# chan_trig_unit

`src/rtl/trig_pkg.sv`:
```
// trig_pkg: shared types and constants for the channel trigger unit
package trig_pkg;
    typedef logic [4:0] ch_cfg_t;
    localparam int CFG_DC   = 0;
    localparam int CFG_LOW  = 1;
    localparam int CFG_HIGH = 2;
    localparam int CFG_NEG  = 3;
    localparam int CFG_POS  = 4;
    typedef enum logic [1:0] {IDLE, QUAL, TRIGD} trig_state_t;
endpackage

```
`src/rtl/chan_trig_cell.sv`:
```
// chan_trig_cell: one channel's synchronisers, delay flops and registered trigger condition
// Ports: clk/rst_n, h/l async comparator inputs, cfg condition enables, trig registered match
module chan_trig_cell
    import trig_pkg::*;
(
    input  logic    clk,
    input  logic    rst_n,
    input  logic    h,
    input  logic    l,
    input  ch_cfg_t cfg,
    output logic    trig
);
    logic h1, l1, sh, sl, ph, pl, cond;
    always_comb cond = cfg[CFG_DC] | (cfg[CFG_LOW] & ~sl) | (cfg[CFG_HIGH] & sh)
                     | (cfg[CFG_NEG] & pl & ~sl) | (cfg[CFG_POS] & sh & ~ph);
    always_ff @(posedge clk or negedge rst_n) begin
        if (!rst_n) begin
            {h1, l1, sh, sl, ph, pl, trig} <= '0;
        end else begin
            h1   <= h;
            l1   <= l;
            sh   <= h1;
            sl   <= l1;
            ph   <= sh;
            pl   <= sl;
            trig <= cond;
        end
    end
endmodule

```
`src/rtl/chan_trig_unit.sv`:
```
// chan_trig_unit: per-channel trigger evaluation, consecutive-match qualifier and latched trigger
// Ports: clk/rst_n, chH/chL comparator inputs, ch_cfg 5 bits per channel, prot_trig/armed qualifiers,
//        match_cnt samples required, clr_trig clear; ch_trig, triggered, trig_pulse outputs
module chan_trig_unit
    import trig_pkg::*;
#(
    parameter int NUM_CH = 5,
    parameter int CNT_W  = 8
) (
    input  logic                clk,
    input  logic                rst_n,
    input  logic [NUM_CH-1:0]   chH,
    input  logic [NUM_CH-1:0]   chL,
    input  logic [5*NUM_CH-1:0] ch_cfg,
    input  logic                prot_trig,
    input  logic                armed,
    input  logic [CNT_W-1:0]    match_cnt,
    input  logic                clr_trig,
    output logic [NUM_CH-1:0]   ch_trig,
    output logic                triggered,
    output logic                trig_pulse
);
    trig_state_t      state;
    logic [CNT_W-1:0] cnt, thr;
    logic             all_match, hit;
    for (genvar i = 0; i < NUM_CH; i++) begin : g_ch
        chan_trig_cell u_cell (
            .clk  (clk),
            .rst_n(rst_n),
            .h    (chH[i]),
            .l    (chL[i]),
            .cfg  (ch_cfg[5*i +: 5]),
            .trig (ch_trig[i])
        );
    end
    always_comb begin
        all_match = &ch_trig & prot_trig & armed;
        thr       = (match_cnt == '0) ? CNT_W'(1) : match_cnt;
        // widened so cnt+1 cannot wrap before the compare
        hit       = ({1'b0, cnt} + (CNT_W+1)'(1)) >= {1'b0, thr};
    end
    always_ff @(posedge clk or negedge rst_n) begin
        if (!rst_n) begin
            state      <= IDLE;
            cnt        <= '0;
            triggered  <= 1'b0;
            trig_pulse <= 1'b0;
        end else begin
            trig_pulse <= 1'b0;
            // clear takes priority over any fire in the same cycle
            if (clr_trig) begin
                cnt <= '0;
                if (state == TRIGD) begin
                    state     <= IDLE;
                    triggered <= 1'b0;
                end
            end else begin
                case (state)
                    IDLE: begin
                        cnt <= '0;
                        if (armed) state <= QUAL;
                    end
                    QUAL: begin
                        if (!armed) begin
                            state <= IDLE;
                            cnt   <= '0;
                        end else if (all_match && hit) begin
                            state      <= TRIGD;
                            triggered  <= 1'b1;
                            trig_pulse <= 1'b1;
                            cnt        <= '0;
                        end else begin
                            cnt <= all_match ? cnt + CNT_W'(1) : '0;
                        end
                    end
                    default: ;
                endcase
            end
        end
    end
endmodule

```
`config.mk`:
```
export PLATFORM = sky130hd
export DESIGN_NAME = chan_trig_unit
export DESIGN_NICKNAME = d
export VERILOG_FILES = /design/src/rtl/trig_pkg.sv /design/src/rtl/chan_trig_cell.sv /design/src/rtl/chan_trig_unit.sv
export SDC_FILE = /design/constraint.sdc
export NUM_CORES = 1
export LEC_CHECK = 0
export CAP_MARGIN = 25
export CORE_AREA = 2 2 83 85
export CTS_CLUSTER_SIZE = 20
export DETAILED_ROUTE_END_ITERATION = 8
export DIE_AREA = 0 0 85 87
export GPL_ROUTABILITY_DRIVEN = 1
export PLACE_DENSITY_LB_ADDON = 0.2
export SLEW_MARGIN = 5
export SYNTH_ARGS = -nofsm -noshare
export SYNTH_HDL_FRONTEND = slang
export SYNTH_SLANG_ARGS = --single-unit
```
`constraint.sdc`:
```
create_clock -name clk -period 2.8 [get_ports clk]
set_clock_uncertainty 0.05 [all_clocks]
set_input_delay 0.56 -clock clk [delete_from_list [all_inputs] [get_ports clk]]
set_output_delay 0.56 -clock clk [all_outputs]
set_load 0.03 [all_outputs]
```
==> chan_trig_unit/clock_nets.png <==
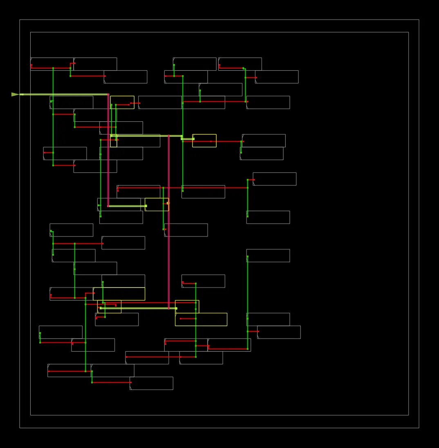
CTS sink cnt: 47
clk pwr: 0.000573 W
worst skew pair latency: 290 ps
layout sequential cell count: 47

==> chan_trig_unit/class_map.png <==
Drawn at 6 px/um.
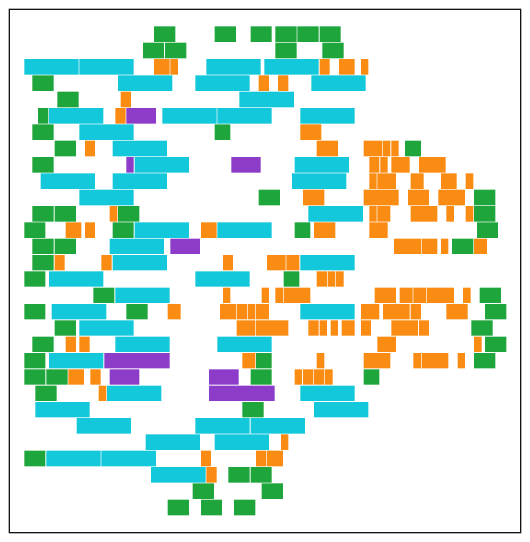
class	color	cells
clock drivers and dummy loads	purple	8
sequential cells	cyan	47
remaining logic cells	orange	100
remaining buffers and delay cells	green	60
total core area: 6569 um^2
design area: 2650 um^2

==> results.txt <==
yosys + openroad results -> status finished, final reports clean, ANT cells 0, Arr. time, crit path 2700 ps, Clock power frac 0.392, sequential cell area share 0.4438, final hold vios 0, Setup CP Type reg -> reg, Non-clk bufs 60, Top Consumer sequential cells, Max-Cap Viols 0, Pleak 1.215 nW, HP Class in -> async, Yosys warnings 0, Congestion Overflow GR 0, r2r setup slk 230 ps, first-pass GRT wire length 5996 um, final core utilization 0.4034, n_taps 80, wire length on met3 267 um, worst path cell trace ha_1, nand3_2, nor2_1, xor2_1, ha_1, and3_1, a221o_1, a21oi_4, a2111oi_2, a211o_1, Die ar. 7395 um^2, Yosys Instances 153, crit path DRT 2930 ps, Total Power 0.001460 W, # fillers 635, num rows 30, number of OpenROAD warnings 26, Reg2Reg Depth 10, synth top area cells dfrtp_1 63%, ha_1 6.0%, a21o_1 3.2%, a21oi_1 2.9%, inv_1 2.8%, GR Layer Usage met3 0.03507, initial antenna violation count 0, Net count, final 271, Root Driver clkbuf_8, multi-input logic area 608.1 um^2, Largest cell class flip-flops and latches, Worst setup endpoint state[1], busiest grt layer met2, R2R Path End state[1], Horiz. Die Dim 85 um, Critical R2R Launch cnt[1], Comb area share 0.2295, buffering overhead 0.2191, internal cell power 0.001160 W, Setup-failing EPs final 0, Antenna Nets Post-Route 0, share of cells above drive strength 1 0.09302, AO/OA Area Share 0.1463, Clock Tree Buf Depth 2, Rel. slew slack 0.5941, ys async rst share 1.000, Final min period 2570 ps, sequential share of power 0.501, Hold-fix buffers, CTS 0, yosys xor share 0.02806, MI comb cells 86, ratio of total power to cell area 551.1 nW/um^2
==> chan_trig_unit/route_heat.png <==
Drawn at 4 px/um. The die is cut into 17 by 17 equal tiles; dark purple is low, yellow is high, scaled to the fullest tile. Values are wire area over tile area, all layers added.
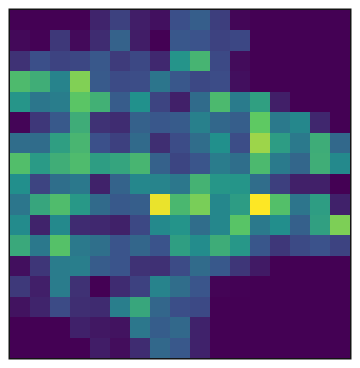
tiles over half the peak	17%
mean over tiles	0.076
fullest tile	0.29
nearly empty tiles	25%
final WL: 3467 um
gr usage total: 0.1037
wire per inst: 11.75 um
vias: 1286

flip-flops by register name (all words and copies together), names as in the netlist:
register / count
cnt: 8
g_ch.u_cell.h1: 5
g_ch.u_cell.l1: 5
g_ch.u_cell.ph: 5
g_ch.u_cell.pl: 5
g_ch.u_cell.sh: 5
g_ch.u_cell.sl: 5
g_ch.u_cell.trig: 5
state: 2
trig_pulse: 1
triggered: 1
cell families after synthesis:
logic type | count (synthesis)
AOI/OAI and AO/OA | 39
xor gates and xnor gates | 6
adders and majority gates | 9
buffers and inverters | 20
DFF | 47
and+or+nand+nor | 32
timing repair:
action,4_1_cts,5_1_grt
buffers inserted,0,1
setup endpoints to repair,0,11
gates resized,0,1
worst max-delay path: cells and delay by family, from the launching register on:
| family | cells | cell delay, ps |
|---|---|---|
| fa+ha+maj | 2 | 490 |
| xor+xnor | 1 | 200 |
| compound gates | 4 | 880 |
| flops | 1 | 400 |
| simple gates | 3 | 460 |
through the flow:
step | instances | instance area [um^2] | TNS (ps)
floorplan | 153 | 1873 | 0
global placement | 286 | 2505 | 0
detailed placement | 286 | 2505 | 0
CTS | 294 | 2638 | 0
global route | 295 | 2650 | -10.52
finish | 295 | 2650 | 0

# debounce_sync

`config.mk`:
```
export PLATFORM = sky130hd
export DESIGN_NAME = debounce_sync
export DESIGN_NICKNAME = d
export VERILOG_FILES = /design/src/rtl/debounce_sync_pkg.sv /design/src/rtl/debounce_channel.sv /design/src/rtl/debounce_sync.sv
export SDC_FILE = /design/constraint.sdc
export NUM_CORES = 1
export LEC_CHECK = 0
export CORE_MARGIN = 1.5
export CORE_UTILIZATION = 30
export CTS_BUF_LIST = sky130_fd_sc_hd__clkbuf_8
export DETAILED_ROUTE_END_ITERATION = 16
export GPL_TIMING_DRIVEN = 0
export PLACE_DENSITY_LB_ADDON = 0.05
export SETUP_SLACK_MARGIN = 0.05
export SLEW_MARGIN = 25
export SYNTH_ARGS = -nofsm -noshare
export SYNTH_HDL_FRONTEND = slang
export SYNTH_SLANG_ARGS = --single-unit
```
`constraint.sdc`:
```
create_clock -name clk -period 2.3 [get_ports clk]
set_clock_uncertainty 0.1 [all_clocks]
set_input_delay 0.46 -clock clk [delete_from_list [all_inputs] [get_ports clk]]
set_output_delay 0.46 -clock clk [all_outputs]
set_load 0.1 [all_outputs]
```
`src/rtl/debounce_sync_pkg.sv`:
```
// rtl/debounce_sync_pkg.sv - shared button constants for the debounce front end
package debounce_sync_pkg;

    localparam int CLK_FREQ_HZ = 50_000_000;
    localparam int DEBOUNCE_MS = 10;
    localparam int N_BUTTONS   = 4;

    localparam int BTN_FIRE  = 0;
    localparam int BTN_LEFT  = 1;
    localparam int BTN_RIGHT = 2;
    localparam int BTN_START = 3;

    // Hold time in clock cycles; divide first so the product stays within 32 bits.
    function automatic int debounce_cycles(input int freq_hz, input int ms);
        return (freq_hz / 1000) * ms;
    endfunction

endpackage

```
`src/rtl/debounce_channel.sv`:
```
// rtl/debounce_channel.sv - two-flop synchroniser plus hold-time filter for one button
module debounce_channel #(
    parameter int DEBOUNCE_CYCLES = 4,
    parameter int CNT_W           = $clog2(DEBOUNCE_CYCLES + 1),
    parameter bit INVERT          = 1'b0
) (
    input  logic clk,
    input  logic reset,
    input  logic raw,
    output logic pressed
);

    localparam logic [CNT_W-1:0] LAST = CNT_W'(DEBOUNCE_CYCLES - 1);

    logic             sync1;
    logic             sync2;
    logic             lvl;
    logic [CNT_W-1:0] count;

    assign lvl = sync2 ^ INVERT;

    always_ff @(posedge clk) begin
        if (reset) begin
            // Synchroniser flops clear to the pin value of a released button.
            sync1   <= INVERT;
            sync2   <= INVERT;
            count   <= '0;
            pressed <= 1'b0;
        end else begin
            sync1 <= raw;
            sync2 <= sync1;
            if (lvl == pressed) begin
                count <= '0;
            end else if (count == LAST) begin
                pressed <= lvl;
                count   <= '0;
            end else begin
                count <= count + 1'b1;
            end
        end
    end

endmodule

```
`src/rtl/debounce_sync.sv`:
```
// rtl/debounce_sync.sv - per-button synchronise and debounce array
module debounce_sync #(
    parameter int N_BUTTONS       = debounce_sync_pkg::N_BUTTONS,
    parameter int DEBOUNCE_CYCLES = debounce_sync_pkg::debounce_cycles(
                                        debounce_sync_pkg::CLK_FREQ_HZ,
                                        debounce_sync_pkg::DEBOUNCE_MS),
    parameter int CNT_W           = $clog2(DEBOUNCE_CYCLES + 1),
    parameter bit ACTIVE_LOW      = 1'b0
) (
    input  logic                 clk,
    input  logic                 reset,
    input  logic [N_BUTTONS-1:0] raw_in,
    output logic [N_BUTTONS-1:0] pressed
);

    // Inversion happens after the synchroniser inside each channel so the
    // raw pin feeds the first flop directly.
    for (genvar i = 0; i < N_BUTTONS; i++) begin : g_chan
        debounce_channel #(
            .DEBOUNCE_CYCLES (DEBOUNCE_CYCLES),
            .CNT_W           (CNT_W),
            .INVERT          (ACTIVE_LOW)
        ) u_chan (
            .clk     (clk),
            .reset   (reset),
            .raw     (raw_in[i]),
            .pressed (pressed[i])
        );
    end

endmodule

```
==> debounce_sync/clock_nets.png <==
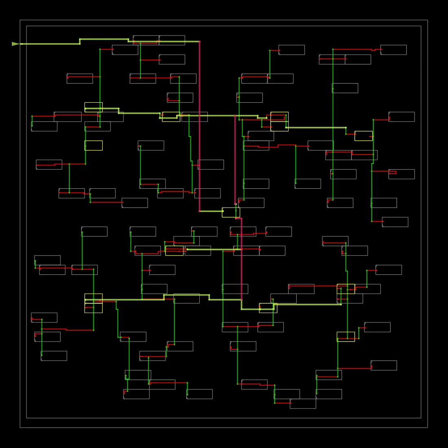
clk pwr: 0.00102 W
clock buf count: 13
total CTS buffers: 9
layout sequential cell count: 88
CTS sink cnt: 88

==> debounce_sync/class_map.png <==
Drawn at 4 px/um.
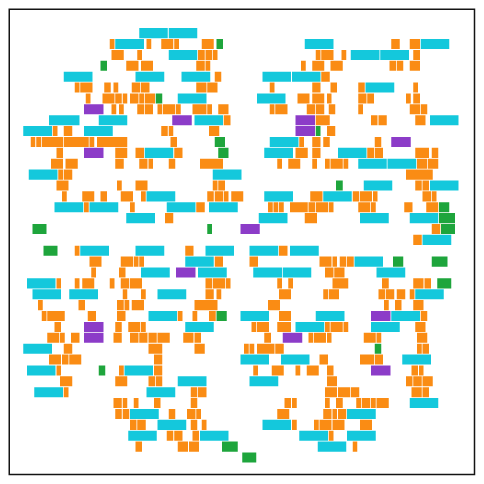
class	color	cells
sequential cells	cyan	88
clock drivers and dummy loads	purple	13
remaining buffers and delay cells	green	21
remaining logic cells	orange	334
final core utilization: 0.3482
num rows: 41
total core area: 12520 um^2

==> results.txt <==
yosys + openroad results -> Mapped Area 3827 um^2, sequential share of the synthesized area 0.4603, commonest register cell after synthesis dfxtp_1, nature of the critical path startpoint register, Post-Synthesis Net Count 443, design area 4358 um^2, ys flops 88, Setup TNS Final 0 ps, Top cells excl fill/tap 87 x dfxtp_1, 61 x nor2_1, 26 x xor2_1, 26 x a21oi_1, ys async rst share 0, I/O Pins 10, Core Density at Floorplan 0.3058, wire length on met3 266 um, Antenna Nets Post-Route 0, share of cells above drive strength 1 0.08553, number of OpenROAD warnings 27, Setup-failing EPs final 0, Yosys chip area 3827 um^2, number of port buffers 9, top sig layer met4, HP Class reg -> reg, status finished, final reports clean, DP HPWL 5324 um, critical path's top delay family simple AND/OR/NAND/NOR gates, Yosys warnings 0, fin worst setup slack 178.0 ps, Hold-fix buffers, CTS 0, met2 Track Usage GR 0.2090, Final min period 2122 ps, Top-area cell share 0.4603, CP endpoint kind register, first-pass GRT wire length 13460 um, ANT cells 0, Crit path largest cell delay 520 ps, Placed Cells 614, setup bufs post-CTS 1, crit path DRT 2500 ps, Rel. slew slack 0.5863, worst slew pin tran 614.9 ps, worst skew pair latency 360 ps, post-route met1 wirelength 3772 um, CTS tree built, Total Power 0.002594 W, Horiz. Die Dim 116.0 um, Setup CP Type reg -> reg, beginning of the critical path g_chan[2].u_chan.count[1], RePlAce Congestion 0.7601, vias per cell 4.774, ratio of total power to cell area 595.3 nW/um^2, largest net degree at the start of global routing 13, drt first pass iters 4, crit-path most repeated cell or4_1, Area growth syn-to-layout 13.86%, Setup Slack @ Placement -212.8 ps, Clock Tree Buf Depth 2, final WL 7630 um
## state kept, by name, summed over array words and instances (netlist names)
signal / flops
g_chan.u_chan.pressed: 4
g_chan.u_chan.sync1: 4
g_chan.u_chan.count: 76
g_chan.u_chan.lvl: 4
## area by class of cell
cell class,count,area [um^2]
flip-flops and latches,88,1763
well taps,172,215.2
plain buffers,11,62.56
repair buffers,10,96.34
fillers,1357,8159
clock buffers,13,178.9
multi-input cells,315,1971
inverters,19,71.32
## worst paths after layout
path,end,slack (ps),depth (start not counted)
worst max-delay path,g_chan[2].u_chan.count[16],180,6
worst min-delay path,g_chan[2].u_chan.count[0],340,1
worst max register to register,g_chan[2].u_chan.count[16],180,6
worst min register to register,g_chan[2].u_chan.count[0],340,1
## report_power, final
part	internal, W	switching [W]	total, W
registers	0.00153	0.00000468	0.00154
logic	0.0000189	0.0000227	0.0000416
clock network	0.000494	0.000524	0.00102
total	0.00204	0.000551	0.00259
## cell families after synthesis
logic type,synth area share
and+or+nand+nor,0.2936
xor gates and xnor gates,0.1144
buffers and inverters,0.03465
DFF,0.4603
adders and majority gates,0.01308
AOI/OAI and AO/OA,0.08401

# intercal_unalu

==> intercal_unalu/route_heat.png <==
Drawn at 2 px/um. The die is cut into 33 by 33 equal tiles; dark purple is low, yellow is high, scaled to the fullest tile. Values are wire area over tile area, all layers added.
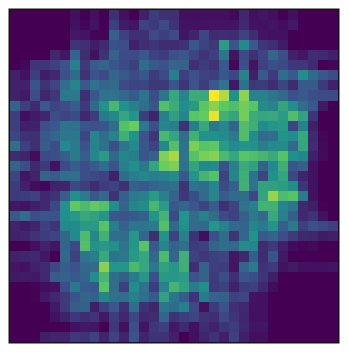
File: src/rtl/intercal_pkg.sv
// intercal_pkg
// Shared definitions for the INTERCAL inverse-operation engine:
//   INTERCAL_WIDTH      - operand width (only 32 is supported)
//   intercal_inv_op_t   - inverse operation encoding, matches the op port
//   intercal_inv_state_t- sequencer states of intercal_unalu
package intercal_pkg;

  localparam int INTERCAL_WIDTH = 32;

  typedef enum logic [1:0] {
    UNMINGLE  = 2'b00,
    DEPOSIT32 = 2'b01,
    DEPOSIT16 = 2'b10,
    UNXOR32   = 2'b11
  } intercal_inv_op_t;

  typedef enum logic [1:0] {
    ST_IDLE = 2'b00,
    ST_RUN  = 2'b01,
    ST_DONE = 2'b10
  } intercal_inv_state_t;

endpackage

File: src/rtl/intercal_inv_bitstep.sv
// intercal_inv_bitstep
// Combinational single-bit step of the inverse operations. Given the current
// bit counter and deposit pointer it produces one result bit, the result index
// it belongs to, and the updated deposit pointer.
// Ports:
//   i_op      operation (intercal_inv_op_t encoding)
//   i_cnt     bit currently being processed (0..31)
//   i_k       deposit source pointer
//   i_a, i_b  latched data / mask operands
//   i_r_prev  previous result bit r[cnt-1] (unxor32 chain)
//   o_bit     next result bit
//   o_idx     result bit index to write
//   o_k_next  updated deposit pointer
module intercal_inv_bitstep
  import intercal_pkg::*;
(
  input  logic [1:0]  i_op,
  input  logic [4:0]  i_cnt,
  input  logic [4:0]  i_k,
  input  logic [31:0] i_a,
  input  logic [31:0] i_b,
  input  logic        i_r_prev,
  output logic        o_bit,
  output logic [4:0]  o_idx,
  output logic [4:0]  o_k_next
);

  logic [4:0] w_cnt_m1;
  logic [4:0] w_k_eff;
  logic [4:0] w_src16;

  assign w_cnt_m1 = i_cnt - 5'd1;
  // deposit16 restarts the pointer at the half boundary; upper half reads a[16+k]
  assign w_k_eff  = (i_cnt == 5'd16) ? 5'd0 : i_k;
  assign w_src16  = {i_cnt[4], w_k_eff[3:0]};

  always_comb begin
    o_bit    = 1'b0;
    o_idx    = i_cnt;
    o_k_next = i_k;
    case (intercal_inv_op_t'(i_op))
      UNMINGLE: begin
        // input bit cnt: even bits fill the low half, odd bits the high half
        o_bit = i_a[i_cnt];
        o_idx = {i_cnt[0], i_cnt[4:1]};
      end
      DEPOSIT32: begin
        if (i_b[i_cnt]) begin
          o_bit    = i_a[i_k];
          o_k_next = i_k + 5'd1;
        end
      end
      DEPOSIT16: begin
        o_k_next = w_k_eff;
        if (i_b[i_cnt]) begin
          o_bit    = i_a[w_src16];
          o_k_next = w_k_eff + 5'd1;
        end
      end
      UNXOR32: begin
        // r[0] is fixed at 0; the complementary solution is the other inverse
        o_bit = (i_cnt == 5'd0) ? 1'b0 : (i_a[w_cnt_m1] ^ i_r_prev);
      end
    endcase
  end

endmodule

File: src/rtl/intercal_unalu.sv
// intercal_unalu
// Sequential inverse-operation engine: accepts one operand pair, undoes
// unmingle / deposit32 / deposit16 / unxor32 one bit per cycle over 32 cycles,
// then presents the result until the consumer takes it.
// Ports:
//   clk, rst                 clock, async active-high reset
//   i_op, i_a, i_b           operation and operands, sampled on input handshake
//   i_in_valid / o_in_ready  input handshake
//   o_f, o_err               result, unxor32 no-inverse flag
//   o_out_valid / i_out_ready output handshake
// WIDTH is fixed at 32; the bit-step datapath is hardwired to it.
module intercal_unalu
  import intercal_pkg::*;
#(
  parameter int WIDTH = INTERCAL_WIDTH
) (
  input  logic             clk,
  input  logic             rst,
  input  logic [1:0]       i_op,
  input  logic [WIDTH-1:0] i_a,
  input  logic [WIDTH-1:0] i_b,
  input  logic             i_in_valid,
  output logic             o_in_ready,
  output logic [WIDTH-1:0] o_f,
  output logic             o_err,
  output logic             o_out_valid,
  input  logic             i_out_ready
);

  intercal_inv_state_t r_state;
  logic [1:0]          r_op;
  logic [WIDTH-1:0]    r_a;
  logic [WIDTH-1:0]    r_b;
  logic [4:0]          r_cnt;
  logic [4:0]          r_k;
  logic [WIDTH-1:0]    r_f;
  logic                r_err;

  logic                w_bit;
  logic [4:0]          w_idx;
  logic [4:0]          w_k_next;
  logic [4:0]          w_cnt_m1;

  assign w_cnt_m1 = r_cnt - 5'd1;

  intercal_inv_bitstep u_bitstep (
    .i_op     (r_op),
    .i_cnt    (r_cnt),
    .i_k      (r_k),
    .i_a      (r_a),
    .i_b      (r_b),
    .i_r_prev (r_f[w_cnt_m1]),
    .o_bit    (w_bit),
    .o_idx    (w_idx),
    .o_k_next (w_k_next)
  );

  always_ff @(posedge clk or posedge rst) begin
    if (rst) begin
      r_state <= ST_IDLE;
      r_op    <= 2'b00;
      r_a     <= '0;
      r_b     <= '0;
      r_cnt   <= 5'd0;
      r_k     <= 5'd0;
      r_f     <= '0;
      r_err   <= 1'b0;
    end else begin
      case (r_state)
        ST_IDLE: begin
          if (i_in_valid) begin
            r_op    <= i_op;
            r_a     <= i_a;
            r_b     <= i_b;
            r_cnt   <= 5'd0;
            r_k     <= 5'd0;
            r_f     <= '0;
            r_err   <= 1'b0;
            r_state <= ST_RUN;
          end
        end
        ST_RUN: begin
          r_f[w_idx] <= w_bit;
          r_k        <= w_k_next;
          r_cnt      <= r_cnt + 5'd1;
          if (r_cnt == 5'd31) begin
            r_state <= ST_DONE;
            // odd parity of a leaves no inverse; w_bit is r[31] here
            if (intercal_inv_op_t'(r_op) == UNXOR32)
              r_err <= r_a[31] ^ r_f[0] ^ w_bit;
          end
        end
        ST_DONE: begin
          if (i_out_ready) r_state <= ST_IDLE;
        end
        default: r_state <= ST_IDLE;
      endcase
    end
  end

  assign o_in_ready  = (r_state == ST_IDLE) & ~rst;
  assign o_out_valid = (r_state == ST_DONE);
  assign o_f         = r_f;
  assign o_err       = r_err;

endmodule

File: config.mk
export PLATFORM = sky130hd
export DESIGN_NAME = intercal_unalu
export DESIGN_NICKNAME = d
export VERILOG_FILES = /design/src/rtl/intercal_pkg.sv /design/src/rtl/intercal_inv_bitstep.sv /design/src/rtl/intercal_unalu.sv
export SDC_FILE = /design/constraint.sdc
export NUM_CORES = 1
export LEC_CHECK = 0
export ABC_AREA = 1
export CAP_MARGIN = 20
export CORE_AREA = 4 4 160 162
export DETAILED_ROUTE_END_ITERATION = 12
export DIE_AREA = 0 0 164 166
export GPL_TIMING_DRIVEN = 0
export PLACE_DENSITY = 0.46
export SLEW_MARGIN = 10
export SYNTH_ARGS = -nofsm -noshare
export SYNTH_HDL_FRONTEND = slang
export SYNTH_HIERARCHICAL = 1
export SYNTH_SLANG_ARGS = --single-unit
File: constraint.sdc
create_clock -name clk -period 4.35 [get_ports clk]
set_clock_uncertainty 0.1 [all_clocks]
set_input_delay 0.87 -clock clk [delete_from_list [all_inputs] [get_ports clk]]
set_output_delay 0.87 -clock clk [all_outputs]
set_load 0.1 [all_outputs]
==> results.txt <==
yosys + openroad results -> Synth mux share 0, Rel. slew slack 0.3284, Setup-failing EPs final 0, GR Layer Usage met3 0.02209, n_taps 324, synth top area cells dfrtp_1 39%, nand2_1 24%, nand3_1 8.4%, inv_1 5.7%, a21oi_1 3.1%, initial antenna violation count 0, Core Density at Floorplan 0.2988, Synth Area in Simple Gates 0.3515, Largest cell class multi-input combinational cells, met2 Track Usage GR 0.2856, Placed Cells 1512, Post-Synthesis Net Count 1163, crit-path most repeated cell nand2_1, Clock buf/inv share 0.03424, Largest logic family simple AND/OR/NAND/NOR gates, vias per cell 4.816, Hold EP r_b[12], NetSw 0.003722 W, Clock power frac 0.127, drt first pass iters 6, Max Fclk 0.2644 GHz, CP endpoint kind register, fin worst setup slack 567.3 ps, part of the cycle the worst path needs 0.8696, CTS tree built, DR WL met2 11470 um, Worst setup endpoint o_f[13], Netlist cell types 33, Starting DRT DRC Count 687, Yosys warnings 6, clock buf count 9, Net count, final 1279, area leader, netlist dfrtp_1, Mapped Area 7202 um^2, unrepaired setup endpoints after global routing no, Hold Path Stages 2, Setup Slack @ Placement 588.8 ps, final slew viol count 0, Critical R2R Launch r_cnt[0], Post-synth EDFFs 0, worst vdd ir 0.2600 mV, top sig layer met4, status finished, final reports clean, wire length on met3 1039 um, Pleak 4.577 nW, yosys adder share 0.01737, total CTS buffers 9
About intercal_unalu/route_heat.png:
emptiest ninth of the die	bottom right
nearly empty tiles	15%
fullest tile	0.56
tiles over half the peak	14%
mean over tiles	0.14
densest ninth of the die	middle
gr usage total: 0.1834
final WL: 24950 um
vias: 7359
wire per inst: 16.33 um

[placed cells by master (no fill, tap or decap), types with 4 or more instances in the layout]
cell | Yosys | final
o211ai_1 | 14 | 14
nand3_1 | 121 | 121
nor2_1 | 23 | 23
dfrtp_1 | 111 | 111
ha_1 | 10 | 10
inv_1 | 110 | 109
nand2_2 | 5 | 5
clkbuf_16 | 0 | 9
inv_8 | 0 | 4
o21ai_0 | 35 | 35
inv_2 | 14 | 14
xor2_1 | 6 | 6
o22ai_1 | 12 | 12
clkdlybuf4s50_1 | 0 | 104
a22o_1 | 6 | 6
buf_6 | 6 | 6
a21oi_1 | 44 | 44
buf_4 | 8 | 8
o21ai_1 | 44 | 44
clkbuf_1 | 5 | 5
xnor2_1 | 4 | 4
nand2_1 | 452 | 452
buf_2 | 32 | 32
[critical path: cells and delay by family (launching register included)]
kind	cells	cell delay, ps
buf+inv	7	1580
simple gates	10	780
flops	1	610
compound gates	3	330
fa+ha+maj	1	290
[through the flow]
stage               utilization  total power, W  hold WS, ps
floorplan                     -        0.004735        341.9
global placement         0.3588        0.005974        357.1
detailed placement       0.3601        0.005989        359.4
CTS                      0.3729        0.006893        381.0
global route             0.3729        0.007474        401.6
finish                   0.3729        0.006863        377.6

# bicubic_vreduce_stage2

==> bicubic_vreduce_stage2/m3.png <==
Drawn at 1 px/um. Cells faint in the background.
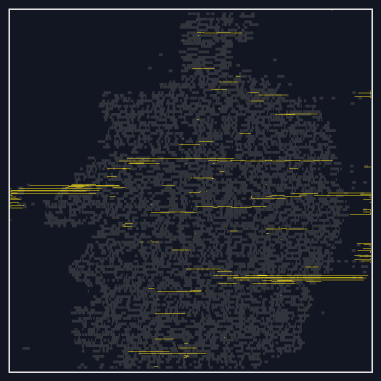
## src/rtl/bicubic_vreduce_stage2.sv

```systemverilog
// Vertical reduction stage of the bicubic upscaler: weights four row inner products by a
// phase coefficient set, rounds and clamps to one channel value, buffers it in a credit-managed FIFO.
module bicubic_vreduce_stage2 #(
    parameter int CHANNEL_WIDTH       = 8,
    parameter int INTER_PRODUCT_WIDTH = 24,
    parameter int FRAC_BITS           = 14,
    parameter int OUT_DEPTH           = 4
) (
    input  logic                                  clk,
    input  logic                                  rst_n,
    input  logic                                  in_valid,
    output logic                                  in_ready,
    input  logic [2:0]                            w_code,
    input  logic signed [INTER_PRODUCT_WIDTH-1:0] inner_product1,
    input  logic signed [INTER_PRODUCT_WIDTH-1:0] inner_product2,
    input  logic signed [INTER_PRODUCT_WIDTH-1:0] inner_product3,
    input  logic signed [INTER_PRODUCT_WIDTH-1:0] inner_product4,
    output logic                                  out_valid,
    input  logic                                  out_ready,
    output logic [CHANNEL_WIDTH-1:0]              out_data
);

    localparam int PW    = INTER_PRODUCT_WIDTH + 8;
    localparam int SW    = INTER_PRODUCT_WIDTH + 10;
    localparam int PTR_W = $clog2(OUT_DEPTH);
    localparam int CNT_W = PTR_W + 1;
    localparam int MAXV  = (1 << CHANNEL_WIDTH) - 1;

    function automatic logic [CHANNEL_WIDTH-1:0] round_clamp(input logic signed [SW-1:0] s);
        logic signed [SW-1:0] r;
        r = (s + SW'(1 <<< (FRAC_BITS - 1))) >>> FRAC_BITS;
        if (r < 0)
            return '0;
        else if (r > SW'(MAXV))
            return CHANNEL_WIDTH'(MAXV);
        else
            return CHANNEL_WIDTH'(r);
    endfunction

    // Coefficients need 9 signed bits because the centre tap reaches +128.
    logic signed [8:0] c1, c2, c3, c4;
    always_comb begin
        c1 = 9'sd0;
        c2 = 9'sd128;
        c3 = 9'sd0;
        c4 = 9'sd0;
        case (w_code)
            3'd1: begin c1 = -9'sd9; c2 = 9'sd111; c3 = 9'sd29;  c4 = -9'sd3; end
            3'd2: begin c1 = -9'sd8; c2 = 9'sd72;  c3 = 9'sd72;  c4 = -9'sd8; end
            3'd3: begin c1 = -9'sd3; c2 = 9'sd29;  c3 = 9'sd111; c4 = -9'sd9; end
            default: ;
        endcase
    end

    logic                 vld_p0_q, vld_p1_q;
    logic signed [PW-1:0] prod1_p0_q, prod2_p0_q, prod3_p0_q, prod4_p0_q;
    logic signed [SW-1:0] sum_p0_d;
    logic [CHANNEL_WIDTH-1:0] pix_p1_q;
    logic [CHANNEL_WIDTH-1:0] mem_q [OUT_DEPTH];
    logic [PTR_W-1:0]     wr_ptr_q, wr_ptr_d, rd_ptr_q, rd_ptr_d;
    logic [CNT_W-1:0]     count_q, count_d;
    logic [CNT_W:0]       occ;
    logic                 accept, fifo_wr, fifo_rd;

    assign occ       = (CNT_W+1)'(count_q) + (CNT_W+1)'(vld_p0_q) + (CNT_W+1)'(vld_p1_q);
    assign in_ready  = occ < (CNT_W+1)'(OUT_DEPTH);
    assign accept    = in_valid && in_ready;
    assign out_valid = count_q != '0;
    assign out_data  = out_valid ? mem_q[rd_ptr_q] : '0;
    assign fifo_wr   = vld_p1_q;
    assign fifo_rd   = out_valid && out_ready;

    // Stage A: per-row weighted products
    always_ff @(posedge clk) begin
        prod1_p0_q <= PW'(inner_product1) * PW'(c1);
        prod2_p0_q <= PW'(inner_product2) * PW'(c2);
        prod3_p0_q <= PW'(inner_product3) * PW'(c3);
        prod4_p0_q <= PW'(inner_product4) * PW'(c4);
    end

    assign sum_p0_d = SW'(prod1_p0_q) + SW'(prod2_p0_q) + SW'(prod3_p0_q) + SW'(prod4_p0_q);

    // Stage B: accumulate, round, clamp
    always_ff @(posedge clk) begin
        pix_p1_q <= round_clamp(sum_p0_d);
    end

    // Output FIFO storage; the credit rule guarantees a write never lands on a full buffer
    always_ff @(posedge clk) begin
        if (fifo_wr)
            mem_q[wr_ptr_q] <= pix_p1_q;
    end

    always_comb begin
        wr_ptr_d = wr_ptr_q;
        rd_ptr_d = rd_ptr_q;
        count_d  = count_q;
        if (fifo_wr)
            wr_ptr_d = wr_ptr_q + 1'b1;
        if (fifo_rd)
            rd_ptr_d = rd_ptr_q + 1'b1;
        if (fifo_wr && !fifo_rd)
            count_d = count_q + 1'b1;
        else if (!fifo_wr && fifo_rd)
            count_d = count_q - 1'b1;
    end

    always_ff @(posedge clk or negedge rst_n) begin
        if (!rst_n) begin
            vld_p0_q <= 1'b0;
            vld_p1_q <= 1'b0;
            wr_ptr_q <= '0;
            rd_ptr_q <= '0;
            count_q  <= '0;
        end else begin
            vld_p0_q <= accept;
            vld_p1_q <= vld_p0_q;
            wr_ptr_q <= wr_ptr_d;
            rd_ptr_q <= rd_ptr_d;
            count_q  <= count_d;
        end
    end

endmodule

```

## config.mk

```make
export PLATFORM = sky130hd
export DESIGN_NAME = bicubic_vreduce_stage2
export DESIGN_NICKNAME = d
export VERILOG_FILES = /design/src/rtl/bicubic_vreduce_stage2.sv
export SDC_FILE = /design/constraint.sdc
export NUM_CORES = 2
export LEC_CHECK = 0
export CORE_MARGIN = 2
export CORE_UTILIZATION = 25
export CTS_CLUSTER_SIZE = 10
export DETAILED_ROUTE_END_ITERATION = 16
export PLACE_DENSITY = 0.51
export SLEW_MARGIN = 40
export SYNTH_ARGS = -nofsm -noshare
export SYNTH_HDL_FRONTEND = slang
export SYNTH_SLANG_ARGS = --single-unit
```

## constraint.sdc

```tcl
create_clock -name clk -period 3.9 [get_ports clk]
set_input_delay 0.78 -clock clk [delete_from_list [all_inputs] [get_ports clk]]
set_output_delay 0.78 -clock clk [all_outputs]
set_load 0.02 [all_outputs]
```

==> results.txt <==
yosys + openroad results -> commonest register cell after synthesis dfxtp_1, drt first pass iters 4, Setup-failing EPs final 115, Starting DRT DRC Count 899, vias in the first global route 25910, Top cells excl fill/tap 675 x buf_4, 632 x fa_1, 626 x inv_1, 255 x ha_1, 216 x and2_1, CP Max Fanout 7, status complete, but fails checks, HP Class reg -> reg, DP HPWL 72390 um, worst skew pair latency 500 ps, fin worst setup slack -1985 ps, unrepaired setup endpoints after global routing yes, synth top area cells fa_1 42%, ha_1 13%, dfxtp_1 8.5%, inv_1 7.9%, and2_1 5.2%, worst vdd ir 1.470 mV, initial antenna violation count 8, Post-synth EDFFs 32, largest net degree at the start of global routing 48, Hold Path Stages 0, Arr. time, crit path 6260 ps, AO/OA Area Share 0.06727, Netlist cell types 71, Setup CP Type in -> reg, Clock buf/inv share 0.01313, failing checks setup timing, Largest logic family adder cells, Core Density at Floorplan 0.2511, num rows 131, vias per cell 4.143
About bicubic_vreduce_stage2/m3.png:
main direction	horizontal
share of all routed wire	3.3%
vias: 23420
final WL: 86020 um
GR Layer Usage met3: 0.02040

logic make-up after synthesis:
logic type,count (synthesis)
flip-flops,177
buffers and inverters,740
XOR/XNOR,134
adder cells (fa/ha/maj),999
AND/OR/NAND/NOR,769
AND-OR/OR-AND,318
multiplexers,12
per-layer routing:
| metal | up-vias | global-route usage | part of all wire |
|---|---|---|---|
| met5 | - | 0 | 0.00064 |
| met4 | 10 | 0.03178 | 0.019 |
| met3 | 60 | 0.02040 | 0.033 |
| met2 | 209 | 0.2344 | 0.49 |
| met1 | 11690 | 0.1820 | 0.46 |
| li1 | 11450 | - | - |
critical path: stages:
cell	delay, ps
buf_6	70
nand2b_4	120
nor2_4	40
buf_12	130
or2_4	340
buf_6	150
and2_4	170
fa_1	500
fa_1	580
fa_1	440
fa_1	560
ha_4	220
ha_4	240
a21o_1	150
a21o_1	170
a211oi_4	290
buf_4	170
buf_6	90
a31oi_4	90
a41o_1	250
a211o_1	320
a21oi_2	150
xnor3_1	210
where the power goes:
group / switching (W) / internal (W)
clock: 0.000811 / 0.000957
combinational: 0.0178 / 0.0174
sequential: 0.000506 / 0.00287
total: 0.0191 / 0.0212

# systolic_feeder

==> systolic_feeder/m3.png <==
Drawn at 2 px/um. Cells faint in the background.
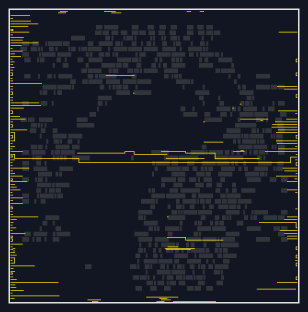
==> systolic_feeder/class_map.png <==
Drawn at 3 px/um.
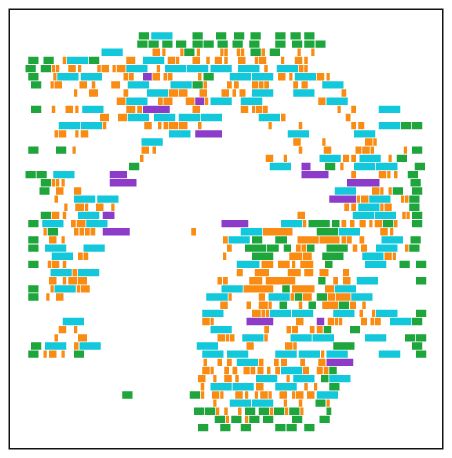
**src/rtl/systolic_pkg.sv**
```systemverilog
// Shared definitions for the systolic array feeder: FSM state encoding,
// default element widths and the beat-counter width helper.
package systolic_pkg;

  typedef enum logic [2:0] {
    IDLE  = 3'd0,
    CLEAR = 3'd1,
    FEED  = 3'd2,
    DRAIN = 3'd3,
    DONE  = 3'd4
  } feeder_state_t;

  localparam int DEF_IN_WIDTH  = 8;
  localparam int DEF_OUT_WIDTH = 32;

  // Beat index covers 0 .. 3*SIZE-3 (feed plus drain), so 3*SIZE states suffice.
  function automatic int beat_cnt_w(input int size);
    return $clog2(3 * size);
  endfunction

endpackage

```
**src/rtl/systolic_skew_mux.sv**
```systemverilog
// Diagonal skew selector: for beat t, row stream i carries A[i][t-i] and
// column stream j carries B[t-j][j]; positions outside the matrix are zero.
module systolic_skew_mux
  import systolic_pkg::*;
#(
  parameter int SIZE     = 2,
  parameter int IN_WIDTH = DEF_IN_WIDTH
) (
  input  logic [SIZE-1:0][SIZE-1:0][IN_WIDTH-1:0] i_a_lat,
  input  logic [SIZE-1:0][SIZE-1:0][IN_WIDTH-1:0] i_b_lat,
  input  logic [beat_cnt_w(SIZE)-1:0]             i_beat,
  output logic [SIZE-1:0][IN_WIDTH-1:0]           o_a_vec,
  output logic [SIZE-1:0][IN_WIDTH-1:0]           o_b_vec
);

  localparam int BEAT_W = beat_cnt_w(SIZE);

  // Pick the element whose skewed position (lane + index) equals the beat.
  always_comb begin
    o_a_vec = '0;
    o_b_vec = '0;
    for (int lane = 0; lane < SIZE; lane++) begin
      for (int k = 0; k < SIZE; k++) begin
        if (i_beat == BEAT_W'(lane + k)) begin
          o_a_vec[lane] = i_a_lat[lane][k];
          o_b_vec[lane] = i_b_lat[k][lane];
        end else begin
          o_a_vec[lane] = o_a_vec[lane];
          o_b_vec[lane] = o_b_vec[lane];
        end
      end
    end
  end

endmodule

```
**src/rtl/systolic_feeder.sv**
```systemverilog
// Transmit-side driver for the systolic matrix-multiply array: accepts two
// operand matrices, clears the array, streams skewed vectors, drains, and
// presents the result with a one-cycle done pulse.
// Optional build macro SYSTOLIC_FEEDER_RESULT_LATCH_EN: c_mat becomes a
// register captured from `out` on the edge entering DONE; otherwise c_mat
// passes `out` straight through.
module systolic_feeder
  import systolic_pkg::*;
#(
  parameter int SIZE        = 2,
  parameter int IN_WIDTH    = DEF_IN_WIDTH,
  parameter int OUT_WIDTH   = DEF_OUT_WIDTH,
  parameter int BEAT_CYCLES = 1
) (
  input  logic                                     clk,
  input  logic                                     reset,
  input  logic                                     start,
  output logic                                     ready,
  input  logic [SIZE-1:0][SIZE-1:0][IN_WIDTH-1:0]  a_mat,
  input  logic [SIZE-1:0][SIZE-1:0][IN_WIDTH-1:0]  b_mat,
  output logic [SIZE-1:0][IN_WIDTH-1:0]            a_in,
  output logic [SIZE-1:0][IN_WIDTH-1:0]            b_in,
  output logic                                     load_en,
  output logic                                     mult_en,
  output logic                                     acc_en,
  output logic                                     clr_n,
  input  logic [SIZE-1:0][SIZE-1:0][OUT_WIDTH-1:0] out,
  output logic [SIZE-1:0][SIZE-1:0][OUT_WIDTH-1:0] c_mat,
  output logic                                     done,
  output logic                                     busy
);

  localparam int BEAT_W = beat_cnt_w(SIZE);
  localparam int HOLD_W = (BEAT_CYCLES > 1) ? $clog2(BEAT_CYCLES) : 1;
  localparam logic [BEAT_W-1:0] FEED_LAST  = BEAT_W'(2 * SIZE - 2);
  localparam logic [BEAT_W-1:0] DRAIN_LAST = BEAT_W'((SIZE > 1) ? SIZE - 2 : 0);
  localparam logic [HOLD_W-1:0] HOLD_LAST  = HOLD_W'(BEAT_CYCLES - 1);

  feeder_state_t r_state, w_state_nxt;
  logic [BEAT_W-1:0] r_beat, w_beat_nxt;
  logic [HOLD_W-1:0] r_hold, w_hold_nxt;
  logic              w_beat_end;
  logic [SIZE-1:0][SIZE-1:0][IN_WIDTH-1:0] r_a, r_b;
  logic [SIZE-1:0][IN_WIDTH-1:0] w_a_sel, w_b_sel;
  logic w_ready_nxt, w_busy_nxt, w_done_nxt, w_en_nxt, w_clr_n_nxt, w_feed_nxt;

  // State, beat index and hold counter registers.
  always_ff @(posedge clk) begin
    if (!reset) begin
      r_state <= IDLE;
      r_beat  <= '0;
      r_hold  <= '0;
    end else begin
      r_state <= w_state_nxt;
      r_beat  <= w_beat_nxt;
      r_hold  <= w_hold_nxt;
    end
  end

  // Operand capture on acceptance; later a_mat/b_mat changes are ignored.
  always_ff @(posedge clk) begin
    if (!reset) begin
      r_a <= '0;
      r_b <= '0;
    end else if ((r_state == IDLE) && start) begin
      r_a <= a_mat;
      r_b <= b_mat;
    end else begin
      r_a <= r_a;
      r_b <= r_b;
    end
  end

  // Next-state and counter sequencing; a beat ends after BEAT_CYCLES cycles.
  always_comb begin
    w_state_nxt = r_state;
    w_beat_nxt  = r_beat;
    w_hold_nxt  = r_hold;
    w_beat_end  = (r_hold == HOLD_LAST);
    case (r_state)
      IDLE: begin
        if (start) begin
          w_state_nxt = CLEAR;
        end else begin
          w_state_nxt = IDLE;
        end
        w_beat_nxt = '0;
        w_hold_nxt = '0;
      end
      CLEAR: begin
        w_state_nxt = FEED;
        w_beat_nxt  = '0;
        w_hold_nxt  = '0;
      end
      FEED: begin
        if (w_beat_end) begin
          w_hold_nxt = '0;
          if (r_beat == FEED_LAST) begin
            w_beat_nxt  = '0;
            w_state_nxt = (SIZE > 1) ? DRAIN : DONE;
          end else begin
            w_beat_nxt = r_beat + BEAT_W'(1);
          end
        end else begin
          w_hold_nxt = r_hold + HOLD_W'(1);
        end
      end
      DRAIN: begin
        if (w_beat_end) begin
          w_hold_nxt = '0;
          if (r_beat == DRAIN_LAST) begin
            w_beat_nxt  = '0;
            w_state_nxt = DONE;
          end else begin
            w_beat_nxt = r_beat + BEAT_W'(1);
          end
        end else begin
          w_hold_nxt = r_hold + HOLD_W'(1);
        end
      end
      DONE: begin
        w_state_nxt = IDLE;
        w_beat_nxt  = '0;
        w_hold_nxt  = '0;
      end
      default: begin
        w_state_nxt = IDLE;
        w_beat_nxt  = '0;
        w_hold_nxt  = '0;
      end
    endcase
  end

  // Output decode from the upcoming state so registered outputs align with it.
  always_comb begin
    w_ready_nxt = (w_state_nxt == IDLE);
    w_busy_nxt  = (w_state_nxt != IDLE);
    w_done_nxt  = (w_state_nxt == DONE);
    w_en_nxt    = (w_state_nxt == FEED) || (w_state_nxt == DRAIN);
    w_clr_n_nxt = (w_state_nxt != CLEAR);
    w_feed_nxt  = (w_state_nxt == FEED);
  end

  systolic_skew_mux #(
    .SIZE     (SIZE),
    .IN_WIDTH (IN_WIDTH)
  ) u_skew (
    .i_a_lat (r_a),
    .i_b_lat (r_b),
    .i_beat  (w_beat_nxt),
    .o_a_vec (w_a_sel),
    .o_b_vec (w_b_sel)
  );

  // Registered control and stream outputs; streams are zero outside FEED.
  always_ff @(posedge clk) begin
    if (!reset) begin
      ready   <= 1'b1;
      busy    <= 1'b0;
      done    <= 1'b0;
      load_en <= 1'b0;
      mult_en <= 1'b0;
      acc_en  <= 1'b0;
      clr_n   <= 1'b1;
      a_in    <= '0;
      b_in    <= '0;
    end else begin
      ready   <= w_ready_nxt;
      busy    <= w_busy_nxt;
      done    <= w_done_nxt;
      load_en <= w_en_nxt;
      mult_en <= w_en_nxt;
      acc_en  <= w_en_nxt;
      clr_n   <= w_clr_n_nxt;
      a_in    <= w_feed_nxt ? w_a_sel : '0;
      b_in    <= w_feed_nxt ? w_b_sel : '0;
    end
  end

`ifdef SYSTOLIC_FEEDER_RESULT_LATCH_EN
  // Capture the array result on the edge entering DONE and hold it.
  always_ff @(posedge clk) begin
    if (!reset) begin
      c_mat <= '0;
    end else if (w_state_nxt == DONE) begin
      c_mat <= out;
    end else begin
      c_mat <= c_mat;
    end
  end
`else
  assign c_mat = out;
`endif

endmodule

```
**config.mk**
```make
export PLATFORM = sky130hd
export DESIGN_NAME = systolic_feeder
export DESIGN_NICKNAME = d
export VERILOG_FILES = /design/src/rtl/systolic_pkg.sv /design/src/rtl/systolic_skew_mux.sv /design/src/rtl/systolic_feeder.sv
export SDC_FILE = /design/constraint.sdc
export NUM_CORES = 1
export LEC_CHECK = 0
export CORE_AREA = 5 5 139 141
export CTS_CLUSTER_SIZE = 40
export DETAILED_ROUTE_END_ITERATION = 12
export DIE_AREA = 0 0 144 146
export PLACE_DENSITY = 0.69
export SLEW_MARGIN = 20
export SYNTH_ARGS = -nofsm -noshare
export SYNTH_HDL_FRONTEND = slang
export SYNTH_SLANG_ARGS = --single-unit
```
**constraint.sdc**
```tcl
create_clock -name clk -period 1.96 [get_ports clk]
set_clock_uncertainty 0.05 [all_clocks]
set_input_delay 0.196 -clock clk [delete_from_list [all_inputs] [get_ports clk]]
set_output_delay 0.196 -clock clk [all_outputs]
set_load 0.05 [all_outputs]
```
==> results.txt <==
yosys + openroad results -> status finished, final reports clean, Hold Path Stages 3, Placed Cells 794, worst skew pair latency 350 ps, met2 Track Usage GR 0.2130, fin worst setup slack 90.95 ps, met1 Track Usage GR 0.1468, Synth Area in Simple Gates 0.1761, wire per inst 17.03 um, part of the cycle the worst path needs 0.9536, number of port buffers 105, yosys xor share 0.006407, Critical R2R Launch r_beat[0], Hold EP r_state[2], NetSw 0.001332 W, Avg Inst Size Synth 8.672 um^2, Min Hold Slack 111.5 ps, yosys adder share 0.007119, share of cells above drive strength 1 0.1237, Setup CP Type reg -> reg, RePlAce Congestion 0.7903, internal cell power 0.003655 W, Largest logic family buffers and inverters, Non-clk bufs 126, top sig layer met4, busiest grt layer met2, Setup Slack @ Placement 4.692 ps, Max Fclk 0.5350 GHz
Notes on systolic_feeder/m3.png above:
main direction	horizontal
share of all routed wire	8.3%
longest straight run	106 um
GR Layer Usage met3: 0.04962
final WL: 13810 um
vias: 3716

Notes on systolic_feeder/class_map.png above:
class	color	cells
remaining buffers and delay cells	green	126
sequential cells	cyan	108
remaining logic cells	orange	332
clock drivers and dummy loads	purple	16
design area: 6030 um^2
final core utilization: 0.3380
num rows: 49

[synth_stat cells (all sizes together)]
master / count / area share
buf: 156 / 0.22
nand2: 130 / 0.093
dfxtp: 108 / 0.41
a21boi: 64 / 0.091
nand3: 33 / 0.031
a21oi: 32 / 0.037
nand4: 16 / 0.019
o21ai: 16 / 0.022
clkbuf: 12 / 0.0085
nor2: 7 / 0.0050
and2: 3 / 0.0036
ha: 3 / 0.0071
or3b: 3 / 0.0050
inv: 2 / 0.0014
nand3b: 2 / 0.0028
nor3b: 2 / 0.0038
o41ai: 2 / 0.010
or4b: 2 / 0.0045
xor2: 2 / 0.0047
and3: 1 / 0.0012
conb: 1 / 0.00071
mux2: 1 / 0.0021
nand2b: 1 / 0.0012
nand4bb: 1 / 0.0021
nor2b: 1 / 0.0012
nor4b: 1 / 0.0017
o221ai: 1 / 0.0017
o22a: 1 / 0.0017
o22ai: 1 / 0.0024
o31ai: 1 / 0.0040
or2: 1 / 0.0012
xnor2: 1 / 0.0017
[logic make-up after synthesis]
logic type                 count (synthesis)
AOI/OAI and AO/OA                        118
xor gates and xnor gates                   3
adders and majority gates                  3
buffers and inverters                    170
DFF                                      108
muxes                                      1
other                                      1
and+or+nand+nor                          204

# binary_search_ctrl_flat

==> binary_search_ctrl_flat/sizing.png <==
Drawn at 3 px/um.
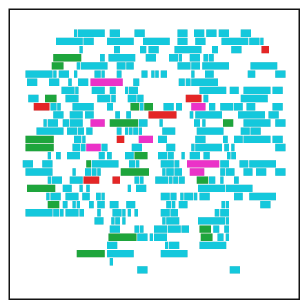
==> binary_search_ctrl_flat/class_map.png <==
Drawn at 4 px/um.
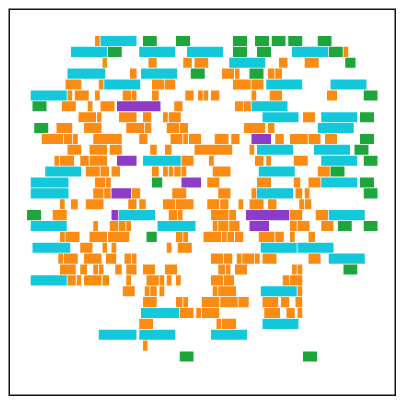
$ cat src/rtl/binary_search_ctrl_if.sv
// binary_search_ctrl_if: search request, comparator flags and result bus (slave = controller, master = requester/comparator)
interface binary_search_ctrl_if;
  logic       start;
  logic       A_lt_B;
  logic       A_gt_B;
  logic       A_eq_B;
  logic [7:0] guess;
  logic       busy;
  logic       done;
  logic       found;
  logic       err;
  logic [7:0] result;
  logic [3:0] steps;
  modport slave (
    input  start, A_lt_B, A_gt_B, A_eq_B,
    output guess, busy, done, found, err, result, steps
  );
  modport master (
    output start, A_lt_B, A_gt_B, A_eq_B,
    input  guess, busy, done, found, err, result, steps
  );
endinterface

$ cat src/rtl/binary_search_ctrl.sv
// binary_search_ctrl: 8-bit binary search over an external comparator; clk/rst plus bus (start, flags in; guess, busy, done, found, err, result, steps out)
module binary_search_ctrl #(
  parameter int WAIT_CYCLES = 1
) (
  input logic               clk,
  input logic               rst,
  binary_search_ctrl_if.slave bus
);
  localparam logic [1:0] IDLE  = 2'd0;
  localparam logic [1:0] PROBE = 2'd1;
  localparam logic [1:0] WAIT  = 2'd2;
  logic [1:0] state;
  logic [7:0] lo, hi, n_lo, n_hi;
  logic [8:0] sum;
  logic [3:0] cnt;
  logic       lt, gt, eq, one_hot, sample, bad;
  assign lt      = bus.A_lt_B;
  assign gt      = bus.A_gt_B;
  assign eq      = bus.A_eq_B;
  assign one_hot = {lt, gt, eq} inside {3'b100, 3'b010, 3'b001};
  assign sample  = (state == PROBE && WAIT_CYCLES == 1) ||
                   (state == WAIT && cnt == 4'(WAIT_CYCLES - 2));
  assign n_lo    = gt ? bus.guess + 8'd1 : lo;
  assign n_hi    = lt ? bus.guess - 8'd1 : hi;
  assign sum     = {1'b0, n_lo} + {1'b0, n_hi};
  assign bad     = !one_hot || (lt && bus.guess == 8'd0) ||
                   (gt && bus.guess == 8'hff) || n_lo > n_hi;
  always_ff @(posedge clk or posedge rst) begin
    if (rst) begin
      state      <= IDLE;
      lo         <= 8'd0;
      hi         <= 8'hff;
      cnt        <= 4'd0;
      bus.guess  <= 8'd0;
      bus.busy   <= 1'b0;
      bus.done   <= 1'b0;
      bus.found  <= 1'b0;
      bus.err    <= 1'b0;
      bus.result <= 8'd0;
      bus.steps  <= 4'd0;
    end else begin
      bus.done <= 1'b0;
      if (state == IDLE) begin
        if (bus.start) begin
          state      <= PROBE;
          lo         <= 8'd0;
          hi         <= 8'hff;
          bus.guess  <= 8'd127;
          bus.busy   <= 1'b1;
          bus.found  <= 1'b0;
          bus.err    <= 1'b0;
          bus.result <= 8'd0;
          bus.steps  <= 4'd0;
        end
      end else if (state == PROBE && WAIT_CYCLES > 1) begin
        state <= WAIT;
        cnt   <= 4'd0;
      end else if (!sample) begin
        cnt <= cnt + 4'd1;
      end else begin
        bus.steps <= bus.steps + 4'd1;
        if (bad || eq) begin
          state      <= IDLE;
          bus.busy   <= 1'b0;
          bus.done   <= 1'b1;
          bus.err    <= bad;
          bus.found  <= !bad;
          bus.result <= bad ? 8'd0 : bus.guess;
        end else begin
          state     <= PROBE;
          lo        <= n_lo;
          hi        <= n_hi;
          bus.guess <= sum[8:1];
        end
      end
    end
  end
endmodule

$ cat src/flat_wrapper.sv
// flat-port wrapper written by rule: the top's interface ports become plain ports
module binary_search_ctrl_flat 
#(
  parameter int WAIT_CYCLES = 1
)
  (clk, rst, bus_start, bus_A_lt_B, bus_A_gt_B, bus_A_eq_B, bus_guess, bus_busy, bus_done, bus_found, bus_err, bus_result, bus_steps);
  binary_search_ctrl_if bus_i ();
  input logic clk;
  input logic rst;
  input wire logic [$bits(bus_i.start)-1:0] bus_start;
  input wire logic [$bits(bus_i.A_lt_B)-1:0] bus_A_lt_B;
  input wire logic [$bits(bus_i.A_gt_B)-1:0] bus_A_gt_B;
  input wire logic [$bits(bus_i.A_eq_B)-1:0] bus_A_eq_B;
  output wire logic [$bits(bus_i.guess)-1:0] bus_guess;
  output wire logic [$bits(bus_i.busy)-1:0] bus_busy;
  output wire logic [$bits(bus_i.done)-1:0] bus_done;
  output wire logic [$bits(bus_i.found)-1:0] bus_found;
  output wire logic [$bits(bus_i.err)-1:0] bus_err;
  output wire logic [$bits(bus_i.result)-1:0] bus_result;
  output wire logic [$bits(bus_i.steps)-1:0] bus_steps;
  assign bus_i.start = bus_start;
  assign bus_i.A_lt_B = bus_A_lt_B;
  assign bus_i.A_gt_B = bus_A_gt_B;
  assign bus_i.A_eq_B = bus_A_eq_B;
  assign bus_guess = bus_i.guess;
  assign bus_busy = bus_i.busy;
  assign bus_done = bus_i.done;
  assign bus_found = bus_i.found;
  assign bus_err = bus_i.err;
  assign bus_result = bus_i.result;
  assign bus_steps = bus_i.steps;
  binary_search_ctrl #(.WAIT_CYCLES(WAIT_CYCLES)) u_core (.clk(clk), .rst(rst), .bus(bus_i));
endmodule
$ cat config.mk
export PLATFORM = sky130hd
export DESIGN_NAME = binary_search_ctrl_flat
export DESIGN_NICKNAME = d
export VERILOG_FILES = /design/src/rtl/binary_search_ctrl_if.sv /design/src/rtl/binary_search_ctrl.sv /design/src/flat_wrapper.sv
export SDC_FILE = /design/constraint.sdc
export NUM_CORES = 1
export LEC_CHECK = 0
export CELL_PAD_IN_SITES_DETAIL_PLACEMENT = 0
export CELL_PAD_IN_SITES_GLOBAL_PLACEMENT = 2
export CORE_MARGIN = 4
export CORE_UTILIZATION = 35
export DETAILED_ROUTE_END_ITERATION = 7
export PLACE_DENSITY = 0.82
export SYNTH_ARGS = -nofsm -noshare
export SYNTH_HDL_FRONTEND = slang
export SYNTH_SLANG_ARGS = --single-unit
$ cat constraint.sdc
create_clock -name clk -period 8.9 [get_ports clk]
set_input_delay 0.89 -clock clk [delete_from_list [all_inputs] [get_ports clk]]
set_output_delay 0.89 -clock clk [all_outputs]
set_load 0.1 [all_outputs]
==> results.txt <==
yosys + openroad results -> status finished, final reports clean, Pleak 1.505 nW, worst slew pin tran 981.1 ps, top cells by count, synth 33 x dfrtp_1, 30 x nor2_1, 19 x ha_1, Worst setup endpoint u_core.lo[6], Congestion Overflow GR 0, # DRC 0, CP endpoint kind register, Hold-fix buffers, CTS 0, skew final 6.695 ps, share of cells above drive strength 1 0.1089, Top-area cell share 0.3036, # fillers 742, CTS clock-pin slew for the worst setup and hold paths 80 ps, Setup CP Type in -> reg, Synth top cell by count dfrtp_1, Crit path largest cell delay 740 ps, Die Y 96.16 um, Core Density at Floorplan 0.3672
About binary_search_ctrl_flat/sizing.png:
size	color	cells	share
x1 and smaller	cyan	270	89%
x6 and larger	magenta	7	2.3%
x3 and x4	red	7	2.3%
x2	green	19	6.3%
design area: 3193 um^2
fin worst setup slack: 4347 ps
Non-clk bufs: 32
Area growth syn-to-layout: 17.39%

About binary_search_ctrl_flat/class_map.png:
class	color	cells
remaining logic cells	orange	222
clock drivers and dummy loads	purple	8
remaining buffers and delay cells	green	32
sequential cells	cyan	41
num rows: 31
final core utilization: 0.4310
total core area: 7408 um^2
sequential cell area share: 0.3245

==> kinds of logic (layout without fill, tap and decap cells) <==
| family | count (synthesis) | after routing | share of synthesized area |
|---|---|---|---|
| adders and majority gates | 20 | 20 | 0.09476 |
| and+or+nand+nor | 90 | 90 | 0.1693 |
| muxes | 27 | 27 | 0.1076 |
| xor gates and xnor gates | 16 | 16 | 0.05152 |
| buffers and inverters | 32 | 57 | 0.05934 |
| AOI/OAI and AO/OA | 52 | 52 | 0.1366 |
| DFF | 41 | 41 | 0.3809 |
==> area by class of cell <==
type                       count  area, um^2  share of cell area
clock buffer                   5       68.82             0.02155
clock inverter                 3       65.06             0.02038
inverter                      17       63.81             0.01998
multi-input combinational    205        1523              0.4769
sequential                    41        1036              0.3245
tap                           99       123.9             0.03879
timing repair buffer          32       312.8             0.09796
==> where the power goes <==
group	internal (W)	switching [W]
Sequential	0.000208	0.0000334
Combinational	0.000113	0.000233
Clock	0.000111	0.0000679
==> sequential cells by signal, summed over array words and instances, names as in the netlist, 4 cells and up <==
name,count
u_core.bus.result,8
u_core.bus.steps,4
u_core.hi,8
u_core.bus.guess,8
u_core.lo,8

# seq_mult_shift_add

==> config.mk <==
export PLATFORM = sky130hd
export DESIGN_NAME = seq_mult_shift_add
export DESIGN_NICKNAME = d
export VERILOG_FILES = /design/src/rtl/seq_mult_shift_add.sv
export SDC_FILE = /design/constraint.sdc
export NUM_CORES = 1
export LEC_CHECK = 0
export ABC_CLOCK_PERIOD_IN_PS = 2330
export CAP_MARGIN = 20
export CORE_ASPECT_RATIO = 1.75
export CORE_MARGIN = 3
export CORE_UTILIZATION = 30
export DETAILED_ROUTE_END_ITERATION = 7
export GPL_TIMING_DRIVEN = 0
export PLACE_DENSITY_LB_ADDON = 0.2
export SLEW_MARGIN = 20
export SYNTH_ARGS = -nofsm -noshare
export SYNTH_HDL_FRONTEND = slang
export SYNTH_SLANG_ARGS = --single-unit
==> constraint.sdc <==
create_clock -name clk -period 2.33 [get_ports clk]
set_input_delay 0.466 -clock clk [delete_from_list [all_inputs] [get_ports clk]]
set_output_delay 0.466 -clock clk [all_outputs]
set_load 0.02 [all_outputs]
==> src/rtl/seq_mult_shift_add.sv <==
// rtl/seq_mult_shift_add.sv - sequential shift-and-add multiplier, signed/unsigned, valid/ready on both sides
// One partial product per cycle through a single WIDTH+1-bit adder; sign applied after the magnitude product.
module seq_mult_shift_add #(
  parameter int WIDTH = 4
) (
  input  logic                 clk,
  input  logic                 rst_n,
  input  logic                 in_valid,
  output logic                 in_ready,
  input  logic [WIDTH-1:0]     a,
  input  logic [WIDTH-1:0]     b,
  input  logic                 signed_mode,
  output logic                 out_valid,
  input  logic                 out_ready,
  output logic [2*WIDTH-1:0]   product,
  output logic                 busy
);

  localparam int CW = $clog2(WIDTH);

  typedef enum logic [1:0] {
    S_IDLE,
    S_BUSY,
    S_DONE
  } state_t;

  state_t               r_state;
  state_t               w_next;
  logic [WIDTH-1:0]     r_mcand;
  logic [WIDTH-1:0]     r_hi;
  logic [WIDTH-1:0]     r_lo;
  logic [CW-1:0]        r_cnt;
  logic                 r_neg;
  logic [2*WIDTH-1:0]   r_product;

  logic [WIDTH-1:0]     w_a_mag;
  logic [WIDTH-1:0]     w_b_mag;
  logic [WIDTH:0]       w_sum;
  logic [2*WIDTH-1:0]   w_mag;
  logic                 w_last;

  // Magnitudes stay WIDTH bits wide, so the most negative value maps to 2^(WIDTH-1).
  always_comb begin
    w_a_mag = (signed_mode && a[WIDTH-1]) ? -a : a;
    w_b_mag = (signed_mode && b[WIDTH-1]) ? -b : b;
    w_sum   = r_lo[0] ? ({1'b0, r_hi} + {1'b0, r_mcand}) : {1'b0, r_hi};
    w_mag   = {w_sum, r_lo[WIDTH-1:1]};
    w_last  = (r_cnt == CW'(WIDTH - 1));
  end

  always_ff @(posedge clk or negedge rst_n) begin
    if (!rst_n) begin
      r_state <= S_IDLE;
    end else begin
      r_state <= w_next;
    end
  end

  always_comb begin
    w_next    = r_state;
    in_ready  = 1'b0;
    out_valid = 1'b0;
    busy      = 1'b0;
    case (r_state)
      S_IDLE: begin
        in_ready = 1'b1;
        if (in_valid) begin
          w_next = S_BUSY;
        end
      end
      S_BUSY: begin
        busy = 1'b1;
        if (w_last) begin
          w_next = S_DONE;
        end
      end
      S_DONE: begin
        out_valid = 1'b1;
        if (out_ready) begin
          w_next = S_IDLE;
        end
      end
      default: begin
        w_next = S_IDLE;
      end
    endcase
  end

  always_ff @(posedge clk or negedge rst_n) begin
    if (!rst_n) begin
      r_mcand   <= '0;
      r_hi      <= '0;
      r_lo      <= '0;
      r_cnt     <= '0;
      r_neg     <= 1'b0;
      r_product <= '0;
    end else begin
      case (r_state)
        S_IDLE: begin
          if (in_valid) begin
            r_mcand <= w_a_mag;
            r_lo    <= w_b_mag;
            r_hi    <= '0;
            r_cnt   <= '0;
            r_neg   <= signed_mode & (a[WIDTH-1] ^ b[WIDTH-1]);
          end
        end
        S_BUSY: begin
          // Shift {carry, accumulator, multiplier} right by one after the conditional add.
          r_hi  <= w_sum[WIDTH:1];
          r_lo  <= {w_sum[0], r_lo[WIDTH-1:1]};
          r_cnt <= r_cnt + CW'(1);
          if (w_last) begin
            r_product <= r_neg ? -w_mag : w_mag;
          end
        end
        default: begin
        end
      endcase
    end
  end

  assign product = r_product;

endmodule
==> seq_mult_shift_add/class_map.png <==
Drawn at 6 px/um.
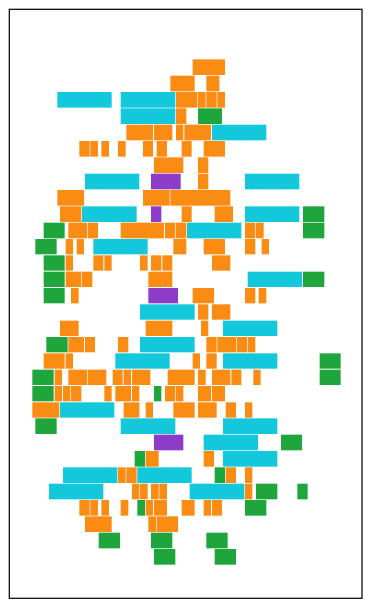
class	color	cells
sequential cells	cyan	25
remaining buffers and delay cells	green	28
clock drivers and dummy loads	purple	4
remaining logic cells	orange	123
design area: 1784 um^2
final core utilization: 0.3944

==> results.txt <==
yosys + openroad results -> status finished, final reports clean, MI comb cells 112, CTS clock-pin slew for the worst setup and hold paths 90 ps, Setup TNS Final 0 ps, Arr. time, crit path 2300 ps, # fillers 469, final hold vios 0, CP endpoint kind register, internal cell power 0.001326 W, num rows 32, Post-synth EDFFs 0, Netlist cell types 33, top cells by count, synth 25 x dfrtp_1, 25 x nand2_1, 16 x o21ai_0, ys flops 25, Pleak 0.7973 nW, ANT cells 0, commonest register cell after synthesis dfrtp_1, worst vdd ir 0.6476 mV, initial antenna violation count 0, # DRC 0, Root Driver clkbuf_8, Setup Slack @ Placement 208.7 ps, Final min period 2140 ps, Setup-failing EPs final 0, Clock Tree Buf Depth 2, Crit path largest cell delay 450 ps, Gate power share 0.560, non-clock inverter count 11, part of the cycle the worst path needs 0.9184, critical path's slowest cell dfrtp_1, area leader, netlist dfrtp_1, worst path cell trace ha_1, fa_1, xor2_1, mux2i_2, nand2_1, o21ai_1, xnor2_1, o21ai_1, skew final 2.537 ps, unrepaired setup endpoints after global routing no, Area after DPL 1738 um^2, first-pass GRT wire length 5506 um, layout sequential cell count 25, Antenna Nets Post-Route 0, H-tree levels 1, multi-input logic area 753.2 um^2, DP HPWL 2500 um, HP Class in -> async, Register Area 625.6 um^2
==> seq_mult_shift_add/route_heat.png <==
Drawn at 4 px/um. The die is cut into 12 by 20 equal tiles; dark purple is low, yellow is high, scaled to the fullest tile. Values are wire area over tile area, all layers added.
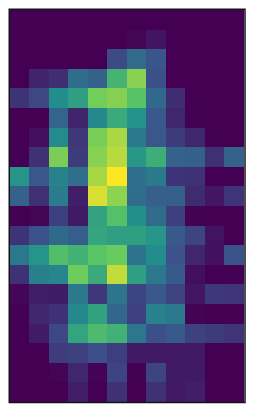
fullest tile	0.37
emptiest ninth of the die	top right
nearly empty tiles	35%
final WL: 3052 um
gr usage total: 0.1222
wire per inst: 13.21 um
vias: 1148

[power groups by stage]
stage	clock network, W	logic, W	registers, W
floorplan	0	0.000867	0.000815
global placement	0	0.00129	0.000764
detailed placement	0	0.00133	0.000778
CTS	0.000270	0.00134	0.000771
global route	0.000288	0.00149	0.000797
finish	0.000259	0.00131	0.000770
[flip-flops by register name, indices dropped and copies added (netlist names)]
| name | cells |
|---|---|
| product | 8 |
| r_cnt | 2 |
| r_hi | 4 |
| r_lo | 4 |
| r_mcand | 4 |
| r_neg | 1 |
| r_state | 2 |
[cells by family after synthesis]
| family | synth area share |
|---|---|
| fa+ha+maj | 0.08290 |
| simple gates | 0.1624 |
| buf+inv | 0.04836 |
| flops | 0.4318 |
| compound gates | 0.1623 |
| xor+xnor | 0.06045 |
| mux | 0.05181 |
[critical path, delay by kind of cell (launching register included)]
kind | cells | cell delay [ps]
simple gates | 1 | 80
flops | 1 | 450
mux | 1 | 270
compound gates | 2 | 230
fa+ha+maj | 2 | 680
xor+xnor | 2 | 320
[routing by layer]
layer	vias up	global-route usage	wire [um]
met1	542	0.1350	1135
met4	0	0.06071	70
li1	580	-	-
met2	20	0.2196	1736
met5	-	0	0
met3	6	0.01455	111

# rv32_mod_lsu_split

==> rv32_mod_lsu_split/class_map.png <==
Drawn at 4 px/um.
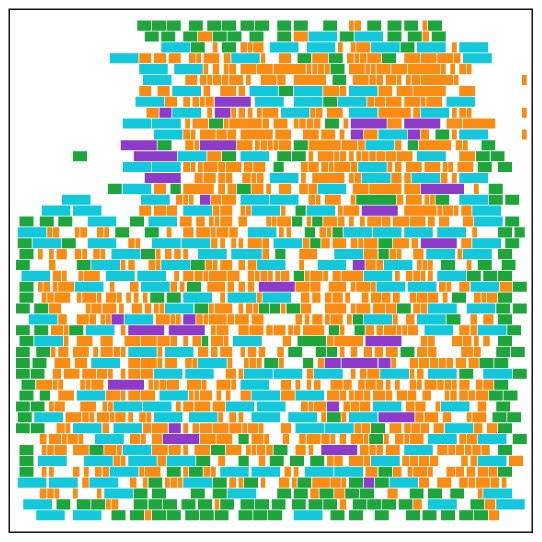
==> rv32_mod_lsu_split/sizing.png <==
Drawn at 2 px/um.
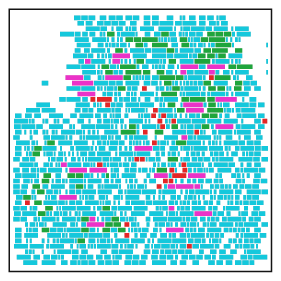
==> rv32_mod_lsu_split/route_heat.png <==
Drawn at 3 px/um. The die is cut into 26 by 26 equal tiles; dark purple is low, yellow is high, scaled to the fullest tile. Values are wire area over tile area, all layers added.
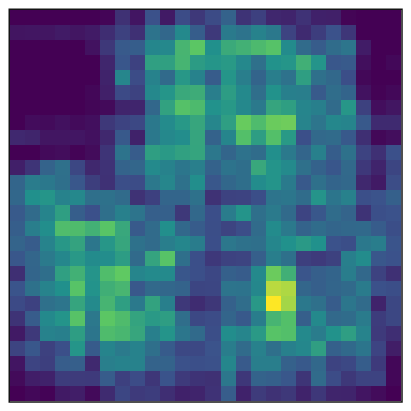
[config.mk]
export PLATFORM = sky130hd
export DESIGN_NAME = rv32_mod_lsu_split
export DESIGN_NICKNAME = d
export VERILOG_FILES = /design/src/rtl/rv32_mod_lsu_split.sv
export SDC_FILE = /design/constraint.sdc
export NUM_CORES = 1
export LEC_CHECK = 0
export CAP_MARGIN = 15
export CORE_UTILIZATION = 55
export CTS_BUF_LIST = sky130_fd_sc_hd__clkbuf_16
export DETAILED_ROUTE_END_ITERATION = 16
export PLACE_DENSITY = 0.89
export SYNTH_ARGS = -nofsm -noshare
export SYNTH_HDL_FRONTEND = slang
export SYNTH_SLANG_ARGS = --single-unit
[constraint.sdc]
create_clock -name clk -period 3.7 [get_ports clk]
set_input_delay 0.74 -clock clk [delete_from_list [all_inputs] [get_ports clk]]
set_output_delay 0.74 -clock clk [all_outputs]
set_load 0.03 [all_outputs]
[src/rtl/rv32_mod_lsu_split.sv]
// RV32 load/store unit: turns byte/half/word hart requests into aligned 32-bit bus beats,
// optionally splitting misaligned accesses into two beats and merging the load result.
module rv32_mod_lsu_split #(
    parameter bit ALLOW_MISALIGNED = 1'b1,
    parameter int TIMEOUT_CYCLES   = 0,
    parameter int TO_W             = 8
) (
    input  logic        clk,
    input  logic        reset,
    input  logic        req,
    input  logic [3:0]  req_type,
    input  logic        wr,
    input  logic [31:0] address,
    input  logic [31:0] data_i,
    output logic [31:0] data_o,
    output logic        valid,
    output logic        err,
    output logic [1:0]  err_cause,
    output logic        stall,
    output logic        data_req,
    output logic        data_wr,
    input  logic        data_ack,
    input  logic        data_err,
    output logic [3:0]  data_be,
    output logic [31:0] data_addr,
    output logic [31:0] data_data_o,
    input  logic [31:0] data_data_i
);

    typedef enum logic [1:0] {
        ST_IDLE = 2'd0,
        ST_LO   = 2'd1,
        ST_HI   = 2'd2,
        ST_RESP = 2'd3
    } state_e;

    state_e          state_q;
    logic [1:0]      size_q;
    logic [1:0]      off_q;
    logic            uns_q;
    logic            wr_q;
    logic            split_q;
    logic [3:0]      be_hi_q;
    logic [31:0]     wdata_hi_q;
    logic [31:0]     lo_data_q;
    logic [TO_W-1:0] cnt_q;

    logic [31:0]     data_o_q;
    logic            valid_q;
    logic            err_q;
    logic [1:0]      err_cause_q;
    logic            data_req_q;
    logic            data_wr_q;
    logic [3:0]      data_be_q;
    logic [31:0]     data_addr_q;
    logic [31:0]     data_data_q;

    logic [3:0]      size_mask_s;
    logic [7:0]      be_ext_s;
    logic [63:0]     wdata_ext_s;
    logic            misaligned_s;
    logic [TO_W-1:0] cnt_inc_s;
    logic            timeout_s;
    logic [31:0]     load_lo_s;
    logic [31:0]     load_hi_s;
    logic [31:0]     load_res_s;
    logic            unused_rsvd_s;

    // Shift the {hi,lo} pair down to the access offset, then extend to 32 bits.
    function automatic logic [31:0] load_ext(
        input logic [31:0] lo,
        input logic [31:0] hi,
        input logic [1:0]  off,
        input logic [1:0]  size,
        input logic        uns
    );
        logic [31:0] m;
        m = 32'({hi, lo} >> {off, 3'b000});
        case (size)
            2'b00:   load_ext = uns ? {24'h000000, m[7:0]}  : {{24{m[7]}}, m[7:0]};
            2'b01:   load_ext = uns ? {16'h0000, m[15:0]}   : {{16{m[15]}}, m[15:0]};
            default: load_ext = m;
        endcase
    endfunction

    // Byte-lane mask for the requested access size.
    always_comb begin
        size_mask_s = 4'b0000;
        case (req_type[1:0])
            2'b00:   size_mask_s = 4'b0001;
            2'b01:   size_mask_s = 4'b0011;
            2'b10:   size_mask_s = 4'b1111;
            default: size_mask_s = 4'b0000;
        endcase
    end

    // An access is misaligned when it crosses a word boundary.
    always_comb begin
        misaligned_s = 1'b0;
        case (req_type[1:0])
            2'b01:   misaligned_s = (address[1:0] == 2'b11);
            2'b10:   misaligned_s = (address[1:0] != 2'b00);
            default: misaligned_s = 1'b0;
        endcase
    end

    // Selects the beat data feeding the load merge.
    always_comb begin
        load_lo_s = 32'h0000_0000;
        load_hi_s = 32'h0000_0000;
        if (state_q == ST_LO) begin
            load_lo_s = data_data_i;
            load_hi_s = 32'h0000_0000;
        end else begin
            load_lo_s = lo_data_q;
            load_hi_s = data_data_i;
        end
    end

    // Upper halves of these feed the second beat of a split access.
    assign be_ext_s      = {4'b0000, size_mask_s} << address[1:0];
    assign wdata_ext_s   = {32'h0000_0000, data_i} << {address[1:0], 3'b000};
    assign cnt_inc_s     = cnt_q + {{(TO_W-1){1'b0}}, 1'b1};
    assign timeout_s     = (TIMEOUT_CYCLES > 0) && (cnt_inc_s == TO_W'(TIMEOUT_CYCLES));
    assign load_res_s    = wr_q ? 32'h0000_0000 : load_ext(load_lo_s, load_hi_s, off_q, size_q, uns_q);
    assign unused_rsvd_s = req_type[2];

    // Access sequencer with registered hart and bus outputs.
    always_ff @(posedge clk) begin
        if (reset) begin
            state_q     <= ST_IDLE;
            size_q      <= 2'b00;
            off_q       <= 2'b00;
            uns_q       <= 1'b0;
            wr_q        <= 1'b0;
            split_q     <= 1'b0;
            be_hi_q     <= 4'b0000;
            wdata_hi_q  <= 32'h0000_0000;
            lo_data_q   <= 32'h0000_0000;
            cnt_q       <= '0;
            data_o_q    <= 32'h0000_0000;
            valid_q     <= 1'b0;
            err_q       <= 1'b0;
            err_cause_q <= 2'b00;
            data_req_q  <= 1'b0;
            data_wr_q   <= 1'b0;
            data_be_q   <= 4'b0000;
            data_addr_q <= 32'h0000_0000;
            data_data_q <= 32'h0000_0000;
        end else begin
            case (state_q)
                ST_IDLE: begin
                    valid_q <= 1'b0;
                    err_q   <= 1'b0;
                    if (req) begin
                        size_q     <= req_type[1:0];
                        uns_q      <= req_type[3];
                        wr_q       <= wr;
                        off_q      <= address[1:0];
                        split_q    <= misaligned_s;
                        be_hi_q    <= be_ext_s[7:4];
                        wdata_hi_q <= wdata_ext_s[63:32];
                        if (req_type[1:0] == 2'b11) begin
                            state_q     <= ST_RESP;
                            err_q       <= 1'b1;
                            err_cause_q <= 2'b00;
                        end else if (misaligned_s && !ALLOW_MISALIGNED) begin
                            state_q     <= ST_RESP;
                            err_q       <= 1'b1;
                            err_cause_q <= 2'b10;
                        end else begin
                            state_q     <= ST_LO;
                            cnt_q       <= '0;
                            data_req_q  <= 1'b1;
                            data_wr_q   <= wr;
                            data_addr_q <= {address[31:2], 2'b00};
                            data_be_q   <= be_ext_s[3:0];
                            data_data_q <= wdata_ext_s[31:0];
                        end
                    end else begin
                        state_q <= ST_IDLE;
                    end
                end
                ST_LO, ST_HI: begin
                    if (data_err) begin
                        state_q     <= ST_RESP;
                        data_req_q  <= 1'b0;
                        data_wr_q   <= 1'b0;
                        err_q       <= 1'b1;
                        err_cause_q <= 2'b01;
                    end else if (data_ack) begin
                        if ((state_q == ST_LO) && split_q) begin
                            // Second beat: next word, upper lanes of the shifted request.
                            state_q     <= ST_HI;
                            lo_data_q   <= data_data_i;
                            cnt_q       <= '0;
                            data_addr_q <= {data_addr_q[31:2] + 30'd1, 2'b00};
                            data_be_q   <= be_hi_q;
                            data_data_q <= wdata_hi_q;
                        end else begin
                            state_q    <= ST_RESP;
                            data_req_q <= 1'b0;
                            data_wr_q  <= 1'b0;
                            valid_q    <= 1'b1;
                            data_o_q   <= load_res_s;
                        end
                    end else if (timeout_s) begin
                        state_q     <= ST_RESP;
                        data_req_q  <= 1'b0;
                        data_wr_q   <= 1'b0;
                        err_q       <= 1'b1;
                        err_cause_q <= 2'b11;
                    end else begin
                        cnt_q <= cnt_inc_s;
                    end
                end
                ST_RESP: begin
                    state_q <= ST_IDLE;
                    valid_q <= 1'b0;
                    err_q   <= 1'b0;
                end
                default: begin
                    state_q <= ST_IDLE;
                end
            endcase
        end
    end

    assign data_o      = data_o_q;
    assign valid       = valid_q;
    assign err         = err_q;
    assign err_cause   = err_cause_q;
    assign data_req    = data_req_q;
    assign data_wr     = data_wr_q;
    assign data_be     = data_be_q;
    assign data_addr   = data_addr_q;
    assign data_data_o = data_data_q;
    // Combinational so the hart can advance in the response cycle itself.
    assign stall       = !reset && req && !(valid_q || err_q);

endmodule

==> results.txt <==
yosys + openroad results -> Starting DRT DRC Count 1112, skew final 9.818 ps, switching portion of total power 0.3678, Post-synth EDFFs 0, DP HPWL 19060 um, Yosys Instances 1077, top cells by count, synth 171 x dfxtp_1, 141 x nand2_1, 115 x nor2_1, Setup-failing EPs final 0, Yosys warnings 0, internal cell power 0.003928 W, Top cells excl fill/tap 207 x clkdlybuf4s50_1, 170 x dfxtp_1, 141 x nand2_1, 115 x nor2_1, 103 x a21oi_1, HP Class reg -> reg, non-clock inverter count 11, ANT cells 1, buffering overhead 0.1939, ys async rst share 0, CP endpoint kind output pin, Horiz. Die Dim 130.4 um, Setup CP Type in -> out, Netlist cell types 59, final slew viol count 0, Hold EP lo_data_q[23], Clock power frac 0.300, CTS tree built, Worst Hold Launch lo_data_q[23], clk pwr 0.00186 W, Root Driver clkbuf_16, Comb area share 0.4409, status finished, final reports clean, number of port buffers 208, Flop+latch power 0.00223 W, CP Max Fanout 8, largest net degree at the start of global routing 78, P_comb 0.00213 W, Hold Path Stages 2, Register Area 3425 um^2, CTS sink cnt 171, Hold-fix buffers, CTS 0, sequential cell area share 0.2881, Reg2Reg Depth 7, Die Y 130.4 um, ys flops 171, Synth top cell by count dfxtp_1, vias in the first global route 8648
About rv32_mod_lsu_split/class_map.png:
class	color	cells
remaining buffers and delay cells	green	234
clock drivers and dummy loads	purple	32
remaining logic cells	orange	813
sequential cells	cyan	171
num rows: 46
design area: 11890 um^2
final core utilization: 0.7429

About rv32_mod_lsu_split/sizing.png:
size	color	cells	share
x3 and x4	red	29	2.3%
x2	green	89	7.1%
x6 and larger	magenta	31	2.5%
x1 and smaller	cyan	1101	88%
Area growth syn-to-layout: 31.11%
fin worst setup slack: 546.6 ps
Non-clk bufs: 234

About rv32_mod_lsu_split/route_heat.png:
nearly empty tiles	8.6%
densest ninth of the die	top middle
fullest tile	0.93
final WL: 29130 um
vias: 9394
wire per inst: 19.86 um
gr usage total: 0.3416

## layer usage
layer,track usage,part of all wire,vias to the layer above
met2,0.5504,0.47,577
met5,0,0,-
met1,0.4352,0.39,4419
met3,0.07573,0.097,105
met4,0.1657,0.038,0
li1,-,-,4293
## kinds of logic (layout without fill, tap and decap cells)
| group | Yosys count | in the layout | share of synthesized area |
|---|---|---|---|
| flops | 171 | 171 | 0.3776 |
| fa+ha+maj | 8 | 8 | 0.01104 |
| simple gates | 400 | 400 | 0.2019 |
| compound gates | 284 | 284 | 0.2139 |
| mux | 107 | 107 | 0.1467 |
| other cells | 1 | 4 | 0.0004136 |
| buf+inv | 106 | 277 | 0.04844 |
## metrics by stage
stage	cell area, um^2	setup WS (ps)	hold WS (ps)	power, W	cells
4_1_cts	11850	553.3	455.1	0.006178	1464
3_3_place_gp	11250	599.7	434.5	0.004288	1432
5_1_grt	11890	414.2	470.9	0.006447	1467
2_1_floorplan	9074	802.3	432.0	0.003554	1079
6_report	11890	546.6	452.9	0.006213	1467
3_5_place_dp	11250	558.5	445.8	0.004334	1432
## worst max-delay path: stages
cell             delay [ps]
clkdlybuf4s50_1         670
nor4b_1                 280
clkdlybuf4s50_1         730

# axi_burst_rd_master_flat

`config.mk`:
```
export PLATFORM = sky130hd
export DESIGN_NAME = axi_burst_rd_master_flat
export DESIGN_NICKNAME = d
export VERILOG_FILES = /design/src/rtl/bfs_axi_pkg.sv /design/src/rtl/axi_burst_rd_master_if.sv /design/src/rtl/rd_burst_len_calc.sv /design/src/rtl/axi_burst_rd_master.sv /design/src/flat_wrapper.sv
export SDC_FILE = /design/constraint.sdc
export NUM_CORES = 1
export LEC_CHECK = 0
export CELL_PAD_IN_SITES_DETAIL_PLACEMENT = 1
export CELL_PAD_IN_SITES_GLOBAL_PLACEMENT = 2
export CORE_AREA = 2 2 479 481
export CTS_CLUSTER_DIAMETER = 200
export DETAILED_ROUTE_END_ITERATION = 10
export DIE_AREA = 0 0 481 483
export GPL_ROUTABILITY_DRIVEN = 0
export PLACE_DENSITY_LB_ADDON = 0.1
export SYNTH_ARGS = -nofsm -noshare
export SYNTH_HDL_FRONTEND = slang
export SYNTH_SLANG_ARGS = --single-unit
```
`constraint.sdc`:
```
create_clock -name m_axi_aclk -period 6.2 [get_ports m_axi_aclk]
set_input_delay 1.86 -clock m_axi_aclk [delete_from_list [all_inputs] [get_ports m_axi_aclk]]
set_output_delay 1.86 -clock m_axi_aclk [all_outputs]
set_load 0.05 [all_outputs]
```
`src/rtl/bfs_axi_pkg.sv`:
```
// rtl/bfs_axi_pkg.sv - shared AXI read constants and read FSM state type
package bfs_axi_pkg;

   localparam logic [2:0] AXI_SIZE_64B         = 3'b110;
   localparam logic [1:0] AXI_BURST_INCR       = 2'b01;
   localparam logic [3:0] AXI_CACHE_MODIFIABLE = 4'b0011;
   localparam logic [1:0] AXI_RESP_OKAY        = 2'b00;

   // 64-byte beats per 4 KB page
   localparam int BEATS_PER_4K = 64;

   typedef enum logic [1:0] {
      RD_IDLE,
      RD_ADDR,
      RD_DATA,
      RD_DONE
   } rd_state_t;

endpackage

```
`src/rtl/axi_burst_rd_master_if.sv`:
```
// rtl/axi_burst_rd_master_if.sv - AXI4 read address/data channel bundle
interface axi_burst_rd_master_if #(
   parameter int ADDR_W = 64,
   parameter int DATA_W = 512
);
   logic              m_axi_arid;
   logic [ADDR_W-1:0] m_axi_araddr;
   logic [7:0]        m_axi_arlen;
   logic [2:0]        m_axi_arsize;
   logic [1:0]        m_axi_arburst;
   logic              m_axi_arlock;
   logic [3:0]        m_axi_arcache;
   logic [2:0]        m_axi_arprot;
   logic              m_axi_arvalid;
   logic              m_axi_arready;
   logic              m_axi_rid;
   logic [DATA_W-1:0] m_axi_rdata;
   logic [1:0]        m_axi_rresp;
   logic              m_axi_rlast;
   logic              m_axi_rvalid;
   logic              m_axi_rready;

   modport master (
      output m_axi_arid, m_axi_araddr, m_axi_arlen, m_axi_arsize, m_axi_arburst,
             m_axi_arlock, m_axi_arcache, m_axi_arprot, m_axi_arvalid, m_axi_rready,
      input  m_axi_arready, m_axi_rid, m_axi_rdata, m_axi_rresp, m_axi_rlast,
             m_axi_rvalid
   );

   modport slave (
      input  m_axi_arid, m_axi_araddr, m_axi_arlen, m_axi_arsize, m_axi_arburst,
             m_axi_arlock, m_axi_arcache, m_axi_arprot, m_axi_arvalid, m_axi_rready,
      output m_axi_arready, m_axi_rid, m_axi_rdata, m_axi_rresp, m_axi_rlast,
             m_axi_rvalid
   );

endinterface

```
`src/rtl/rd_burst_len_calc.sv`:
```
// rtl/rd_burst_len_calc.sv - burst length = min(remaining, MAX_BURST, beats to 4 KB edge)
module rd_burst_len_calc
   import bfs_axi_pkg::*;
#(
   parameter int MAX_BURST = 64
) (
   input  logic [31:0] i_remaining,
   input  logic [5:0]  i_addr_blk,
   output logic [8:0]  o_len
);

   localparam logic [8:0] C_MAX = 9'(MAX_BURST);

   logic [8:0] w_dist;
   logic [8:0] w_cap;

   // distance to the page edge is 1..64 beats, so the result is never zero
   // while remaining is non-zero
   always_comb begin
      w_dist = 9'(BEATS_PER_4K) - {3'b000, i_addr_blk};
      w_cap  = (C_MAX < w_dist) ? C_MAX : w_dist;
      o_len  = (i_remaining < {23'd0, w_cap}) ? i_remaining[8:0] : w_cap;
   end

endmodule

```
`src/rtl/axi_burst_rd_master.sv`:
```
// rtl/axi_burst_rd_master.sv - AXI4 read initiator splitting commands into 4 KB-safe INCR bursts
module axi_burst_rd_master
   import bfs_axi_pkg::*;
#(
   parameter int ADDR_W    = 64,
   parameter int DATA_W    = 512,
   parameter int MAX_BURST = 64,
   parameter int AXI_ID    = 0
) (
   input  logic              m_axi_aclk,
   input  logic              m_axi_aresetn,
   input  logic              cmd_valid,
   output logic              cmd_ready,
   input  logic [ADDR_W-1:0] cmd_addr,
   input  logic [31:0]       cmd_beats,
   output logic              out_valid,
   input  logic              out_ready,
   output logic [DATA_W-1:0] out_data,
   output logic              out_last,
   output logic              done,
   output logic              err,
   axi_burst_rd_master_if.master m_axi
);

   rd_state_t         r_state;
   rd_state_t         w_next;
   logic              r_live;
   logic [ADDR_W-1:0] r_addr;
   logic [31:0]       r_remaining;
   logic [8:0]        r_beat_cnt;
   logic [8:0]        r_len;
   logic              r_err;

   logic [8:0]        w_len;
   logic              w_cmd_hs;
   logic              w_r_hs;
   logic              w_burst_end;
   logic              w_beat_bad;
   logic              w_unused;

   assign w_unused = ^{cmd_addr[5:0], m_axi.m_axi_rid};

   rd_burst_len_calc #(
      .MAX_BURST (MAX_BURST)
   ) u_len_calc (
      .i_remaining (r_remaining),
      .i_addr_blk  (r_addr[11:6]),
      .o_len       (w_len)
   );

   assign w_cmd_hs    = cmd_valid & cmd_ready;
   assign w_r_hs      = (r_state == RD_DATA) & m_axi.m_axi_rvalid & out_ready;
   assign w_burst_end = w_r_hs & (r_beat_cnt == 9'd1);
   assign w_beat_bad  = (m_axi.m_axi_rresp != AXI_RESP_OKAY) |
                        (m_axi.m_axi_rlast != (r_beat_cnt == 9'd1));

   assign m_axi.m_axi_arid    = 1'(AXI_ID);
   assign m_axi.m_axi_arsize  = AXI_SIZE_64B;
   assign m_axi.m_axi_arburst = AXI_BURST_INCR;
   assign m_axi.m_axi_arlock  = 1'b0;
   assign m_axi.m_axi_arcache = AXI_CACHE_MODIFIABLE;
   assign m_axi.m_axi_arprot  = 3'b000;
   assign out_data            = m_axi.m_axi_rdata;

   // state register; reset drops any in-flight burst
   always_ff @(posedge m_axi_aclk or negedge m_axi_aresetn) begin
      if (!m_axi_aresetn) begin
         r_state <= RD_IDLE;
         r_live  <= 1'b0;
      end else begin
         r_state <= w_next;
         r_live  <= 1'b1;
      end
   end

   // next state and all handshake outputs; AR fields come straight from held
   // registers so they stay stable until arready
   always_comb begin
      w_next               = r_state;
      cmd_ready            = 1'b0;
      out_valid            = 1'b0;
      out_last             = 1'b0;
      done                 = 1'b0;
      err                  = 1'b0;
      m_axi.m_axi_arvalid  = 1'b0;
      m_axi.m_axi_araddr   = '0;
      m_axi.m_axi_arlen    = 8'd0;
      m_axi.m_axi_rready   = 1'b0;
      unique case (r_state)
         RD_IDLE: begin
            cmd_ready = r_live;
            if (w_cmd_hs) begin
               w_next = (cmd_beats == 32'd0) ? RD_DONE : RD_ADDR;
            end
         end
         RD_ADDR: begin
            m_axi.m_axi_arvalid = 1'b1;
            m_axi.m_axi_araddr  = r_addr;
            m_axi.m_axi_arlen   = 8'(w_len - 9'd1);
            if (m_axi.m_axi_arready) begin
               w_next = RD_DATA;
            end
         end
         RD_DATA: begin
            m_axi.m_axi_rready = out_ready;
            out_valid          = m_axi.m_axi_rvalid;
            out_last           = m_axi.m_axi_rvalid & (r_beat_cnt == 9'd1) &
                                 (r_remaining == 32'd1);
            if (w_burst_end) begin
               w_next = (r_remaining == 32'd1) ? RD_DONE : RD_ADDR;
            end
         end
         RD_DONE: begin
            done   = 1'b1;
            err    = r_err;
            w_next = RD_IDLE;
         end
         default: w_next = RD_IDLE;
      endcase
   end

   // command latch, burst bookkeeping and sticky error flag
   always_ff @(posedge m_axi_aclk or negedge m_axi_aresetn) begin
      if (!m_axi_aresetn) begin
         r_addr      <= '0;
         r_remaining <= 32'd0;
         r_beat_cnt  <= 9'd0;
         r_len       <= 9'd0;
         r_err       <= 1'b0;
      end else begin
         unique case (r_state)
            RD_IDLE: begin
               if (w_cmd_hs) begin
                  r_addr      <= {cmd_addr[ADDR_W-1:6], 6'b000000};
                  r_remaining <= cmd_beats;
                  r_err       <= 1'b0;
               end
            end
            RD_ADDR: begin
               if (m_axi.m_axi_arready) begin
                  r_beat_cnt <= w_len;
                  r_len      <= w_len;
               end
            end
            RD_DATA: begin
               if (w_r_hs) begin
                  r_beat_cnt  <= r_beat_cnt - 9'd1;
                  r_remaining <= r_remaining - 32'd1;
                  if (w_beat_bad) begin
                     r_err <= 1'b1;
                  end
                  if (r_beat_cnt == 9'd1) begin
                     r_addr <= r_addr + (ADDR_W'(r_len) << 6);
                  end
               end
            end
            default: begin
            end
         endcase
      end
   end

endmodule

```
`src/flat_wrapper.sv`:
```
// flat-port wrapper written by rule: the top's interface ports become plain ports
module axi_burst_rd_master_flat import bfs_axi_pkg::*;
#(
   parameter int ADDR_W    = 64,
   parameter int DATA_W    = 512,
   parameter int MAX_BURST = 64,
   parameter int AXI_ID    = 0
)
  (m_axi_aclk, m_axi_aresetn, cmd_valid, cmd_ready, cmd_addr, cmd_beats, out_valid, out_ready, out_data, out_last, done, err, m_axi_m_axi_arid, m_axi_m_axi_araddr, m_axi_m_axi_arlen, m_axi_m_axi_arsize, m_axi_m_axi_arburst, m_axi_m_axi_arlock, m_axi_m_axi_arcache, m_axi_m_axi_arprot, m_axi_m_axi_arvalid, m_axi_m_axi_rready, m_axi_m_axi_arready, m_axi_m_axi_rid, m_axi_m_axi_rdata, m_axi_m_axi_rresp, m_axi_m_axi_rlast, m_axi_m_axi_rvalid);
  axi_burst_rd_master_if #(.ADDR_W(ADDR_W), .DATA_W(DATA_W)) m_axi_i ();
  input  logic m_axi_aclk;
  input  logic m_axi_aresetn;
  input  logic cmd_valid;
  output logic cmd_ready;
  input  logic [ADDR_W-1:0] cmd_addr;
  input  logic [31:0] cmd_beats;
  output logic out_valid;
  input  logic out_ready;
  output logic [DATA_W-1:0] out_data;
  output logic out_last;
  output logic done;
  output logic err;
  output wire logic [$bits(m_axi_i.m_axi_arid)-1:0] m_axi_m_axi_arid;
  output wire logic [$bits(m_axi_i.m_axi_araddr)-1:0] m_axi_m_axi_araddr;
  output wire logic [$bits(m_axi_i.m_axi_arlen)-1:0] m_axi_m_axi_arlen;
  output wire logic [$bits(m_axi_i.m_axi_arsize)-1:0] m_axi_m_axi_arsize;
  output wire logic [$bits(m_axi_i.m_axi_arburst)-1:0] m_axi_m_axi_arburst;
  output wire logic [$bits(m_axi_i.m_axi_arlock)-1:0] m_axi_m_axi_arlock;
  output wire logic [$bits(m_axi_i.m_axi_arcache)-1:0] m_axi_m_axi_arcache;
  output wire logic [$bits(m_axi_i.m_axi_arprot)-1:0] m_axi_m_axi_arprot;
  output wire logic [$bits(m_axi_i.m_axi_arvalid)-1:0] m_axi_m_axi_arvalid;
  output wire logic [$bits(m_axi_i.m_axi_rready)-1:0] m_axi_m_axi_rready;
  input wire logic [$bits(m_axi_i.m_axi_arready)-1:0] m_axi_m_axi_arready;
  input wire logic [$bits(m_axi_i.m_axi_rid)-1:0] m_axi_m_axi_rid;
  input wire logic [$bits(m_axi_i.m_axi_rdata)-1:0] m_axi_m_axi_rdata;
  input wire logic [$bits(m_axi_i.m_axi_rresp)-1:0] m_axi_m_axi_rresp;
  input wire logic [$bits(m_axi_i.m_axi_rlast)-1:0] m_axi_m_axi_rlast;
  input wire logic [$bits(m_axi_i.m_axi_rvalid)-1:0] m_axi_m_axi_rvalid;
  assign m_axi_m_axi_arid = m_axi_i.m_axi_arid;
  assign m_axi_m_axi_araddr = m_axi_i.m_axi_araddr;
  assign m_axi_m_axi_arlen = m_axi_i.m_axi_arlen;
  assign m_axi_m_axi_arsize = m_axi_i.m_axi_arsize;
  assign m_axi_m_axi_arburst = m_axi_i.m_axi_arburst;
  assign m_axi_m_axi_arlock = m_axi_i.m_axi_arlock;
  assign m_axi_m_axi_arcache = m_axi_i.m_axi_arcache;
  assign m_axi_m_axi_arprot = m_axi_i.m_axi_arprot;
  assign m_axi_m_axi_arvalid = m_axi_i.m_axi_arvalid;
  assign m_axi_m_axi_rready = m_axi_i.m_axi_rready;
  assign m_axi_i.m_axi_arready = m_axi_m_axi_arready;
  assign m_axi_i.m_axi_rid = m_axi_m_axi_rid;
  assign m_axi_i.m_axi_rdata = m_axi_m_axi_rdata;
  assign m_axi_i.m_axi_rresp = m_axi_m_axi_rresp;
  assign m_axi_i.m_axi_rlast = m_axi_m_axi_rlast;
  assign m_axi_i.m_axi_rvalid = m_axi_m_axi_rvalid;
  axi_burst_rd_master #(.ADDR_W(ADDR_W), .DATA_W(DATA_W), .MAX_BURST(MAX_BURST), .AXI_ID(AXI_ID)) u_core (.m_axi_aclk(m_axi_aclk), .m_axi_aresetn(m_axi_aresetn), .cmd_valid(cmd_valid), .cmd_ready(cmd_ready), .cmd_addr(cmd_addr), .cmd_beats(cmd_beats), .out_valid(out_valid), .out_ready(out_ready), .out_data(out_data), .out_last(out_last), .done(done), .err(err), .m_axi(m_axi_i));
endmodule
```
==> axi_burst_rd_master_flat/clock_nets.png <==
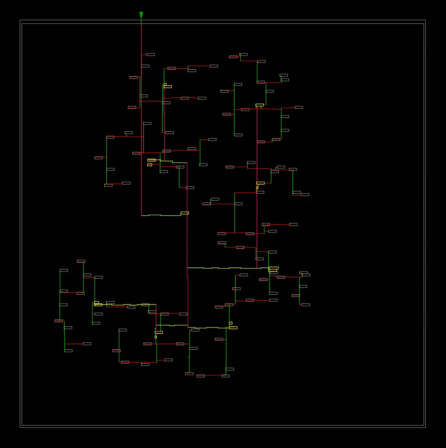
layout sequential cell count: 112
worst skew pair latency: 460 ps
total CTS buffers: 9
skew final: 25.95 ps

==> axi_burst_rd_master_flat/class_map.png <==
Drawn at 1 px/um.
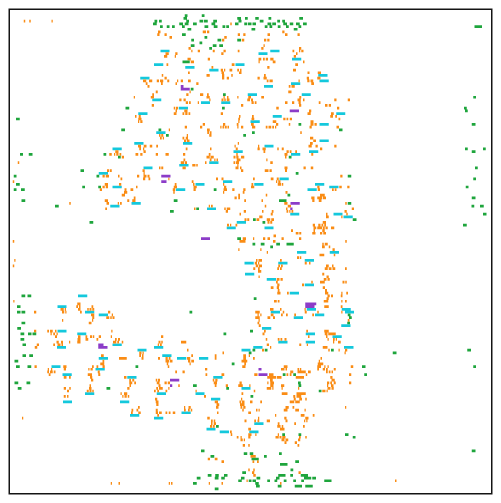
class	color	cells
remaining buffers and delay cells	green	216
sequential cells	cyan	112
clock drivers and dummy loads	purple	16
remaining logic cells	orange	895
design area: 14330 um^2
final core utilization: 0.06316

==> results.txt <==
yosys + openroad results -> R2R Path End u_core.r_addr[31], sequential share of power 0.266, cts repair resizes 4, Horiz. Die Dim 481 um, Final min period 5914 ps, Setup Slack @ Placement 332.3 ps, setup bufs post-CTS 0, Netlist cell types 66, Post-synth EDFFs 0, dominant logic cell type in the layout dfrtp_1, Setup-failing EPs final 0, gr usage total 0.06773, Min Hold Slack 495.7 ps, CP Max Fanout 6, commonest register cell after synthesis dfrtp_1, vias in the first global route 10780, ys flops 112, ANT cells 4, sequential share of the synthesized area 0.2278, Max-Cap Viols 0, num rows 175, Flop+latch power 0.00162 W, Reg2Reg Depth 9, # fillers 27100, Yosys chip area 12300 um^2, Yosys Instances 1588, Worst setup endpoint m_axi_m_axi_arlen[4], Worst Hold Launch u_core.r_remaining[23], Largest cell class multi-input combinational cells, post-route met1 wirelength 32420 um, Comb area share 0.3705, vias per cell 2.304, CP endpoint kind output pin, clk pwr 0.000764 W, share of cells above drive strength 1 0.1235, final slew viol count 0, Die Y 483 um, crit-path most repeated cell buf_4, Net count, final 1874, Starting DRT DRC Count 420, Placed Cells 4232, status finished, final reports clean, crit path DRT 4340 ps, drt first pass iters 4, beginning of the critical path u_core.r_addr[9], I/O Pins 1223, n_taps 3009, critical path's slowest cell ha_1, part of the cycle the worst path needs 0.9539, internal cell power 0.002663 W, Largest logic family buffers and inverters, Pleak 4.411 nW, Top cells excl fill/tap 111 x dfrtp_1, 108 x clkdlybuf4s50_1, 101 x nor2_1, 96 x buf_4, 93 x a21oi_1, critical path depth 16, CTS sink cnt 112, ratio of total power to cell area 426.1 nW/um^2, Clock Tree Buf Depth 2, critical path's top delay family simple AND/OR/NAND/NOR gates, Avg Inst Size Synth 7.747 um^2, nature of the critical path startpoint register, critical path buffer and inverter count 3, Synth Area in Simple Gates 0.2051, CTS tree built, Setup TNS Final 0 ps
==> axi_burst_rd_master_flat/m3.png <==
Drawn at 1 px/um. Cells faint in the background.
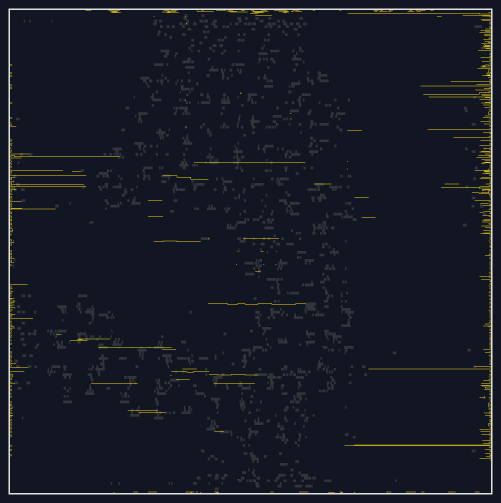
main direction	horizontal
nets with wire on the layer	409
longest straight run	145 um
share of all routed wire	5.4%
vias: 9796
final WL: 80800 um
GR Layer Usage met3: 0.01326

[Yosys cell counts, drive strengths merged (3+ instances only)]
master   instances  share of area
o2111ai          6         0.0043
nor2b            5         0.0025
nand3           48          0.020
nor3            39          0.016
nor4            23          0.013
o2bb2ai          4         0.0028
nand2           86          0.026
a311oi           9         0.0064
nand4           25          0.013
o31a             3         0.0021
xor2             7         0.0050
a41oi            3         0.0021
xnor2            9         0.0064
a22oi            6         0.0037
a21o            11         0.0067
nor3b            6         0.0037
and4             8         0.0057
o22a            13         0.0093
or3              9         0.0046
a2bb2oi         15          0.011
nor2           101          0.031
clkbuf          62          0.019
inv             24         0.0073
o21ai           61          0.025
a31oi           18         0.0092
mux2i           10         0.0084
buf            538           0.33
and2            69          0.035
and3            23          0.012
ha              21          0.021
nand2b           6         0.0031
o32ai            3         0.0021
or2              4         0.0020
or4             11         0.0073
a21oi           94          0.038
a211oi          14         0.0089
dfrtp          112           0.23
o211ai          11         0.0067
nand4b           8         0.0069
o21a            10         0.0061
o22ai           30          0.015
[registers in the layout, summed over array words and instances (netlist names)]
signal              cells
u_core.r_addr          58
u_core.r_remaining     32
u_core.r_beat_cnt       9
u_core.r_len            9
u_core.r_state          2
u_core.r_err            1
u_core.r_live           1

# text_console_writer_flat

==> text_console_writer_flat/m3.png <==
Drawn at 3 px/um. Cells faint in the background.
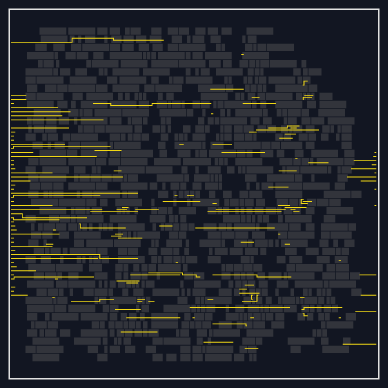
==> text_console_writer_flat/route_heat.png <==
Drawn at 3 px/um. The die is cut into 25 by 25 equal tiles; dark purple is low, yellow is high, scaled to the fullest tile. Values are wire area over tile area, all layers added.
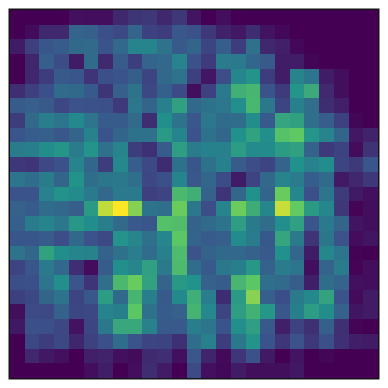
==> config.mk <==
export PLATFORM = sky130hd
export DESIGN_NAME = text_console_writer_flat
export DESIGN_NICKNAME = d
export VERILOG_FILES = /design/src/rtl/text_console_writer_if.sv /design/src/rtl/text_console_writer.sv /design/src/flat_wrapper.sv
export SDC_FILE = /design/constraint.sdc
export NUM_CORES = 1
export LEC_CHECK = 0
export CAP_MARGIN = 20
export CORE_MARGIN = 5
export CORE_UTILIZATION = 55
export CTS_CLUSTER_DIAMETER = 150
export CTS_CLUSTER_SIZE = 12
export DETAILED_ROUTE_END_ITERATION = 6
export PLACE_DENSITY_LB_ADDON = 0.15
export SLEW_MARGIN = 5
export SYNTH_ARGS = -nofsm -noshare
export SYNTH_HDL_FRONTEND = slang
export SYNTH_SLANG_ARGS = --single-unit
==> constraint.sdc <==
create_clock -name clk -period 5.3 [get_ports clk]
set_input_delay 0.53 -clock clk [delete_from_list [all_inputs] [get_ports clk]]
set_output_delay 0.53 -clock clk [all_outputs]
set_load 0.02 [all_outputs]
==> src/rtl/text_console_writer_if.sv <==
// Character stream and framebuffer write port shared between a text producer
// and the console writer.
interface text_console_writer_if;
  logic        char_valid;
  logic        char_ready;
  logic [7:0]  char_data;
  logic [11:0] fg_color;
  logic [11:0] bg_color;
  logic [12:0] write_addr;
  logic [31:0] write_value;
  logic        write_enable;

  modport master (
    output char_valid, char_data, fg_color, bg_color,
    input  char_ready, write_addr, write_value, write_enable
  );

  modport slave (
    input  char_valid, char_data, fg_color, bg_color,
    output char_ready, write_addr, write_value, write_enable
  );
endinterface

==> src/rtl/text_console_writer.sv <==
// Cursor-tracking text writer for the 160x45 cell framebuffer; scrolls by
// rotating v_offset and blanking the newly exposed physical row.
module text_console_writer #(
  parameter int         COLS           = 160,
  parameter int         ROWS           = 45,
  parameter logic [7:0] BLANK_GLYPH    = 8'h20,
  parameter bit         CLEAR_ON_RESET = 1'b1
) (
  input  logic                  clk,
  input  logic                  rst_n,
  text_console_writer_if.slave  bus,
  output logic [5:0]            v_offset,
  output logic [7:0]            cursor_col,
  output logic [5:0]            cursor_row
);

  localparam logic [12:0] CELLS     = 13'(COLS * ROWS);
  localparam logic [12:0] COLS_W    = 13'(COLS);
  localparam logic [7:0]  COLS_M1   = 8'(COLS - 1);
  localparam logic [5:0]  ROWS_M1   = 6'(ROWS - 1);

  localparam logic [7:0]  CODE_BS   = 8'h08;
  localparam logic [7:0]  CODE_LF   = 8'h0A;
  localparam logic [7:0]  CODE_FF   = 8'h0C;
  localparam logic [7:0]  CODE_CR   = 8'h0D;

  typedef enum logic [1:0] {
    IDLE         = 2'd0,
    CLEAR_LINE   = 2'd1,
    CLEAR_SCREEN = 2'd2
  } state_t;

  state_t      state_r;
  logic [12:0] clr_cnt_r;
  logic [12:0] line_base_r;
  logic [11:0] clr_fg_r;
  logic [11:0] clr_bg_r;

  logic [12:0] cur_addr_s;
  logic [12:0] top_base_s;
  logic [5:0]  v_next_s;
  logic        accept_s;

  // Screen row is rotated by v_offset onto the physical framebuffer row.
  function automatic logic [12:0] cell_addr(input logic [5:0] row,
                                            input logic [5:0] voff,
                                            input logic [7:0] col);
    logic [6:0] sum;
    logic [5:0] phys;
    sum = {1'b0, row} + {1'b0, voff};
    if (sum >= 7'(ROWS)) begin
      phys = 6'(sum - 7'(ROWS));
    end else begin
      phys = sum[5:0];
    end
    return ({7'd0, phys} * COLS_W) + {5'd0, col};
  endfunction

  // Cursor address, scroll target row and acceptance strobe.
  always_comb begin
    cur_addr_s = cell_addr(cursor_row, v_offset, cursor_col);
    top_base_s = {7'd0, v_offset} * COLS_W;
    accept_s   = bus.char_valid && bus.char_ready;
    if (v_offset == ROWS_M1) begin
      v_next_s = 6'd0;
    end else begin
      v_next_s = v_offset + 6'd1;
    end
  end

  // Control FSM: character interpretation, line clear and screen clear.
  always_ff @(posedge clk or negedge rst_n) begin
    if (!rst_n) begin
      state_r          <= CLEAR_ON_RESET ? CLEAR_SCREEN : IDLE;
      clr_cnt_r        <= 13'd0;
      line_base_r      <= 13'd0;
      clr_fg_r         <= 12'd0;
      clr_bg_r         <= 12'd0;
      bus.char_ready   <= 1'b0;
      bus.write_enable <= 1'b0;
      bus.write_addr   <= 13'd0;
      bus.write_value  <= 32'd0;
      v_offset         <= 6'd0;
      cursor_col       <= 8'd0;
      cursor_row       <= 6'd0;
    end else begin
      case (state_r)
        IDLE: begin
          bus.write_enable <= 1'b0;
          bus.char_ready   <= 1'b1;
          if (accept_s) begin
            case (bus.char_data)
              CODE_CR: begin
                cursor_col <= 8'd0;
              end
              CODE_BS: begin
                if (cursor_col != 8'd0) begin
                  cursor_col <= cursor_col - 8'd1;
                end else begin
                  cursor_col <= cursor_col;
                end
              end
              CODE_LF: begin
                cursor_col <= 8'd0;
                if (cursor_row < ROWS_M1) begin
                  cursor_row <= cursor_row + 6'd1;
                end else begin
                  // First blank cell goes out with the scroll itself.
                  v_offset         <= v_next_s;
                  clr_fg_r         <= bus.fg_color;
                  clr_bg_r         <= bus.bg_color;
                  line_base_r      <= top_base_s;
                  clr_cnt_r        <= 13'd1;
                  bus.write_enable <= 1'b1;
                  bus.write_addr   <= top_base_s;
                  bus.write_value  <= {bus.fg_color, bus.bg_color, BLANK_GLYPH};
                  bus.char_ready   <= 1'b0;
                  state_r          <= CLEAR_LINE;
                end
              end
              CODE_FF: begin
                v_offset         <= 6'd0;
                cursor_col       <= 8'd0;
                cursor_row       <= 6'd0;
                clr_fg_r         <= bus.fg_color;
                clr_bg_r         <= bus.bg_color;
                clr_cnt_r        <= 13'd1;
                bus.write_enable <= 1'b1;
                bus.write_addr   <= 13'd0;
                bus.write_value  <= {bus.fg_color, bus.bg_color, BLANK_GLYPH};
                bus.char_ready   <= 1'b0;
                state_r          <= CLEAR_SCREEN;
              end
              default: begin
                bus.write_enable <= 1'b1;
                bus.write_addr   <= cur_addr_s;
                bus.write_value  <= {bus.fg_color, bus.bg_color, bus.char_data};
                if (cursor_col < COLS_M1) begin
                  cursor_col <= cursor_col + 8'd1;
                end else begin
                  cursor_col <= 8'd0;
                  if (cursor_row < ROWS_M1) begin
                    cursor_row <= cursor_row + 6'd1;
                  end else begin
                    // Character write occupies this cycle; the clear follows.
                    v_offset       <= v_next_s;
                    clr_fg_r       <= bus.fg_color;
                    clr_bg_r       <= bus.bg_color;
                    line_base_r    <= top_base_s;
                    clr_cnt_r      <= 13'd0;
                    bus.char_ready <= 1'b0;
                    state_r        <= CLEAR_LINE;
                  end
                end
              end
            endcase
          end else begin
            state_r <= IDLE;
          end
        end
        CLEAR_LINE: begin
          if (clr_cnt_r == COLS_W) begin
            bus.write_enable <= 1'b0;
            bus.char_ready   <= 1'b1;
            state_r          <= IDLE;
          end else begin
            bus.write_enable <= 1'b1;
            bus.write_addr   <= line_base_r + clr_cnt_r;
            bus.write_value  <= {clr_fg_r, clr_bg_r, BLANK_GLYPH};
            bus.char_ready   <= 1'b0;
            clr_cnt_r        <= clr_cnt_r + 13'd1;
          end
        end
        CLEAR_SCREEN: begin
          if (clr_cnt_r == CELLS) begin
            bus.write_enable <= 1'b0;
            bus.char_ready   <= 1'b1;
            state_r          <= IDLE;
          end else begin
            bus.write_enable <= 1'b1;
            bus.write_addr   <= clr_cnt_r;
            bus.write_value  <= {clr_fg_r, clr_bg_r, BLANK_GLYPH};
            bus.char_ready   <= 1'b0;
            clr_cnt_r        <= clr_cnt_r + 13'd1;
          end
        end
        default: begin
          bus.write_enable <= 1'b0;
          bus.char_ready   <= 1'b0;
          state_r          <= IDLE;
        end
      endcase
    end
  end

endmodule

==> src/flat_wrapper.sv <==
// flat-port wrapper written by rule: the top's interface ports become plain ports
module text_console_writer_flat 
#(
  parameter int         COLS           = 160,
  parameter int         ROWS           = 45,
  parameter logic [7:0] BLANK_GLYPH    = 8'h20,
  parameter bit         CLEAR_ON_RESET = 1'b1
)
  (clk, rst_n, v_offset, cursor_col, cursor_row, bus_char_valid, bus_char_data, bus_fg_color, bus_bg_color, bus_char_ready, bus_write_addr, bus_write_value, bus_write_enable);
  text_console_writer_if bus_i ();
  input  logic clk;
  input  logic rst_n;
  output logic [5:0] v_offset;
  output logic [7:0] cursor_col;
  output logic [5:0] cursor_row;
  input wire logic [$bits(bus_i.char_valid)-1:0] bus_char_valid;
  input wire logic [$bits(bus_i.char_data)-1:0] bus_char_data;
  input wire logic [$bits(bus_i.fg_color)-1:0] bus_fg_color;
  input wire logic [$bits(bus_i.bg_color)-1:0] bus_bg_color;
  output wire logic [$bits(bus_i.char_ready)-1:0] bus_char_ready;
  output wire logic [$bits(bus_i.write_addr)-1:0] bus_write_addr;
  output wire logic [$bits(bus_i.write_value)-1:0] bus_write_value;
  output wire logic [$bits(bus_i.write_enable)-1:0] bus_write_enable;
  assign bus_i.char_valid = bus_char_valid;
  assign bus_i.char_data = bus_char_data;
  assign bus_i.fg_color = bus_fg_color;
  assign bus_i.bg_color = bus_bg_color;
  assign bus_char_ready = bus_i.char_ready;
  assign bus_write_addr = bus_i.write_addr;
  assign bus_write_value = bus_i.write_value;
  assign bus_write_enable = bus_i.write_enable;
  text_console_writer #(.COLS(COLS), .ROWS(ROWS), .BLANK_GLYPH(BLANK_GLYPH), .CLEAR_ON_RESET(CLEAR_ON_RESET)) u_core (.clk(clk), .rst_n(rst_n), .bus(bus_i), .v_offset(v_offset), .cursor_col(cursor_col), .cursor_row(cursor_row));
endmodule
==> results.txt <==
yosys + openroad results -> critical path buffer and inverter count 1, status finished, final reports clean, Critical R2R Launch u_core.v_offset[1], Netlist cell types 65, n_taps 172, Starting DRT DRC Count 514, Synth Area in Simple Gates 0.1576, worst skew pair latency 430 ps, nature of the critical path startpoint register, sequential cell area share 0.3265, post-synthesis instance total 718, Largest regs u_core.bus.write_value x32, u_core.bus.write_addr x13, u_core.clr_cnt_r x13, Rel. slew slack 0.4883, ys flops 114, non-clock inverter count 22, Placed Cells 963, crit-path most repeated cell ha_1, HP Class in -> async, final slew viol count 0, largest net degree at the start of global routing 62, fin cells 995, Setup-failing EPs final 0, commonest register cell after synthesis dfrtp_1, Crit path largest cell delay 690 ps, met1 Track Usage GR 0.3152, Die Y 122.6 um, wire length on met3 1268 um, Post-Synthesis Net Count 804, met2 Track Usage GR 0.4085, # fillers 1009, num rows 41
## Picture notes: text_console_writer_flat/m3.png
main direction	horizontal
nets with wire on the layer	115
vias: 5991
final WL: 17690 um

## Picture notes: text_console_writer_flat/route_heat.png
mean over tiles	0.19
nearly empty tiles	11%
emptiest ninth of the die	top right
gr usage total: 0.2535
wire per inst: 17.78 um

per-stage QoR:
step	power [W]	setup slack, ps	cell area [um^2]
after floorplan	0.001265	605.5	6978
after global placement	0.001491	499.7	8108
after detailed placement	0.001504	182.6	8108
after CTS	0.002709	143.9	8730
after global routing	0.002809	39.14	8745
final	0.002688	405.7	8745
where the power goes:
group / total, W / switching (W) / leakage [nW] / internal, W
clock: 0.00120 / 0.000447 / 0.307 / 0.000753
sequential: 0.00103 / 0.0000921 / 1.48 / 0.000940
combinational: 0.000457 / 0.000245 / 2.03 / 0.000212
worst min-delay path by stage:
stage / startpoint / depth (start not counted) / to / slack (ps)
after global placement: u_core.bus.write_value[28] / 2 / u_core.bus.write_value[28] / 460
after global routing: rst_n / 1 / u_core.v_offset[5] / 250
after floorplan: rst_n / 0 / u_core.bus.char_ready / 230
final: rst_n / 1 / u_core.v_offset[5] / 190
after CTS: rst_n / 1 / u_core.v_offset[3] / 210
after detailed placement: u_core.bus.write_value[2] / 2 / u_core.bus.write_value[2] / 470
repair_timing:
action / CTS / global route
setup endpoints to repair: 0 / 1
gates resized: 0 / 4
hold buffers: 0 / 0

# clk_div_ctrl

==> clk_div_ctrl/class_map.png <==
Drawn at 6 px/um.
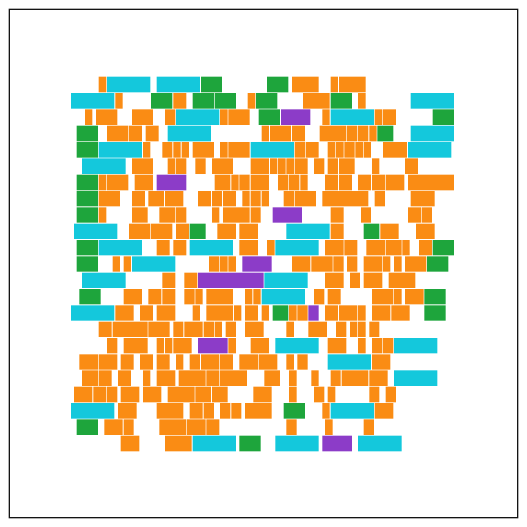
**config.mk**
```make
export PLATFORM = sky130hd
export DESIGN_NAME = clk_div_ctrl
export DESIGN_NICKNAME = d
export VERILOG_FILES = /design/src/rtl/clk_div_pkg.sv /design/src/rtl/clk_div_core.sv /design/src/rtl/clk_div_ctrl.sv
export SDC_FILE = /design/constraint.sdc
export NUM_CORES = 1
export LEC_CHECK = 0
export CAP_MARGIN = 20
export CORE_MARGIN = 10
export CORE_UTILIZATION = 57
export CTS_CLUSTER_SIZE = 30
export DETAILED_ROUTE_END_ITERATION = 6
export PLACE_DENSITY = 0.76
export SYNTH_ARGS = -nofsm -noshare
export SYNTH_HDL_FRONTEND = slang
export SYNTH_SLANG_ARGS = --single-unit
```
**constraint.sdc**
```tcl
create_clock -name iclk -period 5.8 [get_ports iclk]
set_input_delay 1.16 -clock iclk [delete_from_list [all_inputs] [get_ports iclk]]
set_output_delay 1.16 -clock iclk [all_outputs]
set_load 0.05 [all_outputs]
```
**src/rtl/clk_div_pkg.sv**
```systemverilog
// Shared types and helpers for the runtime-programmable clock divider.
package clk_div_pkg;
  typedef enum logic [1:0] {IDLE = 2'd0, RUN = 2'd1, PEND = 2'd2} clk_div_state_t;

  localparam int CLK_DIV_MIN = 2;
  localparam int CLK_DIV_FW  = 32;

  // ceil(div/2), one bit wider than the operand so an all-ones divisor cannot wrap
  function automatic logic [CLK_DIV_FW:0] clk_div_hi(input logic [CLK_DIV_FW-1:0] div);
    return ({1'b0, div} + {{CLK_DIV_FW{1'b0}}, 1'b1}) >> 1;
  endfunction
endpackage

```
**src/rtl/clk_div_core.sv**
```systemverilog
// Divide-by-N counter with registered oclk/tick; divisor swaps only via load.
module clk_div_core
  import clk_div_pkg::*;
#(
  parameter int WIDTH       = 8,
  parameter int DEFAULT_DIV = 3
) (
  input  logic             iclk,
  input  logic             rst,
  input  logic             act_nxt,
  input  logic             load,
  input  logic [WIDTH-1:0] div_in,
  output logic [WIDTH-1:0] cur_div,
  output logic             oclk,
  output logic             tick,
  output logic             wrap
);
  localparam logic [WIDTH-1:0] ONE = WIDTH'(1);

  logic             act;
  logic [WIDTH-1:0] cnt, cnt_nxt, div_nxt;
  logic [WIDTH:0]   hi;

  always_comb begin
    wrap    = act && (cnt == cur_div - ONE);
    div_nxt = load ? div_in : cur_div;
    cnt_nxt = (!act || wrap) ? '0 : cnt + ONE;
    hi      = (WIDTH+1)'(clk_div_hi(CLK_DIV_FW'(div_nxt)));
  end

  // outputs are computed from the post-edge count so oclk rises on the start edge
  always_ff @(posedge iclk) begin
    if (!rst) begin
      act     <= 1'b0;
      cnt     <= '0;
      oclk    <= 1'b0;
      tick    <= 1'b0;
      cur_div <= WIDTH'(DEFAULT_DIV);
    end else begin
      cur_div <= div_nxt;
      act     <= act_nxt;
      if (act_nxt) begin
        cnt  <= cnt_nxt;
        oclk <= ({1'b0, cnt_nxt} < hi);
        tick <= (cnt_nxt == div_nxt - ONE);
      end else begin
        cnt  <= '0;
        oclk <= 1'b0;
        tick <= 1'b0;
      end
    end
  end
endmodule

```
**src/rtl/clk_div_ctrl.sv**
```systemverilog
// Start/stop sequencing and divisor handshake; changes land only on period wraps.
module clk_div_ctrl
  import clk_div_pkg::*;
#(
  parameter int WIDTH       = 8,
  parameter int DEFAULT_DIV = 3
) (
  input  logic             iclk,
  input  logic             rst,
  input  logic             en,
  input  logic             cfg_valid,
  input  logic [WIDTH-1:0] cfg_div,
  output logic             cfg_ready,
  output logic             oclk,
  output logic             tick,
  output logic             busy,
  output logic [WIDTH-1:0] cur_div,
  output logic             err
);
  clk_div_state_t   state, state_nxt;
  logic [WIDTH-1:0] pend_div, div_in;
  logic             hs, div_ok, load, act_nxt, pend_ld, wrap;

  assign cfg_ready = (state != PEND);
  assign hs        = cfg_valid && cfg_ready;
  assign div_ok    = (cfg_div >= WIDTH'(CLK_DIV_MIN));

  always_comb begin
    state_nxt = state;
    load      = 1'b0;
    div_in    = cfg_div;
    act_nxt   = (state != IDLE);
    pend_ld   = 1'b0;
    case (state)
      IDLE: begin
        load      = hs && div_ok;
        act_nxt   = en;
        state_nxt = en ? RUN : IDLE;
      end
      RUN: begin
        if (wrap) begin
          // a divisor arriving on the wrap edge skips PEND entirely
          load      = hs && div_ok;
          act_nxt   = en;
          state_nxt = en ? RUN : IDLE;
        end else if (hs && div_ok) begin
          pend_ld   = 1'b1;
          state_nxt = PEND;
        end
      end
      PEND: begin
        if (wrap) begin
          load      = 1'b1;
          div_in    = pend_div;
          act_nxt   = en;
          state_nxt = en ? RUN : IDLE;
        end
      end
      default: begin
        state_nxt = IDLE;
        act_nxt   = 1'b0;
      end
    endcase
  end

  always_ff @(posedge iclk) begin
    if (!rst) begin
      state    <= IDLE;
      pend_div <= '0;
      err      <= 1'b0;
      busy     <= 1'b0;
    end else begin
      state <= state_nxt;
      if (pend_ld) pend_div <= cfg_div;
      err   <= hs && !div_ok;
      busy  <= (state_nxt != IDLE);
    end
  end

  clk_div_core #(.WIDTH(WIDTH), .DEFAULT_DIV(DEFAULT_DIV)) u_core (
    .iclk    (iclk),
    .rst     (rst),
    .act_nxt (act_nxt),
    .load    (load),
    .div_in  (div_in),
    .cur_div (cur_div),
    .oclk    (oclk),
    .tick    (tick),
    .wrap    (wrap)
  );
endmodule

```
==> results.txt <==
yosys + openroad results -> post-synthesis instance total 292, clk pwr 0.000229 W, Root Driver clkbuf_8, Critical R2R Launch u_core.cur_div[0], status finished, final reports clean, multi-input logic area 1658 um^2, MI comb cells 240, commonest register cell after synthesis dfxtp_1, Area growth syn-to-layout 16.99%, nature of the critical path startpoint input pin, critical path's slowest cell clkdlybuf4s50_1, Crit path largest cell delay 470 ps, final slew viol count 0, worst path cell trace clkdlybuf4s50_1, nor4_1, a21oi_1, and2_1, nor2b_1, a31oi_2, nand2_1, o21ai_1, inv_1, or3_1, xnor2_1, ha_1, a21o_1, a21o_1, a21oi_1, nor2b_1, o21ai_0, nand2b_1, a2111oi_0, Pleak 1.135 nW, vias 2136
About clk_div_ctrl/class_map.png:
class	color	cells
remaining buffers and delay cells	green	28
sequential cells	cyan	31
clock drivers and dummy loads	purple	8
remaining logic cells	orange	252
total core area: 4000 um^2
design area: 2774 um^2

registers in the layout, indices dropped and copies added (netlist names):
register / flops
pend_div: 8
err: 1
u_core.oclk: 1
busy: 1
u_core.cnt: 8
u_core.cur_div: 8
u_core.tick: 1
u_core.act: 1
state: 2
through the flow:
step / utilization / std cells / setup slack, ps / area (um^2)
finish: 0.6935 / 369 / 509.5 / 2774
CTS: 0.6935 / 369 / 549.9 / 2774
global route: 0.6935 / 369 / 116.6 / 2774
global placement: 0.6641 / 361 / 427.7 / 2656
floorplan: - / 292 / 1220 / 2371
detailed placement: 0.6641 / 361 / 243.5 / 2656
cells in the final DEF (no fill, tap or decap), drive strengths merged, types with 6 or more instances in the layout:
cell type	synthesis	final
xnor2	23	23
inv	12	12
nor2	34	34
dfxtp	31	31
clkdlybuf4s50	0	24
o21ai	11	11
nand2b	8	8
xor2	9	9
nand2	20	20
ha	15	15
clkbuf	5	6
a21oi	10	10
nand3	11	11
nor3	19	19
or3	6	6
mux2i	12	12
and2	8	8
per-layer routing:
metal	routed length, um	up-vias	global-route usage
met4	79	0	0.05988
met1	2713	988	0.2105
met3	379	7	0.05121
met5	0	-	0
li1	-	1083	-
met2	2588	58	0.2615

# exc_mem_stage_flat

$ cat src/rtl/exc_mem_if.sv
`default_nettype none
// ---------------------------------------------------------------------------
// exc_mem_if : E-stage inputs and M-stage outputs of the E->M exception stage
// Revision   : 1.0
// ---------------------------------------------------------------------------
interface exc_mem_if;
  logic        valid_E;
  logic [31:0] pc_E;
  logic [31:0] alu_result_E;
  logic [4:0]  exc_code_E;
  logic        bd_E;
  logic [2:0]  mem_op_E;
  logic        eret_E;
  logic        stall_M;
  logic        req;

  logic        valid_M;
  logic [31:0] pc_M;
  logic [31:0] alu_result_M;
  logic [4:0]  ExcCode;
  logic        bd;
  logic        EXLClr;
  logic [2:0]  mem_op_M;
  logic        flush_busy;

  modport master (
    output valid_E, pc_E, alu_result_E, exc_code_E, bd_E, mem_op_E, eret_E,
           stall_M, req,
    input  valid_M, pc_M, alu_result_M, ExcCode, bd, EXLClr, mem_op_M,
           flush_busy
  );

  modport slave (
    input  valid_E, pc_E, alu_result_E, exc_code_E, bd_E, mem_op_E, eret_E,
           stall_M, req,
    output valid_M, pc_M, alu_result_M, ExcCode, bd, EXLClr, mem_op_M,
           flush_busy
  );
endinterface
`default_nettype wire

$ cat src/rtl/exc_mem_stage.sv
`default_nettype none
// ---------------------------------------------------------------------------
// exc_mem_stage : E->M pipeline register for the exception path, with AdEL/AdES
//                 alignment check and fixed flush window after a CP0 request.
//                 Optional macro EXC_MEM_CNT_EN adds the exc_count output.
// Revision      : 1.0
// ---------------------------------------------------------------------------
module exc_mem_stage #(
  parameter int          FLUSH_CYCLES = 2,
  parameter logic [31:0] RESET_PC     = 32'hBFC00000
) (
  input  wire logic   clk,
  input  wire logic   resetn,
  exc_mem_if.slave    bus
`ifdef EXC_MEM_CNT_EN
  ,
  output logic [31:0] exc_count
`endif
);

  localparam logic [0:0] ST_RUN       = 1'b0;
  localparam logic [0:0] ST_FLUSH     = 1'b1;
  localparam logic [3:0] C_FLUSH_LOAD = 4'(FLUSH_CYCLES - 1);

  logic [0:0] r_state, w_state_nxt;
  logic [3:0] r_cnt, w_cnt_nxt;
  logic       w_bubble, w_capture;
  logic       w_load_bubble, w_load_e;
  logic       w_misaligned, w_is_load;
  logic [4:0] w_code;

  logic        r_valid, r_bd, r_eret;
  logic [31:0] r_pc, r_alu;
  logic [4:0]  r_exc;
  logic [2:0]  r_mem_op;

  always_ff @(posedge clk) begin
    if (!resetn) begin
      r_state <= ST_RUN;
      r_cnt   <= 4'd0;
    end else begin
      r_state <= w_state_nxt;
      r_cnt   <= w_cnt_nxt;
    end
  end

  always_comb begin
    w_state_nxt = r_state;
    w_cnt_nxt   = r_cnt;
    case (r_state)
      ST_RUN: begin
        if (bus.req) begin
          w_state_nxt = ST_FLUSH;
          w_cnt_nxt   = C_FLUSH_LOAD;
        end
      end
      default: begin
        if (r_cnt == 4'd0) w_state_nxt = ST_RUN;
        else               w_cnt_nxt   = r_cnt - 4'd1;
      end
    endcase
  end

  // FLUSH ignores both req and stall_M; only RUN looks at them
  always_comb begin
    w_bubble  = 1'b0;
    w_capture = 1'b0;
    case (r_state)
      ST_RUN: begin
        if (bus.req)           w_bubble  = 1'b1;
        else if (!bus.stall_M) w_capture = 1'b1;
      end
      default: w_bubble = 1'b1;
    endcase
  end

  assign w_load_bubble = w_bubble | (w_capture & ~bus.valid_E);
  assign w_load_e      = w_capture & bus.valid_E;

  always_comb begin
    w_misaligned = 1'b0;
    w_is_load    = (bus.mem_op_E == 3'd1) || (bus.mem_op_E == 3'd2) ||
                   (bus.mem_op_E == 3'd3);
    case (bus.mem_op_E)
      3'd1, 3'd4: w_misaligned = (bus.alu_result_E[1:0] != 2'b00);
      3'd2, 3'd5: w_misaligned = bus.alu_result_E[0];
      default:    w_misaligned = 1'b0;
    endcase
    // an exception raised earlier in the pipe outranks the address fault
    if (bus.exc_code_E != 5'd0) w_code = bus.exc_code_E;
    else if (w_misaligned)      w_code = w_is_load ? 5'd4 : 5'd5;
    else                        w_code = 5'd0;
  end

  always_ff @(posedge clk) begin
    if (!resetn || w_load_bubble) begin
      r_valid  <= 1'b0;
      r_pc     <= RESET_PC;
      r_alu    <= 32'd0;
      r_exc    <= 5'd0;
      r_bd     <= 1'b0;
      r_eret   <= 1'b0;
      r_mem_op <= 3'd0;
    end else if (w_load_e) begin
      r_valid  <= 1'b1;
      r_pc     <= bus.pc_E;
      r_alu    <= bus.alu_result_E;
      r_exc    <= w_code;
      r_bd     <= bus.bd_E;
      r_eret   <= bus.eret_E;
      r_mem_op <= (w_code != 5'd0) ? 3'd0 : bus.mem_op_E;
    end
  end

  assign bus.valid_M      = r_valid;
  assign bus.pc_M         = r_pc;
  assign bus.alu_result_M = r_alu;
  assign bus.ExcCode      = r_valid ? r_exc : 5'd0;
  assign bus.bd           = r_valid & r_bd;
  assign bus.EXLClr       = r_valid & r_eret & (r_exc == 5'd0);
  assign bus.mem_op_M     = r_mem_op;
  assign bus.flush_busy   = (r_state == ST_FLUSH);

`ifdef EXC_MEM_CNT_EN
  always_ff @(posedge clk) begin
    if (!resetn)                        exc_count <= 32'd0;
    else if (bus.req && r_state == ST_RUN) exc_count <= exc_count + 32'd1;
  end
`else
`endif

endmodule
`default_nettype wire

$ cat src/flat_wrapper.sv
// flat-port wrapper written by rule: the top's interface ports become plain ports
module exc_mem_stage_flat 
#(
  parameter int          FLUSH_CYCLES = 2,
  parameter logic [31:0] RESET_PC     = 32'hBFC00000
)
  (clk, resetn, bus_valid_E, bus_pc_E, bus_alu_result_E, bus_exc_code_E, bus_bd_E, bus_mem_op_E, bus_eret_E, bus_stall_M, bus_req, bus_valid_M, bus_pc_M, bus_alu_result_M, bus_ExcCode, bus_bd, bus_EXLClr, bus_mem_op_M, bus_flush_busy);
  exc_mem_if bus_i ();
  input  wire logic clk;
  input  wire logic resetn;
  input wire logic [$bits(bus_i.valid_E)-1:0] bus_valid_E;
  input wire logic [$bits(bus_i.pc_E)-1:0] bus_pc_E;
  input wire logic [$bits(bus_i.alu_result_E)-1:0] bus_alu_result_E;
  input wire logic [$bits(bus_i.exc_code_E)-1:0] bus_exc_code_E;
  input wire logic [$bits(bus_i.bd_E)-1:0] bus_bd_E;
  input wire logic [$bits(bus_i.mem_op_E)-1:0] bus_mem_op_E;
  input wire logic [$bits(bus_i.eret_E)-1:0] bus_eret_E;
  input wire logic [$bits(bus_i.stall_M)-1:0] bus_stall_M;
  input wire logic [$bits(bus_i.req)-1:0] bus_req;
  output wire logic [$bits(bus_i.valid_M)-1:0] bus_valid_M;
  output wire logic [$bits(bus_i.pc_M)-1:0] bus_pc_M;
  output wire logic [$bits(bus_i.alu_result_M)-1:0] bus_alu_result_M;
  output wire logic [$bits(bus_i.ExcCode)-1:0] bus_ExcCode;
  output wire logic [$bits(bus_i.bd)-1:0] bus_bd;
  output wire logic [$bits(bus_i.EXLClr)-1:0] bus_EXLClr;
  output wire logic [$bits(bus_i.mem_op_M)-1:0] bus_mem_op_M;
  output wire logic [$bits(bus_i.flush_busy)-1:0] bus_flush_busy;
  assign bus_i.valid_E = bus_valid_E;
  assign bus_i.pc_E = bus_pc_E;
  assign bus_i.alu_result_E = bus_alu_result_E;
  assign bus_i.exc_code_E = bus_exc_code_E;
  assign bus_i.bd_E = bus_bd_E;
  assign bus_i.mem_op_E = bus_mem_op_E;
  assign bus_i.eret_E = bus_eret_E;
  assign bus_i.stall_M = bus_stall_M;
  assign bus_i.req = bus_req;
  assign bus_valid_M = bus_i.valid_M;
  assign bus_pc_M = bus_i.pc_M;
  assign bus_alu_result_M = bus_i.alu_result_M;
  assign bus_ExcCode = bus_i.ExcCode;
  assign bus_bd = bus_i.bd;
  assign bus_EXLClr = bus_i.EXLClr;
  assign bus_mem_op_M = bus_i.mem_op_M;
  assign bus_flush_busy = bus_i.flush_busy;
  exc_mem_stage #(.FLUSH_CYCLES(FLUSH_CYCLES), .RESET_PC(RESET_PC)) u_core (.clk(clk), .resetn(resetn), .bus(bus_i));
endmodule
$ cat config.mk
export PLATFORM = sky130hd
export DESIGN_NAME = exc_mem_stage_flat
export DESIGN_NICKNAME = d
export VERILOG_FILES = /design/src/rtl/exc_mem_if.sv /design/src/rtl/exc_mem_stage.sv /design/src/flat_wrapper.sv
export SDC_FILE = /design/constraint.sdc
export NUM_CORES = 1
export LEC_CHECK = 0
export CORE_MARGIN = 5
export CORE_UTILIZATION = 40
export DETAILED_ROUTE_END_ITERATION = 12
export PLACE_DENSITY = 0.8
export REMOVE_ABC_BUFFERS = 1
export SLEW_MARGIN = 15
export SYNTH_ARGS = -nofsm -noshare
export SYNTH_HDL_FRONTEND = slang
export SYNTH_SLANG_ARGS = --single-unit
$ cat constraint.sdc
create_clock -name clk -period 1.8 [get_ports clk]
set_input_delay 0.27 -clock clk [delete_from_list [all_inputs] [get_ports clk]]
set_output_delay 0.27 -clock clk [all_outputs]
set_load 0.005 [all_outputs]
==> exc_mem_stage_flat/sizing.png <==
Drawn at 3 px/um.
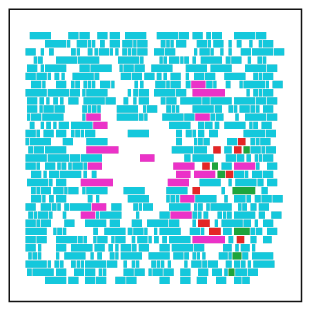
size	color	cells	share
x1 and smaller	cyan	502	93%
x2	green	7	1.3%
x6 and larger	magenta	19	3.5%
x3 and x4	red	9	1.7%
fin worst setup slack: 171.3 ps
Non-clk bufs: 165
Area growth syn-to-layout: 65.36%
design area: 4999 um^2

==> exc_mem_stage_flat/class_map.png <==
Drawn at 4 px/um.
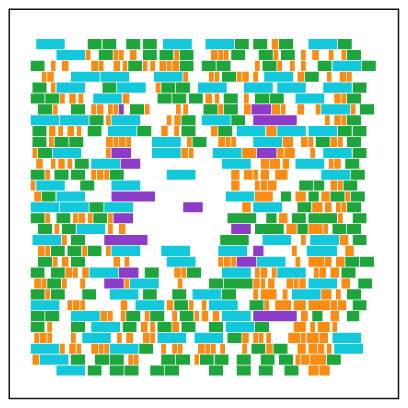
class	color	cells
sequential cells	cyan	80
clock drivers and dummy loads	purple	16
remaining buffers and delay cells	green	165
remaining logic cells	orange	276
total core area: 7292 um^2
sequential cell area share: 0.3207
num rows: 31
final core utilization: 0.6855

-- worst min-delay path, delay by kind of cell (launching register included) --
family | cells | cell delay [ps]
DFF | 1 | 310
AOI/OAI and AO/OA | 1 | 50
and+or+nand+nor | 1 | 50
-- kinds of logic (layout without fill, tap and decap cells) --
kind of cell               Yosys count  count (layout)  synth area share
AOI/OAI and AO/OA                   82              82            0.1494
buffers and inverters               27             185           0.04056
and+or+nand+nor                    187             187            0.2699
muxes                                1               1          0.003311
adders and majority gates            1               1          0.004138
DFF                                 80              80            0.5298
xor gates and xnor gates             1               1          0.002898
-- through the flow --
step / hold slack [ps] / total power [W] / worst slack, ps / TNS [ps] / instances
floorplan: 391.7 / 0.001986 / -990.6 / -61570 / 356
global placement: 440.0 / 0.002261 / -27.37 / -62.53 / 620
detailed placement: 445.5 / 0.002272 / -83.58 / -164.0 / 620
CTS: 456.0 / 0.004006 / 141.2 / 0 / 636
global route: 462.9 / 0.004116 / 70.26 / 0 / 636
finish: 454.2 / 0.003963 / 171.3 / 0 / 636
==> results.txt <==
yosys + openroad results -> Critical R2R Launch u_core.bus.flush_busy, Crit path largest cell delay 500 ps, Largest cell class buffers, post-route met1 wirelength 3645 um, Hold-fix buffers, CTS 0, wire per inst 13.84 um, Max-Cap Viols 0, initial antenna violation count 0, H-tree levels 3, Mapped Area 3023 um^2, CTS sink cnt 80, Avg Inst Size Synth 7.976 um^2, Die ar. 9395 um^2, Worst setup endpoint bus_ExcCode[2], nature of the critical path startpoint register, Post-synth EDFFs 0, top sig layer met4, Horiz. Die Dim 96.93 um, MI comb cells 272, Starting DRT DRC Count 113, Yosys chip area 3023 um^2, # DRC 0, ratio of total power to cell area 792.9 nW/um^2, status finished, final reports clean, R2R Path End u_core.bus.alu_result_M[29], total CTS buffers 9, crit path DRT 1530 ps, switching portion of total power 0.2067, buffering overhead 0.3372, critical path buffer and inverter count 1, wire length on met3 618 um, Gate power share 0.107, Yosys warnings 0, # fillers 613, dominant logic cell type in the layout clkdlybuf4s50_1, n_taps 99, number of port buffers 154, cts repair resizes 2

# iterative_divider

==> iterative_divider/sizing.png <==
Drawn at 3 px/um.
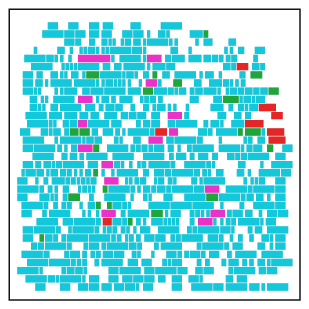
==> iterative_divider/clock_nets.png <==
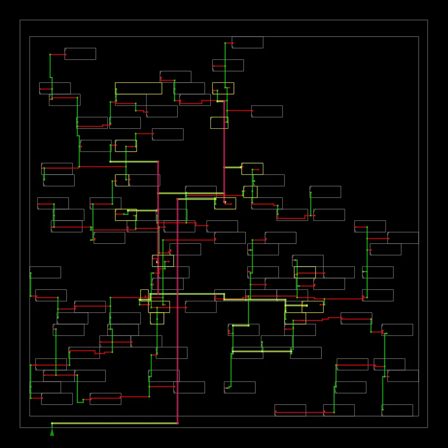
==> iterative_divider/m3.png <==
Drawn at 4 px/um. Cells faint in the background.
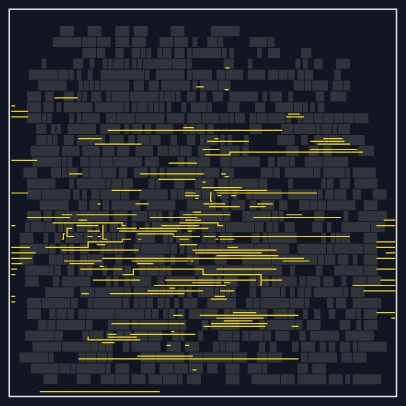
[src/rtl/apu_arith_pkg.sv]
// Shared constants and types for the APU arithmetic unit (multiplier/divider).
package apu_arith_pkg;

    localparam int unsigned DIV_WIDTH = 16;

    typedef enum logic [1:0] {
        IDLE = 2'd0,
        RUN  = 2'd1,
        DONE = 2'd2
    } div_state_t;

    localparam logic [DIV_WIDTH-1:0] DIV_ZERO_QUOTIENT = '1;

endpackage

[src/rtl/divider_step.sv]
// One radix-2 restoring division step: shift {r,q} left, trial-subtract d.
module divider_step #(
    parameter int unsigned WIDTH = 16
) (
    input  logic [WIDTH-1:0] r,
    input  logic [WIDTH-1:0] q,
    input  logic [WIDTH-1:0] d,
    output logic [WIDTH-1:0] r_next,
    output logic [WIDTH-1:0] q_next
);

    logic [WIDTH:0] r_shift;
    logic [WIDTH:0] trial;

    // r < d holds on entry, so r_shift < 2d and the sign bit of trial is exact.
    always_comb begin
        r_shift = {r, q[WIDTH-1]};
        trial   = r_shift - {1'b0, d};
        r_next  = trial[WIDTH] ? r_shift[WIDTH-1:0] : trial[WIDTH-1:0];
        q_next  = {q[WIDTH-2:0], ~trial[WIDTH]};
    end

endmodule

[src/rtl/iterative_divider.sv]
// Unsigned sequential divider: one restoring step per clock behind start/done.
module iterative_divider
    import apu_arith_pkg::*;
#(
    parameter int unsigned WIDTH = DIV_WIDTH
) (
    input  logic             clk,
    input  logic             rst_n,
    input  logic             start,
    input  logic [WIDTH-1:0] dividend,
    input  logic [WIDTH-1:0] divisor,
    output logic             busy,
    output logic             done,
    output logic [WIDTH-1:0] quotient,
    output logic [WIDTH-1:0] remainder,
    output logic             div_by_zero
);

    localparam int unsigned CNT_W = (WIDTH > 1) ? $clog2(WIDTH) : 1;
    localparam logic [CNT_W-1:0] LAST_STEP = CNT_W'(WIDTH - 1);

    div_state_t       state_q, state_d;
    logic [CNT_W-1:0] cnt_q, cnt_d;
    logic [WIDTH-1:0] r_q, r_d, q_q, q_d, d_q, d_d;
    logic [WIDTH-1:0] quo_q, quo_d, rem_q, rem_d;
    logic             dbz_q, dbz_d;
    logic [WIDTH-1:0] r_step, q_step;

    divider_step #(
        .WIDTH(WIDTH)
    ) u_step (
        .r      (r_q),
        .q      (q_q),
        .d      (d_q),
        .r_next (r_step),
        .q_next (q_step)
    );

    always_comb begin
        state_d = state_q;
        cnt_d   = cnt_q;
        r_d     = r_q;
        q_d     = q_q;
        d_d     = d_q;
        quo_d   = quo_q;
        rem_d   = rem_q;
        dbz_d   = dbz_q;
        case (state_q)
            RUN: begin
                r_d   = r_step;
                q_d   = q_step;
                cnt_d = cnt_q + 1'b1;
                if (cnt_q == LAST_STEP) begin
                    state_d = DONE;
                    quo_d   = q_step;
                    rem_d   = r_step;
                    dbz_d   = 1'b0;
                end
            end
            default: begin
                // IDLE and DONE both accept a new request.
                state_d = IDLE;
                if (start) begin
                    d_d   = divisor;
                    q_d   = dividend;
                    r_d   = '0;
                    cnt_d = '0;
                    if (divisor != '0) begin
                        state_d = RUN;
                    end else begin
                        state_d = DONE;
                        quo_d   = WIDTH'(DIV_ZERO_QUOTIENT);
                        rem_d   = dividend;
                        dbz_d   = 1'b1;
                    end
                end
            end
        endcase
    end

    always_ff @(posedge clk) begin
        if (!rst_n) begin
            state_q <= IDLE;
            cnt_q   <= '0;
            r_q     <= '0;
            q_q     <= '0;
            d_q     <= '0;
            quo_q   <= '0;
            rem_q   <= '0;
            dbz_q   <= 1'b0;
        end else begin
            state_q <= state_d;
            cnt_q   <= cnt_d;
            r_q     <= r_d;
            q_q     <= q_d;
            d_q     <= d_d;
            quo_q   <= quo_d;
            rem_q   <= rem_d;
            dbz_q   <= dbz_d;
        end
    end

    assign busy        = (state_q == RUN);
    assign done        = (state_q == DONE);
    assign quotient    = quo_q;
    assign remainder   = rem_q;
    assign div_by_zero = dbz_q;

endmodule
[config.mk]
export PLATFORM = sky130hd
export DESIGN_NAME = iterative_divider
export DESIGN_NICKNAME = d
export VERILOG_FILES = /design/src/rtl/apu_arith_pkg.sv /design/src/rtl/divider_step.sv /design/src/rtl/iterative_divider.sv
export SDC_FILE = /design/constraint.sdc
export NUM_CORES = 1
export LEC_CHECK = 0
export CORE_MARGIN = 2
export CORE_UTILIZATION = 55
export CTS_BUF_LIST = sky130_fd_sc_hd__clkbuf_8
export CTS_CLUSTER_DIAMETER = 150
export CTS_CLUSTER_SIZE = 20
export DETAILED_ROUTE_END_ITERATION = 8
export GPL_TIMING_DRIVEN = 0
export MAX_ROUTING_LAYER = met4
export PLACE_DENSITY = 0.84
export SLEW_MARGIN = 20
export SYNTH_ARGS = -nofsm -noshare
export SYNTH_HDL_FRONTEND = slang
export SYNTH_SLANG_ARGS = --single-unit
[constraint.sdc]
create_clock -name clk -period 3.65 [get_ports clk]
set_clock_uncertainty 0.2 [all_clocks]
set_input_delay 0.73 -clock clk [delete_from_list [all_inputs] [get_ports clk]]
set_output_delay 0.73 -clock clk [all_outputs]
set_load 0.01 [all_outputs]
==> results.txt <==
yosys + openroad results -> status finished, final reports clean, cts repair resizes 0, top sig layer met4, Max Fclk 0.2871 GHz, Reg2Reg Depth 12, total CTS buffers 9, Congestion Overflow GR 0, part of the cycle the worst path needs 0.9542, final slew viol count 0, vias per cell 6.191, Hold-fix buffers, CTS 0, r2r setup slk 270 ps, Clock Tree Buf Depth 2, largest net degree at the start of global routing 17, met2 Track Usage GR 0.4890, total core area 8258 um^2, critical path's top delay family buffers and inverters, Die ar. 9295 um^2, Yosys warnings 0, Yosys chip area 4697 um^2, CTS clock-pin slew for the worst setup and hold paths 100 ps, Final min period 3483 ps, Arr. time, crit path 2550 ps, post-synthesis instance total 570, met1 Track Usage GR 0.4333, RePlAce Congestion 0.9565, Core Density at Floorplan 0.5688, HP Class reg -> reg, ys flops 87, Min Hold Slack 271.5 ps, Horiz. Die Dim 96.41 um, num rows 33, vias in the first global route 4366, Synth mux share 0.04315, Antenna Nets Post-Route 0, AO/OA Area Share 0.2459, # DRC 0, Worst setup endpoint busy, wire length on met3 1223 um, CP endpoint kind output pin, unrepaired setup endpoints after global routing no, worst skew pair latency 370 ps, Setup Slack @ Placement 208.8 ps, Rel. slew slack 0.5048, Synth Area in Simple Gates 0.2174, sequential share of the synthesized area 0.3708, Area after DPL 5509 um^2, Hold EP d_q[10], critical path buffer and inverter count 5, Avg Inst Size Synth 8.240 um^2
## Picture notes: iterative_divider/sizing.png
size	color	cells	share
x1 and smaller	cyan	608	93%
x2	green	23	3.5%
x3 and x4	red	8	1.2%
x6 and larger	magenta	15	2.3%
Area growth syn-to-layout: 21.79%
Non-clk bufs: 104
design area: 5720 um^2
fin worst setup slack: 167.2 ps

## Picture notes: iterative_divider/clock_nets.png
clk pwr: 0.000722 W
clock buf count: 10

## Picture notes: iterative_divider/m3.png
main direction	horizontal
wire length on this layer	1220 um
GR Layer Usage met3: 0.06362
final WL: 14060 um
vias: 4699

[cell usage after synthesis, types with 3 or more instances]
library cell / instances
nand3_1: 10
a211oi_1: 3
nor2b_1: 7
dfxtp_1: 87
a21boi_0: 20
o21a_1: 9
mux2i_1: 18
o211ai_1: 8
a32o_1: 3
nor3b_1: 16
ha_1: 17
nor2_1: 33
and3_1: 4
a21oi_1: 43
inv_1: 21
buf_1: 5
clkbuf_1: 23
and2_1: 10
nand4_1: 6
o21ai_0: 42
buf_2: 6
o22ai_1: 3
nor3_1: 22
xnor2_1: 8
a31oi_1: 6
a21o_1: 7
nor4_1: 5
nand2_1: 74
xor2_1: 5
a21boi_1: 3
[where the power goes]
group,internal [W],switching (W)
Sequential,0.00105,0.000115
Clock,0.000345,0.000377
Combinational,0.00107,0.00162
[area by class of cell]
cell class | count | area, um^2
plain buffers | 36 | 152.6
clock buffers | 10 | 137.6
clock inverters | 6 | 72.57
fillers | 686 | 2537
inverters | 21 | 78.83
multi-input cells | 426 | 2725
flip-flops and latches | 87 | 1742
well taps | 105 | 131.4
repair buffers | 68 | 680.7

# oam_dma_engine

==> oam_dma_engine/m3.png <==
Drawn at 4 px/um. Cells faint in the background.
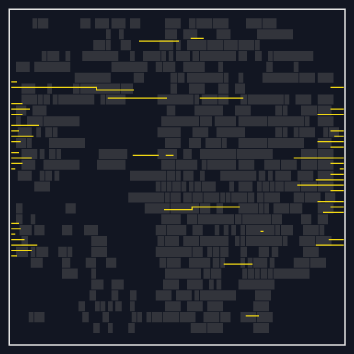
==> oam_dma_engine/class_map.png <==
Drawn at 6 px/um.
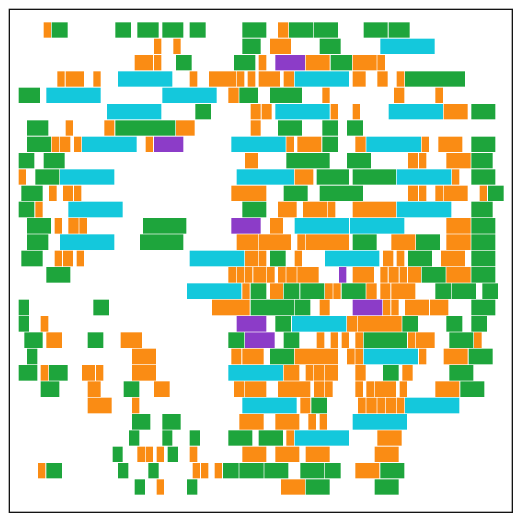
`config.mk`:
```
export PLATFORM = sky130hd
export DESIGN_NAME = oam_dma_engine
export DESIGN_NICKNAME = d
export VERILOG_FILES = /design/src/rtl/oam_dma_engine.sv
export SDC_FILE = /design/constraint.sdc
export NUM_CORES = 1
export LEC_CHECK = 0
export ABC_AREA = 1
export CELL_PAD_IN_SITES_DETAIL_PLACEMENT = 0
export CELL_PAD_IN_SITES_GLOBAL_PLACEMENT = 1
export CORE_UTILIZATION = 25
export CTS_CLUSTER_DIAMETER = 60
export DETAILED_ROUTE_END_ITERATION = 16
export GPL_TIMING_DRIVEN = 0
export PLACE_DENSITY = 0.85
export SETUP_SLACK_MARGIN = 0.3
export SKIP_LAST_GASP = 1
export SLEW_MARGIN = 20
export SYNTH_ARGS = -nofsm -noshare
export SYNTH_HDL_FRONTEND = slang
export SYNTH_SLANG_ARGS = --single-unit
```
`constraint.sdc`:
```
create_clock -name I_CLK -period 1.4 [get_ports I_CLK]
set_clock_uncertainty 0.1 [all_clocks]
set_input_delay 0.14 -clock I_CLK [delete_from_list [all_inputs] [get_ports I_CLK]]
set_output_delay 0.14 -clock I_CLK [all_outputs]
set_load 0.03 [all_outputs]
```
`src/rtl/oam_dma_engine.sv`:
```
// oam_dma_engine: Game Boy OAM DMA, copies XFER_LEN bytes from page {src_hi,8'h00} into OAM
//
// Optional feature macro: OAM_DMA_READBACK_EN
//   defined   - O_REG_DATA returns the raw last byte written to FF46 (reset 8'h00)
//   undefined - O_REG_DATA is constant 8'hFF (write-only register)
//
// Ports:
//   I_CLK       system clock, all state on posedge
//   I_RESET_N   asynchronous active-low reset
//   I_REG_WE    CPU register write strobe (one cycle)
//   I_REG_ADDR  CPU register address, decoded against 16'hFF46
//   I_REG_DATA  CPU write data (source high byte)
//   O_REG_DATA  FF46 readback
//   O_SRC_EN    source read enable
//   O_SRC_ADDR  source read address {src_hi, idx}
//   I_SRC_DATA  source read data, valid READ_LATENCY cycles after O_SRC_EN
//   O_OAM_EN    OAM port enable
//   O_OAM_WE    OAM write enable
//   O_OAM_ADDR  OAM byte index
//   O_OAM_DIN   OAM write data
//   O_BUSY      transfer in progress
module oam_dma_engine #(
   parameter int READ_LATENCY = 1,
   parameter int XFER_LEN     = 160
) (
   input  logic        I_CLK,
   input  logic        I_RESET_N,
   input  logic        I_REG_WE,
   input  logic [15:0] I_REG_ADDR,
   input  logic [7:0]  I_REG_DATA,
   output logic [7:0]  O_REG_DATA,
   output logic        O_SRC_EN,
   output logic [15:0] O_SRC_ADDR,
   input  logic [7:0]  I_SRC_DATA,
   output logic        O_OAM_EN,
   output logic        O_OAM_WE,
   output logic [7:0]  O_OAM_ADDR,
   output logic [7:0]  O_OAM_DIN,
   output logic        O_BUSY
);
   typedef enum logic [1:0] {S_IDLE, S_READ, S_WAIT, S_WRITE} state_t;
   localparam logic [1:0] LAT_LAST = 2'(READ_LATENCY - 1);
   localparam logic [7:0] IDX_LAST = 8'(XFER_LEN - 1);
   state_t     r_state;
   logic [7:0] r_idx;
   logic [7:0] r_src_hi;
   logic [7:0] r_data_q;
   logic [1:0] r_wait;
   logic       r_busy;
   logic       w_start;
   logic       w_rd;
   logic       w_wr;
   logic [7:0] w_src_hi;
   assign w_start  = I_REG_WE && (I_REG_ADDR == 16'hFF46);
   // echo RAM fold: E0-FF map onto C0-DF
   assign w_src_hi = (I_REG_DATA > 8'hDF) ? I_REG_DATA - 8'h20 : I_REG_DATA;
   assign w_rd     = (r_state == S_READ);
   assign w_wr     = (r_state == S_WRITE);
   // a start/restart write overrides whatever state the transfer is in;
   // a WRITE cycle coinciding with it still drives OAM since outputs decode the current state
   always_ff @(posedge I_CLK or negedge I_RESET_N) begin
      if (!I_RESET_N) begin
         r_state  <= S_IDLE;
         r_idx    <= 8'h00;
         r_src_hi <= 8'h00;
         r_data_q <= 8'h00;
         r_wait   <= 2'd0;
         r_busy   <= 1'b0;
      end else if (w_start) begin
         r_src_hi <= w_src_hi;
         r_idx    <= 8'h00;
         r_wait   <= 2'd0;
         r_state  <= S_READ;
         r_busy   <= 1'b1;
      end else begin
         case (r_state)
            S_IDLE: ;
            S_READ: begin
               r_wait  <= 2'd0;
               r_state <= S_WAIT;
            end
            S_WAIT: begin
               if (r_wait == LAT_LAST) begin
                  r_data_q <= I_SRC_DATA;
                  r_state  <= S_WRITE;
               end else begin
                  r_wait <= r_wait + 2'd1;
               end
            end
            S_WRITE: begin
               if (r_idx == IDX_LAST) begin
                  r_state <= S_IDLE;
                  r_busy  <= 1'b0;
               end else begin
                  r_idx   <= r_idx + 8'd1;
                  r_state <= S_READ;
               end
            end
         endcase
      end
   end
   assign O_SRC_EN   = w_rd;
   assign O_SRC_ADDR = w_rd ? {r_src_hi, r_idx} : 16'h0000;
   assign O_OAM_EN   = w_wr;
   assign O_OAM_WE   = w_wr;
   assign O_OAM_ADDR = w_wr ? r_idx : 8'h00;
   assign O_OAM_DIN  = r_data_q;
   assign O_BUSY     = r_busy;
`ifdef OAM_DMA_READBACK_EN
   logic [7:0] r_reg_data;
   always_ff @(posedge I_CLK or negedge I_RESET_N) begin
      if (!I_RESET_N)
         r_reg_data <= 8'h00;
      else if (w_start)
         r_reg_data <= I_REG_DATA;
   end
   assign O_REG_DATA = r_reg_data;
`else
   assign O_REG_DATA = 8'hFF;
`endif
endmodule

```
==> results.txt <==
yosys + openroad results -> status complete, but fails checks, failing checks hold timing, setup timing, worst skew pair latency 280 ps, critical path depth 6, RePlAce Congestion 0.7491, Area growth syn-to-layout 97.52%, Yosys chip area 1664 um^2, Placed Cells 372, Congestion Overflow GR 0, buffering overhead 0.3586, Die ar. 6986 um^2, wire per inst 11.48 um, critical path buffer and inverter count 4, vias in the first global route 1761, ys async rst share 1.000, unrepaired setup endpoints after global routing yes, Antenna Nets Post-Route 0, H-tree levels 2, Setup-failing EPs final 38, Root Driver clkbuf_8, internal cell power 0.003369 W, final hold vios 29, worst path cell trace inv_2, nor2_4, clkinv_4, buf_12, nor2_4, buf_6, Clock power frac 0.116, n_taps 77, Max Fclk 0.6266 GHz, MI comb cells 143, CTS tree built, first-pass GRT wire length 7886 um, Arr. time, crit path 1360 ps, Yosys warnings 0, commonest register cell after synthesis dfrtp_1, vias per cell 4.308, # DRC 0, Yosys Instances 218, share of cells above drive strength 1 0.4881, ratio of total power to cell area 1837 nW/um^2, Clock Tree Buf Depth 2, fin worst setup slack -195.8 ps, r2r setup slk -80 ps, Avg Inst Size Synth 7.633 um^2, Min Hold Slack -198.2 ps, Setup Slack @ Placement -483.4 ps, CTS sink cnt 29, Clock buf/inv share 0.02627, Reg2Reg Depth 8
Notes on oam_dma_engine/m3.png above:
longest straight run	21.2 um
wire length on this layer	251 um
share of all routed wire	5.3%
main direction	horizontal
nets with wire on the layer	43
vias: 1779
GR Layer Usage met3: 0.03759
final WL: 4743 um

Notes on oam_dma_engine/class_map.png above:
class	color	cells
remaining logic cells	orange	184
remaining buffers and delay cells	green	116
sequential cells	cyan	29
clock drivers and dummy loads	purple	7
num rows: 29
final core utilization: 0.5147
design area: 3287 um^2
sequential cell area share: 0.2212

registers in the layout, indices dropped and copies added, names as in the netlist:
signal	cells
O_BUSY	1
O_OAM_DIN	8
r_idx	8
r_src_hi	8
r_state	2
r_wait	2
logic make-up (layout without fill, tap and decap cells):
family | count (synthesis) | count (layout) | share of synthesized area
compound gates | 30 | 30 | 0.09474
fa+ha+maj | 3 | 3 | 0.02256
buf+inv | 54 | 164 | 0.1662
flops | 29 | 29 | 0.4361
other cells | 1 | 8 | 0.002253
simple gates | 101 | 102 | 0.2782
power groups by stage:
stage                     Combinational, W  Sequential (W)  Clock (W)
after CTS                          0.00374         0.00120   0.000719
final                              0.00412         0.00122   0.000699
after global placement             0.00280         0.00121          0
after floorplan                    0.00162         0.00142          0
after detailed placement           0.00281         0.00122          0
after global routing               0.00437         0.00125   0.000749
layer usage:
layer	vias up	routed length, um	GRT usage
li1	892	-	-
met1	825	1942	0.1655
met2	53	2469	0.2432
met3	9	251	0.03759
met4	0	81	0.04622
met5	-	0	0

# flit_pop_stage

$ cat src/rtl/flit_pop_stage.sv
// flit_pop_stage: drains a flit_buffer onto a valid/ready stream.
// Two-entry skid (head/spare) hides the buffer's one-cycle read latency.
module flit_pop_stage #(
  parameter int DATA_WIDTH = 32,
  parameter int CNT_WIDTH  = 16
) (
  input  logic                  clk,
  input  logic                  rst_n,
  input  logic                  buf_not_empty,
  output logic                  buf_rd_en,
  input  logic [DATA_WIDTH-1:0] buf_data,
  input  logic                  flush,
  output logic                  out_valid,
  input  logic                  out_ready,
  output logic [DATA_WIDTH-1:0] out_data,
  output logic [CNT_WIDTH-1:0]  out_count
);

  logic                  r_hv;
  logic                  r_sv;
  logic                  r_inf;
  logic [DATA_WIDTH-1:0] r_head;
  logic [DATA_WIDTH-1:0] r_spare;
  logic [CNT_WIDTH-1:0]  r_cnt;

  logic       w_pop;
  logic       w_arr;
  logic [1:0] w_load;
  logic [1:0] w_room;

  assign out_valid = r_hv;
  assign out_data  = r_head;
  assign out_count = r_cnt;

  // Pop/arrival and read issue; out_ready feeds rd_en for full rate
  always_comb begin
    w_pop  = r_hv & out_ready;
    w_arr  = r_inf & ~flush;
    w_load = {1'b0, r_hv} + {1'b0, r_sv} + {1'b0, r_inf};
    w_room = {1'b0, w_pop} + 2'd1;
    buf_rd_en = rst_n & buf_not_empty & ~flush
              & (w_load <= w_room);
  end

  // Skid store, in-flight tracking and delivered counter
  always_ff @(posedge clk or negedge rst_n) begin
    if (!rst_n) begin
      r_hv    <= 1'b0;
      r_sv    <= 1'b0;
      r_inf   <= 1'b0;
      r_head  <= '0;
      r_spare <= '0;
      r_cnt   <= '0;
    end else begin
      r_inf <= buf_rd_en;
      if (w_pop) begin
        r_cnt <= r_cnt + CNT_WIDTH'(1);
      end
      if (flush) begin
        r_hv <= 1'b0;
        r_sv <= 1'b0;
      end else begin
        unique case (1'b1)
          w_arr & ~r_hv: begin
            r_head <= buf_data;
            r_hv   <= 1'b1;
          end
          w_arr & r_hv & ~r_sv & w_pop: begin
            r_head <= buf_data;
          end
          w_arr & r_hv & ~r_sv & ~w_pop: begin
            r_spare <= buf_data;
            r_sv    <= 1'b1;
          end
          w_arr & r_hv & r_sv: begin
            r_head  <= r_spare;
            r_spare <= buf_data;
          end
          ~w_arr & w_pop & r_sv: begin
            r_head <= r_spare;
            r_sv   <= 1'b0;
          end
          ~w_arr & w_pop & ~r_sv: begin
            r_hv <= 1'b0;
          end
          default: begin
          end
        endcase
      end
    end
  end

endmodule

$ cat config.mk
export PLATFORM = sky130hd
export DESIGN_NAME = flit_pop_stage
export DESIGN_NICKNAME = d
export VERILOG_FILES = /design/src/rtl/flit_pop_stage.sv
export SDC_FILE = /design/constraint.sdc
export NUM_CORES = 1
export LEC_CHECK = 0
export ABC_AREA = 1
export CAP_MARGIN = 20
export CORE_MARGIN = 2
export CORE_UTILIZATION = 48
export CTS_CLUSTER_DIAMETER = 100
export DETAILED_ROUTE_END_ITERATION = 16
export PLACE_DENSITY_LB_ADDON = 0.25
export SLEW_MARGIN = 20
export SYNTH_ARGS = -nofsm -noshare
export SYNTH_HDL_FRONTEND = slang
export SYNTH_SLANG_ARGS = --single-unit
export TNS_END_PERCENT = 100
$ cat constraint.sdc
create_clock -name clk -period 4.78 [get_ports clk]
set_clock_uncertainty 0.1 [all_clocks]
set_input_delay 0.478 -clock clk [delete_from_list [all_inputs] [get_ports clk]]
set_output_delay 0.478 -clock clk [all_outputs]
set_load 0.01 [all_outputs]
==> flit_pop_stage/sizing.png <==
Drawn at 3 px/um.
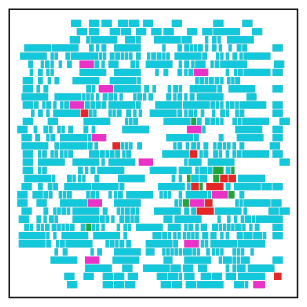
size	color	cells	share
x1 and smaller	cyan	557	95%
x6 and larger	magenta	13	2.2%
x3 and x4	red	10	1.7%
x2	green	9	1.5%
fin worst setup slack: 1636 ps
Non-clk bufs: 93
Area growth syn-to-layout: 27.65%
design area: 5141 um^2

==> flit_pop_stage/route_heat.png <==
Drawn at 4 px/um. The die is cut into 19 by 19 equal tiles; dark purple is low, yellow is high, scaled to the fullest tile. Values are wire area over tile area, all layers added.
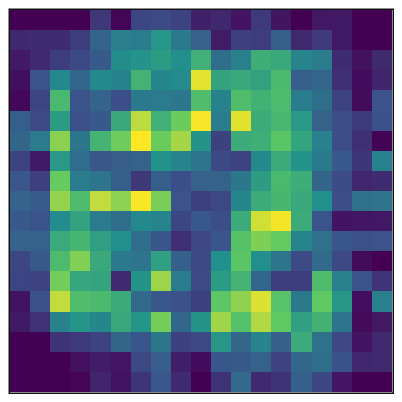
mean over tiles	0.17
fullest tile	0.47
nearly empty tiles	6.6%
tiles over half the peak	28%
vias: 3602
final WL: 9557 um
wire per inst: 13.77 um
gr usage total: 0.2267

==> results.txt <==
yosys + openroad results -> Total Power 0.001771 W, first-pass GRT wire length 16130 um, CP endpoint kind output pin, CTS tree built, Final min period 3144 ps, Synth mux share 0, Worst setup endpoint buf_rd_en, Hold-fix buffers, CTS 0, Register Area 2077 um^2, Post-Synthesis Net Count 549, DP HPWL 6147 um, Yosys warnings 0, Yosys Instances 508, multi-input logic area 1628 um^2, Congestion Overflow GR 0, sequential share of the synthesized area 0.5157, CTS clock-pin slew for the worst setup and hold paths 90 ps, nature of the critical path startpoint register, AO/OA Area Share 0.05468, ys flops 83, synth top area cells dfrtp_1 52%, nand2_1 15%, nand3_1 13%, inv_1 4.8%, o21ai_0 4.2%, largest net degree at the start of global routing 84, num rows 33, Rel. slew slack 0.2789, final hold vios 0, Antenna Nets Post-Route 0, top cells by count, synth 158 x nand2_1, 102 x nand3_1, 83 x dfrtp_1, R2R Path End out_data[8], Max-Cap Viols 0, Setup TNS Final 0 ps, total core area 8175 um^2, Clock buf/inv share 0.03505, setup bufs post-CTS 0, drt first pass iters 5, critical path buffer and inverter count 2, status finished, final reports clean, Crit path largest cell delay 570 ps, Arr. time, crit path 2570 ps, worst slew pin tran 1079 ps, Largest logic family simple AND/OR/NAND/NOR gates, Core Density at Floorplan 0.4927, RePlAce Congestion 0.8274, H-tree levels 3, critical path's slowest cell clkdlybuf4s50_1, worst vdd ir 0.2109 mV, cts repair resizes 0, buffering overhead 0.1794, layout sequential cell count 83, sequential cell area share 0.4040, Critical R2R Launch r_sv, Die ar. 9139 um^2, Clock Tree Buf Depth 2, beginning of the critical path out_valid, number of OpenROAD warnings 26, Min Hold Slack 163.8 ps, CTS sink cnt 83, ANT cells 0, Post-synth EDFFs 0, critical path's top delay family adder cells
-- worst register-to-register path: stages (launching register included) --
cell and delay, ps:
dfrtp_1 350, buf_4 400, nand3_2 620, nand2_1 1080, nand2_1 140, nand2_1 90
-- power breakdown --
group,switching [W],leakage (nW),total [W],internal (W)
clock network,0.000252,0.0884,0.000468,0.000216
registers,0.0000760,1.09,0.000884,0.000808
logic,0.000180,1.41,0.000419,0.000239
-- metal layers --
metal	global-route usage	share of wire
met2	0.3613	0.49
met4	0.09405	0.011
met1	0.3054	0.44
met5	0	0
met3	0.04111	0.068
-- cell usage in the layout (no fill, tap or decap), types with 2 or more instances in the layout --
master	instances
ha_1	3
nand4_1	7
nor2_1	14
clkdlybuf4s50_1	85
xor2_1	6
nand3_1	102
inv_1	51
clkinvlp_4	2
xnor2_1	5
o21ai_0	34
nand2_2	2
inv_2	3
clkinv_2	2
buf_4	6
dfrtp_1	83
a21oi_1	2
clkbuf_8	11
nor3_1	2
nand2_1	158
-- state kept, by name (all words and copies together) (netlist names) --
signal and flops:
out_data 32, r_spare 32, out_count 16, out_valid 1, r_inf 1, r_sv 1

# tx_symbol_scheduler

==> tx_symbol_scheduler/sizing.png <==
Drawn at 4 px/um.
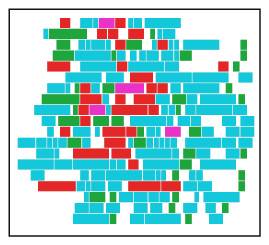
==> tx_symbol_scheduler/m3.png <==
Drawn at 6 px/um. Cells faint in the background.
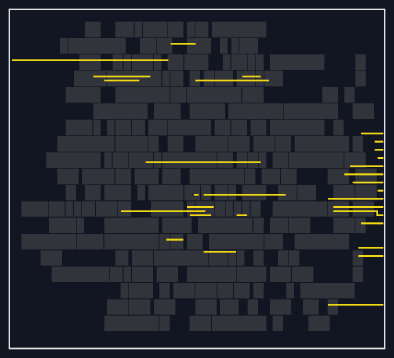
==> tx_symbol_scheduler/class_map.png <==
Drawn at 8 px/um.
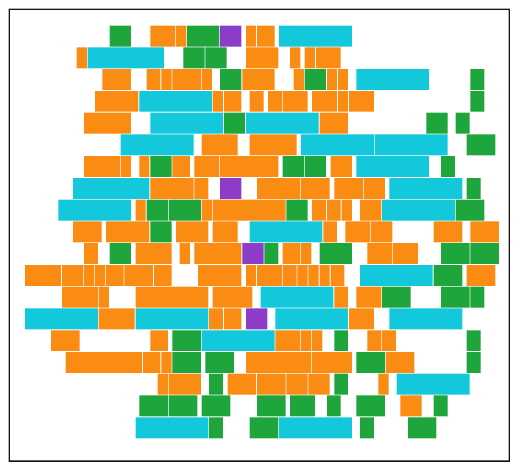
File: config.mk
export PLATFORM = sky130hd
export DESIGN_NAME = tx_symbol_scheduler
export DESIGN_NICKNAME = d
export VERILOG_FILES = /design/src/rtl/tx_symbol_scheduler.sv
export SDC_FILE = /design/constraint.sdc
export NUM_CORES = 1
export LEC_CHECK = 0
export CORE_ASPECT_RATIO = 0.9
export CORE_UTILIZATION = 45
export DETAILED_ROUTE_END_ITERATION = 8
export GPL_TIMING_DRIVEN = 0
export PLACE_DENSITY = 0.8
export SETUP_SLACK_MARGIN = 0.15
export SLEW_MARGIN = 20
export SYNTH_ARGS = -nofsm -noshare
export SYNTH_HDL_FRONTEND = slang
export SYNTH_SLANG_ARGS = --single-unit
File: constraint.sdc
create_clock -name clk -period 1.6 [get_ports clk]
set_input_delay 0.48 -clock clk [delete_from_list [all_inputs] [get_ports clk]]
set_output_delay 0.48 -clock clk [all_outputs]
set_load 0.02 [all_outputs]
File: src/rtl/tx_symbol_scheduler.sv
// -----------------------------------------------------------------------------
// tx_symbol_scheduler
//
// Transmit framing scheduler. Produces a continuous 8-bit symbol stream:
// COM x4 after reset, then IDL fill, STP/SDP-framed packets from two sources
// (TLP and DLLP, round-robin), and periodic COM,SKP,SKP,SKP ordered sets.
//
// Ports:
//   clk, reset_L                  clock, asynchronous active-low reset
//   tlp_valid/data/last/ready     TLP byte source handshake
//   dllp_valid/data/last/ready    DLLP byte source handshake
//   valid, data                   registered output symbol stream
//   err_underrun                  one-cycle pulse on the END that closes a
//                                 packet whose source dropped valid mid-packet
// -----------------------------------------------------------------------------
module tx_symbol_scheduler #(
    parameter int unsigned SKP_INTERVAL = 32,
    parameter logic [7:0]  COM          = 8'hbc,
    parameter logic [7:0]  SKP          = 8'h1c,
    parameter logic [7:0]  STP          = 8'hfb,
    parameter logic [7:0]  SDP          = 8'h5c,
    parameter logic [7:0]  END          = 8'hfd,
    parameter logic [7:0]  IDL          = 8'h7c
) (
    input  logic       clk,
    input  logic       reset_L,
    input  logic       tlp_valid,
    input  logic [7:0] tlp_data,
    input  logic       tlp_last,
    output logic       tlp_ready,
    input  logic       dllp_valid,
    input  logic [7:0] dllp_data,
    input  logic       dllp_last,
    output logic       dllp_ready,
    output logic       valid,
    output logic [7:0] data,
    output logic       err_underrun
);

    localparam int unsigned CW = $clog2(SKP_INTERVAL + 1);
    localparam logic [CW-1:0] SKP_MAX = CW'(SKP_INTERVAL);

    typedef enum logic [1:0] {
        ST_INIT,
        ST_IDLE,
        ST_PAYLOAD,
        ST_OS
    } state_e;

    state_e        state_q, state_d;
    logic [1:0]    sub_q, sub_d;       // COM count in INIT, SKP count in OS
    logic          grant_q, grant_d;   // 0 = TLP, 1 = DLLP
    logic          prio_q, prio_d;     // source that wins a tie
    logic          eop_q, eop_d;       // last byte taken, END due next
    logic [CW-1:0] skp_cnt_q, skp_cnt_d;
    logic          valid_q, valid_d;
    logic [7:0]    data_q, data_d;
    logic          err_q, err_d;
    logic          tlp_ready_q, tlp_ready_d;
    logic          dllp_ready_q, dllp_ready_d;

    logic          skp_pending;
    logic          src_valid;
    logic [7:0]    src_data;
    logic          src_last;
    logic          pick_dllp;

    assign skp_pending = (skp_cnt_q == SKP_MAX);
    assign src_valid   = grant_q ? dllp_valid : tlp_valid;
    assign src_data    = grant_q ? dllp_data  : tlp_data;
    assign src_last    = grant_q ? dllp_last  : tlp_last;
    // Lone requester wins; on a tie the priority pointer decides.
    assign pick_dllp   = dllp_valid && (!tlp_valid || prio_q);

    always_comb begin
        state_d      = state_q;
        sub_d        = sub_q;
        grant_d      = grant_q;
        prio_d       = prio_q;
        eop_d        = eop_q;
        valid_d      = 1'b1;
        data_d       = data_q;
        err_d        = 1'b0;
        tlp_ready_d  = tlp_ready_q;
        dllp_ready_d = dllp_ready_q;

        // Saturating count of emitted symbols since the last ordered set.
        skp_cnt_d = skp_cnt_q;
        if (valid_q && !skp_pending) begin
            skp_cnt_d = skp_cnt_q + 1'b1;
        end

        unique case (state_q)
            ST_INIT: begin
                data_d    = COM;
                skp_cnt_d = '0;
                sub_d     = sub_q + 2'd1;
                if (sub_q == 2'd3) begin
                    sub_d   = '0;
                    state_d = ST_IDLE;
                end
            end

            ST_IDLE: begin
                if (skp_pending) begin
                    data_d    = COM;
                    skp_cnt_d = '0;
                    sub_d     = '0;
                    state_d   = ST_OS;
                end else if (tlp_valid || dllp_valid) begin
                    grant_d      = pick_dllp;
                    data_d       = pick_dllp ? SDP : STP;
                    eop_d        = 1'b0;
                    tlp_ready_d  = !pick_dllp;
                    dllp_ready_d = pick_dllp;
                    state_d      = ST_PAYLOAD;
                end else begin
                    data_d = IDL;
                end
            end

            ST_PAYLOAD: begin
                if (eop_q) begin
                    data_d  = END;
                    eop_d   = 1'b0;
                    prio_d  = !grant_q;
                    state_d = ST_IDLE;
                end else if (src_valid) begin
                    // Ready is always high here, so valid alone is the handshake.
                    data_d = src_data;
                    if (src_last) begin
                        eop_d        = 1'b1;
                        tlp_ready_d  = 1'b0;
                        dllp_ready_d = 1'b0;
                    end
                end else begin
                    data_d       = END;
                    err_d        = 1'b1;
                    tlp_ready_d  = 1'b0;
                    dllp_ready_d = 1'b0;
                    prio_d       = !grant_q;
                    state_d      = ST_IDLE;
                end
            end

            ST_OS: begin
                data_d = SKP;
                sub_d  = sub_q + 2'd1;
                if (sub_q == 2'd2) begin
                    sub_d   = '0;
                    state_d = ST_IDLE;
                end
            end

            default: begin
                state_d = ST_INIT;
            end
        endcase
    end

    always_ff @(posedge clk or negedge reset_L) begin
        if (!reset_L) begin
            state_q      <= ST_INIT;
            sub_q        <= '0;
            grant_q      <= 1'b0;
            prio_q       <= 1'b0;
            eop_q        <= 1'b0;
            skp_cnt_q    <= '0;
            valid_q      <= 1'b0;
            data_q       <= '0;
            err_q        <= 1'b0;
            tlp_ready_q  <= 1'b0;
            dllp_ready_q <= 1'b0;
        end else begin
            state_q      <= state_d;
            sub_q        <= sub_d;
            grant_q      <= grant_d;
            prio_q       <= prio_d;
            eop_q        <= eop_d;
            skp_cnt_q    <= skp_cnt_d;
            valid_q      <= valid_d;
            data_q       <= data_d;
            err_q        <= err_d;
            tlp_ready_q  <= tlp_ready_d;
            dllp_ready_q <= dllp_ready_d;
        end
    end

    assign valid        = valid_q;
    assign data         = data_q;
    assign err_underrun = err_q;
    assign tlp_ready    = tlp_ready_q;
    assign dllp_ready   = dllp_ready_q;

endmodule

==> results.txt <==
yosys + openroad results -> wire length on met3 191 um, part of the cycle the worst path needs 1.090, ys async rst share 1.000, Max Fclk 0.5736 GHz, status complete, but fails checks, Net count, final 229, share of cells above drive strength 1 0.3724, CTS clock-pin slew for the worst setup and hold paths 160 ps, Top cells excl fill/tap 23 x dfrtp_1, 18 x clkdlybuf4s50_1, 16 x buf_2, 14 x buf_4, 11 x nor2_1, number of OpenROAD warnings 36, fin worst setup slack -143.3 ps, Setup TNS Final -1965 ps, ys flops 25, failing checks setup timing, CP Max Fanout 5, Reg2Reg Depth 6, met2 Track Usage GR 0.4537, Setup-failing EPs final 20, worst vdd ir 0.9265 mV, Top Consumer combinational cells, Rel. slew slack 0.6183, Max-Cap Viols 0, Antenna Nets Post-Route 0, DR WL met2 2132 um, Critical R2R Launch skp_cnt_q[0], nature of the critical path startpoint register, Yosys warnings 0, unrepaired setup endpoints after global routing yes
Notes on tx_symbol_scheduler/sizing.png above:
size	color	cells	share
x3 and x4	red	31	16%
x1 and smaller	cyan	123	63%
x6 and larger	magenta	4	2.0%
x2	green	38	19%
fin worst setup slack: -143.3 ps
Area growth syn-to-layout: 40.75%

Notes on tx_symbol_scheduler/m3.png above:
wire length on this layer	191 um
main direction	horizontal
nets with wire on the layer	27
vias: 1299
GR Layer Usage met3: 0.03862
final WL: 3998 um

Notes on tx_symbol_scheduler/class_map.png above:
class	color	cells
clock drivers and dummy loads	purple	4
remaining logic cells	orange	115
remaining buffers and delay cells	green	52
sequential cells	cyan	25
design area: 2074 um^2
sequential cell area share: 0.3028

sequential cells by signal, indices dropped and copies added, names as in the netlist, 2 cells and up:
register / count
skp_cnt_q: 6
data: 8
sub_q: 2
state_q: 2
critical path, stage by stage (launching register included):
cell and delay (ps):
dfrtp_1 440, inv_2 70, ha_2 170, or3b_4 450, o21ai_4 240, inv_2 70, a32o_1 220
layout make-up:
| class | count | share of cell area |
|---|---|---|
| inverters | 11 | 0.01990 |
| flip-flops and latches | 25 | 0.3028 |
| clock buffers | 3 | 0.01086 |
| multi-input cells | 104 | 0.4409 |
| repair buffers | 47 | 0.1815 |
| clock inverters | 1 | 0.003619 |
| well taps | 42 | 0.02533 |
| plain buffers | 5 | 0.01508 |
per-stage QoR:
stage | hold slack (ps) | std cells | total power, W | setup slack [ps]
floorplan | 184.4 | 145 | 0.002452 | -76.63
global placement | 475.1 | 219 | 0.002947 | -405.9
detailed placement | 473.3 | 219 | 0.003055 | -421.0
CTS | 496.0 | 236 | 0.003623 | -76.58
global route | 153.3 | 238 | 0.004082 | -185.5
finish | 102.2 | 238 | 0.003841 | -143.3
what timing repair did:
item,CTS,global route
setup endpoints to repair,60,27
pin swaps,12,3
setup buffers,13,2
resized,69,11

# uart_fifo_bridge_flat

==> uart_fifo_bridge_flat/class_map.png <==
Drawn at 3 px/um.
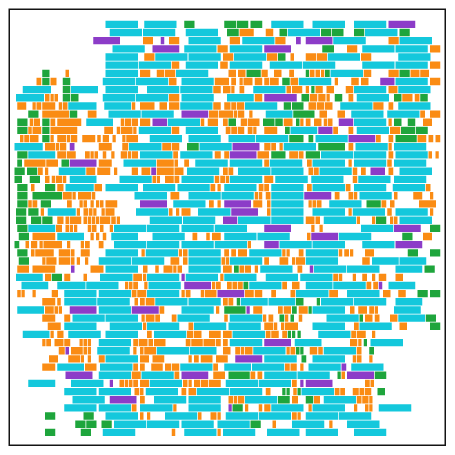
<file path="src/rtl/uart_fifo_bridge_if.sv">
// Bus bundle between the UART bridge and its surroundings: receiver/transmitter
// strobes, the CPU byte port, status counts and a debug view of the TX FSM.
interface uart_fifo_bridge_if #(
    parameter int RX_DEPTH_LOG2 = 4,
    parameter int TX_DEPTH_LOG2 = 4
);
    // Handshakes: a byte moves on any cycle its strobe is high at the clock
    // edge (rx_data_ready, rd_en with rx_valid, wr_en with tx_ready); the
    // transmitter accepts tx_data on the single-cycle tx_start pulse when
    // tx_busy is low.
    logic                   rx_data_ready;
    logic [7:0]             rx_data;
    logic                   rx_clear;
    logic                   tx_busy;
    logic                   tx_start;
    logic [7:0]             tx_data;
    logic                   rd_en;
    logic [7:0]             rd_data;
    logic                   rx_valid;
    logic                   wr_en;
    logic [7:0]             wr_data;
    logic                   tx_ready;
    logic [RX_DEPTH_LOG2:0] rx_count;
    logic [TX_DEPTH_LOG2:0] tx_count;
    logic                   rx_overflow;
    logic                   tx_overflow;
    logic                   clr_overflow;
    logic [1:0]             tx_state;

    modport master (
        output rx_data_ready, rx_data, tx_busy, rd_en, wr_en, wr_data, clr_overflow,
        input  rx_clear, tx_start, tx_data, rd_data, rx_valid, tx_ready,
               rx_count, tx_count, rx_overflow, tx_overflow, tx_state
    );

    modport slave (
        input  rx_data_ready, rx_data, tx_busy, rd_en, wr_en, wr_data, clr_overflow,
        output rx_clear, tx_start, tx_data, rd_data, rx_valid, tx_ready,
               rx_count, tx_count, rx_overflow, tx_overflow, tx_state
    );
endinterface

</file>
<file path="src/rtl/uart_fifo_bridge.sv">
// RX and TX byte FIFOs between the UART receiver/transmitter and the CPU,
// with sticky overflow flags, occupancy counts and an optional echo mode.
module uart_fifo_bridge #(
    parameter int RX_DEPTH_LOG2 = 4,
    parameter int TX_DEPTH_LOG2 = 4,
    parameter bit LOOPBACK      = 1'b0
) (
    input logic               clk,
    input logic               reset,
    uart_fifo_bridge_if.slave bus
);
    localparam int RX_AW    = RX_DEPTH_LOG2;
    localparam int TX_AW    = TX_DEPTH_LOG2;
    localparam int RX_DEPTH = 1 << RX_AW;
    localparam int TX_DEPTH = 1 << TX_AW;

    localparam logic [RX_AW:0]   RX_FULL    = (RX_AW + 1)'(RX_DEPTH);
    localparam logic [TX_AW:0]   TX_FULL    = (TX_AW + 1)'(TX_DEPTH);
    localparam logic [RX_AW:0]   RX_CNT_ONE = (RX_AW + 1)'(1);
    localparam logic [TX_AW:0]   TX_CNT_ONE = (TX_AW + 1)'(1);
    localparam logic [RX_AW-1:0] RX_PTR_ONE = RX_AW'(1);
    localparam logic [TX_AW-1:0] TX_PTR_ONE = TX_AW'(1);

    typedef enum logic [1:0] {
        IDLE  = 2'd0,
        START = 2'd1,
        GUARD = 2'd2
    } tx_state_t;

    logic [7:0]       rx_mem [RX_DEPTH];
    logic [RX_AW-1:0] rx_wr_ptr;
    logic [RX_AW-1:0] rx_rd_ptr;
    logic [RX_AW:0]   rx_cnt;
    logic             rx_req;
    logic             rx_full;
    logic             rx_push;
    logic             rx_pop;
    logic             rx_drop;

    logic [7:0]       tx_mem [TX_DEPTH];
    logic [TX_AW-1:0] tx_wr_ptr;
    logic [TX_AW-1:0] tx_rd_ptr;
    logic [TX_AW:0]   tx_cnt;
    logic             tx_req;
    logic [7:0]       tx_din;
    logic             tx_full;
    logic             tx_push;
    logic             tx_pop;
    logic             tx_drop;

    logic             rx_ovf_q;
    logic             tx_ovf_q;
    logic             tx_start_q;
    logic [7:0]       tx_data_q;
    tx_state_t        state_q;
    tx_state_t        state_d;

    // In echo mode the receiver feeds the TX FIFO and CPU writes are ignored.
    assign rx_req = bus.rx_data_ready && !LOOPBACK;
    assign tx_req = LOOPBACK ? bus.rx_data_ready : bus.wr_en;
    assign tx_din = LOOPBACK ? bus.rx_data : bus.wr_data;

    // A push into a full FIFO still fits when the head leaves in the same cycle.
    assign rx_full = (rx_cnt == RX_FULL);
    assign rx_pop  = bus.rd_en && (rx_cnt != '0);
    assign rx_push = rx_req && (!rx_full || rx_pop);
    assign rx_drop = rx_req && rx_full && !rx_pop;

    assign tx_full = (tx_cnt == TX_FULL);
    assign tx_push = tx_req && (!tx_full || tx_pop);
    assign tx_drop = tx_req && tx_full && !tx_pop;

    always_ff @(posedge clk) begin
        if (rx_push) begin
            rx_mem[rx_wr_ptr] <= bus.rx_data;
        end
    end

    always_ff @(posedge clk or posedge reset) begin
        if (reset) begin
            rx_wr_ptr <= '0;
            rx_rd_ptr <= '0;
            rx_cnt    <= '0;
        end else begin
            if (rx_push) begin
                rx_wr_ptr <= rx_wr_ptr + RX_PTR_ONE;
            end
            if (rx_pop) begin
                rx_rd_ptr <= rx_rd_ptr + RX_PTR_ONE;
            end
            case ({rx_push, rx_pop})
                2'b10:   rx_cnt <= rx_cnt + RX_CNT_ONE;
                2'b01:   rx_cnt <= rx_cnt - RX_CNT_ONE;
                default: rx_cnt <= rx_cnt;
            endcase
        end
    end

    always_ff @(posedge clk) begin
        if (tx_push) begin
            tx_mem[tx_wr_ptr] <= tx_din;
        end
    end

    always_ff @(posedge clk or posedge reset) begin
        if (reset) begin
            tx_wr_ptr <= '0;
            tx_rd_ptr <= '0;
            tx_cnt    <= '0;
        end else begin
            if (tx_push) begin
                tx_wr_ptr <= tx_wr_ptr + TX_PTR_ONE;
            end
            if (tx_pop) begin
                tx_rd_ptr <= tx_rd_ptr + TX_PTR_ONE;
            end
            case ({tx_push, tx_pop})
                2'b10:   tx_cnt <= tx_cnt + TX_CNT_ONE;
                2'b01:   tx_cnt <= tx_cnt - TX_CNT_ONE;
                default: tx_cnt <= tx_cnt;
            endcase
        end
    end

    // Clearing wins over a drop in the same cycle.
    always_ff @(posedge clk or posedge reset) begin
        if (reset) begin
            rx_ovf_q <= 1'b0;
            tx_ovf_q <= 1'b0;
        end else if (bus.clr_overflow) begin
            rx_ovf_q <= 1'b0;
            tx_ovf_q <= 1'b0;
        end else begin
            if (rx_drop) begin
                rx_ovf_q <= 1'b1;
            end
            if (tx_drop) begin
                tx_ovf_q <= 1'b1;
            end
        end
    end

    always_ff @(posedge clk or posedge reset) begin
        if (reset) begin
            state_q <= IDLE;
        end else begin
            state_q <= state_d;
        end
    end

    // GUARD gives the transmitter a cycle to raise tx_busy before IDLE re-tests it.
    always_comb begin
        state_d = state_q;
        tx_pop  = 1'b0;
        case (state_q)
            IDLE: begin
                if ((tx_cnt != '0) && !bus.tx_busy) begin
                    tx_pop  = 1'b1;
                    state_d = START;
                end
            end
            START:   state_d = GUARD;
            GUARD:   state_d = IDLE;
            default: state_d = IDLE;
        endcase
    end

    always_ff @(posedge clk or posedge reset) begin
        if (reset) begin
            tx_start_q <= 1'b0;
            tx_data_q  <= 8'h00;
        end else begin
            tx_start_q <= tx_pop;
            if (tx_pop) begin
                tx_data_q <= tx_mem[tx_rd_ptr];
            end
        end
    end

    assign bus.rx_clear    = bus.rx_data_ready;
    assign bus.rd_data     = rx_mem[rx_rd_ptr];
    assign bus.rx_valid    = (rx_cnt != '0);
    assign bus.tx_ready    = !tx_full;
    assign bus.rx_count    = rx_cnt;
    assign bus.tx_count    = tx_cnt;
    assign bus.rx_overflow = rx_ovf_q;
    assign bus.tx_overflow = tx_ovf_q;
    assign bus.tx_start    = tx_start_q;
    assign bus.tx_data     = tx_data_q;
    assign bus.tx_state    = state_q;
endmodule

</file>
<file path="src/flat_wrapper.sv">
// flat-port wrapper written by rule: the top's interface ports become plain ports
module uart_fifo_bridge_flat 
#(
    parameter int RX_DEPTH_LOG2 = 4,
    parameter int TX_DEPTH_LOG2 = 4,
    parameter bit LOOPBACK      = 1'b0
)
  (clk, reset, bus_rx_data_ready, bus_rx_data, bus_tx_busy, bus_rd_en, bus_wr_en, bus_wr_data, bus_clr_overflow, bus_rx_clear, bus_tx_start, bus_tx_data, bus_rd_data, bus_rx_valid, bus_tx_ready, bus_rx_count, bus_tx_count, bus_rx_overflow, bus_tx_overflow, bus_tx_state);
  uart_fifo_bridge_if #(.RX_DEPTH_LOG2(RX_DEPTH_LOG2), .TX_DEPTH_LOG2(TX_DEPTH_LOG2)) bus_i ();
  input logic clk;
  input logic reset;
  input wire logic [$bits(bus_i.rx_data_ready)-1:0] bus_rx_data_ready;
  input wire logic [$bits(bus_i.rx_data)-1:0] bus_rx_data;
  input wire logic [$bits(bus_i.tx_busy)-1:0] bus_tx_busy;
  input wire logic [$bits(bus_i.rd_en)-1:0] bus_rd_en;
  input wire logic [$bits(bus_i.wr_en)-1:0] bus_wr_en;
  input wire logic [$bits(bus_i.wr_data)-1:0] bus_wr_data;
  input wire logic [$bits(bus_i.clr_overflow)-1:0] bus_clr_overflow;
  output wire logic [$bits(bus_i.rx_clear)-1:0] bus_rx_clear;
  output wire logic [$bits(bus_i.tx_start)-1:0] bus_tx_start;
  output wire logic [$bits(bus_i.tx_data)-1:0] bus_tx_data;
  output wire logic [$bits(bus_i.rd_data)-1:0] bus_rd_data;
  output wire logic [$bits(bus_i.rx_valid)-1:0] bus_rx_valid;
  output wire logic [$bits(bus_i.tx_ready)-1:0] bus_tx_ready;
  output wire logic [$bits(bus_i.rx_count)-1:0] bus_rx_count;
  output wire logic [$bits(bus_i.tx_count)-1:0] bus_tx_count;
  output wire logic [$bits(bus_i.rx_overflow)-1:0] bus_rx_overflow;
  output wire logic [$bits(bus_i.tx_overflow)-1:0] bus_tx_overflow;
  output wire logic [$bits(bus_i.tx_state)-1:0] bus_tx_state;
  assign bus_i.rx_data_ready = bus_rx_data_ready;
  assign bus_i.rx_data = bus_rx_data;
  assign bus_i.tx_busy = bus_tx_busy;
  assign bus_i.rd_en = bus_rd_en;
  assign bus_i.wr_en = bus_wr_en;
  assign bus_i.wr_data = bus_wr_data;
  assign bus_i.clr_overflow = bus_clr_overflow;
  assign bus_rx_clear = bus_i.rx_clear;
  assign bus_tx_start = bus_i.tx_start;
  assign bus_tx_data = bus_i.tx_data;
  assign bus_rd_data = bus_i.rd_data;
  assign bus_rx_valid = bus_i.rx_valid;
  assign bus_tx_ready = bus_i.tx_ready;
  assign bus_rx_count = bus_i.rx_count;
  assign bus_tx_count = bus_i.tx_count;
  assign bus_rx_overflow = bus_i.rx_overflow;
  assign bus_tx_overflow = bus_i.tx_overflow;
  assign bus_tx_state = bus_i.tx_state;
  uart_fifo_bridge #(.RX_DEPTH_LOG2(RX_DEPTH_LOG2), .TX_DEPTH_LOG2(TX_DEPTH_LOG2), .LOOPBACK(LOOPBACK)) u_core (.clk(clk), .reset(reset), .bus(bus_i));
endmodule
</file>
<file path="config.mk">
export PLATFORM = sky130hd
export DESIGN_NAME = uart_fifo_bridge_flat
export DESIGN_NICKNAME = d
export VERILOG_FILES = /design/src/rtl/uart_fifo_bridge_if.sv /design/src/rtl/uart_fifo_bridge.sv /design/src/flat_wrapper.sv
export SDC_FILE = /design/constraint.sdc
export NUM_CORES = 1
export LEC_CHECK = 0
export ABC_AREA = 1
export CAP_MARGIN = 5
export CORE_UTILIZATION = 60
export DETAILED_ROUTE_END_ITERATION = 12
export GPL_TIMING_DRIVEN = 0
export PLACE_DENSITY = 0.79
export SETUP_SLACK_MARGIN = 0.2
export SYNTH_ARGS = -nofsm -noshare
export SYNTH_HDL_FRONTEND = slang
export SYNTH_SLANG_ARGS = --single-unit
</file>
<file path="constraint.sdc">
create_clock -name clk -period 2.5 [get_ports clk]
set_clock_uncertainty 0.1 [all_clocks]
set_input_delay 0.375 -clock clk [delete_from_list [all_inputs] [get_ports clk]]
set_output_delay 0.375 -clock clk [all_outputs]
set_load 0.03 [all_outputs]
</file>
==> results.txt <==
yosys + openroad results -> largest net degree at the start of global routing 22, setup bufs post-CTS 1, Top-area cell share 0.6277, yosys xor share 0.01287, Die Y 144.9 um, Setup-failing EPs final 8, R2R Path End u_core.bus.rx_count[4], status complete, but fails checks, Congestion Overflow GR 0, Reg2Reg Depth 15, layout sequential cell count 295, fin worst setup slack -140.2 ps, post-synthesis instance total 937, Max Fclk 0.3788 GHz, CTS tree built, critical path's top delay family buffers and inverters, worst skew pair latency 540 ps, Horiz. Die Dim 144.9 um, critical path's slowest cell dfrtp_1, Synth Area in Simple Gates 0.07897, total core area 19720 um^2, area leader, netlist edfxtp_1, beginning of the critical path u_core.rx_rd_ptr[0], top cells by count, synth 256 x edfxtp_1, 104 x nor2_1, 104 x o21ai_0, total CTS buffers 28, ys flops 295, vias 8337, buffering overhead 0.07679, Area growth syn-to-layout 20.80%, CTS sink cnt 295, Total Power 0.01854 W, Yosys chip area 12250 um^2, Rel. slew slack 0.4788, MI comb cells 515, gr usage total 0.2901, failing checks setup timing, part of the cycle the worst path needs 1.056, Yosys Instances 937, Comb area share 0.2330, multi-input logic area 3447 um^2, Yosys warnings 0, vias per cell 6.264, final WL 30110 um
## Picture notes: uart_fifo_bridge_flat/class_map.png
class	color	cells
remaining logic cells	orange	593
sequential cells	cyan	295
remaining buffers and delay cells	green	126
clock drivers and dummy loads	purple	51
sequential cell area share: 0.5862
design area: 14790 um^2

## where the power goes
| group | switching (W) | internal, W |
|---|---|---|
| sequential | 0.000436 | 0.00611 |
| clock | 0.00175 | 0.00242 |
| combinational | 0.00504 | 0.00278 |
## metrics by stage
step / utilization / instance area (um^2) / worst slack, ps / std cells / TNS, ps
CTS: 0.7325 / 14440 / -73.72 / 1311 / -469.4
global route: 0.7502 / 14790 / -223.0 / 1330 / -1223
floorplan: - / 12260 / 232.8 / 937 / 0
detailed placement: 0.6686 / 13180 / -441.9 / 1259 / -56840
global placement: 0.6672 / 13160 / -374.1 / 1258 / -46640
finish: 0.7503 / 14790 / -140.2 / 1331 / -846.4
## cell families (layout without fill, tap and decap cells)
logic type,Yosys count,count (layout)
buffers and inverters,127,255
adders and majority gates,16,16
AOI/OAI and AO/OA,237,237
and+or+nand+nor,212,212
xor gates and xnor gates,18,18
other,0,1
DFF,295,295
muxes,32,32
## routing by layer
| layer | wire length [um] | vias to the layer above |
|---|---|---|
| li1 | - | 3628 |
| met5 | 0 | - |
| met1 | 11850 | 4037 |
| met4 | 675 | 0 |
| met2 | 13950 | 603 |
| met3 | 3628 | 69 |

# updown_mod_counter

File: src/rtl/updown_mod_counter.sv
// Parametrised up/down modulo counter with synchronous clear and load,
// wrap-or-saturate range end, cascade terminal count and wrap/overflow status.
module updown_mod_counter #(
    parameter int unsigned      WIDTH     = 8,
    parameter logic [WIDTH-1:0] MAX_COUNT = {WIDTH{1'b1}},
    parameter bit               SATURATE  = 1'b0
) (
    input  logic             clk,
    input  logic             reset,
    input  logic             enable,
    input  logic             clear,
    input  logic             load,
    input  logic [WIDTH-1:0] load_value,
    input  logic             up_down,
    output logic [WIDTH-1:0] counter_out,
    output logic             tc,
    output logic             wrap,
    output logic             overflow
);

    logic [WIDTH-1:0] count_q, count_d;
    logic             wrap_q, wrap_d;
    logic             ovf_q, ovf_d;

    logic             at_max;
    logic             at_zero;
    logic [WIDTH-1:0] load_clamped;
    logic             count_en;

    assign at_max       = (count_q == MAX_COUNT);
    assign at_zero      = (count_q == '0);
    // Loaded values beyond the range are clamped so the count never leaves 0..MAX_COUNT.
    assign load_clamped = (load_value > MAX_COUNT) ? MAX_COUNT : load_value;
    assign count_en     = enable & ~clear & ~load;

    // Next-state: clear > load > enable > hold.
    always_comb begin
        count_d = count_q;
        wrap_d  = 1'b0;
        ovf_d   = ovf_q;
        if (clear) begin
            count_d = '0;
            ovf_d   = 1'b0;
        end else if (load) begin
            count_d = load_clamped;
        end else if (enable) begin
            if (up_down) begin
                if (at_max) begin
                    count_d = SATURATE ? MAX_COUNT : '0;
                    wrap_d  = 1'b1;
                    ovf_d   = 1'b1;
                end else begin
                    count_d = count_q + 1'b1;
                end
            end else begin
                if (at_zero) begin
                    count_d = SATURATE ? '0 : MAX_COUNT;
                    wrap_d  = 1'b1;
                    ovf_d   = 1'b1;
                end else begin
                    count_d = count_q - 1'b1;
                end
            end
        end
    end

    // State registers with asynchronous active-low reset.
    always_ff @(posedge clk or negedge reset) begin
        if (!reset) begin
            count_q <= '0;
            wrap_q  <= 1'b0;
            ovf_q   <= 1'b0;
        end else begin
            count_q <= count_d;
            wrap_q  <= wrap_d;
            ovf_q   <= ovf_d;
        end
    end

    // Terminal count is combinational so a following stage can count on the same edge.
    assign tc = count_en & ((up_down & at_max) | (~up_down & at_zero));

    assign counter_out = count_q;
    assign wrap        = wrap_q;
    assign overflow    = ovf_q;

endmodule
File: config.mk
export PLATFORM = sky130hd
export DESIGN_NAME = updown_mod_counter
export DESIGN_NICKNAME = d
export VERILOG_FILES = /design/src/rtl/updown_mod_counter.sv
export SDC_FILE = /design/constraint.sdc
export NUM_CORES = 1
export LEC_CHECK = 0
export CORE_MARGIN = 4
export CORE_UTILIZATION = 40
export CTS_CLUSTER_SIZE = 8
export DETAILED_ROUTE_END_ITERATION = 10
export PLACE_DENSITY = 0.77
export SETUP_SLACK_MARGIN = 0.5
export SYNTH_ARGS = -nofsm -noshare
export SYNTH_HDL_FRONTEND = slang
export SYNTH_SLANG_ARGS = --single-unit
File: constraint.sdc
create_clock -name clk -period 4.3 [get_ports clk]
set_clock_uncertainty 0.15 [all_clocks]
set_input_delay 0.645 -clock clk [delete_from_list [all_inputs] [get_ports clk]]
set_output_delay 0.645 -clock clk [all_outputs]
set_load 0.01 [all_outputs]
==> updown_mod_counter/m3.png <==
Drawn at 6 px/um. Cells faint in the background.
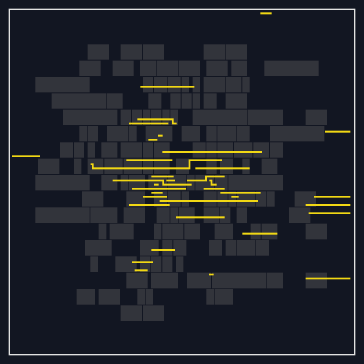
share of all routed wire	7.4%
longest straight run	16.3 um
main direction	horizontal
wire length on this layer	212 um
nets with wire on the layer	26
final WL: 2862 um
GR Layer Usage met3: 0.04977
vias: 1071

==> results.txt <==
yosys + openroad results -> vias per cell 6.227, sequential share of the synthesized area 0.2571, first-pass GRT wire length 4629 um, Root Driver clkbuf_4, Max-Cap Viols 0, part of the cycle the worst path needs 0.7855, Rel. slew slack 0.5999, DR WL met2 1384 um, critical path depth 6, internal cell power 0.0001986 W, beginning of the critical path up_down, area leader, netlist dfrtp_1, P_comb 0.000121 W, H-tree levels 1, Die Y 57.33 um, Worst Hold Launch overflow, Setup CP Type in -> out, drt first pass iters 4, Setup-failing EPs final 0, # DRC 0, final core utilization 0.5511, Yosys chip area 973.4 um^2, clk pwr 0.0000660 W, crit path DRT 3500 ps, Final min period 3378 ps, wire length on met3 211 um, Yosys warnings 0, HP Class reg -> reg, Placed Cells 169, Hold EP overflow, Netlist cell types 51, Crit path largest cell delay 560 ps, Die ar. 3287 um^2, initial antenna violation count 0, post-synthesis instance total 123, status finished, final reports clean, Worst setup endpoint tc
## synth_stat cells (2+ instances only)
library cell,instances
ha_1,3
o22a_1,2
o21ai_0,2
nand2_1,8
nor3b_1,2
a21o_1,2
o31ai_1,2
dfrtp_1,10
buf_2,2
nor2b_1,3
a21oi_1,12
nand4_1,2
a31oi_1,5
nand2b_1,2
buf_4,3
clkbuf_1,3
nor3_1,3
inv_1,6
nor2_1,11
nor4b_1,2
and3_1,4
nand3_1,5
## layout make-up
cell class                 instances  area, um^2  area share
multi-input combinational         99       656.9      0.5287
timing repair buffer              26       255.2      0.2054
sequential                        10       250.2      0.2014
tap                               28       35.03     0.02820
clock buffer                       3       22.52     0.01813
inverter                           6       22.52     0.01813
## cells by family (layout without fill, tap and decap cells)
logic type                 count (synthesis)  after routing  synth area share
and+or+nand+nor                           52             52            0.3111
AOI/OAI and AO/OA                         41             41            0.2944
buffers and inverters                     14             35           0.06812
DFF                                       10             10            0.2571
adders and majority gates                  3              3           0.03856
muxes                                      2              2           0.02185
xor gates and xnor gates                   1              1          0.008999
## registers in the layout, indices dropped and copies added (netlist names)
| signal | cells |
|---|---|
| wrap | 1 |
| overflow | 1 |
| counter_out | 8 |

# traffic_request_encoder

**src/rtl/traffic_request_encoder.sv**
```systemverilog
// Turns debounced push-button requests into one-at-a-time request codes for the traffic
// controller, waiting for the matching light word as acknowledge.
module traffic_request_encoder #(
   parameter int unsigned DEB_CYCLES  = 4,
   parameter int unsigned ACK_TIMEOUT = 16,
   parameter int unsigned HOLD_CYCLES = 2
) (
   input  logic       clk,
   input  logic       res_n,
   input  logic [2:0] btn,
   input  logic [3:0] lights,
   output logic [1:0] req_code,
   output logic       en,
   output logic       busy,
   output logic       err,
   output logic [2:0] pend
);

   localparam logic [3:0] DebMax   = 4'(DEB_CYCLES - 1);
   localparam logic [7:0] TimerMax = 8'(ACK_TIMEOUT - 1);
   localparam logic [3:0] HoldMax  = 4'(HOLD_CYCLES - 1);

   typedef enum logic [1:0] {StIdle, StIssue, StWait, StHold} state_e;

   state_e          state_q, state_d;
   logic [2:0]      sync1_q, sync2_q;
   logic [2:0]      deb_q, deb_d, deb_prev_q;
   logic [2:0][3:0] deb_cnt_q, deb_cnt_d;
   logic [2:0]      pend_q, pend_d, clr;
   logic [1:0]      grant_q, grant_d;
   logic [7:0]      timer_q, timer_d;
   logic [3:0]      hold_q, hold_d;
   logic [1:0]      req_code_q, req_code_d;
   logic            busy_q, busy_d, err_q, err_d, en_q;
   logic [3:0]      ack_word;
   logic [1:0]      pick;

   // Level flips only after DebMax+1 consecutive mismatching samples.
   always_comb begin
      deb_d     = deb_q;
      deb_cnt_d = deb_cnt_q;
      for (int i = 0; i < 3; i++) begin
         if (sync2_q[i] != deb_q[i]) begin
            if (deb_cnt_q[i] == DebMax) begin
               deb_d[i]     = sync2_q[i];
               deb_cnt_d[i] = 4'd0;
            end else begin
               deb_cnt_d[i] = deb_cnt_q[i] + 4'd1;
            end
         end else begin
            deb_cnt_d[i] = 4'd0;
         end
      end
   end

   always_comb begin
      unique case (grant_q)
         2'd0:    ack_word = 4'b1000;
         2'd1:    ack_word = 4'b0100;
         default: ack_word = 4'b0010;
      endcase
   end

   // Fixed priority: bit0 > bit2 > bit1.
   assign pick = pend_q[0] ? 2'd0 : (pend_q[2] ? 2'd2 : 2'd1);

   always_comb begin
      state_d = state_q;
      grant_d = grant_q;
      timer_d = timer_q;
      hold_d  = hold_q;
      clr     = 3'b000;
      err_d   = 1'b0;
      unique case (state_q)
         StIdle: begin
            if (pend_q != 3'b000 && lights != 4'b1111) begin
               grant_d = pick;
               state_d = StIssue;
            end
         end
         StIssue: begin
            timer_d = 8'd0;
            state_d = StWait;
         end
         StWait: begin
            if (lights == ack_word) begin
               hold_d  = 4'd0;
               state_d = StHold;
            end else if (lights == 4'b1111) begin
               state_d = StIdle;
            end else if (timer_q == TimerMax) begin
               err_d   = 1'b1;
               clr     = 3'b001 << grant_q;
               state_d = StIdle;
            end else begin
               timer_d = timer_q + 8'd1;
            end
         end
         StHold: begin
            if (hold_q == HoldMax) begin
               clr     = 3'b001 << grant_q;
               state_d = StIdle;
            end else begin
               hold_d = hold_q + 4'd1;
            end
         end
         default: state_d = StIdle;
      endcase
      // Clear wins over a simultaneous set on the same bit.
      pend_d     = (pend_q | (deb_q & ~deb_prev_q)) & ~clr;
      busy_d     = (state_d != StIdle);
      req_code_d = (state_d == StIdle) ? 2'b11 : grant_d;
   end

   always_ff @(posedge clk or negedge res_n) begin
      if (!res_n) begin
         state_q    <= StIdle;
         sync1_q    <= 3'b000;
         sync2_q    <= 3'b000;
         deb_q      <= 3'b000;
         deb_prev_q <= 3'b000;
         deb_cnt_q  <= '0;
         pend_q     <= 3'b000;
         grant_q    <= 2'd0;
         timer_q    <= 8'd0;
         hold_q     <= 4'd0;
         req_code_q <= 2'b11;
         busy_q     <= 1'b0;
         err_q      <= 1'b0;
         en_q       <= 1'b0;
      end else begin
         state_q    <= state_d;
         sync1_q    <= btn;
         sync2_q    <= sync1_q;
         deb_q      <= deb_d;
         deb_prev_q <= deb_q;
         deb_cnt_q  <= deb_cnt_d;
         pend_q     <= pend_d;
         grant_q    <= grant_d;
         timer_q    <= timer_d;
         hold_q     <= hold_d;
         req_code_q <= req_code_d;
         busy_q     <= busy_d;
         err_q      <= err_d;
         en_q       <= 1'b1;
      end
   end

   assign req_code = req_code_q;
   assign busy     = busy_q;
   assign err      = err_q;
   assign pend     = pend_q;
   assign en       = en_q;

endmodule
```
**config.mk**
```make
export PLATFORM = sky130hd
export DESIGN_NAME = traffic_request_encoder
export DESIGN_NICKNAME = d
export VERILOG_FILES = /design/src/rtl/traffic_request_encoder.sv
export SDC_FILE = /design/constraint.sdc
export NUM_CORES = 1
export LEC_CHECK = 0
export CORE_AREA = 2 2 76 78
export DETAILED_ROUTE_END_ITERATION = 10
export DIE_AREA = 0 0 78 80
export DONT_BUFFER_PORTS = 1
export PLACE_DENSITY_LB_ADDON = 0.08
export SKIP_CTS_REPAIR_TIMING = 1
export SLEW_MARGIN = 20
export SYNTH_ARGS = -nofsm -noshare
export SYNTH_HDL_FRONTEND = slang
export SYNTH_SLANG_ARGS = --single-unit
```
**constraint.sdc**
```tcl
create_clock -name clk -period 1.7 [get_ports clk]
set_input_delay 0.34 -clock clk [delete_from_list [all_inputs] [get_ports clk]]
set_output_delay 0.34 -clock clk [all_outputs]
set_load 0.005 [all_outputs]
```
==> traffic_request_encoder/class_map.png <==
Drawn at 6 px/um.
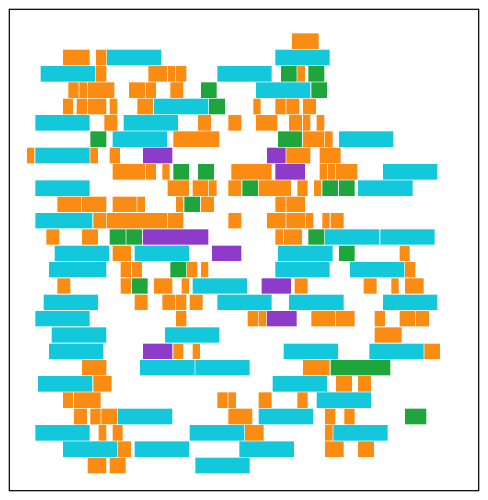
class	color	cells
sequential cells	cyan	48
remaining logic cells	orange	130
clock drivers and dummy loads	purple	8
remaining buffers and delay cells	green	21
design area: 2511 um^2
sequential cell area share: 0.4793

==> traffic_request_encoder/m3.png <==
Drawn at 4 px/um. Cells faint in the background.
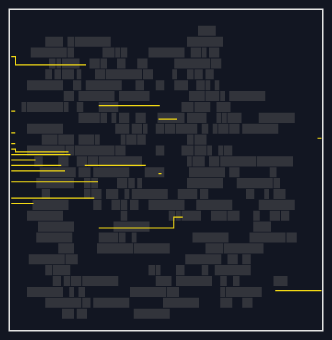
share of all routed wire	5.2%
wire length on this layer	200 um
main direction	horizontal
longest straight run	21.4 um
nets with wire on the layer	15
final WL: 3827 um
GR Layer Usage met3: 0.04864
vias: 1413

==> results.txt <==
yosys + openroad results -> status complete, but fails checks, failing checks setup timing, internal cell power 0.002596 W, total core area 5405 um^2, CP Max Fanout 5, non-clock inverter count 8, met2 Track Usage GR 0.2138, number of port buffers 0, CP endpoint kind register, Root Driver clkbuf_8, wire length on met3 199 um, final slew viol count 0, DP HPWL 2720 um, Hold EP sync1_q[1], Largest logic family simple AND/OR/NAND/NOR gates, sequential share of power 0.450, clock buf count 6, Arr. time, crit path 2020 ps, Clock power frac 0.226, Max-Cap Viols 0, Placed Cells 269, fin worst setup slack -132.2 ps, Setup-failing EPs final 19
-- critical path: stages (launching register included) --
cell      delay (ps)
dfrtp_1          390
or3b_4           400
a211o_1          310
a2111o_1         440
and2_1           190
-- cells in the mapped netlist, drive strengths merged --
library cell	instances	area, um^2
a2111o	1	11.26
a2111oi	2	36.29
a211o	1	8.760
a21oi	12	60.06
a22o	1	8.760
a2bb2oi	1	8.760
a31o	1	8.760
a31oi	1	6.260
and2	1	6.260
and3	1	6.260
and4	1	11.26
buf	1	5.000
clkbuf	1	3.750
conb	1	3.750
dfrtp	46	1151
dfstp	2	52.55
ha	6	75.07
inv	8	30.03
mux2	3	33.78
mux2i	4	40.04
nand2	12	45.04
nand2b	7	43.79
nand3	9	45.04
nand3b	5	37.54
nand4	3	18.77
nand4bb	1	11.26
nor2	8	30.03
nor2b	5	31.28
nor3	4	20.02
nor3b	6	50.05
nor4	2	12.51
nor4b	1	8.760
o2111ai	1	15.01
o211ai	1	7.510
o21ai	6	30.03
o22ai	1	6.260
o31ai	1	7.510
or2	1	6.260
or3	1	6.260
or3b	1	11.26
xnor2	5	43.79
xor2	4	35.03

# puf_soc_cnt_ctrl_flat

==> puf_soc_cnt_ctrl_flat/clock_nets.png <==
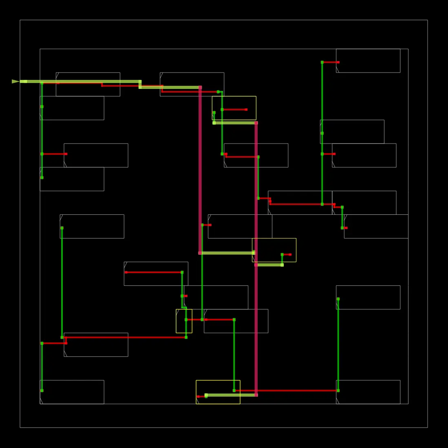
==> puf_soc_cnt_ctrl_flat/sizing.png <==
Drawn at 6 px/um.
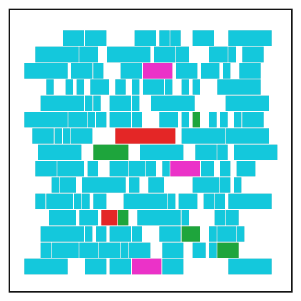
File: src/rtl/puf_soc_cnt_ctrl_if.sv
// Handshake and data bundle between the PUF count controller, its ring counter and the
// result consumer.
interface puf_soc_cnt_ctrl_if #(
  parameter int unsigned CNT_BIT_SIZE = 5
);

  logic                    i_start;
  logic                    o_busy;
  logic                    o_cnt_en;
  logic                    i_cnt_valid;
  logic [CNT_BIT_SIZE-1:0] i_cnt;
  logic                    i_cnt_full;
  logic                    o_res_valid;
  logic                    i_res_ready;
  logic [CNT_BIT_SIZE-1:0] o_res_cnt;
  logic                    o_res_timeout;

  // Controller side.
  modport slave (
    input  i_start,
    input  i_cnt_valid,
    input  i_cnt,
    input  i_cnt_full,
    input  i_res_ready,
    output o_busy,
    output o_cnt_en,
    output o_res_valid,
    output o_res_cnt,
    output o_res_timeout
  );

  // Requester / counter / consumer side.
  modport master (
    output i_start,
    output i_cnt_valid,
    output i_cnt,
    output i_cnt_full,
    output i_res_ready,
    input  o_busy,
    input  o_cnt_en,
    input  o_res_valid,
    input  o_res_cnt,
    input  o_res_timeout
  );

endinterface

File: src/rtl/puf_soc_cnt_ctrl.sv
// PUF counter measurement controller: runs the counter until full or timeout, holds the
// result under valid/ready, then waits a short re-arm gap before accepting the next start.
module puf_soc_cnt_ctrl #(
  parameter int unsigned CNT_BIT_SIZE = 5,
  parameter int unsigned TIMEOUT_CYC  = 64
) (
  input logic               clk,
  input logic               rst,
  puf_soc_cnt_ctrl_if.slave bus
);

  localparam int unsigned TmoW = $clog2(TIMEOUT_CYC + 1);
  localparam logic [TmoW-1:0] TmoLast = TmoW'(TIMEOUT_CYC - 1);

  typedef enum logic [1:0] {
    StIdle,
    StRun,
    StDone,
    StGap
  } state_e;

  state_e                  state_q, state_d;
  logic [TmoW-1:0]         tmo_q, tmo_d;
  logic [CNT_BIT_SIZE-1:0] last_cnt_q, last_cnt_d;
  logic [CNT_BIT_SIZE-1:0] res_cnt_q, res_cnt_d;
  logic                    res_tmo_q, res_tmo_d;
  logic                    gap_q, gap_d;

  logic full_hit;
  logic tmo_hit;

  assign full_hit = bus.i_cnt_valid & bus.i_cnt_full;
  assign tmo_hit  = (tmo_q == TmoLast);

  always_comb begin
    state_d    = state_q;
    tmo_d      = tmo_q;
    last_cnt_d = last_cnt_q;
    res_cnt_d  = res_cnt_q;
    res_tmo_d  = res_tmo_q;
    gap_d      = gap_q;

    unique case (state_q)
      StIdle: begin
        if (bus.i_start) begin
          state_d = StRun;
          tmo_d   = '0;
        end
      end
      StRun: begin
        tmo_d      = tmo_q + TmoW'(1);
        last_cnt_d = bus.i_cnt;
        // Full beats timeout when both land on the same cycle.
        if (full_hit) begin
          state_d   = StDone;
          res_cnt_d = bus.i_cnt;
          res_tmo_d = 1'b0;
        end else if (tmo_hit) begin
          state_d   = StDone;
          res_cnt_d = last_cnt_q;
          res_tmo_d = 1'b1;
        end
      end
      StDone: begin
        if (bus.i_res_ready) begin
          state_d = StGap;
          gap_d   = 1'b0;
        end
      end
      StGap: begin
        gap_d = 1'b1;
        if (gap_q) begin
          state_d = StIdle;
        end
      end
    endcase
  end

  always_ff @(posedge clk) begin
    if (rst) begin
      state_q    <= StIdle;
      tmo_q      <= '0;
      last_cnt_q <= '0;
      res_cnt_q  <= '0;
      res_tmo_q  <= 1'b0;
      gap_q      <= 1'b0;
    end else begin
      state_q    <= state_d;
      tmo_q      <= tmo_d;
      last_cnt_q <= last_cnt_d;
      res_cnt_q  <= res_cnt_d;
      res_tmo_q  <= res_tmo_d;
      gap_q      <= gap_d;
    end
  end

  assign bus.o_busy        = (state_q != StIdle);
  assign bus.o_cnt_en      = (state_q == StRun);
  assign bus.o_res_valid   = (state_q == StDone);
  assign bus.o_res_cnt     = res_cnt_q;
  assign bus.o_res_timeout = res_tmo_q;

endmodule

File: src/flat_wrapper.sv
// flat-port wrapper written by rule: the top's interface ports become plain ports
module puf_soc_cnt_ctrl_flat 
#(
  parameter int unsigned CNT_BIT_SIZE = 5,
  parameter int unsigned TIMEOUT_CYC  = 64
)
  (clk, rst, bus_i_start, bus_i_cnt_valid, bus_i_cnt, bus_i_cnt_full, bus_i_res_ready, bus_o_busy, bus_o_cnt_en, bus_o_res_valid, bus_o_res_cnt, bus_o_res_timeout);
  puf_soc_cnt_ctrl_if #(.CNT_BIT_SIZE(CNT_BIT_SIZE)) bus_i ();
  input logic clk;
  input logic rst;
  input wire logic [$bits(bus_i.i_start)-1:0] bus_i_start;
  input wire logic [$bits(bus_i.i_cnt_valid)-1:0] bus_i_cnt_valid;
  input wire logic [$bits(bus_i.i_cnt)-1:0] bus_i_cnt;
  input wire logic [$bits(bus_i.i_cnt_full)-1:0] bus_i_cnt_full;
  input wire logic [$bits(bus_i.i_res_ready)-1:0] bus_i_res_ready;
  output wire logic [$bits(bus_i.o_busy)-1:0] bus_o_busy;
  output wire logic [$bits(bus_i.o_cnt_en)-1:0] bus_o_cnt_en;
  output wire logic [$bits(bus_i.o_res_valid)-1:0] bus_o_res_valid;
  output wire logic [$bits(bus_i.o_res_cnt)-1:0] bus_o_res_cnt;
  output wire logic [$bits(bus_i.o_res_timeout)-1:0] bus_o_res_timeout;
  assign bus_i.i_start = bus_i_start;
  assign bus_i.i_cnt_valid = bus_i_cnt_valid;
  assign bus_i.i_cnt = bus_i_cnt;
  assign bus_i.i_cnt_full = bus_i_cnt_full;
  assign bus_i.i_res_ready = bus_i_res_ready;
  assign bus_o_busy = bus_i.o_busy;
  assign bus_o_cnt_en = bus_i.o_cnt_en;
  assign bus_o_res_valid = bus_i.o_res_valid;
  assign bus_o_res_cnt = bus_i.o_res_cnt;
  assign bus_o_res_timeout = bus_i.o_res_timeout;
  puf_soc_cnt_ctrl #(.CNT_BIT_SIZE(CNT_BIT_SIZE), .TIMEOUT_CYC(TIMEOUT_CYC)) u_core (.clk(clk), .rst(rst), .bus(bus_i));
endmodule
File: config.mk
export PLATFORM = sky130hd
export DESIGN_NAME = puf_soc_cnt_ctrl_flat
export DESIGN_NICKNAME = d
export VERILOG_FILES = /design/src/rtl/puf_soc_cnt_ctrl_if.sv /design/src/rtl/puf_soc_cnt_ctrl.sv /design/src/flat_wrapper.sv
export SDC_FILE = /design/constraint.sdc
export NUM_CORES = 1
export LEC_CHECK = 0
export CAP_MARGIN = 20
export CORE_MARGIN = 2
export CORE_UTILIZATION = 55
export CTS_BUF_LIST = sky130_fd_sc_hd__clkbuf_8
export CTS_CLUSTER_DIAMETER = 120
export DETAILED_ROUTE_END_ITERATION = 8
export PLACE_DENSITY = 0.85
export SYNTH_ARGS = -nofsm -noshare
export SYNTH_HDL_FRONTEND = slang
export SYNTH_SLANG_ARGS = --single-unit
File: constraint.sdc
create_clock -name clk -period 3.4 [get_ports clk]
set_input_delay 0.85 -clock clk [delete_from_list [all_inputs] [get_ports clk]]
set_output_delay 0.85 -clock clk [all_outputs]
set_load 0.02 [all_outputs]
==> results.txt <==
yosys + openroad results -> switching portion of total power 0.3743, Netlist cell types 30, Arr. time, crit path 1680 ps, Setup CP Type reg -> out, unrepaired setup endpoints after global routing no, GR Layer Usage met3 0.05769, Top Consumer combinational cells, number of OpenROAD warnings 29, buffering overhead 0.1563, Crit path largest cell delay 590 ps, Min Hold Slack 489.6 ps, # DRC 0, I/O Pins 20, Setup-failing EPs final 0, final hold vios 0, first-pass GRT wire length 3546 um, Flop+latch power 0.000313 W, Hold EP u_core.bus.o_res_cnt[3], RePlAce Congestion 0.7769, critical path's slowest cell clkdlybuf4s50_1, Non-clk bufs 20, CTS clock-pin slew for the worst setup and hold paths 80 ps, multi-input logic area 546.8 um^2, vias 871, gr usage total 0.2380, clock buf count 3, Worst setup endpoint bus_o_busy, r2r setup slk 1400 ps, MI comb cells 81, fin cells 157, critical path's top delay family buffers and inverters, Mapped Area 1010 um^2, setup bufs post-CTS 0, met1 Track Usage GR 0.2901, sequential share of the synthesized area 0.4164, ratio of total power to cell area 664.8 nW/um^2, Post-Synthesis Net Count 129, drt first pass iters 4, Comb area share 0.4322, ys flops 21, Congestion Overflow GR 0, CP Max Fanout 5, worst skew pair latency 260 ps, status finished, final reports clean, Most flops, register u_core.tmo_q, Largest cell class multi-input combinational cells, Synth mux share 0.05948, Max-Cap Viols 0, beginning of the critical path u_core.state_q[0], nature of the critical path startpoint register, number of port buffers 19, R2R Path End u_core.bus.o_res_cnt[2], yosys adder share 0.06196
## Picture notes: puf_soc_cnt_ctrl_flat/clock_nets.png
skew final: 2.717 ps
total CTS buffers: 3
layout sequential cell count: 21
clk pwr: 0.000166 W

## Picture notes: puf_soc_cnt_ctrl_flat/sizing.png
size	color	cells	share
x2	green	5	3.8%
x1 and smaller	cyan	122	92%
x6 and larger	magenta	3	2.3%
x3 and x4	red	2	1.5%
Area growth syn-to-layout: 25.28%
design area: 1265 um^2

cell usage in the layout, fill, tap and decap left out, types with 2 or more instances in the layout:
| cell type | synthesis | routed |
|---|---|---|
| nand2_1 | 10 | 10 |
| nand3_1 | 8 | 8 |
| o21ai_0 | 2 | 2 |
| nor2_1 | 16 | 16 |
| mux2i_1 | 6 | 6 |
| a311oi_1 | 8 | 8 |
| a21oi_1 | 7 | 7 |
| inv_1 | 5 | 5 |
| nand2b_1 | 2 | 2 |
| clkbuf_8 | 0 | 3 |
| or3_1 | 2 | 2 |
| clkdlybuf4s50_1 | 0 | 19 |
| xnor2_1 | 2 | 2 |
| dfxtp_1 | 21 | 21 |
| ha_1 | 5 | 5 |
synthesized netlist by cell type, types with 2 or more instances:
cell / instances / area, um^2
nand3_1: 8 / 40.04
nand2b_1: 2 / 12.51
nor2_1: 16 / 60.06
o21ai_0: 2 / 10.01
a21oi_1: 7 / 35.03
clkbuf_1: 3 / 11.26
a311oi_1: 8 / 70.07
xnor2_1: 2 / 17.52
ha_1: 5 / 62.56
mux2i_1: 6 / 60.06
or3_1: 2 / 12.51
inv_1: 5 / 18.77
dfxtp_1: 21 / 420.4
nand2_1: 10 / 37.54

# mul_pipe

## config.mk

```make
export PLATFORM = sky130hd
export DESIGN_NAME = mul_pipe
export DESIGN_NICKNAME = d
export VERILOG_FILES = /design/src/rtl/mul_pipe.sv
export SDC_FILE = /design/constraint.sdc
export NUM_CORES = 2
export LEC_CHECK = 0
export CAP_MARGIN = 20
export CORE_MARGIN = 1
export CORE_UTILIZATION = 45
export CTS_CLUSTER_SIZE = 8
export DETAILED_ROUTE_END_ITERATION = 6
export PLACE_DENSITY = 0.72
export RECOVER_POWER = 50
export SYNTH_ARGS = -nofsm -noshare
export SYNTH_HDL_FRONTEND = slang
export SYNTH_SLANG_ARGS = --single-unit
```

## constraint.sdc

```tcl
create_clock -name clk -period 10.5 [get_ports clk]
set_clock_uncertainty 0.05 [all_clocks]
set_input_delay 2.1 -clock clk [delete_from_list [all_inputs] [get_ports clk]]
set_output_delay 2.1 -clock clk [all_outputs]
set_load 0.01 [all_outputs]
```

## src/rtl/mul_pipe.sv

```systemverilog
// mul_pipe: stallable, flushable pipelined signed multiplier with per-stage
// destination tracking for a register scoreboard.
//
// Ports:
//   clk          - clock, all state updates on rising edge
//   rst_n        - synchronous active-low reset
//   in_valid     - operands and in_dst present this cycle
//   in_a, in_b   - signed operands, WIDTH bits
//   in_dst       - destination register index (5 bits)
//   stall        - freeze every stage, ignore inputs
//   flush        - kill every in-flight operation
//   out_valid    - final stage holds a live result
//   out_result   - low WIDTH bits of a*b
//   out_zero     - out_result == 0
//   out_overflow - signed product does not fit in WIDTH bits
//   out_dst      - destination of the final-stage result
//   dst_busy     - bit r set while any valid stage holds dst r (bit 0 never set)
module mul_pipe #(
    parameter int unsigned WIDTH  = 32,
    parameter int unsigned STAGES = 5
) (
    input  logic              clk,
    input  logic              rst_n,
    input  logic              in_valid,
    input  logic [WIDTH-1:0]  in_a,
    input  logic [WIDTH-1:0]  in_b,
    input  logic [4:0]        in_dst,
    input  logic              stall,
    input  logic              flush,
    output logic              out_valid,
    output logic [WIDTH-1:0]  out_result,
    output logic              out_zero,
    output logic              out_overflow,
    output logic [4:0]        out_dst,
    output logic [31:0]       dst_busy
);

    localparam int unsigned PW = 2 * WIDTH;
    localparam int unsigned DW = 5;

    // Stage-1 arithmetic on the raw inputs
    logic signed [PW-1:0]  prod_c;
    logic [WIDTH-1:0]      res_c;
    logic                  ovf_c;

    assign prod_c = PW'($signed(in_a)) * PW'($signed(in_b));
    assign res_c  = prod_c[WIDTH-1:0];
    // Product fits only if the upper half is a pure sign extension of the result
    assign ovf_c  = (prod_c[PW-1:WIDTH] != {WIDTH{prod_c[WIDTH-1]}});

    // Pipeline state; index 0 is stage 1, index STAGES-1 drives the outputs
    logic [STAGES-1:0] st_valid;
    logic [WIDTH-1:0]  st_result [STAGES];
    logic [STAGES-1:0] st_zero;
    logic [STAGES-1:0] st_ovf;
    logic [DW-1:0]     st_dst    [STAGES];

    // Stage registers. Payload is zeroed whenever an entry is not valid, so the
    // final stage can drive the outputs directly and still read 0 when idle.
    always_ff @(posedge clk) begin
        if (!rst_n || flush) begin
            for (int unsigned k = 0; k < STAGES; k++) begin
                st_valid[k]  <= 1'b0;
                st_result[k] <= '0;
                st_zero[k]   <= 1'b0;
                st_ovf[k]    <= 1'b0;
                st_dst[k]    <= '0;
            end
        end else if (!stall) begin
            st_valid[0]  <= in_valid;
            st_result[0] <= in_valid ? res_c : '0;
            st_zero[0]   <= in_valid && (res_c == '0);
            st_ovf[0]    <= in_valid && ovf_c;
            st_dst[0]    <= in_valid ? in_dst : '0;
            for (int unsigned k = 1; k < STAGES; k++) begin
                st_valid[k]  <= st_valid[k-1];
                st_result[k] <= st_result[k-1];
                st_zero[k]   <= st_zero[k-1];
                st_ovf[k]    <= st_ovf[k-1];
                st_dst[k]    <= st_dst[k-1];
            end
        end
    end

    assign out_valid    = st_valid[STAGES-1];
    assign out_result   = st_result[STAGES-1];
    assign out_zero     = st_zero[STAGES-1];
    assign out_overflow = st_ovf[STAGES-1];
    assign out_dst      = st_dst[STAGES-1];

    // Scoreboard view of pending destinations; r0 is never a real hazard
    always_comb begin
        dst_busy = '0;
        for (int unsigned k = 0; k < STAGES; k++) begin
            if (st_valid[k]) begin
                dst_busy[st_dst[k]] = 1'b1;
            end
        end
        dst_busy[0] = 1'b0;
    end

endmodule

```

==> results.txt <==
yosys + openroad results -> status complete, but fails checks, Clock Tree Buf Depth 2, RePlAce Congestion 0.9420, ANT cells 0, Hold-fix buffers, CTS 0, final slew viol count 188, Mapped Area 44980 um^2, Worst setup endpoint st_ovf[0], Final min period 10090 ps, Top cells excl fill/tap 1082 x fa_1, 744 x inv_1, 667 x nand2_1, 518 x and2_1, 209 x buf_4, Setup-failing EPs final 0, Area after DPL 49440 um^2, Max-Cap Viols 2, Horiz. Die Dim 318.2 um, failing checks capacitance limit, slew limit, Rel. slew slack -1.692, number of port buffers 144
metal layers:
metal,up-vias,global-route usage,routed length [um]
met4,2,0.06860,3602
met2,1108,0.4144,59070
li1,14090,-,-
met5,-,0,17
met1,16580,0.2895,44000
met3,258,0.02162,5819
logic make-up (layout without fill, tap and decap cells):
kind of cell / after synthesis / in the layout / synth area share
buffers and inverters: 1041 / 1187 / 0.09032
AND/OR/NAND/NOR: 1614 / 1614 / 0.1812
other: 1 / 1 / 0.00008337
XOR/XNOR: 62 / 62 / 0.01207
multiplexers: 6 / 6 / 0.001419
adder cells (fa/ha/maj): 1266 / 1266 / 0.5328
flip-flops: 200 / 200 / 0.1302
AND-OR/OR-AND: 339 / 339 / 0.05199
area by class of cell:
cell class | count | area, um^2
Fill cell | 8897 | 48680
Multi-Input combinational cell | 3288 | 35070
Sequential cell | 200 | 5856
Timing Repair Buffer | 409 | 4099
Inverter | 746 | 2801
Tap cell | 1287 | 1610
Clock buffer | 17 | 425.4
Clock inverter | 15 | 172.7
timing repair:
| action | CTS | global route |
|---|---|---|
| buffers inserted | 0 | 0 |
| resized | 0 | 1 |
| endpoints found under the setup margin | 0 | 1 |
==> mul_pipe/class_map.png <==
Drawn at 1.5 px/um.
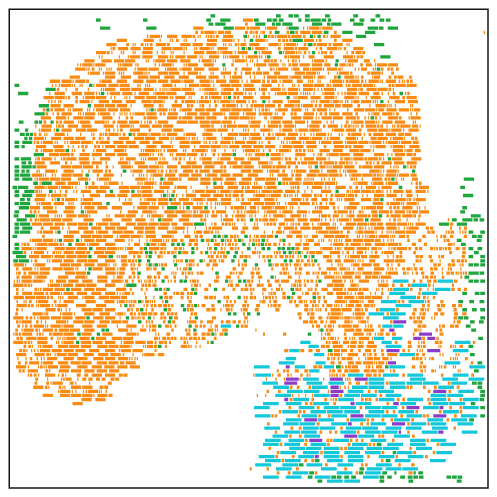
class	color	cells
clock drivers and dummy loads	purple	32
sequential cells	cyan	200
remaining logic cells	orange	4034
remaining buffers and delay cells	green	409
total core area: 98710 um^2
design area: 50030 um^2
sequential cell area share: 0.1170

==> mul_pipe/m3.png <==
Drawn at 1 px/um. Cells faint in the background.
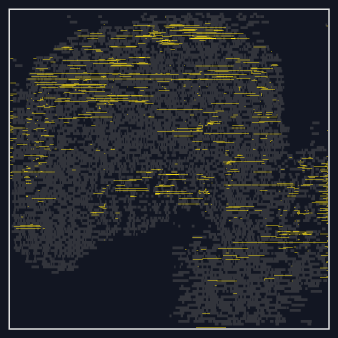
wire length on this layer	5820 um
nets with wire on the layer	379
longest straight run	144 um
GR Layer Usage met3: 0.02162
vias: 32030
final WL: 112500 um


# analog_anneal_ctrl

`config.mk`:
```
export PLATFORM = sky130hd
export DESIGN_NAME = analog_anneal_ctrl
export DESIGN_NICKNAME = d
export VERILOG_FILES = /design/src/rtl/analog_anneal_ctrl.sv
export SDC_FILE = /design/constraint.sdc
export NUM_CORES = 1
export LEC_CHECK = 0
export CAP_MARGIN = 20
export CORE_AREA = 2 2 222 224
export CTS_CLUSTER_SIZE = 28
export DETAILED_ROUTE_END_ITERATION = 10
export DIE_AREA = 0 0 224 226
export PLACE_DENSITY = 0.54
export SLEW_MARGIN = 10
export SYNTH_ARGS = -nofsm -noshare
export SYNTH_HDL_FRONTEND = slang
export SYNTH_SLANG_ARGS = --single-unit
export TNS_END_PERCENT = 50
```
`constraint.sdc`:
```
create_clock -name clk_i -period 6.95 [get_ports clk_i]
set_clock_uncertainty 0.2 [all_clocks]
set_input_delay 1.0425 -clock clk_i [delete_from_list [all_inputs] [get_ports clk_i]]
set_output_delay 1.0425 -clock clk_i [all_outputs]
set_load 0.1 [all_outputs]
```
`src/rtl/analog_anneal_ctrl.sv`:
```
// analog_anneal_ctrl
//   Sequencer for one annealing run on the analog Ising macro. It programs the
//   TX synchronizer, pulses macro_start_o once per iteration and collects each
//   synchronized spin vector into a one-entry output buffer. It also counts
//   iterations and enforces a per-iteration timeout.
//
// Ports
//   clk_i, rst_ni              clock, asynchronous active-low reset
//   en_i                       block enable; low forces IDLE and empties the buffer
//   start_i                    run request, accepted in IDLE only
//   num_iter_i                 iterations per run (latched at start)
//   timeout_cycles_i           max unstalled WAIT cycles per iteration, 0 = off
//   pipe_num_i, sync_mode_i    synchronizer settings (latched at start)
//   tx_configure_enable_o      one-cycle TX config strobe
//   synchronizer_pipe_num_o    latched pipe_num
//   synchronizer_mode_o        latched sync mode
//   macro_start_o              one-cycle compute-start pulse
//   tx_spin_valid_i/_ready_o   spin handshake from the TX synchronizer
//   tx_spin_i                  spin vector from TX
//   spin_valid_o/spin_ready_i  buffered spin handshake to the digital side
//   spin_o                     buffered spin vector (holds after drain)
//   iter_cnt_o                 iterations completed in the current run
//   busy_o                     FSM not in IDLE
//   done_o                     one-cycle end-of-run pulse
//   timeout_o                  sticky timeout flag, cleared by the next start
module analog_anneal_ctrl #(
  parameter int NUM_SPIN               = 256,
  parameter int SYNCHRONIZER_PIPEDEPTH = 3,
  parameter int ITER_W                 = 16,
  parameter int TIMEOUT_W              = 16,
  localparam int PW = (SYNCHRONIZER_PIPEDEPTH > 1) ? $clog2(SYNCHRONIZER_PIPEDEPTH) : 1
) (
  input  logic                 clk_i,
  input  logic                 rst_ni,
  input  logic                 en_i,
  input  logic                 start_i,
  input  logic [ITER_W-1:0]    num_iter_i,
  input  logic [TIMEOUT_W-1:0] timeout_cycles_i,
  input  logic [PW-1:0]        pipe_num_i,
  input  logic                 sync_mode_i,
  output logic                 tx_configure_enable_o,
  output logic [PW-1:0]        synchronizer_pipe_num_o,
  output logic                 synchronizer_mode_o,
  output logic                 macro_start_o,
  input  logic                 tx_spin_valid_i,
  output logic                 tx_spin_ready_o,
  input  logic [NUM_SPIN-1:0]  tx_spin_i,
  output logic                 spin_valid_o,
  input  logic                 spin_ready_i,
  output logic [NUM_SPIN-1:0]  spin_o,
  output logic [ITER_W-1:0]    iter_cnt_o,
  output logic                 busy_o,
  output logic                 done_o,
  output logic                 timeout_o
);

  typedef enum logic [2:0] {
    ST_IDLE,
    ST_CONFIG,
    ST_LAUNCH,
    ST_WAIT,
    ST_DONE
  } state_t;

  state_t               state_q, state_d;

  logic [ITER_W-1:0]    num_iter_q;
  logic [TIMEOUT_W-1:0] tmo_cfg_q;
  logic [TIMEOUT_W-1:0] tmo_cnt_q;
  logic [PW-1:0]        pipe_q;
  logic                 mode_q;
  logic [ITER_W-1:0]    iter_cnt_q;
  logic                 timeout_q;
  logic                 spin_valid_q;
  logic [NUM_SPIN-1:0]  spin_q;

  logic                 accept_start;
  logic                 tx_hs;
  logic                 expire;
  logic                 last_iter;
  logic [ITER_W-1:0]    iter_inc;

  // Decoded outputs
  assign tx_configure_enable_o   = (state_q == ST_CONFIG);
  assign macro_start_o           = (state_q == ST_LAUNCH);
  assign tx_spin_ready_o         = (state_q == ST_WAIT) && !spin_valid_q;
  assign busy_o                  = (state_q != ST_IDLE);
  // The buffer is always empty by the time DONE is left, so done_o marks the
  // cycle DONE first sees it empty.
  assign done_o                  = (state_q == ST_DONE) && !spin_valid_q;

  assign synchronizer_pipe_num_o = pipe_q;
  assign synchronizer_mode_o     = mode_q;
  assign spin_valid_o            = spin_valid_q;
  assign spin_o                  = spin_q;
  assign iter_cnt_o              = iter_cnt_q;
  assign timeout_o               = timeout_q;

  assign accept_start = (state_q == ST_IDLE) && en_i && start_i;
  // A transfer offered while en_i is low is dropped so iter_cnt holds.
  assign tx_hs        = tx_spin_ready_o && tx_spin_valid_i && en_i;
  assign iter_inc     = iter_cnt_q + 1'b1;
  assign last_iter    = (iter_inc == num_iter_q);
  // The counter is loaded in LAUNCH and only moves while ready is high, so the
  // value 1 in an unstalled WAIT cycle means this is the final allowed cycle.
  // A handshake in that same cycle takes priority.
  assign expire       = en_i && tx_spin_ready_o && (tmo_cfg_q != '0) &&
                        (tmo_cnt_q == TIMEOUT_W'(1)) && !tx_hs;

  always_ff @(posedge clk_i or negedge rst_ni) begin
    if (!rst_ni) begin
      state_q <= ST_IDLE;
    end else begin
      state_q <= state_d;
    end
  end

  always_comb begin
    state_d = state_q;
    unique case (state_q)
      ST_IDLE:   if (start_i) state_d = ST_CONFIG;
      ST_CONFIG: state_d = (num_iter_q == '0) ? ST_DONE : ST_LAUNCH;
      ST_LAUNCH: state_d = ST_WAIT;
      ST_WAIT: begin
        if (tx_hs) begin
          state_d = last_iter ? ST_DONE : ST_LAUNCH;
        end else if (expire) begin
          state_d = ST_DONE;
        end
      end
      ST_DONE:   if (!spin_valid_q) state_d = ST_IDLE;
      default:   state_d = ST_IDLE;
    endcase
    if (!en_i) begin
      state_d = ST_IDLE;
    end
  end

  always_ff @(posedge clk_i or negedge rst_ni) begin
    if (!rst_ni) begin
      num_iter_q   <= '0;
      tmo_cfg_q    <= '0;
      tmo_cnt_q    <= '0;
      pipe_q       <= '0;
      mode_q       <= 1'b0;
      iter_cnt_q   <= '0;
      timeout_q    <= 1'b0;
      spin_valid_q <= 1'b0;
      spin_q       <= '0;
    end else begin
      if (accept_start) begin
        num_iter_q <= num_iter_i;
        tmo_cfg_q  <= timeout_cycles_i;
        pipe_q     <= pipe_num_i;
        mode_q     <= sync_mode_i;
        iter_cnt_q <= '0;
        timeout_q  <= 1'b0;
      end

      if (state_q == ST_LAUNCH) begin
        tmo_cnt_q <= tmo_cfg_q;
      end else if (tx_spin_ready_o && (tmo_cnt_q != '0)) begin
        tmo_cnt_q <= tmo_cnt_q - 1'b1;
      end

      if (tx_hs) begin
        spin_q     <= tx_spin_i;
        iter_cnt_q <= iter_inc;
      end

      if (expire) begin
        timeout_q <= 1'b1;
      end

      if (!en_i) begin
        spin_valid_q <= 1'b0;
      end else if (tx_hs) begin
        spin_valid_q <= 1'b1;
      end else if (spin_valid_q && spin_ready_i) begin
        spin_valid_q <= 1'b0;
      end
    end
  end

endmodule

```
==> results.txt <==
yosys + openroad results -> sequential share of the synthesized area 0.6115, setup bufs post-CTS 0, Top Consumer combinational cells, share of cells above drive strength 1 0.05934, Die ar. 50620 um^2, Largest cell class flip-flops and latches, vias 11940, internal cell power 0.004897 W, number of port buffers 578, crit path DRT 5710 ps, Synth top cell by count nand2_1, Hold Path Stages 2, area leader, netlist dfrtp_1, Root Driver clkbuf_16, Register Area 8208 um^2, worst vdd ir 0.3034 mV, n_taps 622, total CTS buffers 40, Min Hold Slack 268.2 ps, Critical R2R Launch iter_cnt_o[0], HP Class reg -> reg, Yosys chip area 13420 um^2, Gate power share 0.501, Final min period 4411 ps, Crit path largest cell delay 1180 ps, max reg flops 256, number of OpenROAD warnings 36, DP HPWL 34700 um, commonest register cell after synthesis dfrtp_1, status finished, final reports clean, sequential cell area share 0.3875, ys flops 328, CP endpoint kind output pin, Clock buf/inv share 0.06457, Avg Inst Size Synth 9.118 um^2, initial antenna violation count 6, ANT cells 5, Starting DRT DRC Count 757, Net count, final 2327, Max-Cap Viols 0, Post-synth EDFFs 0, Clock Tree Buf Depth 3, critical path depth 4, critical path's top delay family buffers and inverters, MI comb cells 1065, Clock power frac 0.220, Setup CP Type reg -> out, num rows 81, ys async rst share 1.000, NetSw 0.005026 W, largest net degree at the start of global routing 155, gr usage total 0.1865, cts repair resizes 0, Setup TNS Final 0 ps, first-pass GRT wire length 72630 um, Netlist cell types 60, wire per inst 18.07 um, sequential share of power 0.280, ratio of total power to cell area 468.5 nW/um^2, Rel. slew slack 0.2224, fin cells 2683, dominant logic cell type in the layout nand2_1
-- cells by family (layout without fill, tap and decap cells) --
group,count (synthesis),count (layout),share of synthesized area
simple gates,919,919,0.2753
flops,328,328,0.6115
compound gates,79,79,0.03766
buf+inv,79,663,0.02433
mux,36,36,0.03011
xor+xnor,28,28,0.01827
fa+ha+maj,3,3,0.002797
other cells,0,5,0
-- metal layers --
layer / track usage / wire length [um] / part of all wire
met1: 0.2226 / 19500 / 0.40
met5: 0 / 25 / 0.00052
met2: 0.3027 / 23260 / 0.48
met4: 0.07398 / 1323 / 0.027
met3: 0.07208 / 4373 / 0.090
-- per-stage QoR --
| step | total power (W) | area [um^2] | utilization |
|---|---|---|---|
| after floorplan | 0.006389 | 13420 | - |
| after global routing | 0.01032 | 21180 | 0.4381 |
| after detailed placement | 0.007779 | 19800 | 0.4096 |
| final | 0.009923 | 21180 | 0.4381 |
| after global placement | 0.007757 | 19800 | 0.4096 |
| after CTS | 0.01002 | 21170 | 0.4379 |
==> analog_anneal_ctrl/class_map.png <==
Drawn at 2 px/um.
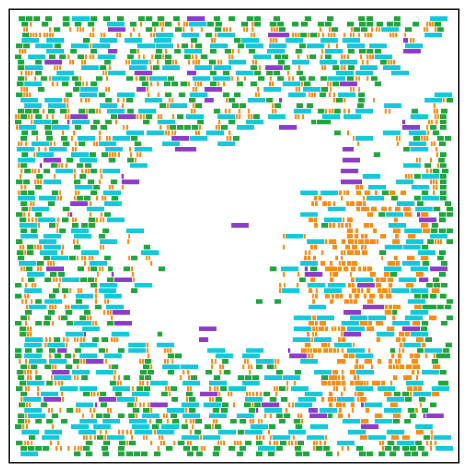
class	color	cells
sequential cells	cyan	328
remaining buffers and delay cells	green	587
clock drivers and dummy loads	purple	71
remaining logic cells	orange	1070
final core utilization: 0.4381
design area: 21180 um^2

==> analog_anneal_ctrl/clock_nets.png <==
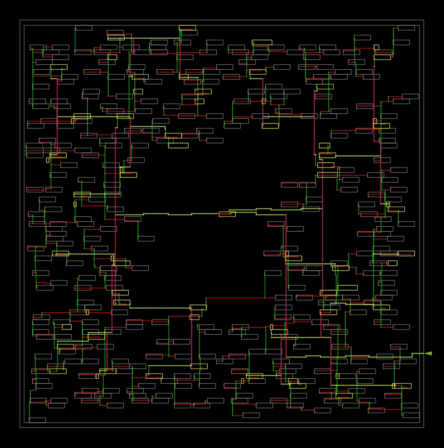
clk pwr: 0.00218 W
worst skew pair latency: 550 ps
clock buf count: 60


# seq_scan_ctrl_flat

==> seq_scan_ctrl_flat/m3.png <==
Drawn at 8 px/um. Cells faint in the background.
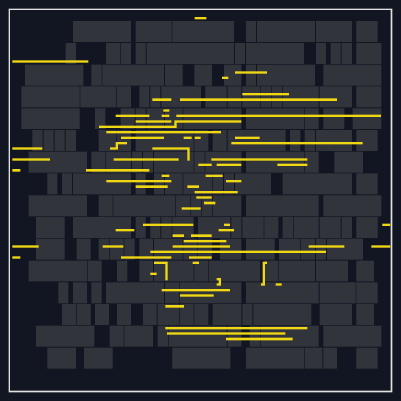
==> seq_scan_ctrl_flat/class_map.png <==
Drawn at 10 px/um.
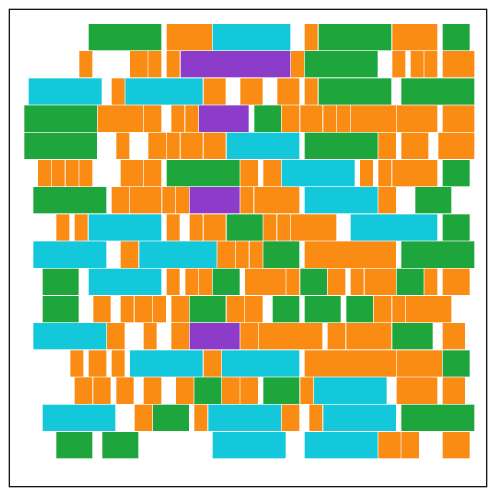
$ cat config.mk
export PLATFORM = sky130hd
export DESIGN_NAME = seq_scan_ctrl_flat
export DESIGN_NICKNAME = d
export VERILOG_FILES = /design/src/rtl/seq_scan_pkg.sv /design/src/rtl/seq_scan_ctrl_if.sv /design/src/rtl/seq_scan_ctrl.sv /design/src/flat_wrapper.sv
export SDC_FILE = /design/constraint.sdc
export NUM_CORES = 1
export LEC_CHECK = 0
export ABC_AREA = 1
export CAP_MARGIN = 20
export CORE_UTILIZATION = 51
export CTS_BUF_LIST = sky130_fd_sc_hd__clkbuf_8
export CTS_CLUSTER_DIAMETER = 80
export DETAILED_ROUTE_END_ITERATION = 12
export GPL_ROUTABILITY_DRIVEN = 0
export HOLD_SLACK_MARGIN = 0.03
export PLACE_DENSITY = 0.8
export SYNTH_ARGS = -nofsm -noshare
export SYNTH_HDL_FRONTEND = slang
export SYNTH_SLANG_ARGS = --single-unit
$ cat constraint.sdc
create_clock -name clk -period 1.5 [get_ports clk]
set_input_delay 0.3 -clock clk [delete_from_list [all_inputs] [get_ports clk]]
set_output_delay 0.3 -clock clk [all_outputs]
set_load 0.1 [all_outputs]
$ cat src/rtl/seq_scan_pkg.sv
// Shared definitions for the serial scan sequencer.
package seq_scan_pkg;

  localparam int DEF_WIDTH = 8;

  typedef enum logic [1:0] {
    IDLE  = 2'd0,
    SHIFT = 2'd1,
    DRAIN = 2'd2,
    DONE  = 2'd3
  } state_t;

endpackage

$ cat src/rtl/seq_scan_ctrl_if.sv
// Host-side start/busy/done handshake and result bus of the scan sequencer.
interface seq_scan_ctrl_if
  import seq_scan_pkg::*;
#(
  parameter int WIDTH = DEF_WIDTH,
  parameter int CNT_W = $clog2(WIDTH)
);

  logic             start;
  logic [WIDTH-1:0] data_in;
  logic             busy;
  logic             done;
  logic [CNT_W-1:0] hit_count;
  logic [CNT_W-1:0] first_hit_idx;
  logic             hit_any;

  modport master (
    output start, data_in,
    input  busy, done, hit_count, first_hit_idx, hit_any
  );

  modport slave (
    input  start, data_in,
    output busy, done, hit_count, first_hit_idx, hit_any
  );

endinterface

$ cat src/rtl/seq_scan_ctrl.sv
// Serialises a captured word MSB first into the run detector and tallies
// its z hits (equal adjacent bit pairs), reporting via start/busy/done.
module seq_scan_ctrl
  import seq_scan_pkg::*;
#(
  parameter int WIDTH = DEF_WIDTH,
  parameter int CNT_W = $clog2(WIDTH)
) (
  input  logic            clk,
  input  logic            reset,
  seq_scan_ctrl_if.slave  host,
  input  logic            z_in,
  output logic            w_out,
  output logic            det_reset
);

  localparam logic [CNT_W-1:0] LAST = CNT_W'(WIDTH - 1);

  state_t           state_q, state_d;
  logic [WIDTH-1:0] sreg;
  logic [CNT_W-1:0] idx;
  logic [CNT_W-1:0] hit_count;
  logic [CNT_W-1:0] first_hit_idx;
  logic             hit_any;

  logic             load;
  logic             hit;
  logic [CNT_W-1:0] hit_j;
  logic             busy_c;
  logic             done_c;

  // State register.
  always_ff @(posedge clk) begin
    if (!reset) state_q <= IDLE;
    else        state_q <= state_d;
  end

  // Next state, detector drive and hit qualification.
  always_comb begin
    state_d   = state_q;
    busy_c    = 1'b0;
    done_c    = 1'b0;
    det_reset = 1'b0;
    w_out     = 1'b0;
    load      = 1'b0;
    hit       = 1'b0;
    hit_j     = '0;
    case (state_q)
      IDLE: begin
        det_reset = 1'b1;
        if (host.start) begin
          load    = 1'b1;
          state_d = SHIFT;
        end
      end
      SHIFT: begin
        busy_c = 1'b1;
        w_out  = sreg[WIDTH-1];
        // z at idx 0 is stale and at idx 1 there is no pair yet, so only
        // idx >= 2 can report pair j = idx-1.
        hit    = z_in && (idx > CNT_W'(1));
        hit_j  = idx - 1'b1;
        if (idx == LAST) state_d = DRAIN;
      end
      DRAIN: begin
        busy_c  = 1'b1;
        hit     = z_in;
        hit_j   = LAST;
        state_d = DONE;
      end
      DONE: begin
        done_c    = 1'b1;
        det_reset = 1'b1;
        state_d   = IDLE;
      end
      default: state_d = IDLE;
    endcase
  end

  // Shift register, bit index and hit accumulator.
  always_ff @(posedge clk) begin
    if (!reset) begin
      sreg          <= '0;
      idx           <= '0;
      hit_count     <= '0;
      first_hit_idx <= '0;
      hit_any       <= 1'b0;
    end else if (load) begin
      sreg          <= host.data_in;
      idx           <= '0;
      hit_count     <= '0;
      first_hit_idx <= '0;
      hit_any       <= 1'b0;
    end else begin
      if (state_q == SHIFT) begin
        sreg <= {sreg[WIDTH-2:0], 1'b0};
        idx  <= idx + 1'b1;
      end
      if (hit) begin
        hit_count <= hit_count + 1'b1;
        hit_any   <= 1'b1;
        if (hit_count == '0) first_hit_idx <= hit_j;
      end
    end
  end

  assign host.busy          = busy_c;
  assign host.done          = done_c;
  assign host.hit_count     = hit_count;
  assign host.first_hit_idx = first_hit_idx;
  assign host.hit_any       = hit_any;

endmodule
$ cat src/flat_wrapper.sv
// flat-port wrapper written by rule: the top's interface ports become plain ports
module seq_scan_ctrl_flat import seq_scan_pkg::*;
#(
  parameter int WIDTH = DEF_WIDTH,
  parameter int CNT_W = $clog2(WIDTH)
)
  (clk, reset, z_in, w_out, det_reset, host_start, host_data_in, host_busy, host_done, host_hit_count, host_first_hit_idx, host_hit_any);
  seq_scan_ctrl_if #(.WIDTH(WIDTH), .CNT_W(CNT_W)) host_i ();
  input  logic clk;
  input  logic reset;
  input  logic z_in;
  output logic w_out;
  output logic det_reset;
  input wire logic [$bits(host_i.start)-1:0] host_start;
  input wire logic [$bits(host_i.data_in)-1:0] host_data_in;
  output wire logic [$bits(host_i.busy)-1:0] host_busy;
  output wire logic [$bits(host_i.done)-1:0] host_done;
  output wire logic [$bits(host_i.hit_count)-1:0] host_hit_count;
  output wire logic [$bits(host_i.first_hit_idx)-1:0] host_first_hit_idx;
  output wire logic [$bits(host_i.hit_any)-1:0] host_hit_any;
  assign host_i.start = host_start;
  assign host_i.data_in = host_data_in;
  assign host_busy = host_i.busy;
  assign host_done = host_i.done;
  assign host_hit_count = host_i.hit_count;
  assign host_first_hit_idx = host_i.first_hit_idx;
  assign host_hit_any = host_i.hit_any;
  seq_scan_ctrl #(.WIDTH(WIDTH), .CNT_W(CNT_W)) u_core (.clk(clk), .reset(reset), .host(host_i), .z_in(z_in), .w_out(w_out), .det_reset(det_reset));
endmodule
==> results.txt <==
yosys + openroad results -> post-route met1 wirelength 1365 um, skew final 5.503 ps, total CTS buffers 3, I/O Pins 23, ys flops 20, ys async rst share 0, non-clock inverter count 23, MI comb cells 95, Synth top cell by count nand2_1, wire per inst 18.61 um, synth top area cells dfxtp_1 38%, ha_1 12%, a21oi_1 10%, nand2_1 8.5%, inv_1 7.8%, post-synthesis instance total 140, Setup-failing EPs final 6, Clock buf/inv share 0.04254, buffering overhead 0.2649, internal cell power 0.001959 W, failing checks setup timing, Die ar. 2264 um^2, Setup CP Type reg -> out, worst slew pin tran 407.0 ps, sequential share of power 0.210, Flop+latch power 0.000789 W, vias in the first global route 1057, layout sequential cell count 20, largest net degree at the start of global routing 13, CTS clock-pin slew for the worst setup and hold paths 80 ps, Synth Area in Simple Gates 0.2208, Max-Cap Viols 0, initial antenna violation count 0, busiest grt layer met2, worst vdd ir 2.316 mV, AO/OA Area Share 0.1842, sequential share of the synthesized area 0.3778, nature of the critical path startpoint register, Comb area share 0.3657, part of the cycle the worst path needs 1.082, Placed Cells 193, Arr. time, crit path 1320 ps, Avg Inst Size Synth 7.570 um^2, switching portion of total power 0.4776, Root Driver clkbuf_8, fin worst setup slack -122.3 ps, DP HPWL 2097 um, Top-area cell share 0.3778, Gate power share 0.641, # fillers 103, Clock power frac 0.148, Mapped Area 1060 um^2, setup bufs post-CTS 4, area leader, netlist dfxtp_1, Area growth syn-to-layout 58.21%, commonest register cell after synthesis dfxtp_1, Netlist cell types 22, clk pwr 0.000556 W, DR WL met2 1857 um, vias per cell 6.059, P_comb 0.00240 W, # DRC 0, status complete, but fails checks, HP Class reg -> reg, Setup Slack @ Placement 29.53 ps, wire length on met3 341 um, Reg2Reg Depth 7, Starting DRT DRC Count 133, Rel. slew slack 0.7277, number of port buffers 22
## Picture notes: seq_scan_ctrl_flat/m3.png
longest straight run	25.3 um
nets with wire on the layer	48
wire length on this layer	342 um
main direction	horizontal
final WL: 3796 um
vias: 1236
GR Layer Usage met3: 0.04151

## Picture notes: seq_scan_ctrl_flat/class_map.png
class	color	cells
remaining logic cells	orange	118
sequential cells	cyan	20
remaining buffers and delay cells	green	35
clock drivers and dummy loads	purple	4
sequential cell area share: 0.2440
design area: 1677 um^2
final core utilization: 0.8546
total core area: 1962 um^2

## metrics by stage
step / TNS (ps) / power (W) / utilization
after global routing: -812.0 / 0.003905 / 0.8546
final: -439.2 / 0.003750 / 0.8546
after CTS: -134.2 / 0.003418 / 0.8195
after floorplan: -484.2 / 0.002094 / -
after detailed placement: 0 / 0.002710 / 0.7602
after global placement: 0 / 0.002641 / 0.7602
## layout by cell type (no fill, tap or decap), types with 2 or more instances in the layout
cell type and count:
inv_1 15, o21ai_0 8, dfxtp_1 15, nand2_4 2, nand3_1 6, buf_12 12
inv_2 2, ha_4 2, nand4_1 2, nand2_1 20, buf_4 11, a21oi_2 2
clkbuf_8 3, nor2_1 11, ha_1 8, clkdlybuf4s50_1 11, nand2_2 4, a21oi_1 20
clkinvlp_4 3, inv_4 3, dfxtp_2 4
## worst paths after layout
path / from / endpoint / slack, ps
worst min register to register: u_core.sreg[1] / u_core.sreg[2] / 470
worst max-delay path: u_core.state_q[1] / det_reset / -120
worst min-delay path: u_core.sreg[1] / u_core.sreg[2] / 470
worst max register to register: u_core.idx[0] / u_core.host.first_hit_idx[1] / -120
## critical path: stages (launching register included)
cell	delay, ps
dfxtp_2	370
inv_4	60
ha_4	320
clkinvlp_4	120
buf_12	170

# serial_pattern_counter_flat

`src/rtl/serial_pattern_counter_if.sv`:
```
// Bundles the pattern-counter data, config, match and report signals.
// Latency: none; this file only declares wires and modports.
// Backpressure: rpt_valid/rpt_ready handshake; the serial input has no backpressure.
// Ports (slave view): in  cfg_load, cfg_pattern[PAT_W], din_valid, din, frame_end, rpt_ready
//                     out match, match_cnt[CNT_W], rpt_valid, rpt_data[CNT_W], rpt_ovf
interface serial_pattern_counter_if #(
  parameter int PAT_W = 4,
  parameter int CNT_W = 8
);
  logic             cfg_load;
  logic [PAT_W-1:0] cfg_pattern;
  logic             din_valid;
  logic             din;
  logic             frame_end;
  logic             match;
  logic [CNT_W-1:0] match_cnt;
  logic             rpt_valid;
  logic             rpt_ready;
  logic [CNT_W-1:0] rpt_data;
  logic             rpt_ovf;

  modport master (
    output cfg_load, cfg_pattern, din_valid, din, frame_end, rpt_ready,
    input  match, match_cnt, rpt_valid, rpt_data, rpt_ovf
  );

  modport slave (
    input  cfg_load, cfg_pattern, din_valid, din, frame_end, rpt_ready,
    output match, match_cnt, rpt_valid, rpt_data, rpt_ovf
  );
endinterface

```
`src/rtl/serial_pattern_counter.sv`:
```
// Serial pattern matcher with overlapping matches, per-frame saturating count and a frame report.
// Latency: match/match_cnt one cycle after the completing bit; report one cycle after frame_end.
// Backpressure: report held while rpt_valid & !rpt_ready; a frame_end that finds it pending sets rpt_ovf.
// Ports: clk, rst_n (async active-low); bus = serial_pattern_counter_if.slave (see interface file).
module serial_pattern_counter #(
  parameter int PAT_W = 4,
  parameter int CNT_W = 8
) (
  input  logic                    clk,
  input  logic                    rst_n,
  serial_pattern_counter_if.slave bus
);

  localparam int FILL_W = $clog2(PAT_W + 1);
  localparam logic [FILL_W-1:0] FILL_LAST = FILL_W'(PAT_W - 1);

  typedef enum logic [1:0] {IDLE = 2'd0, FILL = 2'd1, RUN = 2'd2} state_t;

  state_t            r_state;
  logic [PAT_W-1:0]  r_pattern;
  logic [PAT_W-1:0]  r_hist;
  logic [FILL_W-1:0] r_fill;
  logic              r_match;
  logic [CNT_W-1:0]  r_match_cnt;
  logic              r_rpt_valid;
  logic [CNT_W-1:0]  r_rpt_data;
  logic              r_rpt_ovf;

  logic              w_accept;
  logic              w_frame_end;
  logic              w_rpt_take;
  logic [PAT_W-1:0]  w_hist_nxt;
  logic              w_match;
  logic [CNT_W-1:0]  w_cnt_nxt;

  assign w_accept    = bus.din_valid && (r_state != IDLE);
  assign w_frame_end = bus.frame_end && (r_state != IDLE);
  assign w_rpt_take  = r_rpt_valid && bus.rpt_ready;
  assign w_hist_nxt  = {r_hist[PAT_W-2:0], bus.din};

  // A match needs a full window: either already in RUN, or this bit is the PAT_W-th since load.
  assign w_match = w_accept && (w_hist_nxt == r_pattern) &&
                   ((r_state == RUN) || (r_fill == FILL_LAST));

  // Saturating increment: the count sticks at all-ones instead of wrapping.
  assign w_cnt_nxt = (w_match && (r_match_cnt != {CNT_W{1'b1}})) ?
                     r_match_cnt + CNT_W'(1) : r_match_cnt;

  always_ff @(posedge clk or negedge rst_n) begin
    if (!rst_n) begin
      r_state     <= IDLE;
      r_pattern   <= '0;
      r_hist      <= '0;
      r_fill      <= '0;
      r_match     <= 1'b0;
      r_match_cnt <= '0;
      r_rpt_valid <= 1'b0;
      r_rpt_data  <= '0;
      r_rpt_ovf   <= 1'b0;
    end else begin
      r_match <= 1'b0;
      if (bus.cfg_load) begin
        // Load wins over data and frame_end on this edge; a pending report survives,
        // but a handshake completing on this edge still retires it.
        r_state     <= FILL;
        r_pattern   <= bus.cfg_pattern;
        r_hist      <= '0;
        r_fill      <= '0;
        r_match_cnt <= '0;
        r_rpt_ovf   <= 1'b0;
        if (w_rpt_take) r_rpt_valid <= 1'b0;
      end else begin
        if (w_accept) begin
          r_hist  <= w_hist_nxt;
          r_match <= w_match;
          if (r_state == FILL) begin
            r_fill <= r_fill + FILL_W'(1);
            if (r_fill == FILL_LAST) r_state <= RUN;
          end
        end
        if (w_frame_end) begin
          r_match_cnt <= '0;
          // The slot is free if empty or being drained on this same edge.
          if (!r_rpt_valid || w_rpt_take) begin
            r_rpt_data  <= w_cnt_nxt;
            r_rpt_valid <= 1'b1;
          end else begin
            r_rpt_ovf <= 1'b1;
          end
        end else begin
          r_match_cnt <= w_cnt_nxt;
          if (w_rpt_take) r_rpt_valid <= 1'b0;
        end
      end
    end
  end

  assign bus.match     = r_match;
  assign bus.match_cnt = r_match_cnt;
  assign bus.rpt_valid = r_rpt_valid;
  assign bus.rpt_data  = r_rpt_data;
  assign bus.rpt_ovf   = r_rpt_ovf;

endmodule
```
`src/flat_wrapper.sv`:
```
// flat-port wrapper written by rule: the top's interface ports become plain ports
module serial_pattern_counter_flat 
#(
  parameter int PAT_W = 4,
  parameter int CNT_W = 8
)
  (clk, rst_n, bus_cfg_load, bus_cfg_pattern, bus_din_valid, bus_din, bus_frame_end, bus_rpt_ready, bus_match, bus_match_cnt, bus_rpt_valid, bus_rpt_data, bus_rpt_ovf);
  serial_pattern_counter_if #(.PAT_W(PAT_W), .CNT_W(CNT_W)) bus_i ();
  input  logic clk;
  input  logic rst_n;
  input wire logic [$bits(bus_i.cfg_load)-1:0] bus_cfg_load;
  input wire logic [$bits(bus_i.cfg_pattern)-1:0] bus_cfg_pattern;
  input wire logic [$bits(bus_i.din_valid)-1:0] bus_din_valid;
  input wire logic [$bits(bus_i.din)-1:0] bus_din;
  input wire logic [$bits(bus_i.frame_end)-1:0] bus_frame_end;
  input wire logic [$bits(bus_i.rpt_ready)-1:0] bus_rpt_ready;
  output wire logic [$bits(bus_i.match)-1:0] bus_match;
  output wire logic [$bits(bus_i.match_cnt)-1:0] bus_match_cnt;
  output wire logic [$bits(bus_i.rpt_valid)-1:0] bus_rpt_valid;
  output wire logic [$bits(bus_i.rpt_data)-1:0] bus_rpt_data;
  output wire logic [$bits(bus_i.rpt_ovf)-1:0] bus_rpt_ovf;
  assign bus_i.cfg_load = bus_cfg_load;
  assign bus_i.cfg_pattern = bus_cfg_pattern;
  assign bus_i.din_valid = bus_din_valid;
  assign bus_i.din = bus_din;
  assign bus_i.frame_end = bus_frame_end;
  assign bus_i.rpt_ready = bus_rpt_ready;
  assign bus_match = bus_i.match;
  assign bus_match_cnt = bus_i.match_cnt;
  assign bus_rpt_valid = bus_i.rpt_valid;
  assign bus_rpt_data = bus_i.rpt_data;
  assign bus_rpt_ovf = bus_i.rpt_ovf;
  serial_pattern_counter #(.PAT_W(PAT_W), .CNT_W(CNT_W)) u_core (.clk(clk), .rst_n(rst_n), .bus(bus_i));
endmodule
```
`config.mk`:
```
export PLATFORM = sky130hd
export DESIGN_NAME = serial_pattern_counter_flat
export DESIGN_NICKNAME = d
export VERILOG_FILES = /design/src/rtl/serial_pattern_counter_if.sv /design/src/rtl/serial_pattern_counter.sv /design/src/flat_wrapper.sv
export SDC_FILE = /design/constraint.sdc
export NUM_CORES = 1
export LEC_CHECK = 0
export ABC_AREA = 1
export CORE_MARGIN = 1.5
export CORE_UTILIZATION = 56
export CTS_CLUSTER_SIZE = 16
export DETAILED_ROUTE_END_ITERATION = 10
export GPL_TIMING_DRIVEN = 0
export PLACE_DENSITY = 0.84
export REMOVE_ABC_BUFFERS = 1
export SYNTH_ARGS = -nofsm -noshare
export SYNTH_HDL_FRONTEND = slang
export SYNTH_SLANG_ARGS = --single-unit
```
`constraint.sdc`:
```
create_clock -name clk -period 2.3 [get_ports clk]
set_input_delay 0.46 -clock clk [delete_from_list [all_inputs] [get_ports clk]]
set_output_delay 0.46 -clock clk [all_outputs]
set_load 0.03 [all_outputs]
```
==> serial_pattern_counter_flat/route_heat.png <==
Drawn at 6 px/um. The die is cut into 11 by 11 equal tiles; dark purple is low, yellow is high, scaled to the fullest tile. Values are wire area over tile area, all layers added.
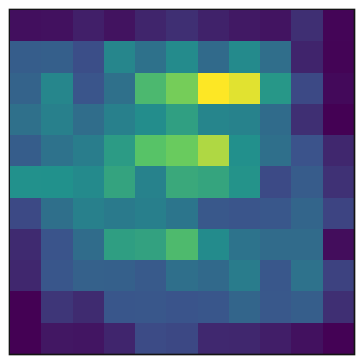
tiles over half the peak	16%
emptiest ninth of the die	bottom left
mean over tiles	0.16
wire per inst: 11.74 um
vias: 1450
final WL: 3335 um
gr usage total: 0.2381

==> serial_pattern_counter_flat/sizing.png <==
Drawn at 4 px/um.
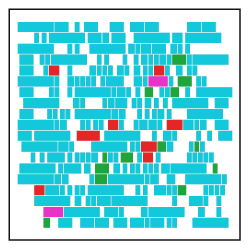
size	color	cells	share
x3 and x4	red	8	3.2%
x1 and smaller	cyan	230	91%
x2	green	13	5.1%
x6 and larger	magenta	2	0.79%
fin worst setup slack: 291.1 ps
design area: 2034 um^2
Area growth syn-to-layout: 23.28%
Non-clk bufs: 29

==> serial_pattern_counter_flat/class_map.png <==
Drawn at 8 px/um.
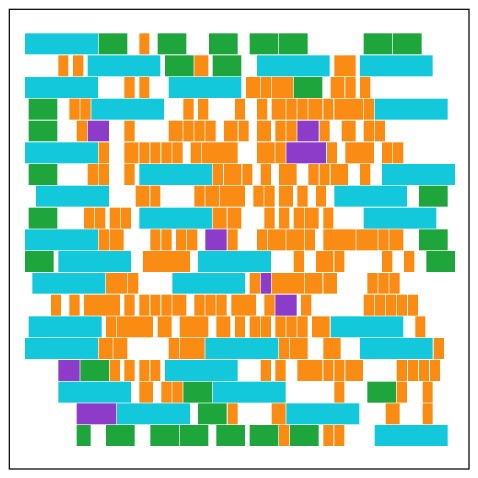
class	color	cells
remaining logic cells	orange	185
remaining buffers and delay cells	green	29
sequential cells	cyan	31
clock drivers and dummy loads	purple	8
total core area: 2781 um^2
sequential cell area share: 0.3813
num rows: 19
final core utilization: 0.7314

==> results.txt <==
yosys + openroad results -> status finished, final reports clean, skew final 9.659 ps, Top Consumer sequential cells, nature of the critical path startpoint register, Starting DRT DRC Count 60, CTS tree built, n_taps 31, sequential share of the synthesized area 0.4701, CP Max Fanout 8, # fillers 231, share of cells above drive strength 1 0.09091, post-synthesis instance total 218, fin cells 284, Avg Inst Size Synth 7.570 um^2, Top cells excl fill/tap 71 x nand2_1, 32 x inv_1, 31 x dfrtp_1, 28 x clkdlybuf4s50_1, 23 x nor2_1, internal cell power 0.0007905 W, ANT cells 0, final hold vios 0, Clock buf/inv share 0.03383, worst slew pin tran 683.9 ps, Comb area share 0.3610, Placed Cells 276, Congestion Overflow GR 0, cts repair resizes 0, vias per cell 5.106, Top-area cell share 0.4701, ratio of total power to cell area 523.2 nW/um^2, buffering overhead 0.1402, layout sequential cell count 31, MI comb cells 150, dominant logic cell type in the layout nand2_1, Netlist cell types 25, Max Fclk 0.4978 GHz, clock buf count 8, H-tree levels 2, Crit path largest cell delay 720 ps, Total Power 0.001064 W, Core Density at Floorplan 0.5933, synth top area cells dfrtp_1 47%, nand2_1 16%, inv_1 7.3%, nor2_1 5.2%, nand3_1 4.2%, worst vdd ir 0.5136 mV, top cells by count, synth 71 x nand2_1, 32 x inv_1, 31 x dfrtp_1, critical path's slowest cell clkdlybuf4s50_1, Root Driver clkbuf_4, Setup CP Type reg -> out
## kinds of logic after synthesis
logic type	after synthesis	synth area share
xor gates and xnor gates	2	0.01062
AOI/OAI and AO/OA	21	0.07657
DFF	31	0.4701
and+or+nand+nor	124	0.3351
buffers and inverters	37	0.08491
adders and majority gates	3	0.02275
## registers in the layout (all words and copies together), names as in the netlist
register / count
u_core.bus.rpt_valid: 1
u_core.r_fill: 3
u_core.bus.match_cnt: 8
u_core.bus.rpt_data: 8
u_core.r_pattern: 4
u_core.bus.match: 1
u_core.bus.rpt_ovf: 1
u_core.r_state: 2
u_core.r_hist: 3
## per-layer routing
metal	share of wire	global-route usage	routed length [um]
met4	0.0069	0.08306	23
met3	0.053	0.08617	176
met5	0	0	0
met2	0.48	0.3629	1614
met1	0.46	0.3169	1520
## final timing paths
kind | to | slack, ps | cells after the start
worst min-delay path | u_core.r_pattern[2] | 160 | 1
worst max-delay path | bus_match_cnt[2] | 290 | 1
max in group asynchronous | u_core.bus.rpt_data[3] | 1700 | 1
worst max register to register | u_core.bus.rpt_data[3] | 640 | 9
worst min register to register | u_core.bus.rpt_data[5] | 490 | 2
min in group clk | u_core.bus.rpt_data[5] | 490 | 2


==> notes/layouts.md <==
Pictures saved along the way, in no particular order.

Drive-strength map.
(a)
Drawn at 2 px/um.
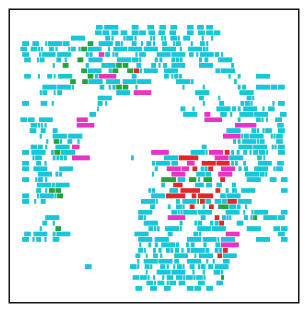
(b)
Drawn at 6 px/um.
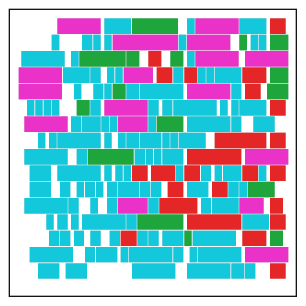
(c)
Drawn at 3 px/um.
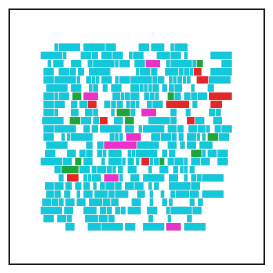
(d)
Drawn at 2 px/um.
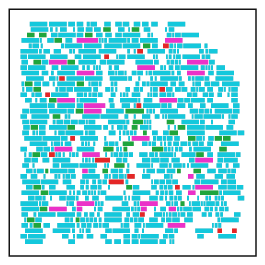
(e)
Drawn at 3 px/um.
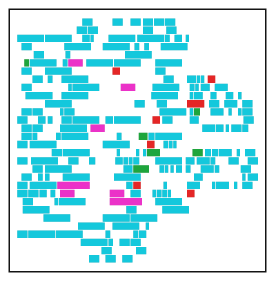
(f)
Drawn at 4 px/um.
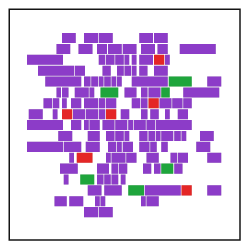
Of these, most cells: (d)
Of these, smallest die: (b)
text_console_writer_flat: (d)
seq_scan_ctrl_flat: (b)
clk_div_ctrl: (c)
chan_trig_unit: (e)
updown_mod_counter: (f)
systolic_feeder: (a)


==> screenshots <==
Clock nets.
Plate I
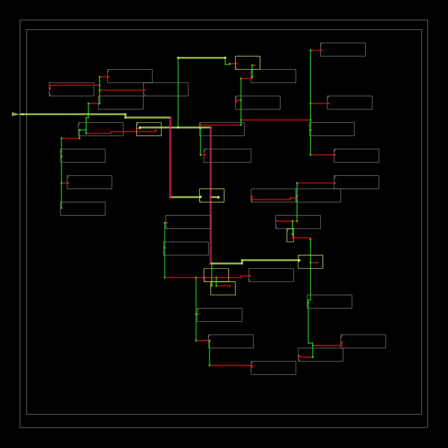
Plate II
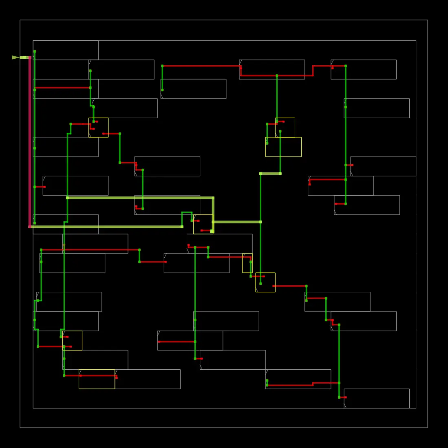
Plate III
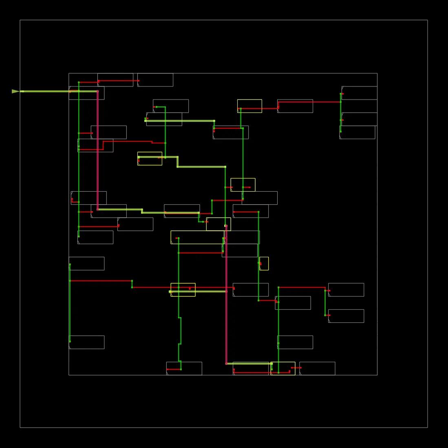
Plate IV
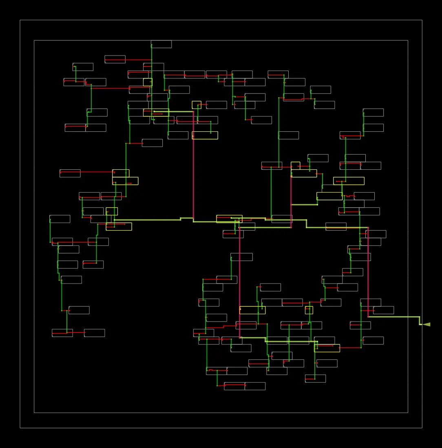
Plate V
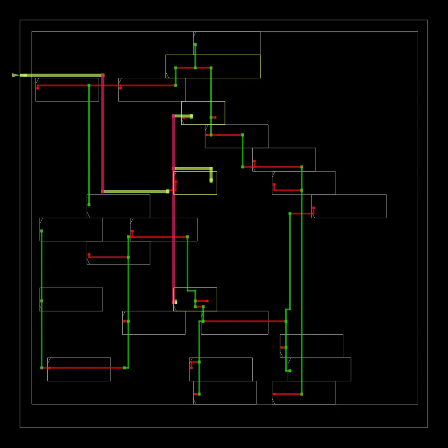
Plate VI
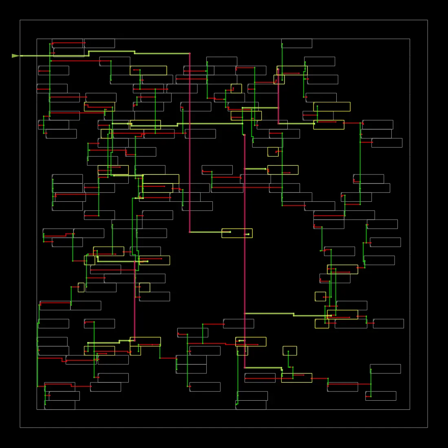
Plate I -> oam_dma_engine
Plate IV -> systolic_feeder
Plate VI -> text_console_writer_flat
Plate V -> seq_scan_ctrl_flat
Plate III -> clk_div_ctrl
Plate II -> serial_pattern_counter_flat
- fewest clock buffers: Plate V
- most clock buffers: Plate VI

No activity file was given, so power comes from the tool's default toggle rates.
